=== block 1 ===
==> block_1/layer_met3.png <==
Drawn at 3 px/um.
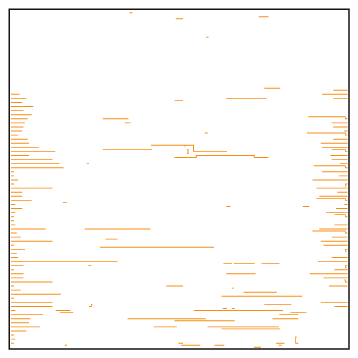

File: src/rtl/mem_port_arbiter_pkg.sv
// rtl/mem_port_arbiter_pkg.sv - shared widths, owner and FSM encodings for mem_port_arbiter
package mem_port_arbiter_pkg;

  localparam int ADDR_LEN = 32;
  localparam int DATA_LEN = 32;

  localparam logic ENABLE  = 1'b1;
  localparam logic DISABLE = 1'b0;

  // Latency counter only has to hold MEM_LAT-1 for MEM_LAT in 1..4
  localparam int LAT_W = 2;

  // Fetch has no size input; it always reads a full word
  localparam logic [2:0] FETCH_FUNCT3 = 3'b010;

  typedef enum logic [1:0] {
    OWN_NONE = 2'd0,
    OWN_IF   = 2'd1,
    OWN_LS   = 2'd2
  } owner_e;

  typedef enum logic {
    ST_IDLE = 1'b0,
    ST_BUSY = 1'b1
  } state_e;

endpackage

File: src/rtl/mem_port_arbiter_arb_pick.sv
// rtl/mem_port_arbiter_arb_pick.sv - fixed data priority with anti-starvation override for fetch
module mem_port_arbiter_arb_pick
  import mem_port_arbiter_pkg::*;
#(
  parameter int SC_W       = 2,
  parameter int STARVE_MAX = 3
) (
  input  logic            if_req,
  input  logic            ls_req,
  input  logic [SC_W-1:0] starve_cnt,
  output logic            pick_if,
  output logic            pick_ls
);

  logic starved;

  // Data wins unless fetch has been passed over STARVE_MAX times in a row
  always_comb begin
    pick_if = DISABLE;
    pick_ls = DISABLE;
    starved = if_req && (starve_cnt == SC_W'(STARVE_MAX));
    if (ls_req && !starved) begin
      pick_ls = ENABLE;
    end else if (if_req) begin
      pick_if = ENABLE;
    end
  end

endmodule

File: src/rtl/mem_port_arbiter.sv
// rtl/mem_port_arbiter.sv - fetch/data arbiter for a single-port memory (optional ARB_PERF_CNT_EN)
module mem_port_arbiter
  import mem_port_arbiter_pkg::*;
#(
  parameter int ADDR_W     = ADDR_LEN,
  parameter int DATA_W     = DATA_LEN,
  parameter int MEM_LAT    = 1,
  parameter int STARVE_MAX = 3
) (
  input  logic              clk,
  input  logic              rst,
`ifdef ARB_PERF_CNT_EN
  output logic [31:0]       perf_conflict,
  output logic [31:0]       perf_starve_force,
`endif
  input  logic              if_req,
  input  logic [ADDR_W-1:0] if_addr,
  output logic              if_gnt,
  output logic              if_rvalid,
  output logic [DATA_W-1:0] if_rdata,
  output logic              if_hold,
  input  logic              ls_req,
  input  logic              ls_we,
  input  logic [2:0]        ls_funct3,
  input  logic [ADDR_W-1:0] ls_addr,
  input  logic [DATA_W-1:0] ls_wdata,
  output logic              ls_gnt,
  output logic              ls_rvalid,
  output logic [DATA_W-1:0] ls_rdata,
  output logic              ls_hold,
  output logic              mem_en,
  output logic              mem_we,
  output logic [2:0]        mem_funct3,
  output logic [ADDR_W-1:0] mem_addr,
  output logic [DATA_W-1:0] mem_wdata,
  input  logic [DATA_W-1:0] mem_rdata
);

  localparam int SC_W = (STARVE_MAX < 2) ? 1 : $clog2(STARVE_MAX + 1);

  state_e            state_q, state_d;
  owner_e            owner_q, owner_d;
  logic [LAT_W-1:0]  lat_cnt_q, lat_cnt_d;
  logic [SC_W-1:0]   starve_cnt_q, starve_cnt_d;
  logic [DATA_W-1:0] if_rdata_q, if_rdata_d;
  logic [DATA_W-1:0] ls_rdata_q, ls_rdata_d;

  logic idle_act;
  logic req_if;
  logic req_ls;
  logic pick_if;
  logic pick_ls;
  logic busy_if;
  logic busy_ls;

  // Requests only compete while idle and out of reset, so all grants are 0 during reset
  always_comb begin
    idle_act = rst && (state_q == ST_IDLE);
    req_if   = if_req && idle_act;
    req_ls   = ls_req && idle_act;
  end

  mem_port_arbiter_arb_pick #(
    .SC_W       (SC_W),
    .STARVE_MAX (STARVE_MAX)
  ) u_arb_pick (
    .if_req     (req_if),
    .ls_req     (req_ls),
    .starve_cnt (starve_cnt_q),
    .pick_if    (pick_if),
    .pick_ls    (pick_ls)
  );

  // Issue/wait/respond sequencing, memory pass-through and response steering
  always_comb begin
    state_d    = state_q;
    owner_d    = owner_q;
    lat_cnt_d  = lat_cnt_q;
    if_rdata_d = if_rdata_q;
    ls_rdata_d = ls_rdata_q;
    if_gnt     = DISABLE;
    ls_gnt     = DISABLE;
    if_rvalid  = DISABLE;
    ls_rvalid  = DISABLE;
    mem_en     = DISABLE;
    mem_we     = DISABLE;
    mem_funct3 = '0;
    mem_addr   = '0;
    mem_wdata  = '0;
    if (state_q == ST_IDLE) begin
      if (pick_ls) begin
        ls_gnt     = ENABLE;
        mem_en     = ENABLE;
        mem_we     = ls_we;
        mem_funct3 = ls_funct3;
        mem_addr   = ls_addr;
        mem_wdata  = ls_wdata;
        // Stores finish in the grant cycle; only loads wait for data
        if (!ls_we) begin
          state_d   = ST_BUSY;
          owner_d   = OWN_LS;
          lat_cnt_d = LAT_W'(MEM_LAT - 1);
        end
      end else if (pick_if) begin
        if_gnt     = ENABLE;
        mem_en     = ENABLE;
        mem_funct3 = FETCH_FUNCT3;
        mem_addr   = if_addr;
        state_d    = ST_BUSY;
        owner_d    = OWN_IF;
        lat_cnt_d  = LAT_W'(MEM_LAT - 1);
      end
    end else begin
      if (lat_cnt_q == '0) begin
        state_d = ST_IDLE;
        owner_d = OWN_NONE;
        if (owner_q == OWN_IF) begin
          if_rvalid  = ENABLE;
          if_rdata_d = mem_rdata;
        end else if (owner_q == OWN_LS) begin
          ls_rvalid  = ENABLE;
          ls_rdata_d = mem_rdata;
        end
      end else begin
        lat_cnt_d = lat_cnt_q - LAT_W'(1);
      end
    end
  end

  // Count data grants that bypass a waiting fetch; any fetch grant or idle fetch clears it
  always_comb begin
    starve_cnt_d = starve_cnt_q;
    if (!if_req || pick_if) begin
      starve_cnt_d = '0;
    end else if (pick_ls && (starve_cnt_q != SC_W'(STARVE_MAX))) begin
      starve_cnt_d = starve_cnt_q + SC_W'(1);
    end
  end

  // Read data shows through on the rvalid cycle and is held afterwards; holds cover the wait
  always_comb begin
    busy_if  = (state_q == ST_BUSY) && (owner_q == OWN_IF);
    busy_ls  = (state_q == ST_BUSY) && (owner_q == OWN_LS);
    if_rdata = if_rvalid ? mem_rdata : if_rdata_q;
    ls_rdata = ls_rvalid ? mem_rdata : ls_rdata_q;
    if_hold  = rst && (if_req || busy_if) && !if_rvalid;
    ls_hold  = rst && ((ls_req && !(ls_gnt && ls_we)) || busy_ls) && !ls_rvalid;
  end

  // State, latency, starvation and captured read data registers
  always_ff @(posedge clk or negedge rst) begin
    if (!rst) begin
      state_q      <= ST_IDLE;
      owner_q      <= OWN_NONE;
      lat_cnt_q    <= '0;
      starve_cnt_q <= '0;
      if_rdata_q   <= '0;
      ls_rdata_q   <= '0;
    end else begin
      state_q      <= state_d;
      owner_q      <= owner_d;
      lat_cnt_q    <= lat_cnt_d;
      starve_cnt_q <= starve_cnt_d;
      if_rdata_q   <= if_rdata_d;
      ls_rdata_q   <= ls_rdata_d;
    end
  end

`ifdef ARB_PERF_CNT_EN
  logic [31:0] perf_conflict_q, perf_conflict_d;
  logic [31:0] perf_starve_force_q, perf_starve_force_d;

  // Conflicts are idle cycles with both requesters present; forced fetches beat a live data request
  always_comb begin
    perf_conflict_d     = perf_conflict_q;
    perf_starve_force_d = perf_starve_force_q;
    if (req_if && req_ls) begin
      perf_conflict_d = perf_conflict_q + 32'd1;
    end
    if (pick_if && req_ls) begin
      perf_starve_force_d = perf_starve_force_q + 32'd1;
    end
    perf_conflict     = perf_conflict_q;
    perf_starve_force = perf_starve_force_q;
  end

  // Free-running wrap-around performance counters
  always_ff @(posedge clk or negedge rst) begin
    if (!rst) begin
      perf_conflict_q     <= '0;
      perf_starve_force_q <= '0;
    end else begin
      perf_conflict_q     <= perf_conflict_d;
      perf_starve_force_q <= perf_starve_force_d;
    end
  end
`endif

endmodule

File: config.mk
export PLATFORM = sky130hd
export DESIGN_NAME = mem_port_arbiter
export DESIGN_NICKNAME = d
export VERILOG_FILES = /design/src/rtl/mem_port_arbiter_pkg.sv /design/src/rtl/mem_port_arbiter_arb_pick.sv /design/src/rtl/mem_port_arbiter.sv
export SDC_FILE = /design/constraint.sdc
export NUM_CORES = 1
export LEC_CHECK = 0
export CORE_MARGIN = 1.5
export CORE_UTILIZATION = 35
export CTS_CLUSTER_DIAMETER = 200
export DETAILED_ROUTE_END_ITERATION = 10
export HOLD_SLACK_MARGIN = 0.08
export PLACE_DENSITY = 0.75
export SLEW_MARGIN = 20
export SYNTH_ARGS = -nofsm -noshare
export SYNTH_HDL_FRONTEND = slang
export SYNTH_SLANG_ARGS = --single-unit
File: constraint.sdc
create_clock -name clk -period 1.85 [get_ports clk]
set_input_delay 0.185 -clock clk [delete_from_list [all_inputs] [get_ports clk]]
set_output_delay 0.185 -clock clk [all_outputs]
set_load 0.01 [all_outputs]
=== block 2 ===
===== config.mk =====
export PLATFORM = sky130hd
export DESIGN_NAME = seq_div_nm
export DESIGN_NICKNAME = d
export VERILOG_FILES = /design/src/rtl/seq_div_nm.sv
export SDC_FILE = /design/constraint.sdc
export NUM_CORES = 1
export LEC_CHECK = 0
export CORE_MARGIN = 5
export CORE_UTILIZATION = 40
export CTS_CLUSTER_DIAMETER = 40
export DETAILED_ROUTE_END_ITERATION = 10
export GPL_TIMING_DRIVEN = 0
export PLACE_DENSITY = 0.89
export SLEW_MARGIN = 20
export SYNTH_ARGS = -nofsm -noshare
export SYNTH_HDL_FRONTEND = slang
export SYNTH_SLANG_ARGS = --single-unit
export TNS_END_PERCENT = 50

===== constraint.sdc =====
create_clock -name clock -period 1.75 [get_ports clock]
set_clock_uncertainty 0.2 [all_clocks]
set_input_delay 0.35 -clock clock [delete_from_list [all_inputs] [get_ports clock]]
set_output_delay 0.35 -clock clock [all_outputs]
set_load 0.05 [all_outputs]

===== src/rtl/seq_div_nm.sv =====
// Sequential restoring divider: one quotient bit per clock, MSB first.
// Optional divide-by-zero short-cut and flag enabled by SEQDIV_DBZ_EN.
module seq_div_nm #(
    parameter int N = 5,
    parameter int M = 18
) (
    input  logic         clock,
    input  logic         reset,
    input  logic         start,
    input  logic [M-1:0] A,
    input  logic [N-1:0] B,
    output logic         ready,
    output logic [M-1:0] Q,
    output logic [N-1:0] R
`ifdef SEQDIV_DBZ_EN
    ,
    output logic         dbz
`endif
);

    localparam int CW = $clog2(M + 1);
    localparam logic [CW-1:0] LAST = CW'(M - 1);

    typedef enum logic {
        IDLE,
        BUSY
    } state_t;

    state_t         state;
    state_t         state_nx;
    logic [CW-1:0]  cnt;
    logic [M-1:0]   quo;
    logic [N-1:0]   rem;
    logic [N-1:0]   div;
    logic [N:0]     trial;
    logic [N-1:0]   diff;
    logic [N-1:0]   rem_nx;
    logic           qbit;
    logic           done;
    logic           dbz_r;

    // Partial remainder stays below the divisor, so the low N bits of
    // the difference are exact whenever the subtraction is kept.
    always_comb begin
        trial  = {rem, quo[M-1]};
        diff   = trial[N-1:0] - div;
        qbit   = (trial >= {1'b0, div});
        rem_nx = qbit ? diff : trial[N-1:0];
    end

`ifdef SEQDIV_DBZ_EN
    assign done = (cnt == LAST) || dbz_r;
    assign dbz  = dbz_r;
`else
    assign done = (cnt == LAST);
`endif

    always_ff @(posedge clock or negedge reset) begin
        if (!reset) begin
            state <= IDLE;
        end else begin
            state <= state_nx;
        end
    end

    always_comb begin
        state_nx = state;
        ready    = 1'b0;
        unique case (state)
            IDLE: begin
                ready = 1'b1;
                if (start) begin
                    state_nx = BUSY;
                end
            end
            BUSY: begin
                if (done) begin
                    state_nx = IDLE;
                end
            end
        endcase
    end

    always_ff @(posedge clock or negedge reset) begin
        if (!reset) begin
            quo   <= '0;
            rem   <= '0;
            div   <= '0;
            cnt   <= '0;
            dbz_r <= 1'b0;
        end else if (state == IDLE && start) begin
            div <= B;
            cnt <= '0;
            rem <= '0;
`ifdef SEQDIV_DBZ_EN
            // Zero divisor skips the iterations entirely.
            if (B == '0) begin
                quo   <= '1;
                dbz_r <= 1'b1;
            end else begin
                quo   <= A;
                dbz_r <= 1'b0;
            end
`else
            quo <= A;
`endif
        end else if (state == BUSY && !dbz_r) begin
            quo <= {quo[M-2:0], qbit};
            rem <= rem_nx;
            cnt <= cnt + CW'(1);
        end
    end

    assign Q = quo;
    assign R = rem;

endmodule


=== block 3 ===
`src/rtl/lfsr_pkg.sv`:
```
// lfsr_pkg
//   Shared definitions for the LFSR random scheduler: word width, feedback tap
//   positions, substitute seed, lock-up value, scheduler FSM states and the
//   single-step next-state function of the LFSR.
package lfsr_pkg;

    localparam int NUM_BITS = 25;
    localparam int TAP_HI   = NUM_BITS - 1;
    localparam int TAP_LO   = NUM_BITS - 4;

    localparam logic [NUM_BITS-1:0] LFSR_DEFAULT_SEED = 25'h00ACE1;
    // XNOR feedback makes all-ones the one state that maps onto itself.
    localparam logic [NUM_BITS-1:0] LFSR_LOCKUP       = {NUM_BITS{1'b1}};

    typedef enum logic [1:0] {
        ST_IDLE   = 2'd0,
        ST_WARMUP = 2'd1,
        ST_SERVE  = 2'd2
    } sched_state_e;

    function automatic logic [NUM_BITS-1:0] lfsr_step(input logic [NUM_BITS-1:0] s);
        return {s[NUM_BITS-2:0], ~(s[TAP_HI] ^ s[TAP_LO])};
    endfunction

endpackage

```
`src/rtl/lfsr_step_core.sv`:
```
// lfsr_step_core
//   LFSR state register with load / step / hold control and a lock-up guard.
//   Priority: reset, load, lock-up recovery, step, hold.
// Ports
//   i_clk       clock, rising edge
//   i_rst       synchronous active-high reset, state returns to SUBST_SEED
//   i_load      load i_load_val this cycle
//   i_load_val  value to load (caller has already replaced the lock-up value)
//   i_step      advance the LFSR by one step
//   i_guard     lock-up recovery enabled (scheduler is warming up or serving)
//   o_state     current LFSR state
module lfsr_step_core
    import lfsr_pkg::*;
#(
    parameter logic [NUM_BITS-1:0] SUBST_SEED = LFSR_DEFAULT_SEED
) (
    input  logic                i_clk,
    input  logic                i_rst,
    input  logic                i_load,
    input  logic [NUM_BITS-1:0] i_load_val,
    input  logic                i_step,
    input  logic                i_guard,
    output logic [NUM_BITS-1:0] o_state
);

    logic [NUM_BITS-1:0] state_r;
    logic [NUM_BITS-1:0] state_nxt_s;

    // Next-state selection for the LFSR register.
    always_comb begin
        state_nxt_s = state_r;
        if (i_load) begin
            state_nxt_s = i_load_val;
        end else if (i_guard && (state_r == LFSR_LOCKUP)) begin
            state_nxt_s = SUBST_SEED;
        end else if (i_step) begin
            state_nxt_s = lfsr_step(state_r);
        end else begin
            state_nxt_s = state_r;
        end
    end

    // LFSR state register.
    always_ff @(posedge i_clk) begin
        if (i_rst) begin
            state_r <= SUBST_SEED;
        end else begin
            state_r <= state_nxt_s;
        end
    end

    assign o_state = state_r;

endmodule

```
`src/rtl/lfsr_rand_scheduler.sv`:
```
// lfsr_rand_scheduler
//   Shares one LFSR among NUM_REQ requesters. A seed load restarts the LFSR,
//   steps it WARMUP times, then serves requests round-robin, one random word
//   per grant (the LFSR value at the decision cycle), one cycle after request.
// Ports
//   i_clk         clock, rising edge
//   i_rst         synchronous active-high reset, highest priority
//   i_seed_load   load i_seed (sampled every cycle, wins over requests)
//   i_seed        seed value; all-ones is replaced by DEFAULT_SEED
//   i_req         per-requester request, held until granted
//   o_ready       1 while in SERVE
//   o_grant       registered one-hot grant, one cycle wide
//   o_rand_valid  o_rand_data carries a fresh word (== |o_grant)
//   o_rand_data   random word for the granted requester, holds otherwise
//   o_draw_cnt    grants since last seed load, wraps
module lfsr_rand_scheduler
    import lfsr_pkg::*;
#(
    parameter int                  NUM_REQ      = 4,
    parameter int                  WARMUP       = 16,
    parameter logic [NUM_BITS-1:0] DEFAULT_SEED = LFSR_DEFAULT_SEED
) (
    input  logic                i_clk,
    input  logic                i_rst,
    input  logic                i_seed_load,
    input  logic [NUM_BITS-1:0] i_seed,
    input  logic [NUM_REQ-1:0]  i_req,
    output logic                o_ready,
    output logic [NUM_REQ-1:0]  o_grant,
    output logic                o_rand_valid,
    output logic [NUM_BITS-1:0] o_rand_data,
    output logic [15:0]         o_draw_cnt
);

    localparam int PTR_W = (NUM_REQ > 1) ? $clog2(NUM_REQ) : 1;
    localparam int WU_W  = (WARMUP > 0) ? $clog2(WARMUP + 1) : 1;

    localparam logic [PTR_W-1:0] PTR_LAST = PTR_W'(NUM_REQ - 1);
    localparam logic [PTR_W:0]   PTR_MOD  = (PTR_W+1)'(NUM_REQ);
    localparam logic [WU_W-1:0]  WU_INIT  = WU_W'(WARMUP);

    sched_state_e        state_r;
    logic [WU_W-1:0]     wu_cnt_r;
    logic [PTR_W-1:0]    ptr_r;
    logic                ready_r;
    logic [NUM_REQ-1:0]  grant_r;
    logic                valid_r;
    logic [NUM_BITS-1:0] data_r;
    logic [15:0]         draw_cnt_r;

    logic [NUM_BITS-1:0] lfsr_state_s;
    logic [NUM_BITS-1:0] load_val_s;
    logic                serve_pick_s;
    logic                step_s;
    logic                guard_s;

    logic [PTR_W:0]      cand_s;
    logic [PTR_W-1:0]    cand_idx_s;
    logic                pick_vld_s;
    logic [PTR_W-1:0]    pick_idx_s;
    logic [PTR_W-1:0]    ptr_nxt_s;
    logic [NUM_REQ-1:0]  onehot_s;

    // Round-robin search: first request at or above ptr_r, wrapping. The loop
    // runs from the farthest candidate down so the nearest one wins.
    always_comb begin
        pick_vld_s = 1'b0;
        pick_idx_s = '0;
        cand_s     = '0;
        cand_idx_s = '0;
        for (int k = NUM_REQ - 1; k >= 0; k--) begin
            cand_s = {1'b0, ptr_r} + (PTR_W+1)'(k);
            if (cand_s >= PTR_MOD) begin
                cand_s = cand_s - PTR_MOD;
            end else begin
                cand_s = cand_s;
            end
            cand_idx_s = cand_s[PTR_W-1:0];
            if (i_req[cand_idx_s]) begin
                pick_vld_s = 1'b1;
                pick_idx_s = cand_idx_s;
            end else begin
                pick_vld_s = pick_vld_s;
                pick_idx_s = pick_idx_s;
            end
        end
    end

    // Grant vector and pointer advance for the selected requester.
    always_comb begin
        onehot_s = {{(NUM_REQ-1){1'b0}}, 1'b1} << pick_idx_s;
        if (pick_idx_s == PTR_LAST) begin
            ptr_nxt_s = '0;
        end else begin
            ptr_nxt_s = pick_idx_s + PTR_W'(1);
        end
    end

    // LFSR control decode; a seed load always beats stepping and serving.
    always_comb begin
        load_val_s   = (i_seed == LFSR_LOCKUP) ? DEFAULT_SEED : i_seed;
        serve_pick_s = (state_r == ST_SERVE) && !i_seed_load && pick_vld_s;
        guard_s      = (state_r != ST_IDLE);
        if (i_seed_load) begin
            step_s = 1'b0;
        end else if ((state_r == ST_WARMUP) && (wu_cnt_r != '0)) begin
            step_s = 1'b1;
        end else begin
            step_s = serve_pick_s;
        end
    end

    lfsr_step_core #(
        .SUBST_SEED (DEFAULT_SEED)
    ) u_core (
        .i_clk      (i_clk),
        .i_rst      (i_rst),
        .i_load     (i_seed_load),
        .i_load_val (load_val_s),
        .i_step     (step_s),
        .i_guard    (guard_s),
        .o_state    (lfsr_state_s)
    );

    // Scheduler FSM with warm-up counter, RR pointer and registered outputs.
    always_ff @(posedge i_clk) begin
        if (i_rst) begin
            state_r    <= ST_IDLE;
            wu_cnt_r   <= '0;
            ptr_r      <= '0;
            ready_r    <= 1'b0;
            grant_r    <= '0;
            valid_r    <= 1'b0;
            data_r     <= '0;
            draw_cnt_r <= 16'd0;
        end else if (i_seed_load) begin
            state_r    <= ST_WARMUP;
            wu_cnt_r   <= WU_INIT;
            ptr_r      <= '0;
            ready_r    <= 1'b0;
            grant_r    <= '0;
            valid_r    <= 1'b0;
            draw_cnt_r <= 16'd0;
        end else begin
            case (state_r)
                ST_IDLE: begin
                    ready_r <= 1'b0;
                    grant_r <= '0;
                    valid_r <= 1'b0;
                end
                ST_WARMUP: begin
                    grant_r <= '0;
                    valid_r <= 1'b0;
                    if (wu_cnt_r == '0) begin
                        state_r <= ST_SERVE;
                        ready_r <= 1'b1;
                    end else begin
                        wu_cnt_r <= wu_cnt_r - WU_W'(1);
                        ready_r  <= 1'b0;
                    end
                end
                ST_SERVE: begin
                    ready_r <= 1'b1;
                    if (serve_pick_s) begin
                        grant_r    <= onehot_s;
                        valid_r    <= 1'b1;
                        data_r     <= lfsr_state_s;
                        ptr_r      <= ptr_nxt_s;
                        draw_cnt_r <= draw_cnt_r + 16'd1;
                    end else begin
                        grant_r <= '0;
                        valid_r <= 1'b0;
                    end
                end
                default: begin
                    state_r <= ST_IDLE;
                    ready_r <= 1'b0;
                    grant_r <= '0;
                    valid_r <= 1'b0;
                end
            endcase
        end
    end

    assign o_ready      = ready_r;
    assign o_grant      = grant_r;
    assign o_rand_valid = valid_r;
    assign o_rand_data  = data_r;
    assign o_draw_cnt   = draw_cnt_r;

endmodule

```
`config.mk`:
```
export PLATFORM = sky130hd
export DESIGN_NAME = lfsr_rand_scheduler
export DESIGN_NICKNAME = d
export VERILOG_FILES = /design/src/rtl/lfsr_pkg.sv /design/src/rtl/lfsr_step_core.sv /design/src/rtl/lfsr_rand_scheduler.sv
export SDC_FILE = /design/constraint.sdc
export NUM_CORES = 1
export LEC_CHECK = 0
export ABC_CLOCK_PERIOD_IN_PS = 2700
export CAP_MARGIN = 30
export CORE_MARGIN = 1.5
export CORE_UTILIZATION = 52
export CTS_BUF_LIST = sky130_fd_sc_hd__clkbuf_8
export DETAILED_ROUTE_END_ITERATION = 12
export PLACE_DENSITY_LB_ADDON = 0.08
export SYNTH_ARGS = -nofsm -noshare
export SYNTH_HDL_FRONTEND = slang
export SYNTH_SLANG_ARGS = --single-unit
```
`constraint.sdc`:
```
create_clock -name i_clk -period 2.7 [get_ports i_clk]
set_input_delay 0.54 -clock i_clk [delete_from_list [all_inputs] [get_ports i_clk]]
set_output_delay 0.54 -clock i_clk [all_outputs]
set_load 0.1 [all_outputs]
```

==> layout pictures side by side <==
Placement view.
shot_01.png
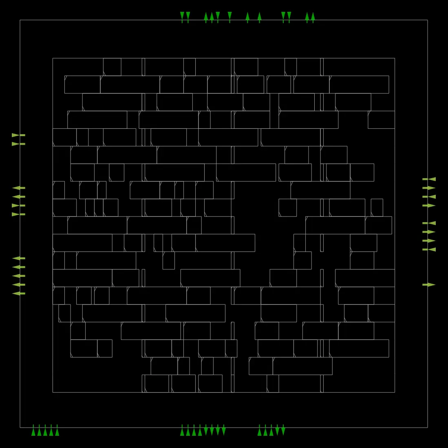
shot_02.png
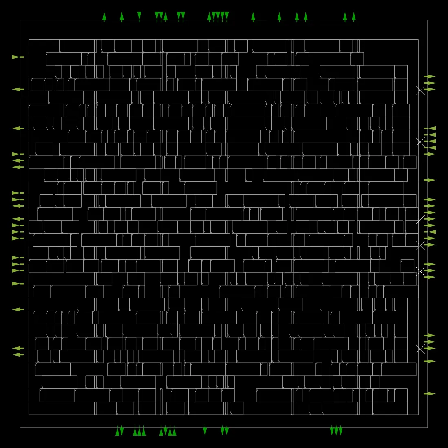
shot_03.png
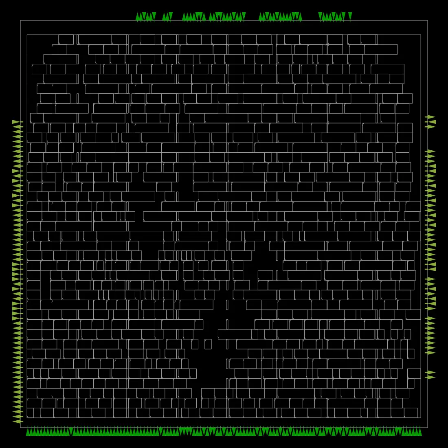
- shot_03.png = block 1
- shot_02.png = block 3
- shot_01.png = block 2

==> block_3/layer_met1.png <==
Drawn at 4 px/um. Supply wires on this layer in grey.
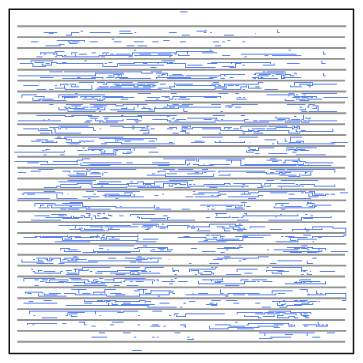
The longest straight run is 23.9 um. The layer carries 3800 um of wire. The layer holds 46% of the routed length.

==> flow_summary.rst, block 3 <==
Metrics
=======

.. list-table::
   :header-rows: 1

   * - Metric
     - Value
   * - Placed inst area
     - 0.004307 sq mm
   * - Yosys synthesis warning count
     - 0
   * - Register clock-pin slew on the reported worst setup and hold paths
     - 90 ps
   * - Post-route DRC violation count
     - 6
   * - Violated checks
     - DRC
   * - Worst endpoint required time
     - 2970 ps
   * - Routed WL per cell
     - 14.54 um
   * - Worst hold slack across all endpoints
     - 457.6 ps
   * - Post-Syn Instances
     - 413
   * - Worst supply voltage drop on vdd
     - 0.3805 mV
   * - Unrepaired setup endpoints after global routing
     - false
   * - Sequential share of cell area
     - 0.3601
   * - Cell with the largest stage delay on the worst path
     - o41a_4
   * - Combinational fraction of design power
     - 0.133
   * - Hold buffer count at cts
     - 0
   * - Worst-path maximum fanout
     - 25
   * - Reg2reg end
     - u_core.o_state[20]
   * - Non-clk buf share
     - 0.1739
   * - Share of the cycle needed by the critical path after routing
     - 0.8497
   * - Number of vias per cell after detailed routing
     - 5.582
   * - Post-detail-place hpwl
     - 5599 um
   * - Outcome
     - finished, violations left
   * - Pin count of the biggest net entering global routing
     - 57
   * - Syn nets
     - 450
   * - Congestion Overflow GR
     - 0
   * - Fraction of layout instances using a drive strength above 1
     - 0.1907
## block 3: power groups by stage
stage	Clock (mW)	Sequential (mW)	Combinational [mW]
global placement	0	1.31	0.324
global route	0.943	1.29	0.361
CTS	0.891	1.29	0.333
finish	0.881	1.29	0.334
floorplan	0	1.34	0.186
detailed placement	0	1.31	0.331
## block 3: layer usage
| layer | vias to the layer above | wire length [um] | track usage |
|---|---|---|---|
| met2 | 102 | 3834 | 0.3801 |
| li1 | 1603 | - | - |
| met1 | 1461 | 3799 | 0.3055 |
| met5 | - | 0 | 0 |
| met4 | 0 | 165 | 0.09238 |
| met3 | 16 | 490 | 0.04620 |
## block 3: metrics by stage
stage	instances	worst slack, ps
after global routing	570	287.9
after detailed placement	554	79.30
after CTS	570	419.3
after floorplan	413	313.2
after global placement	554	127.1
final	570	405.8
## block 3: placed cells by master, fill, tap and decap left out, drive strengths merged, types with 11 or more instances in the layout
cell	count
inv	11
a21oi	36
a211oi	11
xnor2	12
nor3	28
nand2	61
dfxtp	81
a221oi	17
nand4	12
clkdlybuf4s50	30
buf	58
nor2	55
## block 3: tightest hold or removal path, stage by stage, from the launching register on
cell and delay (ps):
dfxtp_1 320, nand2_1 50, a21oi_1 50
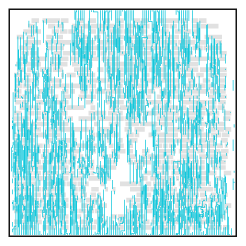
(block_1/layer_met2.png)
Drawn at 2 px/um.
The layer carries 9860 um of wire. The wires run mostly vertical. The longest straight run is 65.6 um. The layer holds 52% of the routed length. 817 nets have wire on it.

Notes on block_1/layer_met3.png above:
The layer carries 1080 um of wire. The layer holds 5.8% of the routed length. The longest straight run is 37.7 um. 142 nets have wire on it.

==> flow_summary.rst, block 1 <==
Metrics
=======

.. list-table::
   :header-rows: 1

   * - Metric
     - Value
   * - Final-layout clock-cell area share
     - 0.03612
   * - Setup slack after layout
     - -358.1 ps
   * - Hold buffer count at cts
     - 1
   * - I/O Pins
     - 275
   * - Violated checks
     - setup timing
   * - Synthesized cell area
     - 0.004217 sq mm
   * - Worst slack at placement
     - -302.8 ps
   * - Combinational fraction of design power
     - 0.598
   * - Synth Register Bits
     - 71
   * - Pin count of the biggest net entering global routing
     - 33
   * - Vias in the first global route
     - 4817
   * - Most instantiated cells after synthesis
     - mux2_2, dfrtp_1, and2_1
   * - Number of failing setup endpoints in the final timing report
     - 130
   * - Outcome
     - finished, violations left
   * - Post-detail-place hpwl
     - 11070 um
   * - Hold crit path type
     - input pin to async pin
   * - Setup Skew
     - 4.357 ps
   * - Source of the worst register-to-register timing path
     - lat_cnt_q[0]
   * - Area of the die
     - 0.01271 sq mm
   * - M2 GR Usage
     - 0.4683
   * - Endpoint of the most critical setup path
     - mem_addr[2]
   * - Sequential Power Share
     - 0.240
   * - GP Congestion
     - 0.9272
   * - Worst-path maximum fanout
     - 6
   * - Worst endpoint required time
     - 1660 ps
   * - CP arrival
     - 2020 ps
   * - Worst reg-to-reg path cell count
     - 9
   * - Cell Chain, Critical Path
     - ha_4 > buf_6 > nand2b_4 > and3_4 > buf_16 > buf_6 > a22o_1 > buf_2
   * - Kind of end point of the critical path
     - primary output
   * - N_diodes
     - 3
   * - Distinct cell type count of the synthesized netlist
     - 33
[block 1: stage by stage]
| stage | total power, mW | utilization | cells | TNS, ps | instance area [sq um] |
|---|---|---|---|---|---|
| after CTS | 10.86 | 0.7342 | 857 | -32140 | 8491 |
| after global routing | 12.04 | 0.7757 | 877 | -36560 | 8971 |
| final | 11.49 | 0.7757 | 877 | -27710 | 8971 |
| after floorplan | 5.330 | - | 342 | 0 | 4217 |
| after global placement | 8.073 | 0.6324 | 772 | -28080 | 7313 |
| after detailed placement | 8.243 | 0.6324 | 772 | -33450 | 7313 |
[block 1: registers in the layout, summed over array words and instances (netlist names)]
| signal | count |
|---|---|
| ls_rdata_q | 32 |
| starve_cnt_q | 2 |
| if_rdata_q | 32 |
| owner_q | 2 |
| state_q | 1 |
| lat_cnt_q | 2 |
[block 1: kinds of logic after synthesis]
kind of cell | count (synthesis) | synth area share
muxes | 130 | 0.3469
DFF | 71 | 0.4214
AOI/OAI and AO/OA | 43 | 0.08546
and+or+nand+nor | 60 | 0.08902
buffers and inverters | 35 | 0.04926
adders and majority gates | 2 | 0.005934
xor gates and xnor gates | 1 | 0.002078
==> block_2/layer_met2.png <==
Drawn at 4 px/um.
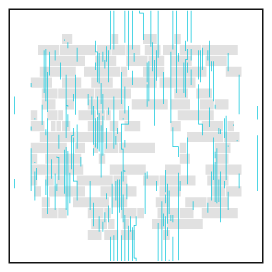
134 nets have wire on it. The wires run mostly vertical. The layer carries 1150 um of wire.

==> flow_summary.rst, block 2 <==
Metrics
=======

.. list-table::
   :header-rows: 1

   * - Metric
     - Value
   * - Outcome
     - completed
   * - Simple-gate area share of the yosys netlist
     - 0.06563
   * - Source of the worst register-to-register timing path
     - state
   * - Area of the die
     - 0.003973 sq mm
   * - Routed via count
     - 700
   * - I/O Pins
     - 50
   * - Area fraction in compound gates
     - 0.006674
   * - Layout Cells excl Fill
     - 152
   * - Register-to-register setup slack
     - 260 ps
   * - DIE HEIGHT
     - 63.03 um
   * - Routed WL per cell
     - 14.92 um
   * - Congestion Overflow GR
     - 0
   * - Unrepaired setup endpoints after global routing
     - false
   * - Core region area
     - 0.002734 sq mm
   * - Clock network fraction of design power
     - 0.332
   * - Hold crit path type
     - flop to flop
   * - 1st-pass router iterations
     - 2
   * - Share of the cycle needed by the critical path after routing
     - 0.9181
   * - Avg Synthesized Cell Area
     - 16.54 sq um
   * - Final-layout setup total negative slack
     - 0 ps
   * - Leading cell type by number of instances after synthesis
     - dfrtp_1
   * - Endpoint of the most critical setup path
     - Q[5]
-- block 2: registers in the layout, summed over array words and instances (netlist names) --
register  cells
state         1
cnt           5
R             5
Q            18
-- block 2: layout make-up --
type,instances,area [sq um],share of cell area
Clock inverter,1,5.005,0.003075
Sequential cell,29,725.7,0.4458
Timing Repair Buffer,45,394.1,0.2421
Inverter,3,11.26,0.006918
Tap cell,31,38.79,0.02383
Clock buffer,7,65.06,0.03997
Buffer,4,38.79,0.02383
Multi-Input combinational cell,32,349.1,0.2145
-- block 2: metal layers --
layer / vias up / part of all wire / global-route usage
met5: - / 0 / 0
met4: 0 / 0.0093 / 0.05570
met3: 2 / 0.079 / 0.06115
met2: 24 / 0.51 / 0.1949
met1: 352 / 0.40 / 0.1323
li1: 322 / - / -
-- block 2: power groups by stage --
stage	sequential (mW)	clock (mW)	combinational, mW
after global placement	0.717	0	0.215
final	0.705	0.452	0.203
after global routing	0.708	0.514	0.213
after floorplan	0.798	0	0.0300
after detailed placement	0.719	0	0.218
after CTS	0.706	0.475	0.212
-- block 2: repair_timing --
item                                    CTS  global route
endpoints found under the setup margin   24            13
endpoints found under the hold margin    29             0
gates resized                            60            14
hold buffers                              1             0

=== block 4 ===
==> block_4/layer_met1.png <==
Drawn at 4 px/um. Supply wires on this layer in grey.
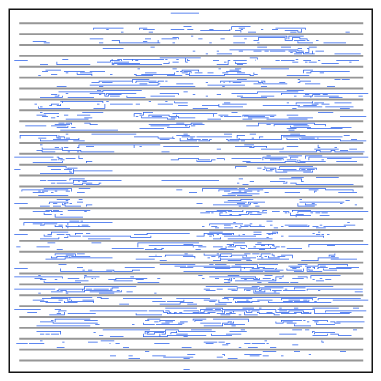

==> config.mk <==
export PLATFORM = sky130hd
export DESIGN_NAME = wb_arbiter_flat
export DESIGN_NICKNAME = d
export VERILOG_FILES = /design/src/rtl/wb_pkg.sv /design/src/rtl/wb_arbiter_if.sv /design/src/rtl/wb_arbiter_rr_picker.sv /design/src/rtl/wb_arbiter.sv /design/src/flat_wrapper.sv
export SDC_FILE = /design/constraint.sdc
export NUM_CORES = 1
export LEC_CHECK = 0
export CORE_MARGIN = 2
export CORE_UTILIZATION = 40
export DETAILED_ROUTE_END_ITERATION = 12
export PLACE_DENSITY = 0.84
export SLEW_MARGIN = 20
export SYNTH_ARGS = -nofsm -noshare
export SYNTH_HDL_FRONTEND = slang
export SYNTH_HIERARCHICAL = 1
export SYNTH_SLANG_ARGS = --single-unit
export TNS_END_PERCENT = 20
==> constraint.sdc <==
create_clock -name clk -period 3.5 [get_ports clk]
set_input_delay 0.875 -clock clk [delete_from_list [all_inputs] [get_ports clk]]
set_output_delay 0.875 -clock clk [all_outputs]
set_load 0.01 [all_outputs]
==> src/rtl/wb_pkg.sv <==
// Shared definitions for the writeback arbiter: default widths, the x0 register
// constant and the request record type.
package wb_pkg;

    localparam int XLEN_DEF = 32;
    localparam int AW_DEF   = 5;

    localparam logic [AW_DEF-1:0] REG_ZERO = 5'd0;

    typedef struct packed {
        logic [AW_DEF-1:0]   addr;
        logic [XLEN_DEF-1:0] data;
    } wb_req_t;

endpackage

==> src/rtl/wb_arbiter_if.sv <==
// Writeback request bus plus register file write port. Building with
// WB_ARB_FWD_EN adds the read-address and bypass signals.
interface wb_arbiter_if
    import wb_pkg::*;
#(
    parameter int NREQ = 3,
    parameter int XLEN = XLEN_DEF,
    parameter int AW   = AW_DEF
);
    localparam int IW = $clog2(NREQ);

    logic [NREQ-1:0]      req_valid;
    logic [NREQ*AW-1:0]   req_addr;
    logic [NREQ*XLEN-1:0] req_data;
    logic [NREQ-1:0]      req_ready;

    logic                 we3;
    logic [AW-1:0]        wa3;
    logic [XLEN-1:0]      wd3;
    logic [IW-1:0]        grant_id;

`ifdef WB_ARB_FWD_EN
    logic [AW-1:0]        ra1;
    logic [AW-1:0]        ra2;
    logic                 fwd1_hit;
    logic                 fwd2_hit;
    logic [XLEN-1:0]      fwd1_data;
    logic [XLEN-1:0]      fwd2_data;

    modport master (
        output req_valid, req_addr, req_data, ra1, ra2,
        input  req_ready, we3, wa3, wd3, grant_id,
               fwd1_hit, fwd2_hit, fwd1_data, fwd2_data
    );

    modport slave (
        input  req_valid, req_addr, req_data, ra1, ra2,
        output req_ready, we3, wa3, wd3, grant_id,
               fwd1_hit, fwd2_hit, fwd1_data, fwd2_data
    );
`else
    modport master (
        output req_valid, req_addr, req_data,
        input  req_ready, we3, wa3, wd3, grant_id
    );

    modport slave (
        input  req_valid, req_addr, req_data,
        output req_ready, we3, wa3, wd3, grant_id
    );
`endif

endinterface

==> src/rtl/wb_arbiter_rr_picker.sv <==
// Combinational round-robin picker: selects the first set request at or after
// the pointer, wrapping modulo NREQ.
module rr_picker #(
    parameter  int NREQ = 3,
    localparam int IW   = $clog2(NREQ)
) (
    input  logic [NREQ-1:0] i_req,
    input  logic [IW-1:0]   i_ptr,
    output logic [NREQ-1:0] o_grant,
    output logic [IW-1:0]   o_idx,
    output logic            o_any
);

    int w_j;

    always_comb begin
        // NOTE: every output gets a default before the search loop, so no path leaves a latch.
        o_grant = '0;
        o_idx   = '0;
        o_any   = 1'b0;
        w_j     = 0;
        for (int k = 0; k < NREQ; k++) begin
            w_j = int'(i_ptr) + k;
            if (w_j >= NREQ) begin
                w_j = w_j - NREQ;
            end
            if (!o_any && i_req[w_j]) begin
                o_any      = 1'b1;
                o_grant[w_j] = 1'b1;
                o_idx      = IW'(w_j);
            end
        end
    end

endmodule

==> src/rtl/wb_arbiter.sv <==
// Round-robin writeback arbiter feeding the register file write port from a
// registered stage. Optional same-cycle bypass: define WB_ARB_FWD_EN.
module wb_arbiter
    import wb_pkg::*;
#(
    parameter int NREQ = 3,
    parameter int XLEN = XLEN_DEF,
    parameter int AW   = AW_DEF
) (
    input  logic         clk,
    input  logic         reset,
    wb_arbiter_if.slave  bus
);

    localparam int            IW   = $clog2(NREQ);
    localparam logic [IW-1:0] LAST = IW'(NREQ - 1);

    logic [IW-1:0]   r_ptr;
    logic            r_we;
    logic [AW-1:0]   r_wa;
    logic [XLEN-1:0] r_wd;
    logic [IW-1:0]   r_gid;

    logic [NREQ-1:0] w_zero;
    logic [NREQ-1:0] w_cand;
    logic [NREQ-1:0] w_grant;
    logic [IW-1:0]   w_idx;
    logic            w_any;
    logic [IW-1:0]   w_ptr_next;
    logic [AW-1:0]   w_win_addr;
    logic [XLEN-1:0] w_win_data;

    // Writes to x0 are swallowed here and never compete for the write port.
    for (genvar g = 0; g < NREQ; g++) begin : g_split
        assign w_zero[g] = bus.req_valid[g] && (bus.req_addr[g*AW +: AW] == AW'(REG_ZERO));
        assign w_cand[g] = bus.req_valid[g] && (bus.req_addr[g*AW +: AW] != AW'(REG_ZERO));
    end

    rr_picker #(.NREQ(NREQ)) u_picker (
        .i_req   (w_cand),
        .i_ptr   (r_ptr),
        .o_grant (w_grant),
        .o_idx   (w_idx),
        .o_any   (w_any)
    );

    assign w_ptr_next = (w_idx == LAST) ? '0 : w_idx + 1'b1;
    assign w_win_addr = bus.req_addr[int'(w_idx)*AW +: AW];
    assign w_win_data = bus.req_data[int'(w_idx)*XLEN +: XLEN];

    assign bus.req_ready = reset ? '0 : (w_zero | w_grant);

    // NOTE: state updates use non-blocking assignments so all registers sample pre-edge values.
    always_ff @(posedge clk or posedge reset) begin
        if (reset) begin
            r_ptr <= '0;
            r_we  <= 1'b0;
            r_wa  <= '0;
            r_wd  <= '0;
            r_gid <= '0;
        end else begin
            r_we <= w_any;
            if (w_any) begin
                r_ptr <= w_ptr_next;
                r_wa  <= w_win_addr;
                r_wd  <= w_win_data;
                r_gid <= w_idx;
            end
        end
    end

    assign bus.we3      = r_we;
    assign bus.wa3      = r_wa;
    assign bus.wd3      = r_wd;
    assign bus.grant_id = r_gid;

`ifdef WB_ARB_FWD_EN
    // Bypass covers the cycle where the write sits in the stage but is not yet in the file.
    assign bus.fwd1_hit  = r_we && (r_wa == bus.ra1) && (bus.ra1 != AW'(REG_ZERO));
    assign bus.fwd2_hit  = r_we && (r_wa == bus.ra2) && (bus.ra2 != AW'(REG_ZERO));
    assign bus.fwd1_data = r_wd;
    assign bus.fwd2_data = r_wd;
`endif

endmodule

==> src/flat_wrapper.sv <==
// flat-port wrapper written by rule: the top's interface ports become plain ports
module wb_arbiter_flat import wb_pkg::*;
#(
    parameter int NREQ = 3,
    parameter int XLEN = XLEN_DEF,
    parameter int AW   = AW_DEF
)
  (clk, reset, bus_req_valid, bus_req_addr, bus_req_data, bus_req_ready, bus_we3, bus_wa3, bus_wd3, bus_grant_id);
  wb_arbiter_if #(.NREQ(NREQ), .XLEN(XLEN), .AW(AW)) bus_i ();
  input  logic clk;
  input  logic reset;
  input wire logic [$bits(bus_i.req_valid)-1:0] bus_req_valid;
  input wire logic [$bits(bus_i.req_addr)-1:0] bus_req_addr;
  input wire logic [$bits(bus_i.req_data)-1:0] bus_req_data;
  output wire logic [$bits(bus_i.req_ready)-1:0] bus_req_ready;
  output wire logic [$bits(bus_i.we3)-1:0] bus_we3;
  output wire logic [$bits(bus_i.wa3)-1:0] bus_wa3;
  output wire logic [$bits(bus_i.wd3)-1:0] bus_wd3;
  output wire logic [$bits(bus_i.grant_id)-1:0] bus_grant_id;
  assign bus_i.req_valid = bus_req_valid;
  assign bus_i.req_addr = bus_req_addr;
  assign bus_i.req_data = bus_req_data;
  assign bus_req_ready = bus_i.req_ready;
  assign bus_we3 = bus_i.we3;
  assign bus_wa3 = bus_i.wa3;
  assign bus_wd3 = bus_i.wd3;
  assign bus_grant_id = bus_i.grant_id;
  wb_arbiter #(.NREQ(NREQ), .XLEN(XLEN), .AW(AW)) u_core (.clk(clk), .reset(reset), .bus(bus_i));
endmodule
=== block 5 ===
--- src/rtl/dec_ser_pkg.sv ---
// Shared sizing helpers and state type for the multi-channel decimator serializer.
package dec_ser_pkg;

  localparam int unsigned DATA_W_DEF = 22;
  localparam int unsigned N_CH_DEF   = 4;

  typedef enum logic [1:0] {
    IDLE,
    SHIFT,
    GAP
  } sched_state_t;

  function automatic int unsigned id_w(input int unsigned n_ch);
    return (n_ch > 1) ? $clog2(n_ch) : 1;
  endfunction

  function automatic int unsigned frame_w(input int unsigned n_ch, input int unsigned data_w);
    return id_w(n_ch) + data_w;
  endfunction

endpackage

--- src/rtl/dec_ser_channel_scheduler_if.sv ---
// Channel-side strobes/words and serial-link outputs of the channel scheduler.
interface dec_ser_channel_scheduler_if
  import dec_ser_pkg::*;
#(
  parameter int unsigned N_CH   = N_CH_DEF,
  parameter int unsigned DATA_W = DATA_W_DEF
);
  localparam int unsigned ID_W = id_w(N_CH);

  logic                     en_i;
  logic [N_CH-1:0]          valid_strobe_i;
  logic [N_CH*DATA_W-1:0]   data_i;
  logic                     overrun_clr_i;
  logic                     data_o;
  logic                     frame_sync_o;
  logic [ID_W-1:0]          ch_id_o;
  logic                     busy_o;
  logic [N_CH-1:0]          overrun_o;

  modport master (
    output en_i, valid_strobe_i, data_i, overrun_clr_i,
    input  data_o, frame_sync_o, ch_id_o, busy_o, overrun_o
  );

  modport slave (
    input  en_i, valid_strobe_i, data_i, overrun_clr_i,
    output data_o, frame_sync_o, ch_id_o, busy_o, overrun_o
  );
endinterface

--- src/rtl/dec_strobe_capture.sv ---
// Per-channel strobe synchronizer with rising-edge capture, pending and sticky overrun flags.
module dec_strobe_capture #(
  parameter int unsigned DATA_W = 22
) (
  input  logic              clk,
  input  logic              rst_b,
  input  logic              strobe,
  input  logic [DATA_W-1:0] data,
  input  logic              clr_pending,
  input  logic              overrun_clr,
  output logic [DATA_W-1:0] hold,
  output logic              pending,
  output logic              overrun
);

  logic [2:0] sync_q;
  logic       rise_c;

  assign rise_c = sync_q[1] & ~sync_q[2];

  // A capture always wins over a grant clear, so a word arriving on its own grant cycle stays pending.
  always_ff @(posedge clk or negedge rst_b) begin
    if (!rst_b) begin
      sync_q  <= '0;
      hold    <= '0;
      pending <= 1'b0;
      overrun <= 1'b0;
    end else begin
      sync_q <= {sync_q[1:0], strobe};
      if (rise_c) begin
        hold <= data;
      end
      if (rise_c) begin
        pending <= 1'b1;
      end else if (clr_pending) begin
        pending <= 1'b0;
      end
      if (rise_c && pending && !clr_pending) begin
        overrun <= 1'b1;
      end else if (overrun_clr) begin
        overrun <= 1'b0;
      end
    end
  end

endmodule

--- src/rtl/dec_ser_channel_scheduler.sv ---
// Round-robin scheduler sharing one serial link among N_CH decimator channels;
// frames are {channel id, data} MSB-first with frame sync and a fixed inter-frame gap.
module dec_ser_channel_scheduler
  import dec_ser_pkg::*;
#(
  parameter int unsigned N_CH    = N_CH_DEF,
  parameter int unsigned DATA_W  = DATA_W_DEF,
  parameter int unsigned GAP_CYC = 2
) (
  input logic                    clk,
  input logic                    rst_b,
  dec_ser_channel_scheduler_if.slave bus
);

  localparam int unsigned ID_W     = id_w(N_CH);
  localparam int unsigned FRAME_W  = frame_w(N_CH, DATA_W);
  localparam int unsigned CNT_W    = $clog2(FRAME_W);
  localparam int unsigned GAP_W    = (GAP_CYC > 1) ? $clog2(GAP_CYC) : 1;
  localparam int unsigned GAP_LOAD = (GAP_CYC > 0) ? GAP_CYC - 1 : 0;

  logic [DATA_W-1:0]  hold_c [N_CH];
  logic [N_CH-1:0]    pending_c;
  logic [N_CH-1:0]    overrun_c;
  logic [N_CH-1:0]    clr_vec_c;

  sched_state_t       state_q, state_d;
  logic [FRAME_W-1:0] shreg_q, shreg_d;
  logic [CNT_W-1:0]   bit_cnt_q, bit_cnt_d;
  logic [GAP_W-1:0]   gap_cnt_q, gap_cnt_d;
  logic               fs_q, fs_d;
  logic               busy_q;
  logic [ID_W-1:0]    ch_id_q, ch_id_d;
  logic [ID_W-1:0]    ptr_q, ptr_d;

  logic               gnt_found_c;
  logic [ID_W-1:0]    gnt_c;
  int unsigned        idx_c;

  for (genvar k = 0; k < N_CH; k++) begin : g_ch
    dec_strobe_capture #(.DATA_W(DATA_W)) u_cap (
      .clk         (clk),
      .rst_b       (rst_b),
      .strobe      (bus.valid_strobe_i[k]),
      .data        (bus.data_i[k*DATA_W +: DATA_W]),
      .clr_pending (clr_vec_c[k]),
      .overrun_clr (bus.overrun_clr_i),
      .hold        (hold_c[k]),
      .pending     (pending_c[k]),
      .overrun     (overrun_c[k])
    );
  end

  // Round-robin search starting at ptr_q, wrapping modulo N_CH.
  always_comb begin
    gnt_found_c = 1'b0;
    gnt_c       = '0;
    idx_c       = 0;
    for (int unsigned i = 0; i < N_CH; i++) begin
      idx_c = 32'(ptr_q) + i;
      if (idx_c >= N_CH) begin
        idx_c = idx_c - N_CH;
      end
      if (!gnt_found_c && pending_c[ID_W'(idx_c)]) begin
        gnt_found_c = 1'b1;
        gnt_c       = ID_W'(idx_c);
      end
    end
  end

  always_comb begin
    state_d   = state_q;
    shreg_d   = shreg_q;
    bit_cnt_d = bit_cnt_q;
    gap_cnt_d = gap_cnt_q;
    fs_d      = fs_q;
    ch_id_d   = ch_id_q;
    ptr_d     = ptr_q;
    clr_vec_c = '0;
    case (state_q)
      IDLE: begin
        if (bus.en_i && gnt_found_c) begin
          shreg_d          = {gnt_c, hold_c[gnt_c]};
          clr_vec_c[gnt_c] = 1'b1;
          ch_id_d          = gnt_c;
          bit_cnt_d        = CNT_W'(FRAME_W - 1);
          fs_d             = 1'b1;
          ptr_d            = (gnt_c == ID_W'(N_CH - 1)) ? '0 : gnt_c + ID_W'(1);
          state_d          = SHIFT;
        end
      end
      SHIFT: begin
        // The final shift empties shreg, so data_o returns to 0 with frame sync.
        shreg_d = {shreg_q[FRAME_W-2:0], 1'b0};
        if (bit_cnt_q == '0) begin
          fs_d      = 1'b0;
          gap_cnt_d = GAP_W'(GAP_LOAD);
          state_d   = (GAP_CYC == 0) ? IDLE : GAP;
        end else begin
          bit_cnt_d = bit_cnt_q - CNT_W'(1);
        end
      end
      GAP: begin
        if (gap_cnt_q == '0) begin
          state_d = IDLE;
        end else begin
          gap_cnt_d = gap_cnt_q - GAP_W'(1);
        end
      end
      default: state_d = IDLE;
    endcase
  end

  always_ff @(posedge clk or negedge rst_b) begin
    if (!rst_b) begin
      state_q   <= IDLE;
      shreg_q   <= '0;
      bit_cnt_q <= '0;
      gap_cnt_q <= '0;
      fs_q      <= 1'b0;
      busy_q    <= 1'b0;
      ch_id_q   <= '0;
      ptr_q     <= '0;
    end else begin
      state_q   <= state_d;
      shreg_q   <= shreg_d;
      bit_cnt_q <= bit_cnt_d;
      gap_cnt_q <= gap_cnt_d;
      fs_q      <= fs_d;
      busy_q    <= (state_d != IDLE);
      ch_id_q   <= ch_id_d;
      ptr_q     <= ptr_d;
    end
  end

  assign bus.data_o       = shreg_q[FRAME_W-1];
  assign bus.frame_sync_o = fs_q;
  assign bus.ch_id_o      = ch_id_q;
  assign bus.busy_o       = busy_q;
  assign bus.overrun_o    = overrun_c;

endmodule

--- src/flat_wrapper.sv ---
// flat-port wrapper written by rule: the top's interface ports become plain ports
module dec_ser_channel_scheduler_flat import dec_ser_pkg::*;
#(
  parameter int unsigned N_CH    = N_CH_DEF,
  parameter int unsigned DATA_W  = DATA_W_DEF,
  parameter int unsigned GAP_CYC = 2
)
  (clk, rst_b, bus_en_i, bus_valid_strobe_i, bus_data_i, bus_overrun_clr_i, bus_data_o, bus_frame_sync_o, bus_ch_id_o, bus_busy_o, bus_overrun_o);
  dec_ser_channel_scheduler_if #(.N_CH(N_CH), .DATA_W(DATA_W)) bus_i ();
  input logic clk;
  input logic rst_b;
  input wire logic [$bits(bus_i.en_i)-1:0] bus_en_i;
  input wire logic [$bits(bus_i.valid_strobe_i)-1:0] bus_valid_strobe_i;
  input wire logic [$bits(bus_i.data_i)-1:0] bus_data_i;
  input wire logic [$bits(bus_i.overrun_clr_i)-1:0] bus_overrun_clr_i;
  output wire logic [$bits(bus_i.data_o)-1:0] bus_data_o;
  output wire logic [$bits(bus_i.frame_sync_o)-1:0] bus_frame_sync_o;
  output wire logic [$bits(bus_i.ch_id_o)-1:0] bus_ch_id_o;
  output wire logic [$bits(bus_i.busy_o)-1:0] bus_busy_o;
  output wire logic [$bits(bus_i.overrun_o)-1:0] bus_overrun_o;
  assign bus_i.en_i = bus_en_i;
  assign bus_i.valid_strobe_i = bus_valid_strobe_i;
  assign bus_i.data_i = bus_data_i;
  assign bus_i.overrun_clr_i = bus_overrun_clr_i;
  assign bus_data_o = bus_i.data_o;
  assign bus_frame_sync_o = bus_i.frame_sync_o;
  assign bus_ch_id_o = bus_i.ch_id_o;
  assign bus_busy_o = bus_i.busy_o;
  assign bus_overrun_o = bus_i.overrun_o;
  dec_ser_channel_scheduler #(.N_CH(N_CH), .DATA_W(DATA_W), .GAP_CYC(GAP_CYC)) u_core (.clk(clk), .rst_b(rst_b), .bus(bus_i));
endmodule
--- config.mk ---
export PLATFORM = sky130hd
export DESIGN_NAME = dec_ser_channel_scheduler_flat
export DESIGN_NICKNAME = d
export VERILOG_FILES = /design/src/rtl/dec_ser_pkg.sv /design/src/rtl/dec_ser_channel_scheduler_if.sv /design/src/rtl/dec_strobe_capture.sv /design/src/rtl/dec_ser_channel_scheduler.sv /design/src/flat_wrapper.sv
export SDC_FILE = /design/constraint.sdc
export NUM_CORES = 1
export LEC_CHECK = 0
export CAP_MARGIN = 20
export CORE_AREA = 2 2 131 133
export CTS_CLUSTER_SIZE = 12
export DETAILED_ROUTE_END_ITERATION = 8
export DIE_AREA = 0 0 133 135
export SLEW_MARGIN = 20
export SYNTH_ARGS = -nofsm -noshare
export SYNTH_HDL_FRONTEND = slang
export SYNTH_SLANG_ARGS = --single-unit
--- constraint.sdc ---
create_clock -name clk -period 1.8 [get_ports clk]
set_input_delay 0.18 -clock clk [delete_from_list [all_inputs] [get_ports clk]]
set_output_delay 0.18 -clock clk [all_outputs]
set_load 0.05 [all_outputs]
=== block 6 ===
### config.mk
export PLATFORM = sky130hd
export DESIGN_NAME = serial_disp_rx_flat
export DESIGN_NICKNAME = d
export VERILOG_FILES = /design/src/rtl/serial_disp_rx_if.sv /design/src/rtl/serial_disp_rx.sv /design/src/flat_wrapper.sv
export SDC_FILE = /design/constraint.sdc
export NUM_CORES = 1
export LEC_CHECK = 0
export ABC_AREA = 0
export CELL_PAD_IN_SITES_DETAIL_PLACEMENT = 1
export CELL_PAD_IN_SITES_GLOBAL_PLACEMENT = 1
export CORE_MARGIN = 10
export CORE_UTILIZATION = 35
export CTS_CLUSTER_DIAMETER = 50
export DETAILED_ROUTE_END_ITERATION = 8
export PLACE_DENSITY_LB_ADDON = 0.1
export REMOVE_ABC_BUFFERS = 1
export SLEW_MARGIN = 20
export SYNTH_ARGS = -nofsm -noshare
export SYNTH_HDL_FRONTEND = slang
export SYNTH_SLANG_ARGS = --single-unit
### constraint.sdc
create_clock -name clk -period 6.4 [get_ports clk]
set_input_delay 1.28 -clock clk [delete_from_list [all_inputs] [get_ports clk]]
set_output_delay 1.28 -clock clk [all_outputs]
set_load 0.1 [all_outputs]
### src/rtl/serial_disp_rx_if.sv
// serial_disp_rx_if: 3-wire display link pins plus the rebuilt-frame outputs of the receiver
interface serial_disp_rx_if #(parameter int WIDTH = 64);
  logic ser_clk;
  logic ser_do;
  logic ser_en;
  logic [WIDTH-1:0] data_out;
  logic data_valid;
  logic [7:0] frame_bits;
  logic frame_err;
  logic timeout_err;
  logic busy;
  logic [15:0] frame_count;
  modport master (
    output ser_clk, ser_do, ser_en,
    input data_out, data_valid, frame_bits, frame_err, timeout_err, busy, frame_count
  );
  modport slave (
    input ser_clk, ser_do, ser_en,
    output data_out, data_valid, frame_bits, frame_err, timeout_err, busy, frame_count
  );
endinterface

### src/rtl/serial_disp_rx.sv
// serial_disp_rx: oversampling receiver that rebuilds display-link frames as parallel words
module serial_disp_rx #(
  parameter int WIDTH = 64,
  parameter int MSB_FIRST = 1,
  parameter int SYNC_STAGES = 2,
  parameter int LATCH_POL = 1,
  parameter int TIMEOUT = 4096
) (
  input logic clk,
  input logic rst,
  serial_disp_rx_if.slave bus
);
  localparam logic [0:0] IDLE = 1'b0;
  localparam logic [0:0] SHIFT = 1'b1;
  localparam logic [7:0] W8 = 8'(WIDTH);
  localparam logic [15:0] TLAST = 16'(TIMEOUT - 1);
  logic [SYNC_STAGES-1:0] sc, sd, se;
  logic hc, he, rise, lat, rise_q, lat_q, bit_q, tmo;
  logic [0:0] state;
  logic [15:0] tcnt, fcnt;
  logic [WIDTH-1:0] shreg, sh, dout;
  logic [7:0] bit_cnt, cnt, fbits;
  logic dv, ferr, terr;
  always_ff @(posedge clk or posedge rst)
    if (rst) begin
      sc <= '0;
      sd <= '0;
      se <= '0;
      hc <= 1'b0;
      he <= 1'b0;
      rise_q <= 1'b0;
      lat_q <= 1'b0;
      bit_q <= 1'b0;
    end else begin
      sc <= {sc[SYNC_STAGES-2:0], bus.ser_clk};
      sd <= {sd[SYNC_STAGES-2:0], bus.ser_do};
      se <= {se[SYNC_STAGES-2:0], bus.ser_en};
      hc <= sc[SYNC_STAGES-1];
      he <= se[SYNC_STAGES-1];
      rise_q <= rise;
      lat_q <= lat;
      bit_q <= sd[SYNC_STAGES-1];
    end
  // Edge events are registered once so the pulse lands SYNC_STAGES+2 edges after the pin.
  always_comb begin
    rise = sc[SYNC_STAGES-1] & ~hc;
    lat = (LATCH_POL != 0) ? (se[SYNC_STAGES-1] & ~he) : (~se[SYNC_STAGES-1] & he);
    sh = !rise_q ? shreg : (MSB_FIRST != 0) ? {shreg[WIDTH-2:0], bit_q} : {bit_q, shreg[WIDTH-1:1]};
    cnt = (rise_q && bit_cnt != 8'hFF) ? bit_cnt + 8'd1 : bit_cnt;
    tmo = (state == SHIFT) && !rise_q && !lat_q && (tcnt == TLAST);
  end
  always_ff @(posedge clk or posedge rst)
    if (rst) begin
      state <= IDLE;
      tcnt <= '0;
      shreg <= '0;
      bit_cnt <= '0;
      dout <= '0;
      fbits <= '0;
      ferr <= 1'b0;
      dv <= 1'b0;
      terr <= 1'b0;
      fcnt <= '0;
    end else begin
      dv <= lat_q;
      terr <= tmo;
      tcnt <= (state == IDLE || rise_q || lat_q || tmo) ? '0 : tcnt + 16'd1;
      if (lat_q) begin
        fbits <= cnt;
        ferr <= cnt != W8;
        if (cnt != '0) dout <= sh;
        if (cnt == W8) fcnt <= fcnt + 16'd1;
        shreg <= '0;
        bit_cnt <= '0;
        state <= IDLE;
      end else if (tmo) begin
        shreg <= '0;
        bit_cnt <= '0;
        state <= IDLE;
      end else begin
        shreg <= sh;
        bit_cnt <= cnt;
        if (rise_q) state <= SHIFT;
      end
    end
  assign bus.data_out = dout;
  assign bus.data_valid = dv;
  assign bus.frame_bits = fbits;
  assign bus.frame_err = ferr;
  assign bus.timeout_err = terr;
  assign bus.busy = state == SHIFT;
  assign bus.frame_count = fcnt;
endmodule

### src/flat_wrapper.sv
// flat-port wrapper written by rule: the top's interface ports become plain ports
module serial_disp_rx_flat 
#(
  parameter int WIDTH = 64,
  parameter int MSB_FIRST = 1,
  parameter int SYNC_STAGES = 2,
  parameter int LATCH_POL = 1,
  parameter int TIMEOUT = 4096
)
  (clk, rst, bus_ser_clk, bus_ser_do, bus_ser_en, bus_data_out, bus_data_valid, bus_frame_bits, bus_frame_err, bus_timeout_err, bus_busy, bus_frame_count);
  serial_disp_rx_if #(.WIDTH(WIDTH)) bus_i ();
  input logic clk;
  input logic rst;
  input wire logic [$bits(bus_i.ser_clk)-1:0] bus_ser_clk;
  input wire logic [$bits(bus_i.ser_do)-1:0] bus_ser_do;
  input wire logic [$bits(bus_i.ser_en)-1:0] bus_ser_en;
  output wire logic [$bits(bus_i.data_out)-1:0] bus_data_out;
  output wire logic [$bits(bus_i.data_valid)-1:0] bus_data_valid;
  output wire logic [$bits(bus_i.frame_bits)-1:0] bus_frame_bits;
  output wire logic [$bits(bus_i.frame_err)-1:0] bus_frame_err;
  output wire logic [$bits(bus_i.timeout_err)-1:0] bus_timeout_err;
  output wire logic [$bits(bus_i.busy)-1:0] bus_busy;
  output wire logic [$bits(bus_i.frame_count)-1:0] bus_frame_count;
  assign bus_i.ser_clk = bus_ser_clk;
  assign bus_i.ser_do = bus_ser_do;
  assign bus_i.ser_en = bus_ser_en;
  assign bus_data_out = bus_i.data_out;
  assign bus_data_valid = bus_i.data_valid;
  assign bus_frame_bits = bus_i.frame_bits;
  assign bus_frame_err = bus_i.frame_err;
  assign bus_timeout_err = bus_i.timeout_err;
  assign bus_busy = bus_i.busy;
  assign bus_frame_count = bus_i.frame_count;
  serial_disp_rx #(.WIDTH(WIDTH), .MSB_FIRST(MSB_FIRST), .SYNC_STAGES(SYNC_STAGES), .LATCH_POL(LATCH_POL), .TIMEOUT(TIMEOUT)) u_core (.clk(clk), .rst(rst), .bus(bus_i));
endmodule
=== block 7 ===
`config.mk`:
```
export PLATFORM = sky130hd
export DESIGN_NAME = seq_divider
export DESIGN_NICKNAME = d
export VERILOG_FILES = /design/src/rtl/seq_divider.sv
export SDC_FILE = /design/constraint.sdc
export NUM_CORES = 1
export LEC_CHECK = 0
export ABC_CLOCK_PERIOD_IN_PS = 4500
export CORE_AREA = 2 2 77 79
export DETAILED_ROUTE_END_ITERATION = 10
export DIE_AREA = 0 0 79 81
export GPL_TIMING_DRIVEN = 0
export HOLD_SLACK_MARGIN = 0.15
export MAX_ROUTING_LAYER = met4
export PLACE_DENSITY = 0.86
export SYNTH_ARGS = -nofsm -noshare
export SYNTH_HDL_FRONTEND = slang
export SYNTH_SLANG_ARGS = --single-unit
```
`constraint.sdc`:
```
create_clock -name clk -period 4.5 [get_ports clk]
set_clock_uncertainty 0.05 [all_clocks]
set_input_delay 0.9 -clock clk [delete_from_list [all_inputs] [get_ports clk]]
set_output_delay 0.9 -clock clk [all_outputs]
set_load 0.01 [all_outputs]
```
`src/rtl/seq_divider.sv`:
```
// Sequential restoring divider: 2W-bit dividend by W-bit divisor, one quotient
// bit per clock, with a start/busy/done handshake.
module seq_divider #(
   parameter int W = 8
) (
   input  logic           clk,
   input  logic           rst_n,
   input  logic           start,
   input  logic [2*W-1:0] dividend,
   input  logic [W-1:0]   divisor,
   output logic           busy,
   output logic           done,
   output logic [2*W-1:0] quotient,
   output logic [W-1:0]   remainder,
   output logic           div_by_zero,
   output logic           dbg_state_o
);

   // Handshake: start is sampled only in IDLE; the accepting edge captures the
   // operands. busy is high during RUN; done is a one-cycle pulse on the edge
   // the results are loaded, and the results hold until the next completion.

   localparam int CW = $clog2(2 * W);

   typedef enum logic {IDLE = 1'b0, RUN = 1'b1} state_t;

   state_t           state_q, state_d;
   logic [CW-1:0]    cnt_q, cnt_d;
   logic [W:0]       prem_q, prem_d;
   logic [2*W-1:0]   shreg_q, shreg_d;
   logic [W-1:0]     dvsr_q, dvsr_d;
   logic [2*W-1:0]   quot_q, quot_d;
   logic [W-1:0]     rem_q, rem_d;
   logic             dbz_q, dbz_d;
   logic             done_q, done_d;

   logic [W:0]       shifted;
   logic [W:0]       diff;
   logic             qbit;

   // Partial remainder is W+1 bits so the trial subtraction cannot wrap.
   assign shifted = {prem_q[W-1:0], shreg_q[2*W-1]};
   assign diff    = shifted - {1'b0, dvsr_q};
   assign qbit    = ~diff[W];

   always_comb begin
      state_d = state_q;
      cnt_d   = cnt_q;
      prem_d  = prem_q;
      shreg_d = shreg_q;
      dvsr_d  = dvsr_q;
      quot_d  = quot_q;
      rem_d   = rem_q;
      dbz_d   = dbz_q;
      done_d  = 1'b0;
      unique case (state_q)
         IDLE: begin
            if (start) begin
               dvsr_d = divisor;
               dbz_d  = 1'b0;
               if (divisor == '0) begin
                  quot_d = '1;
                  rem_d  = dividend[W-1:0];
                  dbz_d  = 1'b1;
                  done_d = 1'b1;
               end else begin
                  state_d = RUN;
                  cnt_d   = CW'(2 * W - 1);
                  prem_d  = '0;
                  shreg_d = dividend;
               end
            end
         end
         RUN: begin
            // Dividend bits shift out the top while quotient bits fill the bottom.
            prem_d  = qbit ? diff : shifted;
            shreg_d = {shreg_q[2*W-2:0], qbit};
            cnt_d   = cnt_q - 1'b1;
            if (cnt_q == '0) begin
               quot_d  = {shreg_q[2*W-2:0], qbit};
               rem_d   = qbit ? diff[W-1:0] : shifted[W-1:0];
               done_d  = 1'b1;
               state_d = IDLE;
            end
         end
         default: state_d = IDLE;
      endcase
   end

   always_ff @(posedge clk or negedge rst_n) begin
      if (!rst_n) begin
         state_q <= IDLE;
         cnt_q   <= '0;
         prem_q  <= '0;
         shreg_q <= '0;
         dvsr_q  <= '0;
         quot_q  <= '0;
         rem_q   <= '0;
         dbz_q   <= 1'b0;
         done_q  <= 1'b0;
      end else begin
         state_q <= state_d;
         cnt_q   <= cnt_d;
         prem_q  <= prem_d;
         shreg_q <= shreg_d;
         dvsr_q  <= dvsr_d;
         quot_q  <= quot_d;
         rem_q   <= rem_d;
         dbz_q   <= dbz_d;
         done_q  <= done_d;
      end
   end

   assign busy        = (state_q == RUN);
   assign done        = done_q;
   assign quotient    = quot_q;
   assign remainder   = rem_q;
   assign div_by_zero = dbz_q;
   assign dbg_state_o = state_q;

endmodule

```
==> block_4/placement.png <==
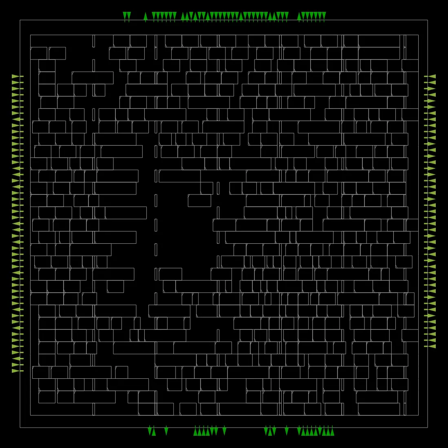
sequential share of cell area: 0.2113
well tap count: 99
core region area: 0.007253 sq mm

About block_4/layer_met1.png:
The longest straight run is 23.0 um. The layer holds 39% of the routed length.

==> flow_summary.rst, block 4 <==
Metrics
=======

.. list-table::
   :header-rows: 1

   * - Metric
     - Value
   * - Nets
     - 584
   * - Most instantiated cells after synthesis
     - dfrtp_1, nand2b_1, mux2i_1
   * - Register-to-register setup slack
     - 570 ps
   * - Setup slack after layout
     - -186.2 ps
   * - Avg Synthesized Cell Area
     - 10.29 sq um
   * - Relative area change from synthesis to final layout
     - 66.74%
   * - Register clock-pin slew on the reported worst setup and hold paths
     - 80 ps
   * - Hold buffer count at cts
     - 0
   * - Unrepaired setup endpoints after global routing
     - true
   * - Worst Max-Slew Pin Slew
     - 395.3 ps
   * - Number of failing setup endpoints in the final timing report
     - 3
   * - Yosys synthesis warning count
     - 6
   * - Worst slack at placement
     - -774.4 ps
   * - Yosys Instances
     - 290
   * - Worst supply voltage drop on vdd
     - 0.3684 mV
   * - Max-slew headroom at the worst pin
     - 0.7365
   * - Final-layout setup total negative slack
     - -418.1 ps
   * - Combinational fraction of design power
     - 0.686
   * - Routed WL per cell
     - 16.86 um
   * - GP Congestion
     - 0.9731
   * - Post-Syn Instances
     - 290
   * - Violated checks
     - setup timing
   * - Number of buffers inserted to repair setup after CTS
     - 5
   * - Outcome
     - finished, violations left
   * - I/O Pins
     - 159
   * - Pin count of the biggest net entering global routing
     - 43
[block 4: flip-flops by register name (all words and copies together) (netlist names)]
| signal | count |
|---|---|
| u_core/bus.wa3 | 5 |
| u_core/bus.wd3 | 32 |
| u_core/bus.we3 | 1 |
| u_core/r_ptr | 2 |
| u_core/bus.grant_id | 2 |
[block 4: kinds of logic (layout without fill, tap and decap cells)]
| group | Yosys count | count (layout) | synth area share |
|---|---|---|---|
| AND/OR/NAND/NOR | 100 | 100 | 0.2374 |
| flip-flops | 42 | 42 | 0.3523 |
| multiplexers | 41 | 41 | 0.1464 |
| adder cells (fa/ha/maj) | 4 | 4 | 0.01678 |
| AND-OR/OR-AND | 65 | 65 | 0.1653 |
| buffers and inverters | 38 | 212 | 0.08179 |
[block 4: critical path: cells and delay by family]
kind            cells  cell delay (ps)
compound gates      4              880
buf+inv             3              740
mux                 2              310
[block 4: layer usage]
layer	vias up	wire length, um
met3	19	829
met5	-	0
met4	0	159
li1	1445	-
met2	150	4838
met1	1449	3665
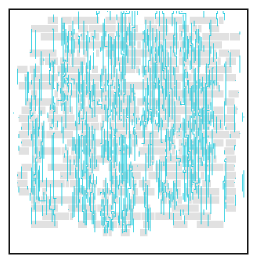
(block_7/layer_met2.png)
Drawn at 3 px/um.
The layer carries 3920 um of wire. 399 nets have wire on it. The wires run mostly vertical. The layer holds 48% of the routed length. The longest straight run is 43.9 um.

==> flow_summary.rst, block 7 <==
Metrics
=======

.. list-table::
   :header-rows: 1

   * - Metric
     - Value
   * - Routed met3 length
     - 586 um
   * - Initial Util
     - 0.5485
   * - N_diodes
     - 0
   * - Worst endpoint required time
     - 4660 ps
   * - Pin count of the biggest net entering global routing
     - 43
   * - Post-CTS resize count
     - 0
   * - First-pass GRT wire length
     - 13310 um
   * - Final hold vios
     - 0
   * - Internal
     - 2.086 mW
   * - Total power density per cell area
     - 898.4 mW/mm^2
   * - Yosys synthesis warning count
     - 0
   * - Outcome
     - completed
   * - Nets
     - 454
   * - Clock network fraction of design power
     - 0.158
   * - Source-to-sink clock delay at the later pin of the worst-skew pair
     - 340 ps
   * - Synthesized cell area
     - 0.003113 sq mm
   * - Source of the worst register-to-register timing path
     - shreg_q[15]
   * - Detailed-routed wire length on met2
     - 3920 um
   * - Startpoint-to-endpoint class of the critical path
     - input pin to flop
   * - Register clock-pin slew on the reported worst setup and hold paths
     - 80 ps
   * - Hold crit path type
     - flop to flop
   * - Endpoint of the most critical setup path
     - cnt_q[1]
[block 7: flip-flops by register name, indices dropped and copies added (netlist names)]
name and flops:
shreg_q 16, cnt_q 4, remainder 8, dvsr_q 8, prem_q 8, busy 1
div_by_zero 1, quotient 16, done 1
[block 7: critical path, stage by stage]
cell and delay (ps):
clkdlybuf4s50_1 420, nor4_1 410, nand2_1 160, and2_1 180, clkbuf_1 250, clkbuf_1 320, o21ai_0 240, o21ai_0 120
[block 7: power by group through the flow]
stage | clock (mW) | combinational, mW | sequential (mW)
2_1_floorplan | 0 | 1.28 | 1.07
4_1_cts | 0.567 | 1.96 | 1.05
6_report | 0.568 | 1.97 | 1.05
3_3_place_gp | 0 | 1.87 | 1.04
5_1_grt | 0.599 | 2.18 | 1.08
3_5_place_dp | 0 | 1.93 | 1.05
[block 7: kinds of logic (layout without fill, tap and decap cells)]
family,Yosys count,count (layout),share of synthesized area
compound gates,104,104,0.1998
xor+xnor,4,4,0.01126
fa+ha+maj,10,10,0.04261
buf+inv,35,106,0.05064
flops,63,63,0.5064
mux,1,1,0.003216
simple gates,134,134,0.1861
==> block_5/layer_met3.png <==
Drawn at 3 px/um.
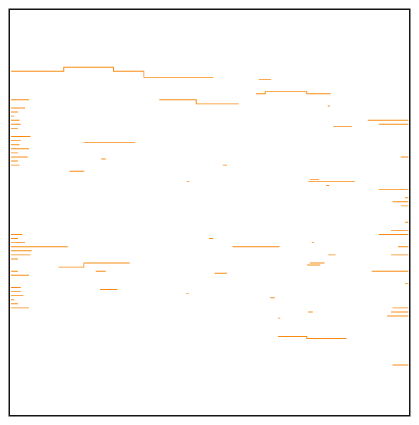
The layer holds 3.0% of the routed length. The longest straight run is 23.0 um. The layer carries 490 um of wire. The wires run mostly horizontal. 62 nets have wire on it.

==> flow_summary.rst, block 5 <==
Metrics
=======

.. list-table::
   :header-rows: 1

   * - Metric
     - Value
   * - Number of standard-cell rows in the floorplan
     - 47
   * - Global routing met1 resource utilization
     - 0.2340
   * - Clock root buffer
     - clkbuf_16
   * - Max Used Layer
     - met4
   * - Kind of end point of the critical path
     - flop
   * - Seq cells
     - 146
   * - Syn nets
     - 619
   * - Hold crit path type
     - input pin to flop
   * - Routed WL per cell
     - 18.58 um
   * - Post-detailed-routing wire length
     - 16480 um
   * - Source-to-sink clock delay at the later pin of the worst-skew pair
     - 430 ps
   * - Die x size
     - 133 um
   * - Distinct cell type count of the synthesized netlist
     - 39
   * - Setup slack after layout
     - -99.49 ps
   * - Placed inst area
     - 0.008084 sq mm
   * - Worst hold slack across all endpoints
     - 201.9 ps
   * - Number of vias per cell after detailed routing
     - 5.191
   * - Power dissipated in combinational cells
     - 5.72 mW
   * - Met3 usage
     - 0.04580
   * - Number of failing setup endpoints in the final timing report
     - 23
   * - Violated checks
     - setup timing
   * - Hold Crit Depth
     - 1
   * - Outcome
     - finished, violations left
   * - Pin count of the biggest net entering global routing
     - 49
   * - Vias in the first global route
     - 4909
   * - Most instantiated cells after synthesis
     - dfrtp_1, mux2_2, o21ai_0
   * - Yosys Instances
     - 520
block 5: kinds of logic (layout without fill, tap and decap cells):
| logic type | Yosys count | after routing | synth area share |
|---|---|---|---|
| compound gates | 111 | 111 | 0.1258 |
| simple gates | 102 | 105 | 0.08729 |
| xor+xnor | 2 | 2 | 0.002680 |
| mux | 110 | 110 | 0.1853 |
| fa+ha+maj | 3 | 3 | 0.005743 |
| buf+inv | 46 | 190 | 0.03426 |
| flops | 146 | 146 | 0.5590 |
block 5: worst max-delay path, cell delays in order, from the launching register on:
cell and delay (ps):
dfrtp_1 380, nor2b_4 130, or4_4 660, nand2_8 210, mux2i_4 270, o211ai_1 110
block 5: stage by stage:
stage	setup WS [ps]	setup TNS, ps	std cells
finish	-99.49	-1144	887
global route	-148.0	-2628	887
CTS	-87.07	-1635	881
detailed placement	-229.9	-4363	846
global placement	-186.6	-3172	846
floorplan	-66.29	-1352	520
block 5: cells in the final DEF (no fill, tap or decap), types with 19 or more instances in the layout:
cell             instances
o21ai_0                 24
o211ai_2                19
nand3_1                 19
a211o_1                 22
mux2_2                  88
a21oi_1                 25
clkdlybuf4s50_1        100
dfrtp_1                145
buf_4                   33
and3_1                  22
==> block_6/layer_met2.png <==
Drawn at 1.5 px/um.
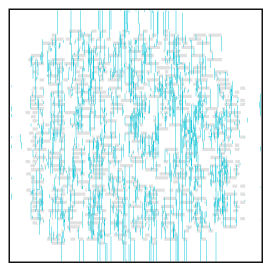
703 nets have wire on it. The layer holds 49% of the routed length.

==> block_6/layer_met1.png <==
Drawn at 2 px/um. Supply wires on this layer in grey.
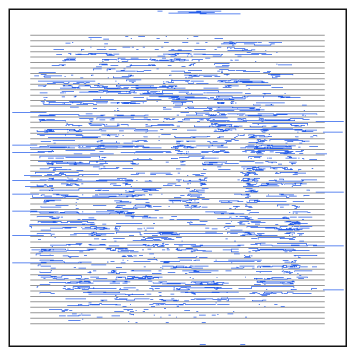
The wires run mostly horizontal. The longest straight run is 41.2 um.

==> flow_summary.rst, block 6 <==
Metrics
=======

.. list-table::
   :header-rows: 1

   * - Metric
     - Value
   * - Outcome
     - completed
   * - Fraction of the yosys area taken by sequential cells
     - 0.6260
   * - Core region area
     - 0.02122 sq mm
   * - Combinational fraction of design power
     - 0.093
   * - Commonest Layout Cell
     - dfrtp_1
   * - Setup slack after layout
     - 3009 ps
   * - Cell leakage power
     - 4.219 nW
   * - Combinational family with the most area after synthesis
     - simple AND/OR/NAND/NOR gates
   * - Post-layout power
     - 2.566 mW
   * - Worst reg-to-reg path cell count
     - 8
   * - Met3 usage
     - 0.03722
   * - Minimum period implied by the final worst setup slack
     - 3391 ps
   * - Global routing met1 resource utilization
     - 0.1540
   * - M2 GR Usage
     - 0.2083
   * - Well tap count
     - 275
   * - Combinational gate count
     - 435
   * - Dominant kind of cell
     - sequential cells
   * - Number of non-clock buffers in the layout
     - 102
   * - Source-to-sink clock delay at the later pin of the worst-skew pair
     - 440 ps
   * - Nets
     - 764
   * - Detailed-routed wire length on met2
     - 8508 um
   * - Cell Chain, Critical Path
     - clkdlybuf4s50_1
   * - 1st-pass router iterations
     - 4
   * - Worst endpoint required time
     - 5120 ps
==> block 6: power by group through the flow <==
stage	sequential [mW]	combinational [mW]	clock, mW
finish	1.25	0.239	1.08
global placement	1.27	0.242	0
floorplan	1.35	0.0925	0
CTS	1.25	0.246	1.11
detailed placement	1.27	0.245	0
global route	1.25	0.262	1.16
==> block 6: worst max-delay path by stage <==
stage                         startpoint                       to  slack, ps  cells past startpoint
6_report       u_core.bus.frame_count[0]       bus_frame_count[0]       3010                      1
5_1_grt                u_core.bit_cnt[0]  u_core.bus.data_out[22]       2770                      8
4_1_cts        u_core.bus.frame_count[0]       bus_frame_count[0]       2960                      1
3_5_place_dp           u_core.bit_cnt[0]  u_core.bus.data_out[22]       3130                      8
3_3_place_gp           u_core.bit_cnt[0]  u_core.bus.data_out[11]       3240                      8
2_1_floorplan              u_core.rise_q   u_core.bus.data_out[0]      -6080                      5
==> block 6: per-stage QoR <==
stage | instance area (sq um) | TNS (ps) | std cells
6_report | 9423 | 0 | 1044
5_1_grt | 9423 | 0 | 1044
4_1_cts | 9423 | 0 | 1044
3_5_place_dp | 8827 | 0 | 1012
3_3_place_gp | 8827 | 0 | 1012
2_1_floorplan | 7458 | -403950 | 635

==> screenshots <==
The metal 4 layer.
(a)
Drawn at 4 px/um. Supply wires on this layer in grey.
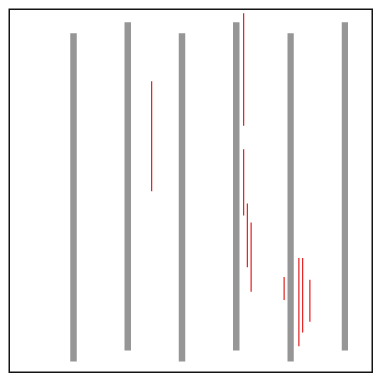
(b)
Drawn at 2 px/um. Supply wires on this layer in grey.
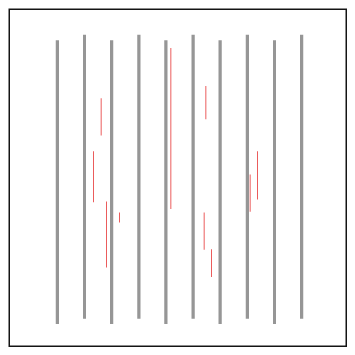
(c)
Drawn at 4 px/um. Supply wires on this layer in grey.
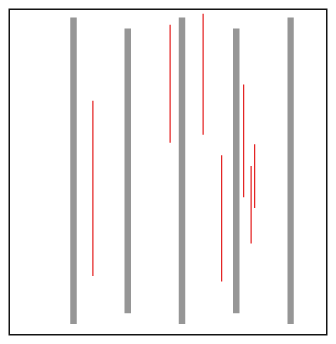
(d)
Drawn at 3 px/um. Supply wires on this layer in grey.
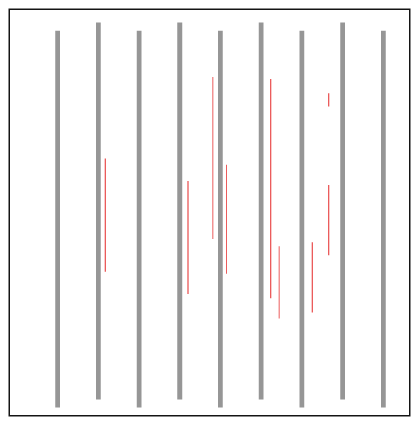
- largest die: (b)
- smallest die: (c)
- (b) = block 6
- (a) = block 4
- (c) = block 7
- (d) = block 5

Key to (c):
The wires run mostly vertical. The layer holds 2.4% of the routed length. 6 nets have wire on it. The layer carries 197 um of wire. The longest straight run is 43.5 um.


=== block 8 ===
==> block_8/layer_met2.png <==
Drawn at 4 px/um.
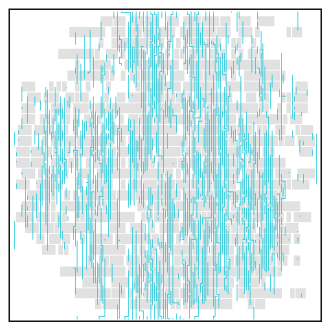

File: config.mk
export PLATFORM = sky130hd
export DESIGN_NAME = v_sequencer
export DESIGN_NICKNAME = d
export VERILOG_FILES = /design/src/rtl/v_pkg.sv /design/src/rtl/v_sequencer.sv
export SDC_FILE = /design/constraint.sdc
export NUM_CORES = 1
export LEC_CHECK = 0
export ABC_AREA = 1
export CORE_MARGIN = 1
export CORE_UTILIZATION = 40
export DETAILED_ROUTE_END_ITERATION = 8
export GPL_TIMING_DRIVEN = 0
export PLACE_DENSITY = 0.86
export SKIP_LAST_GASP = 1
export SLEW_MARGIN = 30
export SYNTH_ARGS = -nofsm -noshare
export SYNTH_HDL_FRONTEND = slang
export SYNTH_SLANG_ARGS = --single-unit
File: constraint.sdc
create_clock -name clk -period 1.9 [get_ports clk]
set_input_delay 0.38 -clock clk [delete_from_list [all_inputs] [get_ports clk]]
set_output_delay 0.38 -clock clk [all_outputs]
set_load 0.005 [all_outputs]
File: src/rtl/v_pkg.sv
// Shared types for the vector sequencer: unit encodings, FSM states, micro-op
// descriptor and the decoded-instruction unit-select priority.
package v_pkg;

  typedef enum logic [2:0] {
    VUNIT_NONE = 3'd0,
    VUNIT_ALU  = 3'd1,
    VUNIT_MUL  = 3'd2,
    VUNIT_RED  = 3'd3,
    VUNIT_SLDU = 3'd4,
    VUNIT_LSU  = 3'd5
  } v_unit_t;

  typedef enum logic [0:0] {
    VSEQ_IDLE  = 1'b0,
    VSEQ_ISSUE = 1'b1
  } vseq_state_t;

  typedef struct packed {
    v_unit_t    unit;
    logic [3:0] op;
    logic [4:0] vd;
    logic [4:0] vs1;
    logic [4:0] vs2;
  } v_uop_t;

  // Unit priority below vconfig: LSU > RED > SLDU > MUL > ALU.
  function automatic v_unit_t sel_unit(input logic [3:0] lsu_op,
                                       input logic [2:0] red_op,
                                       input logic [2:0] sldu_op,
                                       input logic       mul,
                                       input logic [3:0] alu_op);
    v_unit_t u;
    if (lsu_op != 4'd0) begin
      u = VUNIT_LSU;
    end else if (red_op != 3'd0) begin
      u = VUNIT_RED;
    end else if (sldu_op != 3'd0) begin
      u = VUNIT_SLDU;
    end else if (mul) begin
      u = VUNIT_MUL;
    end else if (alu_op != 4'd0) begin
      u = VUNIT_ALU;
    end else begin
      u = VUNIT_NONE;
    end
    return u;
  endfunction

endpackage

File: src/rtl/v_sequencer.sv
// Vector sequencer: accepts one decoded instruction, owns vl, and splits each
// instruction into LANES-wide element-group micro-ops over a valid/ready port.
module v_sequencer
  import v_pkg::*;
#(
  parameter int LANES = 4,
  parameter int VLMAX = 32,
  parameter int VLW   = $clog2(VLMAX + 1)
) (
  input  logic             clk,
  input  logic             nrst,
  input  logic             in_valid,
  output logic             in_ready,
  input  logic             is_vconfig,
  input  logic [3:0]       v_alu_op,
  input  logic             is_mul,
  input  logic [2:0]       v_red_op,
  input  logic [2:0]       v_sldu_op,
  input  logic [3:0]       v_lsu_op,
  input  logic [4:0]       vd,
  input  logic [4:0]       vs1,
  input  logic [4:0]       vs2,
  input  logic [VLW:0]     avl,
  output logic             out_valid,
  input  logic             out_ready,
  output logic [2:0]       out_unit,
  output logic [3:0]       out_op,
  output logic [4:0]       out_vd,
  output logic [4:0]       out_vs1,
  output logic [4:0]       out_vs2,
  output logic [VLW-1:0]   out_eidx,
  output logic [LANES-1:0] out_emask,
  output logic             out_last,
  output logic [VLW-1:0]   vl,
  output logic             busy,
  output logic             illegal
);

  localparam logic [VLW:0] VLMAX_X = (VLW + 1)'(VLMAX);
  localparam logic [VLW:0] LANES_X = (VLW + 1)'(LANES);

  vseq_state_t      state_q, state_d;
  logic [VLW-1:0]   vl_q, vl_d;
  logic [VLW-1:0]   eidx_q, eidx_d;
  v_uop_t           uop_q, uop_d;
  logic             illegal_q, illegal_d;

  v_unit_t          unit_s;
  logic [3:0]       op_s;
  logic [VLW:0]     eidx_next_s;
  logic [LANES-1:0] emask_s;
  logic             last_s;
  logic             issue_s;

  assign issue_s = (state_q == VSEQ_ISSUE);

  // Decode target unit and unit-local opcode of the presented instruction.
  always_comb begin
    unit_s = sel_unit(v_lsu_op, v_red_op, v_sldu_op, is_mul, v_alu_op);
    case (unit_s)
      VUNIT_LSU:  op_s = v_lsu_op;
      VUNIT_RED:  op_s = {1'b0, v_red_op};
      VUNIT_SLDU: op_s = {1'b0, v_sldu_op};
      VUNIT_MUL:  op_s = v_alu_op;
      VUNIT_ALU:  op_s = v_alu_op;
      default:    op_s = 4'd0;
    endcase
  end

  // Per-lane active mask and last-group flag; one extra bit keeps eidx+LANES from wrapping.
  always_comb begin
    eidx_next_s = {1'b0, eidx_q} + LANES_X;
    last_s      = (eidx_next_s >= {1'b0, vl_q});
    emask_s     = '0;
    for (int i = 0; i < LANES; i++) begin
      emask_s[i] = (({1'b0, eidx_q} + (VLW + 1)'(i)) < {1'b0, vl_q});
    end
  end

  // Next-state logic for the IDLE/ISSUE sequencer.
  always_comb begin
    state_d   = state_q;
    vl_d      = vl_q;
    eidx_d    = eidx_q;
    uop_d     = uop_q;
    illegal_d = 1'b0;
    case (state_q)
      VSEQ_IDLE: begin
        if (in_valid) begin
          if (is_vconfig) begin
            if (avl > VLMAX_X) begin
              vl_d = VLMAX_X[VLW-1:0];
            end else begin
              vl_d = avl[VLW-1:0];
            end
          end else if (unit_s == VUNIT_NONE) begin
            illegal_d = 1'b1;
          end else if (vl_q == '0) begin
            state_d = VSEQ_IDLE;
          end else begin
            uop_d.unit = unit_s;
            uop_d.op   = op_s;
            uop_d.vd   = vd;
            uop_d.vs1  = vs1;
            uop_d.vs2  = vs2;
            eidx_d     = '0;
            state_d    = VSEQ_ISSUE;
          end
        end else begin
          state_d = VSEQ_IDLE;
        end
      end
      VSEQ_ISSUE: begin
        if (out_ready) begin
          if (last_s) begin
            state_d = VSEQ_IDLE;
          end else begin
            eidx_d = eidx_next_s[VLW-1:0];
          end
        end else begin
          state_d = VSEQ_ISSUE;
        end
      end
      default: begin
        state_d = VSEQ_IDLE;
      end
    endcase
  end

  // State, vl and latched micro-op registers.
  always_ff @(posedge clk or negedge nrst) begin
    if (!nrst) begin
      state_q   <= VSEQ_IDLE;
      vl_q      <= VLMAX_X[VLW-1:0];
      eidx_q    <= '0;
      uop_q     <= '0;
      illegal_q <= 1'b0;
    end else begin
      state_q   <= state_d;
      vl_q      <= vl_d;
      eidx_q    <= eidx_d;
      uop_q     <= uop_d;
      illegal_q <= illegal_d;
    end
  end

  // Micro-op fields read as zero whenever no micro-op is being offered.
  always_comb begin
    out_valid = issue_s;
    out_unit  = issue_s ? uop_q.unit : VUNIT_NONE;
    out_op    = issue_s ? uop_q.op   : 4'd0;
    out_vd    = issue_s ? uop_q.vd   : 5'd0;
    out_vs1   = issue_s ? uop_q.vs1  : 5'd0;
    out_vs2   = issue_s ? uop_q.vs2  : 5'd0;
    out_eidx  = issue_s ? eidx_q     : '0;
    out_emask = issue_s ? emask_s    : '0;
    out_last  = issue_s & last_s;
  end

  assign in_ready = (state_q == VSEQ_IDLE);
  assign busy     = issue_s;
  assign vl       = vl_q;
  assign illegal  = illegal_q;

endmodule
=== block 9 ===
`src/rtl/regfile_sequencer.sv`:
```
// Sequencer that serialises decode reads (two operands) and writeback writes onto the
// single port of an x0-x7 register file, alternating grants under contention.
module regfile_sequencer #(
    parameter int DATA_W  = 6,
    parameter int ADDR_W  = 3,
    parameter bit SKIP_X0 = 1'b1
) (
    input  logic              clk,
    input  logic              reset,
    input  logic              rd_valid,
    output logic              rd_ready,
    input  logic [ADDR_W-1:0] rs1,
    input  logic [ADDR_W-1:0] rs2,
    output logic [DATA_W-1:0] opa,
    output logic [DATA_W-1:0] opb,
    output logic              op_valid,
    input  logic              op_ready,
    input  logic              wb_valid,
    output logic              wb_ready,
    input  logic [ADDR_W-1:0] wb_addr,
    input  logic [DATA_W-1:0] wb_data,
    output logic [ADDR_W-1:0] rf_addr,
    output logic [DATA_W-1:0] rf_wdata,
    output logic              rf_we,
    input  logic [DATA_W-1:0] rf_rdata
);

    typedef enum logic [2:0] {
        IDLE,
        WR,
        RD1,
        RD2,
        DONE
    } state_t;

    typedef enum logic {
        GRANT_READ  = 1'b0,
        GRANT_WRITE = 1'b1
    } grant_t;

    state_t            state_q, state_d;
    grant_t            last_grant_q, last_grant_d;
    logic [ADDR_W-1:0] rf_addr_q, rf_addr_d;
    logic [DATA_W-1:0] rf_wdata_q, rf_wdata_d;
    logic              rf_we_q, rf_we_d;
    logic [DATA_W-1:0] opa_q, opa_d;
    logic [DATA_W-1:0] opb_q, opb_d;
    logic              op_valid_q, op_valid_d;
    logic [ADDR_W-1:0] rs2_q, rs2_d;
    logic              wb_grant, rd_grant;

    // Writeback takes the port unless it had the previous grant and a read is waiting.
    always_comb begin
        wb_grant = (state_q == IDLE) && wb_valid && !(rd_valid && last_grant_q == GRANT_WRITE);
        rd_grant = (state_q == IDLE) && rd_valid && !wb_grant;
    end

    // NOTE: every signal gets a default before the case so no path leaves it unassigned,
    // which would otherwise infer a latch.
    always_comb begin
        state_d      = state_q;
        last_grant_d = last_grant_q;
        rf_addr_d    = rf_addr_q;
        rf_wdata_d   = rf_wdata_q;
        rf_we_d      = 1'b0;
        opa_d        = opa_q;
        opb_d        = opb_q;
        op_valid_d   = op_valid_q;
        rs2_d        = rs2_q;

        case (state_q)
            IDLE: begin
                if (wb_grant) begin
                    last_grant_d = GRANT_WRITE;
                    if (!(SKIP_X0 && wb_addr == '0)) begin
                        rf_addr_d  = wb_addr;
                        rf_wdata_d = wb_data;
                        rf_we_d    = 1'b1;
                        state_d    = WR;
                    end
                end else if (rd_grant) begin
                    last_grant_d = GRANT_READ;
                    rs2_d        = rs2;
                    if (SKIP_X0 && rs1 == '0) begin
                        opa_d = '0;
                        if (rs2 == '0) begin
                            opb_d   = '0;
                            state_d = DONE;
                        end else begin
                            rf_addr_d = rs2;
                            state_d   = RD2;
                        end
                    end else begin
                        rf_addr_d = rs1;
                        state_d   = RD1;
                    end
                end
            end
            WR: state_d = IDLE;
            RD1: begin
                opa_d = rf_rdata;
                if (SKIP_X0 && rs2_q == '0) begin
                    opb_d   = '0;
                    state_d = DONE;
                end else begin
                    rf_addr_d = rs2_q;
                    state_d   = RD2;
                end
            end
            RD2: begin
                opb_d   = rf_rdata;
                state_d = DONE;
            end
            DONE: begin
                // op_valid rises one cycle after entering DONE and drops on the consuming edge.
                op_valid_d = 1'b1;
                if (op_valid_q && op_ready) begin
                    op_valid_d = 1'b0;
                    state_d    = IDLE;
                end
            end
            default: state_d = IDLE;
        endcase
    end

    // NOTE: sequential state uses non-blocking assignments so all flops update together.
    always_ff @(posedge clk or negedge reset) begin
        if (!reset) begin
            state_q      <= IDLE;
            last_grant_q <= GRANT_READ;
            rf_addr_q    <= '0;
            rf_wdata_q   <= '0;
            rf_we_q      <= 1'b0;
            opa_q        <= '0;
            opb_q        <= '0;
            op_valid_q   <= 1'b0;
            rs2_q        <= '0;
        end else begin
            state_q      <= state_d;
            last_grant_q <= last_grant_d;
            rf_addr_q    <= rf_addr_d;
            rf_wdata_q   <= rf_wdata_d;
            rf_we_q      <= rf_we_d;
            opa_q        <= opa_d;
            opb_q        <= opb_d;
            op_valid_q   <= op_valid_d;
            rs2_q        <= rs2_d;
        end
    end

    assign wb_ready = wb_grant;
    assign rd_ready = rd_grant;
    assign rf_addr  = rf_addr_q;
    assign rf_wdata = rf_wdata_q;
    assign rf_we    = rf_we_q;
    assign opa      = opa_q;
    assign opb      = opb_q;
    assign op_valid = op_valid_q;

endmodule
```
`config.mk`:
```
export PLATFORM = sky130hd
export DESIGN_NAME = regfile_sequencer
export DESIGN_NICKNAME = d
export VERILOG_FILES = /design/src/rtl/regfile_sequencer.sv
export SDC_FILE = /design/constraint.sdc
export NUM_CORES = 1
export LEC_CHECK = 0
export CORE_AREA = 2 2 78 80
export CTS_BUF_LIST = sky130_fd_sc_hd__clkbuf_4 sky130_fd_sc_hd__clkbuf_8
export CTS_CLUSTER_SIZE = 40
export DETAILED_ROUTE_END_ITERATION = 10
export DIE_AREA = 0 0 80 82
export PLACE_DENSITY = 0.56
export SLEW_MARGIN = 0
export SYNTH_ARGS = -nofsm -noshare
export SYNTH_HDL_FRONTEND = slang
export SYNTH_SLANG_ARGS = --single-unit
```
`constraint.sdc`:
```
create_clock -name clk -period 5.25 [get_ports clk]
set_input_delay 1.05 -clock clk [delete_from_list [all_inputs] [get_ports clk]]
set_output_delay 1.05 -clock clk [all_outputs]
set_load 0.03 [all_outputs]
```
==> block_9/layer_met2.png <==
Drawn at 3 px/um.
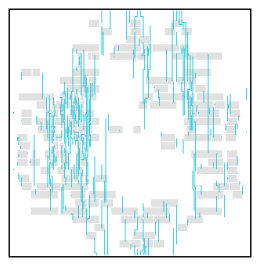
173 nets have wire on it. The layer holds 44% of the routed length. The wires run mostly vertical. The longest straight run is 32.6 um.

==> flow_summary.rst, block 9 <==
Metrics
=======

.. list-table::
   :header-rows: 1

   * - Metric
     - Value
   * - Sequential share of cell area
     - 0.3650
   * - Fillcell total
     - 572
   * - Relative area change from synthesis to final layout
     - 48.24%
   * - Cell Chain, Critical Path
     - clkdlybuf4s50_1 > a21boi_1 > nor2_1 > nand2_1 > inv_1 > clkdlybuf4s50_1
   * - Combinational fraction of design power
     - 0.525
   * - Slowest Stage Delay on Critical Path
     - 590 ps
   * - Worst reg-to-reg path cell count
     - 4
   * - Hold Crit Depth
     - 1
   * - WP depth
     - 6
   * - Tally of nets with antenna violations remaining after routing
     - 0
   * - Post-CTS resize count
     - 0
   * - Initial drt markers
     - 51
   * - Maxcap violations
     - 0
   * - Most common cell on crit path
     - clkdlybuf4s50_1
   * - Congestion Overflow GR
     - 0
   * - Fraction of the yosys area taken by sequential cells
     - 0.5410
   * - Core region area
     - 0.005746 sq mm
   * - Dominant kind of cell
     - sequential cells
   * - Worst supply voltage drop on vdd
     - 0.2094 mV
   * - Hold crit path type
     - flop to flop
   * - CTS tree
     - yes
   * - Source of the worst register-to-register timing path
     - state_q[1]
   * - I/O Buffers
     - 50
   * - Outcome
     - completed
   * - Comb/total area
     - 0.2835
   * - Seq cells
     - 30
   * - Number of clock buffers inserted by TritonCTS
     - 5
   * - Post-synthesis share of cell area spent on xor and xnor gates
     - 0
   * - Initial antenna violation count
     - 0
   * - Switching power summed over all nets
     - 0.5079 mW
   * - Post-Syn Instances
     - 117
   * - Non-clk buf share
     - 0.2506
   * - Sequential Power Share
     - 0.324
   * - Number of enable-type register cells in the synthesized netlist
     - 0
-- block 9: metal layers --
layer,up-vias,part of all wire,global-route usage
met5,-,0,0
met4,0,0.014,0.04576
met3,6,0.076,0.03516
met2,48,0.44,0.1483
met1,519,0.47,0.1347
li1,545,-,-
-- block 9: flip-flops by register name, summed over array words and instances (netlist names) --
| name | flops |
|---|---|
| rf_addr | 3 |
| opb | 6 |
| op_valid | 1 |
| rf_we | 1 |
| last_grant_q | 1 |
| state_q | 3 |
| rf_wdata | 6 |
| opa | 6 |
| rs2_q | 3 |
-- block 9: worst reg2reg max path, stage by stage (launching register included) --
cell and delay [ps]:
dfrtp_1 470, nor3_1 700, nand3_1 200, nand4_1 220
mux2_2 360
-- block 9: cells in the mapped netlist, types with 2 or more instances --
master,instances,area (sq um)
o31ai_1,3,22.52
or3_4,2,22.52
dfrtp_1,30,750.7
nor2_1,4,15.01
mux2_4,6,90.09
inv_1,5,18.77
nand4_1,3,18.77
a22o_1,12,105.1
a221oi_1,3,26.28
a21oi_1,2,10.01
buf_6,2,22.52
mux2_2,6,67.56
nor3_1,8,40.04
nand2_1,12,45.04
==> block_8/layer_met4.png <==
Drawn at 4 px/um. Supply wires on this layer in grey.
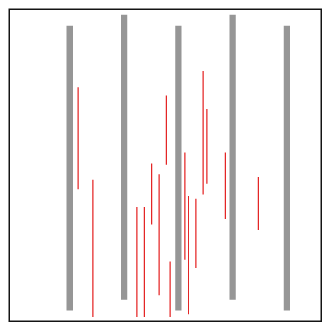
The layer holds 4.3% of the routed length. The longest straight run is 34.0 um. 14 nets have wire on it. The layer carries 340 um of wire. The wires run mostly vertical.

About block_8/layer_met2.png:
The longest straight run is 40.1 um. 437 nets have wire on it.

==> flow_summary.rst, block 8 <==
Metrics
=======

.. list-table::
   :header-rows: 1

   * - Metric
     - Value
   * - Number of failing setup endpoints in the final timing report
     - 11
   * - Dominant kind of cell
     - combinational gates
   * - Tally of nets with antenna violations remaining after routing
     - 0
   * - Final-layout setup total negative slack
     - -2775 ps
   * - Yosys synthesis warning count
     - 0
   * - Share of the cycle needed by the critical path after routing
     - 1.294
   * - Placed cell count
     - 488
   * - Outcome
     - finished, violations left
   * - Post-synthesis adder-cell area fraction
     - 0.08206
   * - Simple-gate area share of the yosys netlist
     - 0.3249
   * - Crit path launch type
     - flop
   * - Violated checks
     - setup timing
   * - Cell leakage power
     - 2.313 nW
   * - Fraction of layout instances using a drive strength above 1
     - 0.2532
   * - Final-layout clock-cell area share
     - 0.03430
   * - Fillcell total
     - 395
   * - GP Congestion
     - 0.9014
   * - Initial Util
     - 0.4154
   * - Kind of cell adding the most delay to the critical path
     - buffers and inverters
   * - Unrepaired setup endpoints after global routing
     - true
   * - Pin count of the biggest net entering global routing
     - 28
   * - Cell with the largest stage delay on the worst path
     - dfrtp_2
   * - Commonest Layout Cell
     - nand2_1
   * - Worst-path maximum fanout
     - 4
   * - Worst Max-Slew Pin Slew
     - 497.8 ps
   * - Logic inverters
     - 59
   * - Setup slack after layout
     - -559.3 ps
   * - Most frequently used flop master after synthesis
     - dfrtp_1
   * - Distinct cell type count of the synthesized netlist
     - 34
   * - Seq cells
     - 34
## block 8: path summary, 6_finish.rpt
path	startpoint	cells after the start	endpoint	slack [ps]
setup / recovery	eidx_q[2]	10	out_last	-560
hold / removal	nrst	2	illegal	490
setup reg to reg	eidx_q[2]	12	eidx_q[5]	-210
hold reg to reg	uop_q[9]	2	uop_q[9]	490
max in group asynchronous	nrst	3	eidx_q[4]	990
min in group clk	uop_q[9]	2	uop_q[9]	490
## block 8: routing by layer
| layer | vias up | wire [um] |
|---|---|---|
| met3 | 33 | 357 |
| met5 | - | 0 |
| met4 | 0 | 340 |
| met1 | 1257 | 3121 |
| li1 | 1281 | - |
| met2 | 101 | 4113 |
## block 8: registers in the layout, summed over array words and instances, names as in the netlist
| name | flops |
|---|---|
| busy | 1 |
| illegal | 1 |
| uop_q | 22 |
| eidx_q | 4 |
| vl | 6 |
## block 8: report_power, final
group          leakage (nW)  total, mW  internal (mW)  switching [mW]
sequential            0.418       1.27           1.03           0.236
combinational          1.83       3.52           1.84            1.68
clock                0.0683      0.833          0.526           0.307

=== block 10 ===
==> block_10/placement.png <==
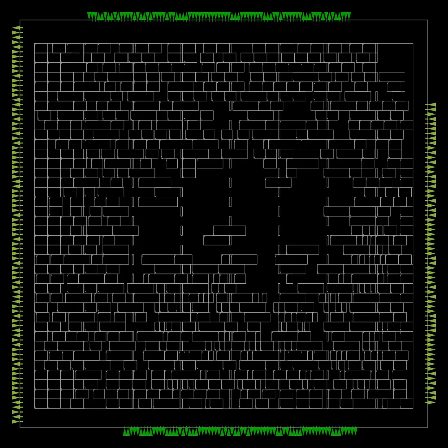

## config.mk

```make
export PLATFORM = sky130hd
export DESIGN_NAME = ucsbece154a_mem_arbiter
export DESIGN_NICKNAME = d
export VERILOG_FILES = /design/src/rtl/ucsbece154a_mem_arbiter_pkg.sv /design/src/rtl/ucsbece154a_mem_arbiter.sv
export SDC_FILE = /design/constraint.sdc
export NUM_CORES = 1
export LEC_CHECK = 0
export CAP_MARGIN = 20
export CORE_MARGIN = 4
export CORE_UTILIZATION = 38
export DETAILED_ROUTE_END_ITERATION = 12
export PLACE_DENSITY = 0.88
export SLEW_MARGIN = 20
export SYNTH_ARGS = -nofsm -noshare
export SYNTH_HDL_FRONTEND = slang
export SYNTH_SLANG_ARGS = --single-unit
```

## constraint.sdc

```tcl
create_clock -name clk -period 3.2 [get_ports clk]
set_input_delay 0.32 -clock clk [delete_from_list [all_inputs] [get_ports clk]]
set_output_delay 0.32 -clock clk [all_outputs]
set_load 0.02 [all_outputs]
```

## src/rtl/ucsbece154a_mem_arbiter_pkg.sv

```systemverilog
// Shared definitions for the two-port memory arbiter: FSM state encodings,
// requester ids, and the arbitration pick.
package ucsbece154a_mem_arbiter_pkg;

  typedef enum logic [1:0] {
    ST_IDLE   = 2'b00,
    ST_ACCESS = 2'b01,
    ST_DONE   = 2'b10
  } arb_state_e;

  // Requester ids: m0 is the CPU, m1 is the loader/debug port.
  localparam logic ID_M0 = 1'b0;
  localparam logic ID_M1 = 1'b1;

  // Wait counter width; covers WAIT up to 15.
  localparam int CNT_W = 4;

  // A lone requester wins; on contention the prio bit names the winner.
  function automatic logic arb_pick(input logic req0, input logic req1,
                                    input logic prio);
    if (req0 && req1) return prio;
    return req1 ? ID_M1 : ID_M0;
  endfunction

endpackage

```

## src/rtl/ucsbece154a_mem_arbiter.sv

```systemverilog
// Two-requester memory arbiter. A request is sampled in IDLE, the memory is
// driven for WAIT+1 cycles in ACCESS, and the winner gets a one-cycle done
// pulse in DONE. Priority flips to the other requester after each grant so
// continuous contention alternates.
module ucsbece154a_mem_arbiter #(
  parameter int AW   = 32,
  parameter int DW   = 32,
  parameter int WAIT = 1
) (
  input  logic          clk,
  input  logic          reset,
  input  logic          m0_req,
  input  logic          m0_we,
  input  logic [AW-1:0] m0_addr,
  input  logic [DW-1:0] m0_wdata,
  output logic          m0_done,
  output logic [DW-1:0] m0_rdata,
  input  logic          m1_req,
  input  logic          m1_we,
  input  logic [AW-1:0] m1_addr,
  input  logic [DW-1:0] m1_wdata,
  output logic          m1_done,
  output logic [DW-1:0] m1_rdata,
  output logic          mem_en,
  output logic          mem_we,
  output logic [AW-1:0] mem_addr,
  output logic [DW-1:0] mem_wdata,
  input  logic [DW-1:0] mem_rdata,
  output logic          busy
);
  import ucsbece154a_mem_arbiter_pkg::*;

  localparam logic [CNT_W-1:0] WAIT_CNT = CNT_W'(WAIT);

  arb_state_e       state_q, state_d;
  logic [CNT_W-1:0] cnt_q, cnt_d;
  logic             prio_q, prio_d;
  logic             id_q, id_d;
  logic             we_q, we_d;
  logic [AW-1:0]    addr_q, addr_d;
  logic [DW-1:0]    wdata_q, wdata_d;
  logic [DW-1:0]    rdata_q, rdata_d;
  logic             pick;

  assign pick = arb_pick(m0_req, m1_req, prio_q);

  // State and datapath registers; reset clears everything including priority.
  always_ff @(posedge clk) begin
    if (reset) begin
      state_q <= ST_IDLE;
      cnt_q   <= '0;
      prio_q  <= ID_M0;
      id_q    <= ID_M0;
      we_q    <= 1'b0;
      addr_q  <= '0;
      wdata_q <= '0;
      rdata_q <= '0;
    end else begin
      state_q <= state_d;
      cnt_q   <= cnt_d;
      prio_q  <= prio_d;
      id_q    <= id_d;
      we_q    <= we_d;
      addr_q  <= addr_d;
      wdata_q <= wdata_d;
      rdata_q <= rdata_d;
    end
  end

  // Next-state logic: latch the winner in IDLE, count wait states in ACCESS,
  // hand priority to the other requester in DONE.
  always_comb begin
    state_d = state_q;
    cnt_d   = cnt_q;
    prio_d  = prio_q;
    id_d    = id_q;
    we_d    = we_q;
    addr_d  = addr_q;
    wdata_d = wdata_q;
    rdata_d = rdata_q;
    case (state_q)
      ST_IDLE: begin
        if (m0_req || m1_req) begin
          id_d    = pick;
          we_d    = (pick == ID_M1) ? m1_we    : m0_we;
          addr_d  = (pick == ID_M1) ? m1_addr  : m0_addr;
          wdata_d = (pick == ID_M1) ? m1_wdata : m0_wdata;
          cnt_d   = WAIT_CNT;
          state_d = ST_ACCESS;
        end
      end
      ST_ACCESS: begin
        if (cnt_q == '0) begin
          if (!we_q) rdata_d = mem_rdata;
          state_d = ST_DONE;
        end else begin
          cnt_d = cnt_q - 1'b1;
        end
      end
      ST_DONE: begin
        prio_d  = ~id_q;
        state_d = ST_IDLE;
      end
      default: state_d = ST_IDLE;
    endcase
  end

  assign mem_en    = (state_q == ST_ACCESS);
  assign mem_we    = mem_en & we_q;
  assign mem_addr  = addr_q;
  assign mem_wdata = wdata_q;
  assign busy      = (state_q != ST_IDLE);
  assign m0_done   = (state_q == ST_DONE) && (id_q == ID_M0);
  assign m1_done   = (state_q == ST_DONE) && (id_q == ID_M1);
  assign m0_rdata  = rdata_q;
  assign m1_rdata  = rdata_q;

endmodule
```

=== block 11 ===
[config.mk]
export PLATFORM = sky130hd
export DESIGN_NAME = branch_ctrl_unit_flat
export DESIGN_NICKNAME = d
export VERILOG_FILES = /design/src/rtl/branch_ctrl_unit_pkg.sv /design/src/rtl/branch_ctrl_unit_if.sv /design/src/rtl/branch_ctrl_unit_sat_counter.sv /design/src/rtl/branch_ctrl_unit.sv /design/src/flat_wrapper.sv
export SDC_FILE = /design/constraint.sdc
export NUM_CORES = 1
export LEC_CHECK = 0
export ABC_AREA = 1
export CAP_MARGIN = 20
export CELL_PAD_IN_SITES_DETAIL_PLACEMENT = 1
export CELL_PAD_IN_SITES_GLOBAL_PLACEMENT = 2
export CORE_MARGIN = 2
export CORE_UTILIZATION = 22
export DETAILED_ROUTE_END_ITERATION = 6
export PLACE_DENSITY = 0.84
export SYNTH_ARGS = -nofsm -noshare
export SYNTH_HDL_FRONTEND = slang
export SYNTH_HIERARCHICAL = 1
export SYNTH_SLANG_ARGS = --single-unit
[constraint.sdc]
create_clock -name Clk -period 1.6 [get_ports Clk]
set_input_delay 0.16 -clock Clk [delete_from_list [all_inputs] [get_ports Clk]]
set_output_delay 0.16 -clock Clk [all_outputs]
set_load 0.05 [all_outputs]
[src/rtl/branch_ctrl_unit_pkg.sv]
// Shared encodings for the branch control unit: opcode/function constants,
// FSM state type and default field widths.
package branch_ctrl_unit_pkg;

  localparam int IW_DEF   = 9;
  localparam int CNTW_DEF = 16;

  localparam logic [2:0] opADD   = 3'b000;
  localparam logic [2:0] opSUB   = 3'b001;
  localparam logic [2:0] opCEQ   = 3'b010;
  localparam logic [2:0] opCLT   = 3'b011;
  localparam logic [2:0] opOTHER = 3'b111;

  localparam logic [2:0] fnB0   = 3'b000;
  localparam logic [2:0] fnB1   = 3'b001;
  localparam logic [2:0] fnHALT = 3'b111;

  typedef enum logic [1:0] {RUN, FLUSH, HALT} ctrl_state_t;

endpackage

[src/rtl/branch_ctrl_unit_if.sv]
// Instruction-side inputs and control/status outputs of the branch control unit.
interface branch_ctrl_unit_if
  import branch_ctrl_unit_pkg::*;
#(
  parameter int IW   = IW_DEF,
  parameter int CNTW = CNTW_DEF
);
  logic [IW-1:0]   Instruction;
  logic            instr_valid;
  logic            cmp_flag;
  logic            alu_ovf;
  logic            branch_en;
  logic            flush;
  logic            halted;
  logic            flag_q;
  logic            ovf_q;
  logic [CNTW-1:0] br_count;

  modport master (
    output Instruction, instr_valid, cmp_flag, alu_ovf,
    input  branch_en, flush, halted, flag_q, ovf_q, br_count
  );

  modport slave (
    input  Instruction, instr_valid, cmp_flag, alu_ovf,
    output branch_en, flush, halted, flag_q, ovf_q, br_count
  );
endinterface

[src/rtl/branch_ctrl_unit_sat_counter.sv]
// Saturating up-counter with synchronous clear; clear has priority over inc.
module sat_counter #(
  parameter int W = 16
) (
  input  logic         clk,
  input  logic         clear,
  input  logic         inc,
  output logic [W-1:0] count
);
  always_ff @(posedge clk) begin
    if (clear)                   count <= '0;
    else if (inc && count != '1) count <= count + W'(1);
  end
endmodule

[src/rtl/branch_ctrl_unit.sv]
// Branch resolution, flag/overflow registers, flush/halt sequencing and
// taken-branch counting between decode and the program counter.
module branch_ctrl_unit
  import branch_ctrl_unit_pkg::*;
#(
  parameter int IW        = 9,
  parameter int OPW       = 3,
  parameter int FNW       = 3,
  parameter int FLUSH_CYC = 1,
  parameter int CNTW      = 16
) (
  input logic              Clk,
  input logic              Reset,
  branch_ctrl_unit_if.slave bus
);
  ctrl_state_t    state, state_d;
  logic [2:0]     cnt, cnt_d;
  logic           flag_r, ovf_r;
  logic [OPW-1:0] opc;
  logic [FNW-1:0] fn;
  logic           live, is_other, fn_b0, fn_b1, fn_halt;
  logic           br_take, is_halt, flag_we, ovf_we;

  assign opc = bus.Instruction[IW-1 -: OPW];
  assign fn  = bus.Instruction[FNW-1:0];

  always_comb begin
    live     = bus.instr_valid && (state == RUN);
    is_other = (opc == OPW'(opOTHER));
    fn_b0    = (fn == FNW'(fnB0));
    fn_b1    = (fn == FNW'(fnB1));
    fn_halt  = (fn == FNW'(fnHALT));
    // Branch uses only the registered flag; there is no bypass from cmp_flag.
    br_take  = live && is_other && ((fn_b0 && flag_r) || (fn_b1 && !flag_r));
    is_halt  = live && is_other && fn_halt;
    flag_we  = live && ((opc == OPW'(opCEQ)) || (opc == OPW'(opCLT)));
    ovf_we   = live && ((opc == OPW'(opADD)) || (opc == OPW'(opSUB)) ||
                        (is_other && !fn_b0 && !fn_b1 && !fn_halt));
  end

  always_comb begin
    state_d = state;
    cnt_d   = cnt;
    unique case (state)
      RUN: begin
        if (is_halt) begin
          state_d = HALT;
        end else if (br_take && (FLUSH_CYC > 0)) begin
          state_d = FLUSH;
          cnt_d   = 3'(FLUSH_CYC - 1);
        end
      end
      FLUSH: begin
        if (cnt == '0) state_d = RUN;
        else           cnt_d   = cnt - 3'd1;
      end
      HALT:    state_d = HALT;
      default: state_d = RUN;
    endcase
  end

  always_ff @(posedge Clk) begin
    if (Reset) begin
      state  <= RUN;
      cnt    <= '0;
      flag_r <= 1'b0;
      ovf_r  <= 1'b0;
    end else begin
      state <= state_d;
      cnt   <= cnt_d;
      if (flag_we) flag_r <= bus.cmp_flag;
      if (ovf_we)  ovf_r  <= bus.alu_ovf;
    end
  end

  sat_counter #(.W(CNTW)) u_br_cnt (
    .clk   (Clk),
    .clear (Reset),
    .inc   (br_take),
    .count (bus.br_count)
  );

  assign bus.branch_en = br_take;
  assign bus.flush     = (state != RUN);
  assign bus.halted    = (state == HALT);
  assign bus.flag_q    = flag_r;
  assign bus.ovf_q     = ovf_r;
endmodule

[src/flat_wrapper.sv]
// flat-port wrapper written by rule: the top's interface ports become plain ports
module branch_ctrl_unit_flat import branch_ctrl_unit_pkg::*;
#(
  parameter int IW        = 9,
  parameter int OPW       = 3,
  parameter int FNW       = 3,
  parameter int FLUSH_CYC = 1,
  parameter int CNTW      = 16
)
  (Clk, Reset, bus_Instruction, bus_instr_valid, bus_cmp_flag, bus_alu_ovf, bus_branch_en, bus_flush, bus_halted, bus_flag_q, bus_ovf_q, bus_br_count);
  branch_ctrl_unit_if #(.IW(IW), .CNTW(CNTW)) bus_i ();
  input logic Clk;
  input logic Reset;
  input wire logic [$bits(bus_i.Instruction)-1:0] bus_Instruction;
  input wire logic [$bits(bus_i.instr_valid)-1:0] bus_instr_valid;
  input wire logic [$bits(bus_i.cmp_flag)-1:0] bus_cmp_flag;
  input wire logic [$bits(bus_i.alu_ovf)-1:0] bus_alu_ovf;
  output wire logic [$bits(bus_i.branch_en)-1:0] bus_branch_en;
  output wire logic [$bits(bus_i.flush)-1:0] bus_flush;
  output wire logic [$bits(bus_i.halted)-1:0] bus_halted;
  output wire logic [$bits(bus_i.flag_q)-1:0] bus_flag_q;
  output wire logic [$bits(bus_i.ovf_q)-1:0] bus_ovf_q;
  output wire logic [$bits(bus_i.br_count)-1:0] bus_br_count;
  assign bus_i.Instruction = bus_Instruction;
  assign bus_i.instr_valid = bus_instr_valid;
  assign bus_i.cmp_flag = bus_cmp_flag;
  assign bus_i.alu_ovf = bus_alu_ovf;
  assign bus_branch_en = bus_i.branch_en;
  assign bus_flush = bus_i.flush;
  assign bus_halted = bus_i.halted;
  assign bus_flag_q = bus_i.flag_q;
  assign bus_ovf_q = bus_i.ovf_q;
  assign bus_br_count = bus_i.br_count;
  branch_ctrl_unit #(.IW(IW), .OPW(OPW), .FNW(FNW), .FLUSH_CYC(FLUSH_CYC), .CNTW(CNTW)) u_core (.Clk(Clk), .Reset(Reset), .bus(bus_i));
endmodule

==> gallery <==
Met3 routing.
picture 1
Drawn at 4 px/um.
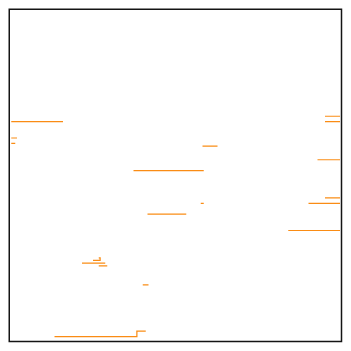
picture 2
Drawn at 3 px/um.
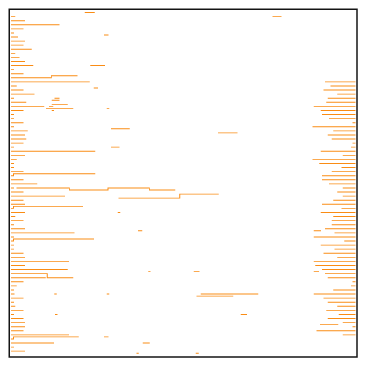
- picture 2 = block 10
- picture 1 = block 11
- largest die: picture 2

==> block_10/layer_met4.png <==
Drawn at 3 px/um. Supply wires on this layer in grey.
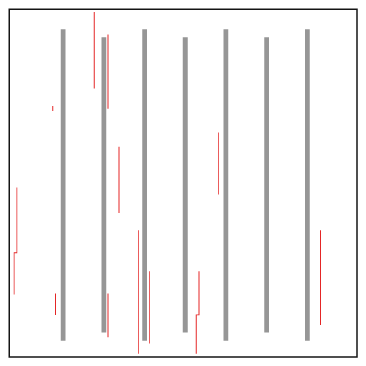
The layer carries 275 um of wire. The longest straight run is 40.8 um. The layer holds 1.9% of the routed length. The wires run mostly vertical.

## Picture notes: block_10/placement.png
Seq cells: 105
sequential share of cell area: 0.2802
final core occ: 0.6772
core region area: 0.01108 sq mm

==> flow_summary.rst, block 10 <==
Metrics
=======

.. list-table::
   :header-rows: 1

   * - Metric
     - Value
   * - Post-layout power
     - 3.646 mW
   * - I/O Pins
     - 299
   * - Combinational fraction of design power
     - 0.296
   * - Area fraction in compound gates
     - 0.1760
   * - Clk power
     - 1.04 mW
   * - CP arrival
     - 2440 ps
   * - Post-synthesis share of cell area spent on xor and xnor gates
     - 0.003994
   * - H-Tree Depth
     - 3
   * - Number of failing setup endpoints in the final timing report
     - 0
   * - Setup slack after layout
     - 956.0 ps
   * - Non-clk buf share
     - 0.4079
   * - Endpoint of the most critical setup path
     - m0_rdata[19]
   * - CTS tree
     - yes
   * - Number of standard-cell rows in the floorplan
     - 38
   * - Source of the critical timing path
     - cnt_q[0]
   * - Synthesized cell area
     - 0.004385 sq mm
   * - Yosys Instances
     - 436
   * - Outcome
     - completed
   * - Peak Freq
     - 445.6 MHz
   * - Simple-gate area share of the yosys netlist
     - 0.08474
   * - Fraction of layout instances using a drive strength above 1
     - 0.03333
   * - Post-route DRC violation count
     - 0
   * - Worst endpoint required time
     - 3400 ps
   * - Hold crit path type
     - flop to flop
   * - Total power density per cell area
     - 486.0 mW/mm^2
   * - Maximum root-to-sink buffer count
     - 2
   * - Detailed-routed wire length on met2
     - 7636 um
   * - Worst reg-to-reg path cell count
     - 6
   * - Worst supply voltage drop on vdd
     - 0.2623 mV
   * - Syn nets
     - 604
   * - Total routed wire length on the met1 layer
     - 5089 um
[block 10: synth_stat cells, types with 4 or more instances]
cell       number  share of area
o2bb2ai_1      66           0.13
clkbuf_1       10         0.0086
inv_1           5         0.0043
a21oi_1        35          0.040
nor2_1          4         0.0034
dfxtp_1       105           0.48
buf_2          15          0.017
nand2_1        65          0.056
buf_4          33          0.056
buf_6           5          0.013
mux2i_1        65           0.15
[block 10: routing by layer]
metal | GRT usage | vias up
li1 | - | 2001
met1 | 0.2188 | 1882
met2 | 0.3850 | 193
met3 | 0.05326 | 25
met4 | 0.06495 | 0
met5 | 0 | -
[block 10: placed cells by master (no fill, tap or decap), drive strengths merged, types with 3 or more instances in the layout]
cell	Yosys	final
clkdlybuf4s50	0	298
dfxtp	105	105
o2bb2ai	66	66
mux2i	65	65
nand2	65	65
a21oi	35	35
clkbuf	10	12
buf	56	7
inv	5	5
nor2	4	4
and2	3	3
nand3	3	3
or3	3	3
nor3	3	3
[block 10: state kept, by name, indices dropped and copies added (netlist names)]
name / flops
id_q: 1
mem_addr: 32
cnt_q: 4
m0_rdata: 32
we_q: 1
mem_wdata: 32
state_q: 2
prio_q: 1
==> block_11/layer_met2.png <==
Drawn at 3 px/um.
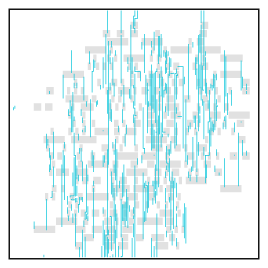
The layer carries 2060 um of wire. The longest straight run is 41.1 um. 248 nets have wire on it. The layer holds 50% of the routed length. The wires run mostly vertical.

==> flow_summary.rst, block 11 <==
Metrics
=======

.. list-table::
   :header-rows: 1

   * - Metric
     - Value
   * - Kind of cell adding the most delay to the critical path
     - simple AND/OR/NAND/NOR gates
   * - Outcome
     - completed
   * - Slowest Stage Delay on Critical Path
     - 520 ps
   * - Nets
     - 291
   * - Mux cell area share
     - 0
   * - Post-route DRC violation count
     - 0
   * - Well tap count
     - 75
   * - Final core occ
     - 0.3347
   * - Most instantiated cells after synthesis
     - nand2_1, nor2_1, inv_1
   * - Commonest cells after routing, fill and taps aside
     - nand2_1, nor2_1, buf_4
   * - CTS tree
     - yes
   * - Total power density per cell area
     - 537.3 mW/mm^2
   * - Largest area contributor in the synthesized netlist
     - dfxtp_1
   * - Simple-gate area share of the yosys netlist
     - 0.4945
   * - N_diodes
     - 0
   * - Avg Synthesized Cell Area
     - 6.216 sq um
   * - DIE HEIGHT
     - 82.66 um
   * - Sequential share of cell area
     - 0.2367
   * - Post-Syn Instances
     - 219
   * - Count of final max-slew check failures
     - 0
   * - Area fraction in compound gates
     - 0.05515
block 11: registers in the layout, indices dropped and copies added (netlist names):
signal and count:
u_core/bus.ovf_q 1, u_core/state 2, u_core/u_br_cnt/count 16, u_core/bus.flag_q 1
u_core/cnt 3
block 11: routing by layer:
layer	GRT usage	vias to the layer above	wire length, um
li1	-	786	-
met1	0.1601	689	1890
met2	0.2306	22	2055
met3	0.02717	5	115
met4	0.03443	0	31
met5	0	-	0
block 11: power by group:
part	leakage, nW	total (mW)	switching (mW)	internal, mW
clock network	0.0228	0.387	0.208	0.179
registers	0.189	0.575	0.00240	0.573
logic	0.734	0.109	0.0575	0.0515
block 11: final timing paths:
check                           start                        end  cells after the start
min reg2reg  u_core/u_br_cnt/count[1]   u_core/u_br_cnt/count[1]                      2
max                   bus_instr_valid  u_core/u_br_cnt/count[13]                     11
max reg2reg         u_core/bus.flag_q  u_core/u_br_cnt/count[13]                     12
min                bus_Instruction[2]            u_core/state[1]                      5
block 11: metrics by stage:
stage               cell area (sq um)  setup WS, ps  TNS [ps]
global placement                 1852        -223.8     -1863
detailed placement               1852        -303.2     -2716
floorplan                        1384        -241.0     -1135
CTS                              1907         4.305         0
global route                     1993        -107.6    -438.4
finish                           1993         26.59         0

=== block 12 ===
==> block_12/placement.png <==
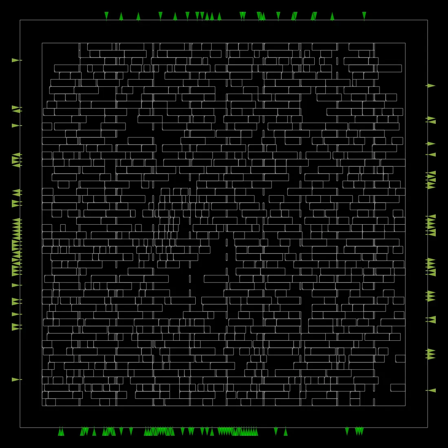

`config.mk`:
```
export PLATFORM = sky130hd
export DESIGN_NAME = ws_input_feeder
export DESIGN_NICKNAME = d
export VERILOG_FILES = /design/src/rtl/ws_input_feeder.sv
export SDC_FILE = /design/constraint.sdc
export NUM_CORES = 1
export LEC_CHECK = 0
export CAP_MARGIN = 20
export CORE_MARGIN = 8
export CORE_UTILIZATION = 49
export DETAILED_ROUTE_END_ITERATION = 10
export PLACE_DENSITY_LB_ADDON = 0.05
export SYNTH_ARGS = -nofsm -noshare
export SYNTH_HDL_FRONTEND = slang
export SYNTH_SLANG_ARGS = --single-unit
```
`constraint.sdc`:
```
create_clock -name clk -period 2.3 [get_ports clk]
set_input_delay 0.69 -clock clk [delete_from_list [all_inputs] [get_ports clk]]
set_output_delay 0.69 -clock clk [all_outputs]
set_load 0.01 [all_outputs]
```
`src/rtl/ws_input_feeder.sv`:
```
// rtl/ws_input_feeder.sv - weight-stationary systolic array feeder
// Captures a 4x4 weight tile, shifts it into the array, then streams skewed feature rows.
module ws_input_feeder #(
  parameter int DATA_WIDTH = 8
) (
  input  logic                    clk,
  input  logic                    rstn,
  input  logic                    i_w_valid,
  input  logic [4*DATA_WIDTH-1:0] i_w_data,
  output logic                    o_w_ready,
  input  logic                    i_f_valid,
  input  logic [4*DATA_WIDTH-1:0] i_f_data,
  input  logic                    i_f_last,
  output logic                    o_f_ready,
  output logic                    o_start,
  output logic [DATA_WIDTH-1:0]   o_w_col_1,
  output logic [DATA_WIDTH-1:0]   o_w_col_2,
  output logic [DATA_WIDTH-1:0]   o_w_col_3,
  output logic [DATA_WIDTH-1:0]   o_w_col_4,
  output logic [DATA_WIDTH-1:0]   o_f_row_1,
  output logic [DATA_WIDTH-1:0]   o_f_row_2,
  output logic [DATA_WIDTH-1:0]   o_f_row_3,
  output logic [DATA_WIDTH-1:0]   o_f_row_4,
  output logic [3:0]              o_f_vld,
  output logic                    o_done
);

  typedef enum logic [2:0] {
    IDLE, WCOL, START, LOAD, STREAM, DRAIN, DONE
  } state_t;

  state_t                  state;
  state_t                  state_nxt;
  logic [1:0]              cnt;
  logic [1:0]              cnt_nxt;
  logic [4*DATA_WIDTH-1:0] w_mem [4];
  logic [4*DATA_WIDTH-1:0] load_row;
  logic [1:0]              w_idx;
  logic                    w_acc;
  logic                    f_acc;
  logic                    shift_en;
  logic [DATA_WIDTH-1:0]   row_out [4];
  logic [3:0]              vld_out;

  // One counter serves as weight row index, LOAD step and DRAIN step.
  always_ff @(posedge clk or negedge rstn) begin
    if (!rstn) begin
      state <= IDLE;
      cnt   <= 2'd0;
    end else begin
      state <= state_nxt;
      cnt   <= cnt_nxt;
    end
  end

  always_comb begin
    state_nxt = state;
    cnt_nxt   = cnt;
    o_w_ready = 1'b0;
    o_f_ready = 1'b0;
    o_start   = 1'b0;
    o_done    = 1'b0;
    case (state)
      IDLE: begin
        o_w_ready = 1'b1;
        if (i_w_valid) begin
          state_nxt = WCOL;
          cnt_nxt   = 2'd1;
        end
      end
      WCOL: begin
        o_w_ready = 1'b1;
        if (i_w_valid) begin
          cnt_nxt = cnt + 2'd1;
          if (cnt == 2'd3) state_nxt = START;
        end
      end
      START: begin
        o_start   = 1'b1;
        cnt_nxt   = 2'd0;
        state_nxt = LOAD;
      end
      LOAD: begin
        cnt_nxt = cnt + 2'd1;
        if (cnt == 2'd3) state_nxt = STREAM;
      end
      STREAM: begin
        o_f_ready = 1'b1;
        if (i_f_valid && i_f_last) begin
          state_nxt = DRAIN;
          cnt_nxt   = 2'd0;
        end
      end
      DRAIN: begin
        cnt_nxt = cnt + 2'd1;
        if (cnt == 2'd3) state_nxt = DONE;
      end
      DONE: begin
        o_done    = 1'b1;
        state_nxt = IDLE;
      end
      default: state_nxt = IDLE;
    endcase
  end

  assign w_acc = o_w_ready & i_w_valid;
  assign w_idx = (state == IDLE) ? 2'd0 : cnt;

  always_ff @(posedge clk or negedge rstn) begin
    if (!rstn) begin
      for (int i = 0; i < 4; i++) w_mem[i] <= '0;
    end else if (w_acc) begin
      w_mem[w_idx] <= i_w_data;
    end
  end

  // Last row first, so W[3] has travelled to array row 4 when LOAD ends.
  assign load_row  = (state == LOAD) ? w_mem[~cnt] : '0;
  assign o_w_col_1 = load_row[0*DATA_WIDTH +: DATA_WIDTH];
  assign o_w_col_2 = load_row[1*DATA_WIDTH +: DATA_WIDTH];
  assign o_w_col_3 = load_row[2*DATA_WIDTH +: DATA_WIDTH];
  assign o_w_col_4 = load_row[3*DATA_WIDTH +: DATA_WIDTH];

  assign f_acc    = o_f_ready & i_f_valid;
  assign shift_en = (state == STREAM) || (state == DRAIN);

  // Row r is delayed r+1 cycles; an idle STREAM cycle enters as a zero bubble.
  for (genvar r = 0; r < 4; r++) begin : g_skew
    logic [DATA_WIDTH-1:0] dp [0:r];
    logic [r:0]            vp;

    always_ff @(posedge clk or negedge rstn) begin
      if (!rstn) begin
        for (int s = 0; s <= r; s++) dp[s] <= '0;
        vp <= '0;
      end else if (shift_en) begin
        dp[0] <= f_acc ? i_f_data[r*DATA_WIDTH +: DATA_WIDTH] : '0;
        vp[0] <= f_acc;
        for (int s = 1; s <= r; s++) begin
          dp[s] <= dp[s-1];
          vp[s] <= vp[s-1];
        end
      end else begin
        for (int s = 0; s <= r; s++) dp[s] <= '0;
        vp <= '0;
      end
    end

    assign row_out[r] = dp[r];
    assign vld_out[r] = vp[r];
  end

  assign o_f_row_1 = row_out[0];
  assign o_f_row_2 = row_out[1];
  assign o_f_row_3 = row_out[2];
  assign o_f_row_4 = row_out[3];
  assign o_f_vld   = vld_out;

endmodule

```
=== block 13 ===
**src/rtl/decode_stage_hs.sv**
```systemverilog
// Handshaked MIPS decode stage: fetch-to-decode and decode-to-execute latches,
// priority operand bypass with load-use interlock, and optional branch resolution.
module decode_stage_hs #(
   parameter int NUM_FWD  = 3,
   parameter bit BR_IN_DE = 1'b1
) (
   input  logic                  clk,
   input  logic                  reset,
   input  logic                  fe_valid,
   input  logic [31:0]           fe_inst,
   input  logic [31:0]           fe_pc,
   output logic                  de_allowin,
   input  logic                  flush,
   output logic [4:0]            raddr1,
   output logic [4:0]            raddr2,
   input  logic [31:0]           rdata1,
   input  logic [31:0]           rdata2,
   input  logic [NUM_FWD-1:0]    fwd_valid,
   input  logic [NUM_FWD-1:0]    fwd_wen,
   input  logic [NUM_FWD-1:0]    fwd_is_load,
   input  logic [5*NUM_FWD-1:0]  fwd_dest,
   input  logic [32*NUM_FWD-1:0] fwd_data,
   output logic                  br_taken,
   output logic [31:0]           br_target,
   input  logic                  ex_allowin,
   output logic                  de_to_ex_valid,
   output logic [31:0]           de_pc,
   output logic [31:0]           de_alusrc1,
   output logic [31:0]           de_alusrc2,
   output logic [31:0]           de_rt_data,
   output logic [3:0]            de_aluop,
   output logic                  de_dramen,
   output logic                  de_wen,
   output logic                  de_is_load,
   output logic [3:0]            de_dramwen,
   output logic [4:0]            de_regdst
);

   localparam logic [5:0] OP_SPECIAL = 6'h00, OP_J = 6'h02, OP_JAL = 6'h03, OP_BEQ = 6'h04,
                          OP_BNE = 6'h05, OP_ADDI = 6'h08, OP_ADDIU = 6'h09, OP_SLTI = 6'h0A,
                          OP_SLTIU = 6'h0B, OP_ANDI = 6'h0C, OP_ORI = 6'h0D, OP_XORI = 6'h0E,
                          OP_LUI = 6'h0F, OP_LW = 6'h23, OP_SW = 6'h2B;
   localparam logic [5:0] F_SLL = 6'h00, F_SRL = 6'h02, F_SRA = 6'h03, F_SLLV = 6'h04,
                          F_SRLV = 6'h06, F_SRAV = 6'h07, F_JR = 6'h08, F_ADD = 6'h20,
                          F_ADDU = 6'h21, F_SUB = 6'h22, F_SUBU = 6'h23, F_AND = 6'h24,
                          F_OR = 6'h25, F_XOR = 6'h26, F_NOR = 6'h27, F_SLT = 6'h2A,
                          F_SLTU = 6'h2B;

   typedef enum logic [1:0] {S1_RS, S1_SA, S1_PC} src1_e;
   typedef enum logic [2:0] {S2_ZERO, S2_ZIMM, S2_SIMM, S2_RT, S2_EIGHT} src2_e;

   function automatic logic signed [31:0] sext16(input logic [15:0] v);
      return signed'({{16{v[15]}}, v});
   endfunction

   logic        ds_vld_p0;
   logic [31:0] ds_inst_p0;
   logic [31:0] ds_pc_p0;

   logic [5:0]  op, funct;
   logic [4:0]  rs, rt, rd, sa;
   logic [15:0] imm;

   assign op    = ds_inst_p0[31:26];
   assign rs    = ds_inst_p0[25:21];
   assign rt    = ds_inst_p0[20:16];
   assign rd    = ds_inst_p0[15:11];
   assign sa    = ds_inst_p0[10:6];
   assign funct = ds_inst_p0[5:0];
   assign imm   = ds_inst_p0[15:0];

   assign raddr1 = rs;
   assign raddr2 = rt;

   logic [3:0] aluop_d, dramwen_d;
   logic       wen_d, dramen_d, is_load_d;
   logic [4:0] regdst_d;
   src1_e      s1_sel;
   src2_e      s2_sel;
   logic       rs_used, rt_used, is_beq, is_bne, is_j, is_jal, is_jr;

   always_comb begin
      aluop_d   = 4'd0;
      dramwen_d = 4'h0;
      wen_d     = 1'b0;
      dramen_d  = 1'b0;
      is_load_d = 1'b0;
      regdst_d  = 5'd0;
      s1_sel    = S1_RS;
      s2_sel    = S2_ZERO;
      rs_used   = 1'b1;
      rt_used   = 1'b0;
      is_beq    = 1'b0;
      is_bne    = 1'b0;
      is_j      = 1'b0;
      is_jal    = 1'b0;
      is_jr     = 1'b0;
      case (op)
         OP_SPECIAL: begin
            rt_used  = 1'b1;
            s2_sel   = S2_RT;
            wen_d    = 1'b1;
            regdst_d = rd;
            case (funct)
               F_SLL:          begin aluop_d = 4'd6; s1_sel = S1_SA; rs_used = 1'b0; end
               F_SRL:          begin aluop_d = 4'd7; s1_sel = S1_SA; rs_used = 1'b0; end
               F_SRA:          begin aluop_d = 4'd9; s1_sel = S1_SA; rs_used = 1'b0; end
               F_SLLV:         aluop_d = 4'd6;
               F_SRLV:         aluop_d = 4'd7;
               F_SRAV:         aluop_d = 4'd9;
               F_ADD, F_ADDU:  aluop_d = 4'd2;
               F_SUB, F_SUBU:  aluop_d = 4'd3;
               F_AND:          aluop_d = 4'd0;
               F_OR:           aluop_d = 4'd1;
               F_XOR:          aluop_d = 4'd11;
               F_NOR:          aluop_d = 4'd12;
               F_SLT:          aluop_d = 4'd4;
               F_SLTU:         aluop_d = 4'd5;
               F_JR:           begin is_jr = 1'b1; wen_d = 1'b0; regdst_d = 5'd0; end
               default:        begin wen_d = 1'b0; regdst_d = 5'd0; end
            endcase
         end
         OP_J:    begin is_j = 1'b1; rs_used = 1'b0; end
         OP_JAL:  begin
            is_jal = 1'b1; rs_used = 1'b0; wen_d = 1'b1; regdst_d = 5'd31;
            s1_sel = S1_PC; s2_sel = S2_EIGHT; aluop_d = 4'd2;
         end
         OP_BEQ:  begin is_beq = 1'b1; rt_used = 1'b1; end
         OP_BNE:  begin is_bne = 1'b1; rt_used = 1'b1; end
         OP_ADDI, OP_ADDIU: begin aluop_d = 4'd2;  s2_sel = S2_SIMM; wen_d = 1'b1; regdst_d = rt; end
         OP_SLTI:  begin aluop_d = 4'd4;  s2_sel = S2_SIMM; wen_d = 1'b1; regdst_d = rt; end
         OP_SLTIU: begin aluop_d = 4'd5;  s2_sel = S2_SIMM; wen_d = 1'b1; regdst_d = rt; end
         OP_ANDI:  begin aluop_d = 4'd0;  s2_sel = S2_ZIMM; wen_d = 1'b1; regdst_d = rt; end
         OP_ORI:   begin aluop_d = 4'd1;  s2_sel = S2_ZIMM; wen_d = 1'b1; regdst_d = rt; end
         OP_XORI:  begin aluop_d = 4'd11; s2_sel = S2_ZIMM; wen_d = 1'b1; regdst_d = rt; end
         OP_LUI:   begin aluop_d = 4'd10; s2_sel = S2_SIMM; wen_d = 1'b1; regdst_d = rt; end
         OP_LW: begin
            aluop_d = 4'd2; s2_sel = S2_SIMM; wen_d = 1'b1; regdst_d = rt;
            dramen_d = 1'b1; is_load_d = 1'b1;
         end
         OP_SW: begin
            aluop_d = 4'd2; s2_sel = S2_SIMM; rt_used = 1'b1;
            dramen_d = 1'b1; dramwen_d = 4'hF;
         end
         default: ;
      endcase
   end

   // Bypass: scan from oldest to youngest so the lowest index overrides.
   logic [31:0] rs_val, rt_val;
   logic        rs_load, rt_load;

   always_comb begin
      rs_val  = (rs == 5'd0) ? 32'd0 : rdata1;
      rt_val  = (rt == 5'd0) ? 32'd0 : rdata2;
      rs_load = 1'b0;
      rt_load = 1'b0;
      for (int i = NUM_FWD - 1; i >= 0; i--) begin
         if (fwd_valid[i] && fwd_wen[i] && fwd_dest[5*i +: 5] != 5'd0) begin
            if (fwd_dest[5*i +: 5] == rs) begin
               rs_val  = fwd_data[32*i +: 32];
               rs_load = fwd_is_load[i];
            end
            if (fwd_dest[5*i +: 5] == rt) begin
               rt_val  = fwd_data[32*i +: 32];
               rt_load = fwd_is_load[i];
            end
         end
      end
   end

   logic ds_ready_go, ds_fire;
   assign ds_ready_go = !((rs_used && rs_load) || (rt_used && rt_load));
   assign ds_fire     = ds_vld_p0 && ds_ready_go && ex_allowin;
   assign de_allowin  = !ds_vld_p0 || (ds_ready_go && ex_allowin);

   logic [31:0] alusrc1_d, alusrc2_d, pc4, br_tgt_d;
   logic        br_hit;

   always_comb begin
      unique case (s1_sel)
         S1_SA:   alusrc1_d = {27'd0, sa};
         S1_PC:   alusrc1_d = ds_pc_p0;
         default: alusrc1_d = rs_val;
      endcase
      unique case (s2_sel)
         S2_ZIMM:  alusrc2_d = {16'd0, imm};
         S2_SIMM:  alusrc2_d = unsigned'(sext16(imm));
         S2_RT:    alusrc2_d = rt_val;
         S2_EIGHT: alusrc2_d = 32'd8;
         default:  alusrc2_d = 32'd0;
      endcase
   end

   always_comb begin
      pc4      = ds_pc_p0 + 32'd4;
      br_hit   = (is_beq && rs_val == rt_val) || (is_bne && rs_val != rt_val) ||
                 is_j || is_jal || is_jr;
      br_tgt_d = pc4 + unsigned'(sext16(imm) <<< 2);
      if (is_j || is_jal) br_tgt_d = {pc4[31:28], ds_inst_p0[25:0], 2'b00};
      else if (is_jr)     br_tgt_d = rs_val;
      br_taken  = 1'b0;
      br_target = 32'd0;
      if (BR_IN_DE) begin
         br_taken  = ds_fire && br_hit;
         br_target = br_tgt_d;
      end
   end

   // Stage boundary: fetch -> decode latch.
   always_ff @(posedge clk) begin
      if (reset || flush)  ds_vld_p0 <= 1'b0;
      else if (de_allowin) ds_vld_p0 <= fe_valid;
      if (!reset && !flush && fe_valid && de_allowin) begin
         ds_inst_p0 <= fe_inst;
         ds_pc_p0   <= fe_pc;
      end
   end

   // Stage boundary: decode -> execute latch.
   always_ff @(posedge clk) begin
      if (reset) begin
         de_to_ex_valid <= 1'b0;
         de_pc          <= 32'd0;
         de_alusrc1     <= 32'd0;
         de_alusrc2     <= 32'd0;
         de_rt_data     <= 32'd0;
         de_aluop       <= 4'd0;
         de_dramen      <= 1'b0;
         de_wen         <= 1'b0;
         de_is_load     <= 1'b0;
         de_dramwen     <= 4'h0;
         de_regdst      <= 5'd0;
      end else if (flush) begin
         de_to_ex_valid <= 1'b0;
      end else if (ex_allowin) begin
         de_to_ex_valid <= ds_vld_p0 && ds_ready_go;
         if (ds_vld_p0 && ds_ready_go) begin
            de_pc      <= ds_pc_p0;
            de_alusrc1 <= alusrc1_d;
            de_alusrc2 <= alusrc2_d;
            de_rt_data <= rt_val;
            de_aluop   <= aluop_d;
            de_dramen  <= dramen_d;
            de_wen     <= wen_d;
            de_is_load <= is_load_d;
            de_dramwen <= dramwen_d;
            de_regdst  <= regdst_d;
         end
      end
   end

endmodule

```
**config.mk**
```make
export PLATFORM = sky130hd
export DESIGN_NAME = decode_stage_hs
export DESIGN_NICKNAME = d
export VERILOG_FILES = /design/src/rtl/decode_stage_hs.sv
export SDC_FILE = /design/constraint.sdc
export NUM_CORES = 1
export LEC_CHECK = 0
export ABC_AREA = 1
export CAP_MARGIN = 0
export CORE_MARGIN = 2
export CORE_UTILIZATION = 50
export CTS_CLUSTER_SIZE = 10
export DETAILED_ROUTE_END_ITERATION = 10
export HOLD_SLACK_MARGIN = 0.03
export PLACE_DENSITY = 0.83
export SYNTH_ARGS = -nofsm -noshare
export SYNTH_HDL_FRONTEND = slang
export SYNTH_SLANG_ARGS = --single-unit
```
**constraint.sdc**
```tcl
create_clock -name clk -period 6.2 [get_ports clk]
set_clock_uncertainty 0.2 [all_clocks]
set_input_delay 0.93 -clock clk [delete_from_list [all_inputs] [get_ports clk]]
set_output_delay 0.93 -clock clk [all_outputs]
set_load 0.02 [all_outputs]
```
=== block 14 ===
[src/rtl/lsu_mem_initiator_if.sv]
// Core-side request/response and data-memory bus of the load/store unit front end.
// The unit itself connects through the slave modport; the core/memory environment uses master.
interface lsu_mem_initiator_if;
    // Core request: an access transfers on a clock edge where req_valid && req_ready.
    // The core holds req_valid and req_* stable until that edge. resp_valid is a
    // one-cycle pulse with no back-pressure.
    logic        req_valid;
    logic        req_ready;
    logic        req_we;
    logic [2:0]  req_funct3;
    logic [31:0] req_addr;
    logic [31:0] req_wdata;
    logic [4:0]  req_rd;
    logic        resp_valid;
    logic [31:0] resp_rdata;
    logic [4:0]  resp_rd;
    logic [1:0]  resp_err;
    logic        busy;
    logic [31:0] mem_addr;
    logic [31:0] mem_wdata;
    logic        mem_we;
    logic [3:0]  mem_wstrb;
    logic [3:0]  mem_wstrb_load;
    logic [31:0] mem_rdata;
    logic        mem_valid;

    modport slave (
        input  req_valid, req_we, req_funct3, req_addr, req_wdata, req_rd,
        input  mem_rdata, mem_valid,
        output req_ready, resp_valid, resp_rdata, resp_rd, resp_err, busy,
        output mem_addr, mem_wdata, mem_we, mem_wstrb, mem_wstrb_load
    );

    modport master (
        output req_valid, req_we, req_funct3, req_addr, req_wdata, req_rd,
        output mem_rdata, mem_valid,
        input  req_ready, resp_valid, resp_rdata, resp_rd, resp_err, busy,
        input  mem_addr, mem_wdata, mem_we, mem_wstrb, mem_wstrb_load
    );
endinterface

[src/rtl/lsu_mem_initiator.sv]
// Load/store front end: validates one core access, emits a single-cycle memory request,
// waits for the pipelined memory's valid (or a timeout) and returns a one-cycle response.
module lsu_mem_initiator #(
    parameter int TIMEOUT = 15,
    parameter int CNT_W   = $clog2(TIMEOUT + 1)
) (
    input  logic                 clk,
    input  logic                 rst_n,
    lsu_mem_initiator_if.slave   bus,
    output logic [2:0]           state_dbg
);

    typedef enum logic [2:0] {
        IDLE  = 3'd0,
        ISSUE = 3'd1,
        WAIT  = 3'd2,
        RESP  = 3'd3,
        ERR   = 3'd4
    } state_t;

    state_t      state, state_nx;
    logic [CNT_W-1:0] cnt, cnt_nx;
    logic        we_q, we_nx;
    logic [3:0]  strb_q, strb_nx;
    logic [31:0] addr_q, addr_nx;
    logic [31:0] wdata_q, wdata_nx;
    logic [4:0]  rd_q, rd_nx;
    logic [31:0] rdata_nx;
    logic [1:0]  err_nx;

    logic [3:0]  dec_strb;
    logic        dec_ill;
    logic        dec_mis;

    assign state_dbg = state;

    // Loads carry the extension mode in wstrb_load bit 3 (1 = zero-extend).
    always_comb begin
        dec_strb = 4'b0000;
        dec_ill  = 1'b0;
        dec_mis  = 1'b0;
        if (bus.req_we) begin
            case (bus.req_funct3)
                3'b000:  dec_strb = 4'b0001;
                3'b001:  dec_strb = 4'b0011;
                3'b010:  dec_strb = 4'b1111;
                default: dec_ill  = 1'b1;
            endcase
        end else begin
            case (bus.req_funct3)
                3'b000:  dec_strb = 4'b0001;
                3'b001:  dec_strb = 4'b0011;
                3'b010:  dec_strb = 4'b1111;
                3'b100:  dec_strb = 4'b1001;
                3'b101:  dec_strb = 4'b1011;
                default: dec_ill  = 1'b1;
            endcase
        end
        case (bus.req_funct3[1:0])
            2'b01:   dec_mis = bus.req_addr[0];
            2'b10:   dec_mis = |bus.req_addr[1:0];
            default: dec_mis = 1'b0;
        endcase
    end

    always_comb begin
        state_nx = state;
        cnt_nx   = cnt;
        we_nx    = we_q;
        strb_nx  = strb_q;
        addr_nx  = addr_q;
        wdata_nx = wdata_q;
        rd_nx    = rd_q;
        rdata_nx = 32'h0;
        err_nx   = 2'b00;
        case (state)
            IDLE: begin
                if (bus.req_valid) begin
                    we_nx    = bus.req_we;
                    strb_nx  = dec_strb;
                    addr_nx  = bus.req_addr;
                    wdata_nx = bus.req_wdata;
                    rd_nx    = bus.req_rd;
                    if (dec_ill) begin
                        err_nx   = 2'b10;
                        state_nx = ERR;
                    end else if (dec_mis) begin
                        err_nx   = 2'b01;
                        state_nx = ERR;
                    end else begin
                        state_nx = ISSUE;
                    end
                end
            end
            ISSUE: begin
                cnt_nx   = '0;
                state_nx = WAIT;
            end
            WAIT: begin
                cnt_nx = cnt + CNT_W'(1);
                // A valid arriving on the timeout cycle still completes normally.
                if (bus.mem_valid) begin
                    rdata_nx = we_q ? 32'h0 : bus.mem_rdata;
                    state_nx = RESP;
                end else if (cnt == CNT_W'(TIMEOUT - 1)) begin
                    err_nx   = 2'b11;
                    state_nx = RESP;
                end
            end
            RESP, ERR: state_nx = IDLE;
            default:   state_nx = IDLE;
        endcase
    end

    // Outputs are registered from the next state so each one lines up with its state.
    always_ff @(posedge clk) begin
        if (!rst_n) begin
            state              <= IDLE;
            cnt                <= '0;
            we_q               <= 1'b0;
            strb_q             <= 4'b0000;
            addr_q             <= 32'h0;
            wdata_q            <= 32'h0;
            rd_q               <= 5'd0;
            bus.req_ready      <= 1'b1;
            bus.busy           <= 1'b0;
            bus.resp_valid     <= 1'b0;
            bus.resp_rdata     <= 32'h0;
            bus.resp_rd        <= 5'd0;
            bus.resp_err       <= 2'b00;
            bus.mem_addr       <= 32'h0;
            bus.mem_wdata      <= 32'h0;
            bus.mem_we         <= 1'b0;
            bus.mem_wstrb      <= 4'b0000;
            bus.mem_wstrb_load <= 4'b0000;
        end else begin
            state          <= state_nx;
            cnt            <= cnt_nx;
            we_q           <= we_nx;
            strb_q         <= strb_nx;
            addr_q         <= addr_nx;
            wdata_q        <= wdata_nx;
            rd_q           <= rd_nx;
            bus.req_ready  <= (state_nx == IDLE);
            bus.busy       <= (state_nx != IDLE);
            if (state_nx == RESP || state_nx == ERR) begin
                bus.resp_valid <= 1'b1;
                bus.resp_rdata <= rdata_nx;
                bus.resp_rd    <= rd_nx;
                bus.resp_err   <= err_nx;
            end else begin
                bus.resp_valid <= 1'b0;
                bus.resp_rdata <= 32'h0;
                bus.resp_rd    <= 5'd0;
                bus.resp_err   <= 2'b00;
            end
            // The memory treats any nonzero we/wstrb_load as a request, so these stay
            // quiet outside the single ISSUE cycle.
            if (state_nx == ISSUE) begin
                bus.mem_addr       <= addr_nx;
                bus.mem_wdata      <= we_nx ? wdata_nx : 32'h0;
                bus.mem_we         <= we_nx;
                bus.mem_wstrb      <= we_nx ? strb_nx : 4'b0000;
                bus.mem_wstrb_load <= we_nx ? 4'b0000 : strb_nx;
            end else begin
                bus.mem_addr       <= 32'h0;
                bus.mem_wdata      <= 32'h0;
                bus.mem_we         <= 1'b0;
                bus.mem_wstrb      <= 4'b0000;
                bus.mem_wstrb_load <= 4'b0000;
            end
        end
    end

endmodule

[src/flat_wrapper.sv]
// flat-port wrapper written by rule: the top's interface ports become plain ports
module lsu_mem_initiator_flat 
#(
    parameter int TIMEOUT = 15,
    parameter int CNT_W   = $clog2(TIMEOUT + 1)
)
  (clk, rst_n, state_dbg, bus_req_valid, bus_req_we, bus_req_funct3, bus_req_addr, bus_req_wdata, bus_req_rd, bus_mem_rdata, bus_mem_valid, bus_req_ready, bus_resp_valid, bus_resp_rdata, bus_resp_rd, bus_resp_err, bus_busy, bus_mem_addr, bus_mem_wdata, bus_mem_we, bus_mem_wstrb, bus_mem_wstrb_load);
  lsu_mem_initiator_if bus_i ();
  input  logic clk;
  input  logic rst_n;
  output logic [2:0] state_dbg;
  input wire logic [$bits(bus_i.req_valid)-1:0] bus_req_valid;
  input wire logic [$bits(bus_i.req_we)-1:0] bus_req_we;
  input wire logic [$bits(bus_i.req_funct3)-1:0] bus_req_funct3;
  input wire logic [$bits(bus_i.req_addr)-1:0] bus_req_addr;
  input wire logic [$bits(bus_i.req_wdata)-1:0] bus_req_wdata;
  input wire logic [$bits(bus_i.req_rd)-1:0] bus_req_rd;
  input wire logic [$bits(bus_i.mem_rdata)-1:0] bus_mem_rdata;
  input wire logic [$bits(bus_i.mem_valid)-1:0] bus_mem_valid;
  output wire logic [$bits(bus_i.req_ready)-1:0] bus_req_ready;
  output wire logic [$bits(bus_i.resp_valid)-1:0] bus_resp_valid;
  output wire logic [$bits(bus_i.resp_rdata)-1:0] bus_resp_rdata;
  output wire logic [$bits(bus_i.resp_rd)-1:0] bus_resp_rd;
  output wire logic [$bits(bus_i.resp_err)-1:0] bus_resp_err;
  output wire logic [$bits(bus_i.busy)-1:0] bus_busy;
  output wire logic [$bits(bus_i.mem_addr)-1:0] bus_mem_addr;
  output wire logic [$bits(bus_i.mem_wdata)-1:0] bus_mem_wdata;
  output wire logic [$bits(bus_i.mem_we)-1:0] bus_mem_we;
  output wire logic [$bits(bus_i.mem_wstrb)-1:0] bus_mem_wstrb;
  output wire logic [$bits(bus_i.mem_wstrb_load)-1:0] bus_mem_wstrb_load;
  assign bus_i.req_valid = bus_req_valid;
  assign bus_i.req_we = bus_req_we;
  assign bus_i.req_funct3 = bus_req_funct3;
  assign bus_i.req_addr = bus_req_addr;
  assign bus_i.req_wdata = bus_req_wdata;
  assign bus_i.req_rd = bus_req_rd;
  assign bus_i.mem_rdata = bus_mem_rdata;
  assign bus_i.mem_valid = bus_mem_valid;
  assign bus_req_ready = bus_i.req_ready;
  assign bus_resp_valid = bus_i.resp_valid;
  assign bus_resp_rdata = bus_i.resp_rdata;
  assign bus_resp_rd = bus_i.resp_rd;
  assign bus_resp_err = bus_i.resp_err;
  assign bus_busy = bus_i.busy;
  assign bus_mem_addr = bus_i.mem_addr;
  assign bus_mem_wdata = bus_i.mem_wdata;
  assign bus_mem_we = bus_i.mem_we;
  assign bus_mem_wstrb = bus_i.mem_wstrb;
  assign bus_mem_wstrb_load = bus_i.mem_wstrb_load;
  lsu_mem_initiator #(.TIMEOUT(TIMEOUT), .CNT_W(CNT_W)) u_core (.clk(clk), .rst_n(rst_n), .bus(bus_i), .state_dbg(state_dbg));
endmodule
[config.mk]
export PLATFORM = sky130hd
export DESIGN_NAME = lsu_mem_initiator_flat
export DESIGN_NICKNAME = d
export VERILOG_FILES = /design/src/rtl/lsu_mem_initiator_if.sv /design/src/rtl/lsu_mem_initiator.sv /design/src/flat_wrapper.sv
export SDC_FILE = /design/constraint.sdc
export NUM_CORES = 1
export LEC_CHECK = 0
export CAP_MARGIN = 40
export CORE_MARGIN = 3
export CORE_UTILIZATION = 35
export DETAILED_ROUTE_END_ITERATION = 10
export GPL_ROUTABILITY_DRIVEN = 0
export PLACE_DENSITY_LB_ADDON = 0.25
export REMOVE_ABC_BUFFERS = 1
export SETUP_SLACK_MARGIN = 0.2
export SYNTH_ARGS = -nofsm -noshare
export SYNTH_HDL_FRONTEND = slang
export SYNTH_SLANG_ARGS = --single-unit
[constraint.sdc]
create_clock -name clk -period 1.8 [get_ports clk]
set_input_delay 0.36 -clock clk [delete_from_list [all_inputs] [get_ports clk]]
set_output_delay 0.36 -clock clk [all_outputs]
set_load 0.01 [all_outputs]
=== block 15 ===
`src/rtl/axi_lite_bram_bridge.sv`:
```
// rtl/axi_lite_bram_bridge.sv - AXI4-Lite slave to single-port block-RAM bridge
// Single-beat reads/writes become one-cycle BRAM enable/byte-write cycles.
module axi_lite_bram_bridge #(
  parameter int ADDR_WIDTH = 16
) (
  input  logic                  clk,
  input  logic                  reset,
  input  logic [31:0]           s_axi_awaddr,
  input  logic [2:0]            s_axi_awprot,
  input  logic                  s_axi_awvalid,
  output logic                  s_axi_awready,
  input  logic [31:0]           s_axi_wdata,
  input  logic [3:0]            s_axi_wstrb,
  input  logic                  s_axi_wvalid,
  output logic                  s_axi_wready,
  output logic [1:0]            s_axi_bresp,
  output logic                  s_axi_bvalid,
  input  logic                  s_axi_bready,
  input  logic [31:0]           s_axi_araddr,
  input  logic [2:0]            s_axi_arprot,
  input  logic                  s_axi_arvalid,
  output logic                  s_axi_arready,
  output logic [31:0]           s_axi_rdata,
  output logic [1:0]            s_axi_rresp,
  output logic                  s_axi_rvalid,
  input  logic                  s_axi_rready,
  output logic                  bram_en,
  output logic [3:0]            bram_we,
  output logic [ADDR_WIDTH-1:0] bram_addr,
  output logic [31:0]           bram_wrdata,
  input  logic [31:0]           bram_rddata
);

  typedef enum logic [1:0] {IDLE, RD_WAIT, RD_RESP, WR_RESP} state_t;

  state_t                 state;
  logic                   aw_held;
  logic                   w_held;
  logic                   last_wr;
  logic [ADDR_WIDTH-1:2]  awaddr_held;
  logic [31:0]            wdata_held;
  logic [3:0]             wstrb_held;
  logic [31:0]            rdata_q;
  logic                   bvalid_q;
  logic                   rvalid_q;
  logic                   wr_req;
  logic                   rd_req;
  logic                   rd_grant;
  logic                   wr_grant;
  logic                   unused_inputs;

  assign unused_inputs = ^{s_axi_awprot, s_axi_arprot, s_axi_awaddr, s_axi_araddr};

  // Grants are qualified by !reset so a reset cycle can never enable the BRAM.
  always_comb begin
    wr_req   = aw_held && w_held;
    rd_req   = s_axi_arvalid;
    rd_grant = !reset && (state == IDLE) && rd_req && (!wr_req || last_wr);
    wr_grant = !reset && (state == IDLE) && wr_req && !(rd_req && last_wr);
  end

  assign s_axi_awready = !aw_held;
  assign s_axi_wready  = !w_held;
  assign s_axi_arready = rd_grant;
  assign s_axi_bvalid  = bvalid_q;
  assign s_axi_bresp   = 2'b00;
  assign s_axi_rvalid  = rvalid_q;
  assign s_axi_rdata   = rdata_q;
  assign s_axi_rresp   = 2'b00;

  assign bram_en     = rd_grant || wr_grant;
  assign bram_we     = wr_grant ? wstrb_held : 4'b0000;
  assign bram_addr   = rd_grant ? {s_axi_araddr[ADDR_WIDTH-1:2], 2'b00}
                                : {awaddr_held, 2'b00};
  assign bram_wrdata = wdata_held;

  always_ff @(posedge clk) begin
    if (reset) begin
      state       <= IDLE;
      aw_held     <= 1'b0;
      w_held      <= 1'b0;
      last_wr     <= 1'b0;
      awaddr_held <= '0;
      wdata_held  <= 32'h0;
      wstrb_held  <= 4'h0;
      rdata_q     <= 32'h0;
      bvalid_q    <= 1'b0;
      rvalid_q    <= 1'b0;
    end else begin
      // Holding registers fill independently of the FSM; a grant needs both full.
      if (s_axi_awvalid && !aw_held) begin
        aw_held     <= 1'b1;
        awaddr_held <= s_axi_awaddr[ADDR_WIDTH-1:2];
      end
      if (s_axi_wvalid && !w_held) begin
        w_held     <= 1'b1;
        wdata_held <= s_axi_wdata;
        wstrb_held <= s_axi_wstrb;
      end

      case (state)
        IDLE: begin
          if (rd_grant) begin
            last_wr <= 1'b0;
            state   <= RD_WAIT;
          end else if (wr_grant) begin
            aw_held  <= 1'b0;
            w_held   <= 1'b0;
            last_wr  <= 1'b1;
            bvalid_q <= 1'b1;
            state    <= WR_RESP;
          end
        end
        RD_WAIT: begin
          rdata_q  <= bram_rddata;
          rvalid_q <= 1'b1;
          state    <= RD_RESP;
        end
        RD_RESP: begin
          if (s_axi_rready) begin
            rvalid_q <= 1'b0;
            state    <= IDLE;
          end
        end
        WR_RESP: begin
          if (s_axi_bready) begin
            bvalid_q <= 1'b0;
            state    <= IDLE;
          end
        end
        default: state <= IDLE;
      endcase
    end
  end

endmodule

```
`config.mk`:
```
export PLATFORM = sky130hd
export DESIGN_NAME = axi_lite_bram_bridge
export DESIGN_NICKNAME = d
export VERILOG_FILES = /design/src/rtl/axi_lite_bram_bridge.sv
export SDC_FILE = /design/constraint.sdc
export NUM_CORES = 1
export LEC_CHECK = 0
export CORE_AREA = 2 2 98 110
export CTS_BUF_LIST = sky130_fd_sc_hd__clkbuf_4 sky130_fd_sc_hd__clkbuf_8 sky130_fd_sc_hd__clkbuf_16
export CTS_CLUSTER_DIAMETER = 60
export CTS_CLUSTER_SIZE = 20
export DETAILED_ROUTE_END_ITERATION = 10
export DIE_AREA = 0 0 100 112
export GPL_TIMING_DRIVEN = 0
export PLACE_DENSITY = 0.77
export SLEW_MARGIN = 20
export SYNTH_ARGS = -nofsm -noshare
export SYNTH_HDL_FRONTEND = slang
export SYNTH_SLANG_ARGS = --single-unit
```
`constraint.sdc`:
```
create_clock -name clk -period 1.8 [get_ports clk]
set_input_delay 0.36 -clock clk [delete_from_list [all_inputs] [get_ports clk]]
set_output_delay 0.36 -clock clk [all_outputs]
set_load 0.01 [all_outputs]
```
==> block_13/placement.png <==
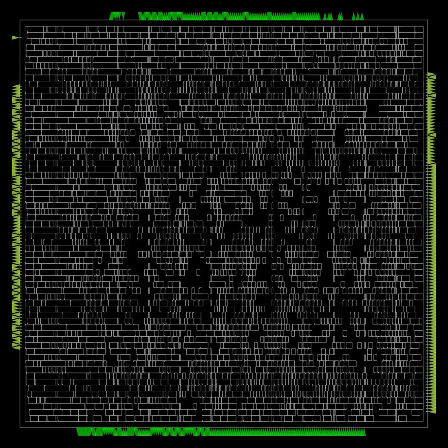
final core occ: 0.6731
core region area: 0.03147 sq mm

==> block_13/layer_met4.png <==
Drawn at 2 px/um. Supply wires on this layer in grey.
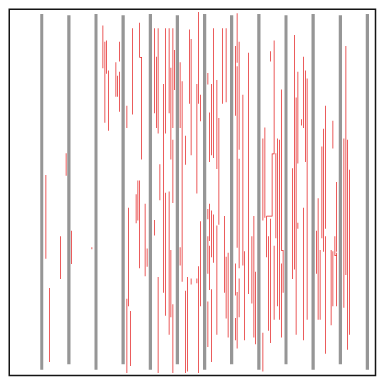
The layer holds 7.4% of the routed length. The wires run mostly vertical. The layer carries 5500 um of wire. The longest straight run is 120 um.

==> flow_summary.rst, block 13 <==
Metrics
=======

.. list-table::
   :header-rows: 1

   * - Metric
     - Value
   * - Outcome
     - completed
   * - Total of clock buffers placed in the layout
     - 39
   * - Final hold vios
     - 0
   * - Syn nets
     - 2789
   * - Initial Util
     - 0.5052
   * - N_diodes
     - 3
   * - Register clock-pin slew on the reported worst setup and hold paths
     - 50 ps
   * - Cell leakage power
     - 9.742 nW
   * - Most frequently used flop master after synthesis
     - dfxtp_1
   * - Area of combinational cells with multiple inputs
     - 0.008952 sq mm
   * - Share of Yosys cell area claimed by the top area cell type
     - 0.1800
   * - Most crowded layer after global routing
     - met2
   * - Yosys synthesis warning count
     - 0
   * - Detailed-routed wire length on met2
     - 32410 um
   * - Seq cells
     - 207
   * - Source of the worst register-to-register timing path
     - ds_inst_p0[17]
   * - Hold Crit Depth
     - 2
   * - Synth Register Bits
     - 207
   * - Maxcap violations
     - 0
   * - Final-layout clock-cell area share
     - 0.03467
   * - Max-slew headroom at the worst pin
     - 0.2302
   * - Number of non-clock buffers in the layout
     - 490
   * - Crit path launch type
     - input pin
   * - GP Congestion
     - 1.064
block 13: synthesized netlist by cell type, types with 6 or more instances:
master	number
buf_4	26
nand2_1	666
o221ai_1	27
ha_1	32
nor3_1	19
buf_6	17
nand3_2	6
nor2_4	6
buf_2	57
dfxtp_1	143
nand4_1	14
o21ai_1	77
o21ai_0	121
inv_1	333
a21oi_1	179
nor2_2	8
clkbuf_1	49
a22oi_1	6
a21oi_2	27
a31oi_1	37
o22ai_1	23
nor2_1	179
edfxtp_1	64
xor2_1	32
inv_2	31
xnor2_1	23
nand3_1	251
block 13: cell families (layout without fill, tap and decap cells):
group                    after synthesis  count (layout)  share of synthesized area
flip-flops                           207             207                     0.3009
adder cells (fa/ha/maj)               33              33                    0.02644
XOR/XNOR                              56              56                    0.03132
AND/OR/NAND/NOR                     1171            1172                     0.3134
other                                  0               3                          0
AND-OR/OR-AND                        522             522                     0.1879
buffers and inverters                514             896                     0.1400
block 13: where the power goes:
group,total (mW),internal [mW],switching (mW)
combinational,0.850,0.348,0.501
clock,1.36,0.782,0.575
sequential,1.46,1.43,0.0296
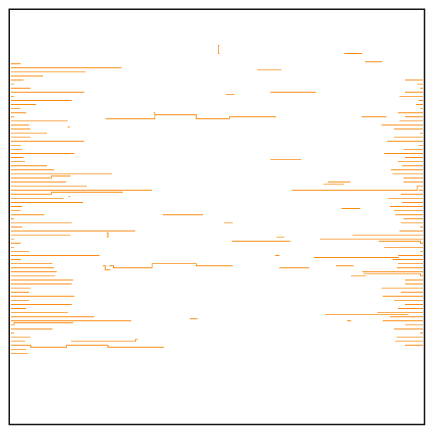
(block_14/layer_met3.png)
Drawn at 3 px/um.
156 nets have wire on it. The longest straight run is 46.7 um. The layer carries 1920 um of wire. The layer holds 10% of the routed length.

==> block_14/layer_met1.png <==
Drawn at 3 px/um. Supply wires on this layer in grey.
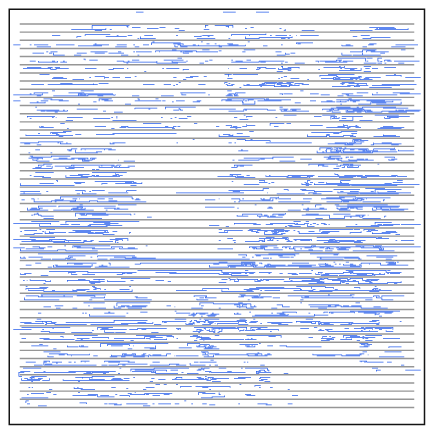
The layer holds 37% of the routed length. The wires run mostly horizontal. The layer carries 7110 um of wire. 871 nets have wire on it.

==> flow_summary.rst, block 14 <==
Metrics
=======

.. list-table::
   :header-rows: 1

   * - Metric
     - Value
   * - Outcome
     - finished, violations left
   * - Violated checks
     - setup timing
   * - H-Tree Depth
     - 4
   * - Number of failing setup endpoints in the final timing report
     - 7
   * - Routed WL per cell
     - 17.40 um
   * - Synthesized chip area reported by yosys
     - 0.006092 sq mm
   * - N_diodes
     - 0
   * - Post-route DRC violation count
     - 0
   * - Tally of nets with antenna violations remaining after routing
     - 0
   * - Commonest cells after routing, fill and taps aside
     - dfxtp_1, dlymetal6s2s_1, clkdlybuf4s50_1
   * - Congestion Overflow GR
     - 0
   * - DIE HEIGHT
     - 137.9 um
   * - Slowest Stage Delay on Critical Path
     - 550 ps
   * - Number of clock buffers inserted by TritonCTS
     - 17
   * - Combinational fraction of design power
     - 0.169
   * - Clock sink count
     - 195
   * - Combinational family with the most area after synthesis
     - simple AND/OR/NAND/NOR gates
   * - Worst hold slack across all endpoints
     - 391.0 ps
   * - Fraction of layout instances using a drive strength above 1
     - 0.2954
   * - Setup slack after layout
     - -43.64 ps
## block 14: registers in the layout, indices dropped and copies added (netlist names)
register / cells
u_core.bus.resp_err: 2
u_core.bus.resp_rd: 5
u_core.strb_q: 3
u_core.bus.req_ready: 1
u_core.bus.busy: 1
u_core.state_dbg: 3
u_core.cnt: 4
u_core.bus.mem_wstrb: 4
u_core.bus.resp_rdata: 32
u_core.bus.mem_we: 1
u_core.bus.resp_valid: 1
u_core.addr_q: 32
u_core.bus.mem_wstrb_load: 4
u_core.rd_q: 5
u_core.wdata_q: 32
u_core.bus.mem_addr: 32
u_core.bus.mem_wdata: 32
u_core.we_q: 1
## block 14: worst min path at each step
stage / slack, ps / cells past startpoint / startpoint / to
3_5_place_dp: 440 / 2 / u_core.addr_q[3] / u_core.addr_q[3]
3_3_place_gp: 440 / 2 / u_core.rd_q[1] / u_core.rd_q[1]
4_1_cts: 380 / 3 / bus_req_valid / u_core.bus.req_ready
6_report: 390 / 3 / bus_req_valid / u_core.bus.req_ready
5_1_grt: 390 / 3 / bus_req_valid / u_core.bus.req_ready
2_1_floorplan: 430 / 1 / bus_req_we / u_core.bus.mem_wstrb_load[1]
==> block_12/layer_met4.png <==
Drawn at 2 px/um. Supply wires on this layer in grey.
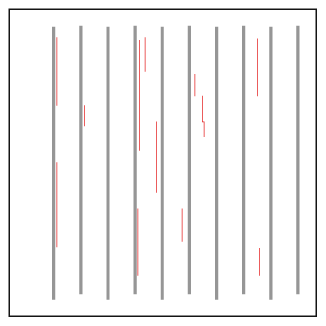
The wires run mostly vertical. The layer carries 318 um of wire. 4 nets have wire on it. The layer holds 1.7% of the routed length. The longest straight run is 55.1 um.

==> block_12/layer_met3.png <==
Drawn at 2 px/um.
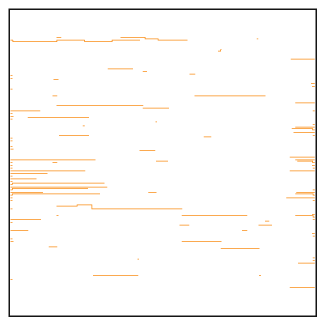
The wires run mostly horizontal. The layer carries 999 um of wire.

About block_12/placement.png:
Seq cells: 217
number of standard-cell rows in the floorplan: 50
Layout Cells excl Fill: 994
fillcell total: 1314
well tap count: 234

==> flow_summary.rst, block 12 <==
Metrics
=======

.. list-table::
   :header-rows: 1

   * - Metric
     - Value
   * - Outcome
     - finished, violations left
   * - Violated checks
     - setup timing
   * - Cell leakage power
     - 5.489 nW
   * - Hold crit path type
     - input pin to async pin
   * - Combinational gate count
     - 318
   * - Number of failing setup endpoints in the final timing report
     - 32
   * - Initial antenna violation count
     - 0
   * - Tally of nets with antenna violations remaining after routing
     - 0
   * - Syn nets
     - 674
   * - Post-synthesis share of cell area spent on xor and xnor gates
     - 0
   * - Share of the cycle needed by the critical path after routing
     - 1.170
   * - Post-detail-place hpwl
     - 12650 um
   * - Sequential share of cell area
     - 0.4571
   * - Number of vias per cell after detailed routing
     - 5.285
   * - First-pass GRT wire length
     - 31590 um
   * - Top cells by area in the synthesized netlist
     - dfrtp_1, mux2_2, mux4_2
   * - Cell Chain, Critical Path
     - buf_12 > buf_12 > mux4_2 > and3_4 > buf_6
   * - Final hold vios
     - 0
   * - Setup slack after layout
     - -390.2 ps
   * - Endpoint of the most critical setup path
     - o_w_col_2[2]
==> block 12: registers in the layout (all words and copies together) (netlist names) <==
name	cells
cnt	2
g_skew.dp	48
g_skew.vp	4
o_f_row_1	8
o_f_row_2	8
o_f_row_3	8
o_f_row_4	8
state	3
w_mem	128
==> block 12: routing by layer <==
metal,part of all wire,vias up
li1,-,2373
met1,0.44,2738
met2,0.49,112
met3,0.052,30
met4,0.017,0
met5,0,-
==> block 12: per-stage QoR <==
step | power (mW) | setup slack, ps | utilization
3_5_place_dp | 10.86 | -270.4 | 0.5891
4_1_cts | 14.88 | -404.5 | 0.6386
5_1_grt | 15.61 | -446.2 | 0.6418
2_1_floorplan | 9.031 | 40.46 | -
3_3_place_gp | 10.65 | -257.9 | 0.5891
6_report | 14.77 | -390.2 | 0.6418
==> block 12: power breakdown <==
group / switching (mW) / internal (mW) / total [mW]
registers: 0.602 / 5.01 / 5.61
logic: 2.06 / 3.47 / 5.53
clock network: 1.46 / 2.16 / 3.63
==> block 12: repair_timing <==
item / 4_1_cts / 5_1_grt
resized: 184 / 20
endpoints found under the hold margin: 0 / 0
setup endpoints to repair: 36 / 35
cloned: 2 / 0
pin swaps: 14 / 0
buffers inserted: 4 / 0
==> block_15/layer_met3.png <==
Drawn at 3 px/um.
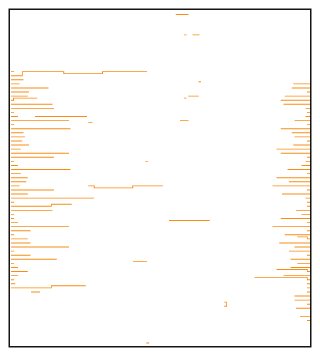
The layer holds 8.0% of the routed length. The longest straight run is 27.4 um. The layer carries 817 um of wire. The wires run mostly horizontal. 121 nets have wire on it.

==> flow_summary.rst, block 15 <==
Metrics
=======

.. list-table::
   :header-rows: 1

   * - Metric
     - Value
   * - Outcome
     - finished, violations left
   * - Violated checks
     - setup timing
   * - Total routed wire length on the met1 layer
     - 4150 um
   * - Routed WL per cell
     - 13.47 um
   * - Non-clk buf share
     - 0.3602
   * - Heaviest power group
     - sequential cells
   * - Source-to-sink clock delay at the later pin of the worst-skew pair
     - 320 ps
   * - Die x size
     - 100 um
   * - Maximum root-to-sink buffer count
     - 2
   * - Yosys Instances
     - 425
   * - Global routing met1 resource utilization
     - 0.2024
   * - Area of combinational cells with multiple inputs
     - 0.001515 sq mm
   * - Congestion Overflow GR
     - 0
   * - Slowest Stage Delay on Critical Path
     - 360 ps
   * - Power dissipated in combinational cells
     - 1.05 mW
   * - Synth Register Bits
     - 89
   * - Comb/total area
     - 0.2548
   * - Minimum period implied by the final worst setup slack
     - 2040 ps
   * - Clock sink count
     - 89
   * - Switching power summed over all nets
     - 1.245 mW
   * - Number of clock buffers inserted by TritonCTS
     - 9
   * - Share of the cycle needed by the critical path after routing
     - 1.133
   * - Final-layout clock-cell area share
     - 0.05449
   * - Final core occ
     - 0.5859
   * - Initial drt markers
     - 85
   * - Top cells by area in the synthesized netlist
     - dfxtp_1, nand2_1, a21oi_1
   * - Met3 usage
     - 0.05399
   * - First-pass GRT wire length
     - 16310 um
   * - Worst hold slack across all endpoints
     - 452.4 ps
   * - Setup Skew
     - 5.415 ps
   * - Worst supply voltage drop on vdd
     - 0.4227 mV
   * - Setup slack after layout
     - -240.0 ps
   * - Clk power
     - 2.00 mW
   * - Worst-path maximum fanout
     - 5
   * - Number of failing setup endpoints in the final timing report
     - 14
   * - Area of the die
     - 0.01120 sq mm
   * - Seq cells
     - 89
   * - Switch share
     - 0.2388
[block 15: through the flow]
step	cells	power, mW	setup TNS (ps)
finish	763	5.213	-3047
global route	763	5.456	-4091
CTS	764	5.259	-3715
detailed placement	742	3.217	-14620
global placement	742	3.191	-12650
floorplan	430	2.636	0
[block 15: timing repair]
| item | in CTS | in global routing |
|---|---|---|
| cloned | 1 | 0 |
| gates resized | 112 | 10 |
| pin swaps | 3 | 2 |
| buffers inserted | 8 | 2 |
| endpoints found under the setup margin | 20 | 22 |
[block 15: critical path, delay by kind of cell (launching register included)]
kind	cells	cell delay [ps]
flops	1	360
buf+inv	2	310
mux	1	290
simple gates	1	240
compound gates	1	150
[block 15: final timing paths]
kind              depth (start not counted)             end           start  slack (ps)
hold reg to reg                           2  bram_wrdata[4]  bram_wrdata[4]         450
hold / removal                            2  bram_wrdata[4]  bram_wrdata[4]         450
setup / recovery                          5    bram_addr[3]        state[1]        -240
setup reg to reg                          5  awaddr_held[8]         aw_held         260
[block 15: cells by family after synthesis]
logic type	synth area share
AND-OR/OR-AND	0.1434
other	0.001088
AND/OR/NAND/NOR	0.2229
buffers and inverters	0.05664
flip-flops	0.5171
multiplexers	0.05882


==> screenshots <==
Placement view.
Plate I
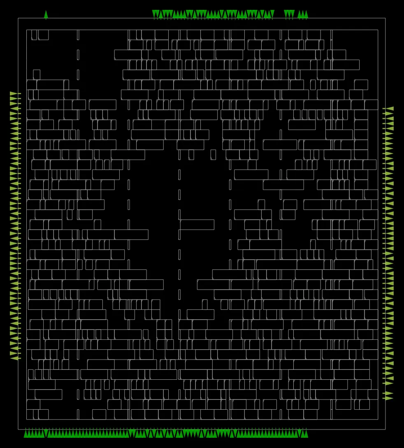
Plate II
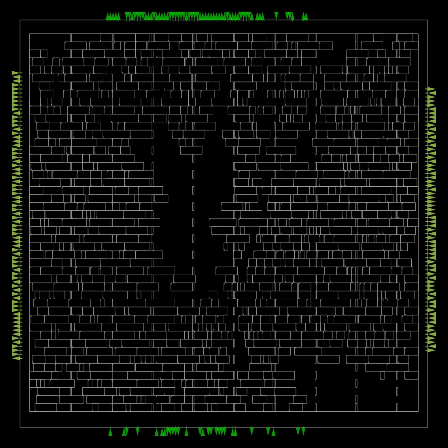
Plate III
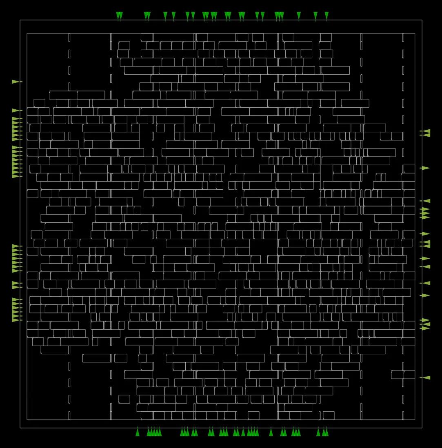
Plate IV
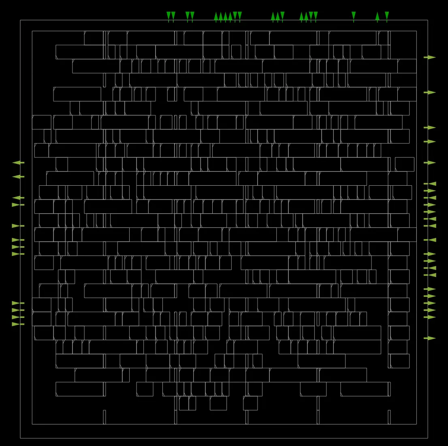
Plate V
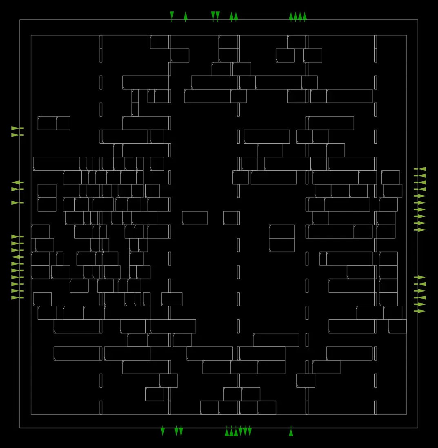
Plate VI
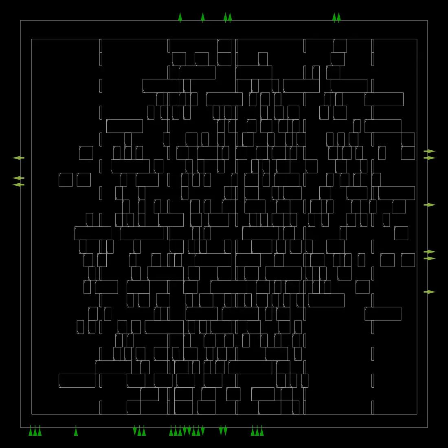
Plate I: block 15
Plate IV: block 7
Plate V: block 9
Plate II: block 14
Plate III: block 5
Plate VI: block 11
The one with the fewest sequential cells is Plate VI.
The one with the most sequential cells is Plate II.


==> notes/layouts.md <==
Pictures saved along the way, in no particular order.

The metal 4 layer.
image #1
Drawn at 3 px/um. Supply wires on this layer in grey.
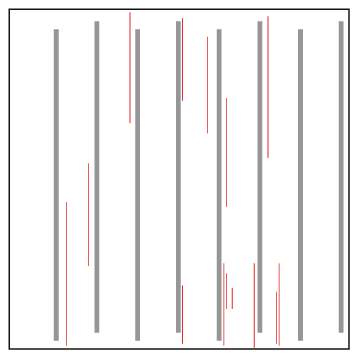
image #2
Drawn at 4 px/um. Supply wires on this layer in grey.
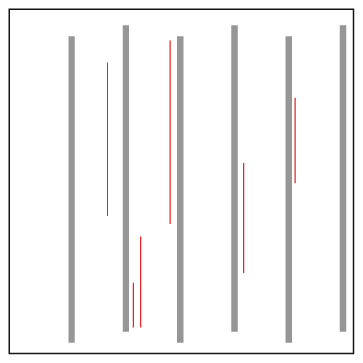
image #3
Drawn at 3 px/um. Supply wires on this layer in grey.
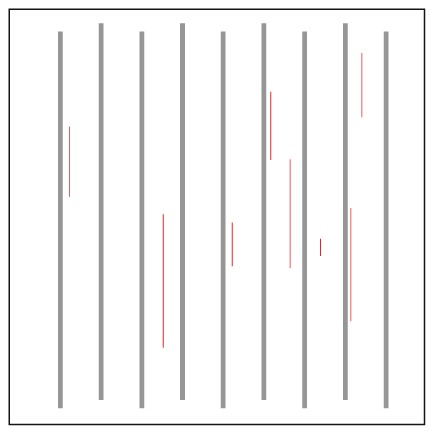
Image #3 comes from block 14.
Image #1 comes from block 1.
Image #2 comes from block 3.
- largest die: image #3
- smallest die: image #2

Key to image #1:
The layer holds 2.1% of the routed length. 14 nets have wire on it.

Power is estimated from default activity; no workload was simulated.
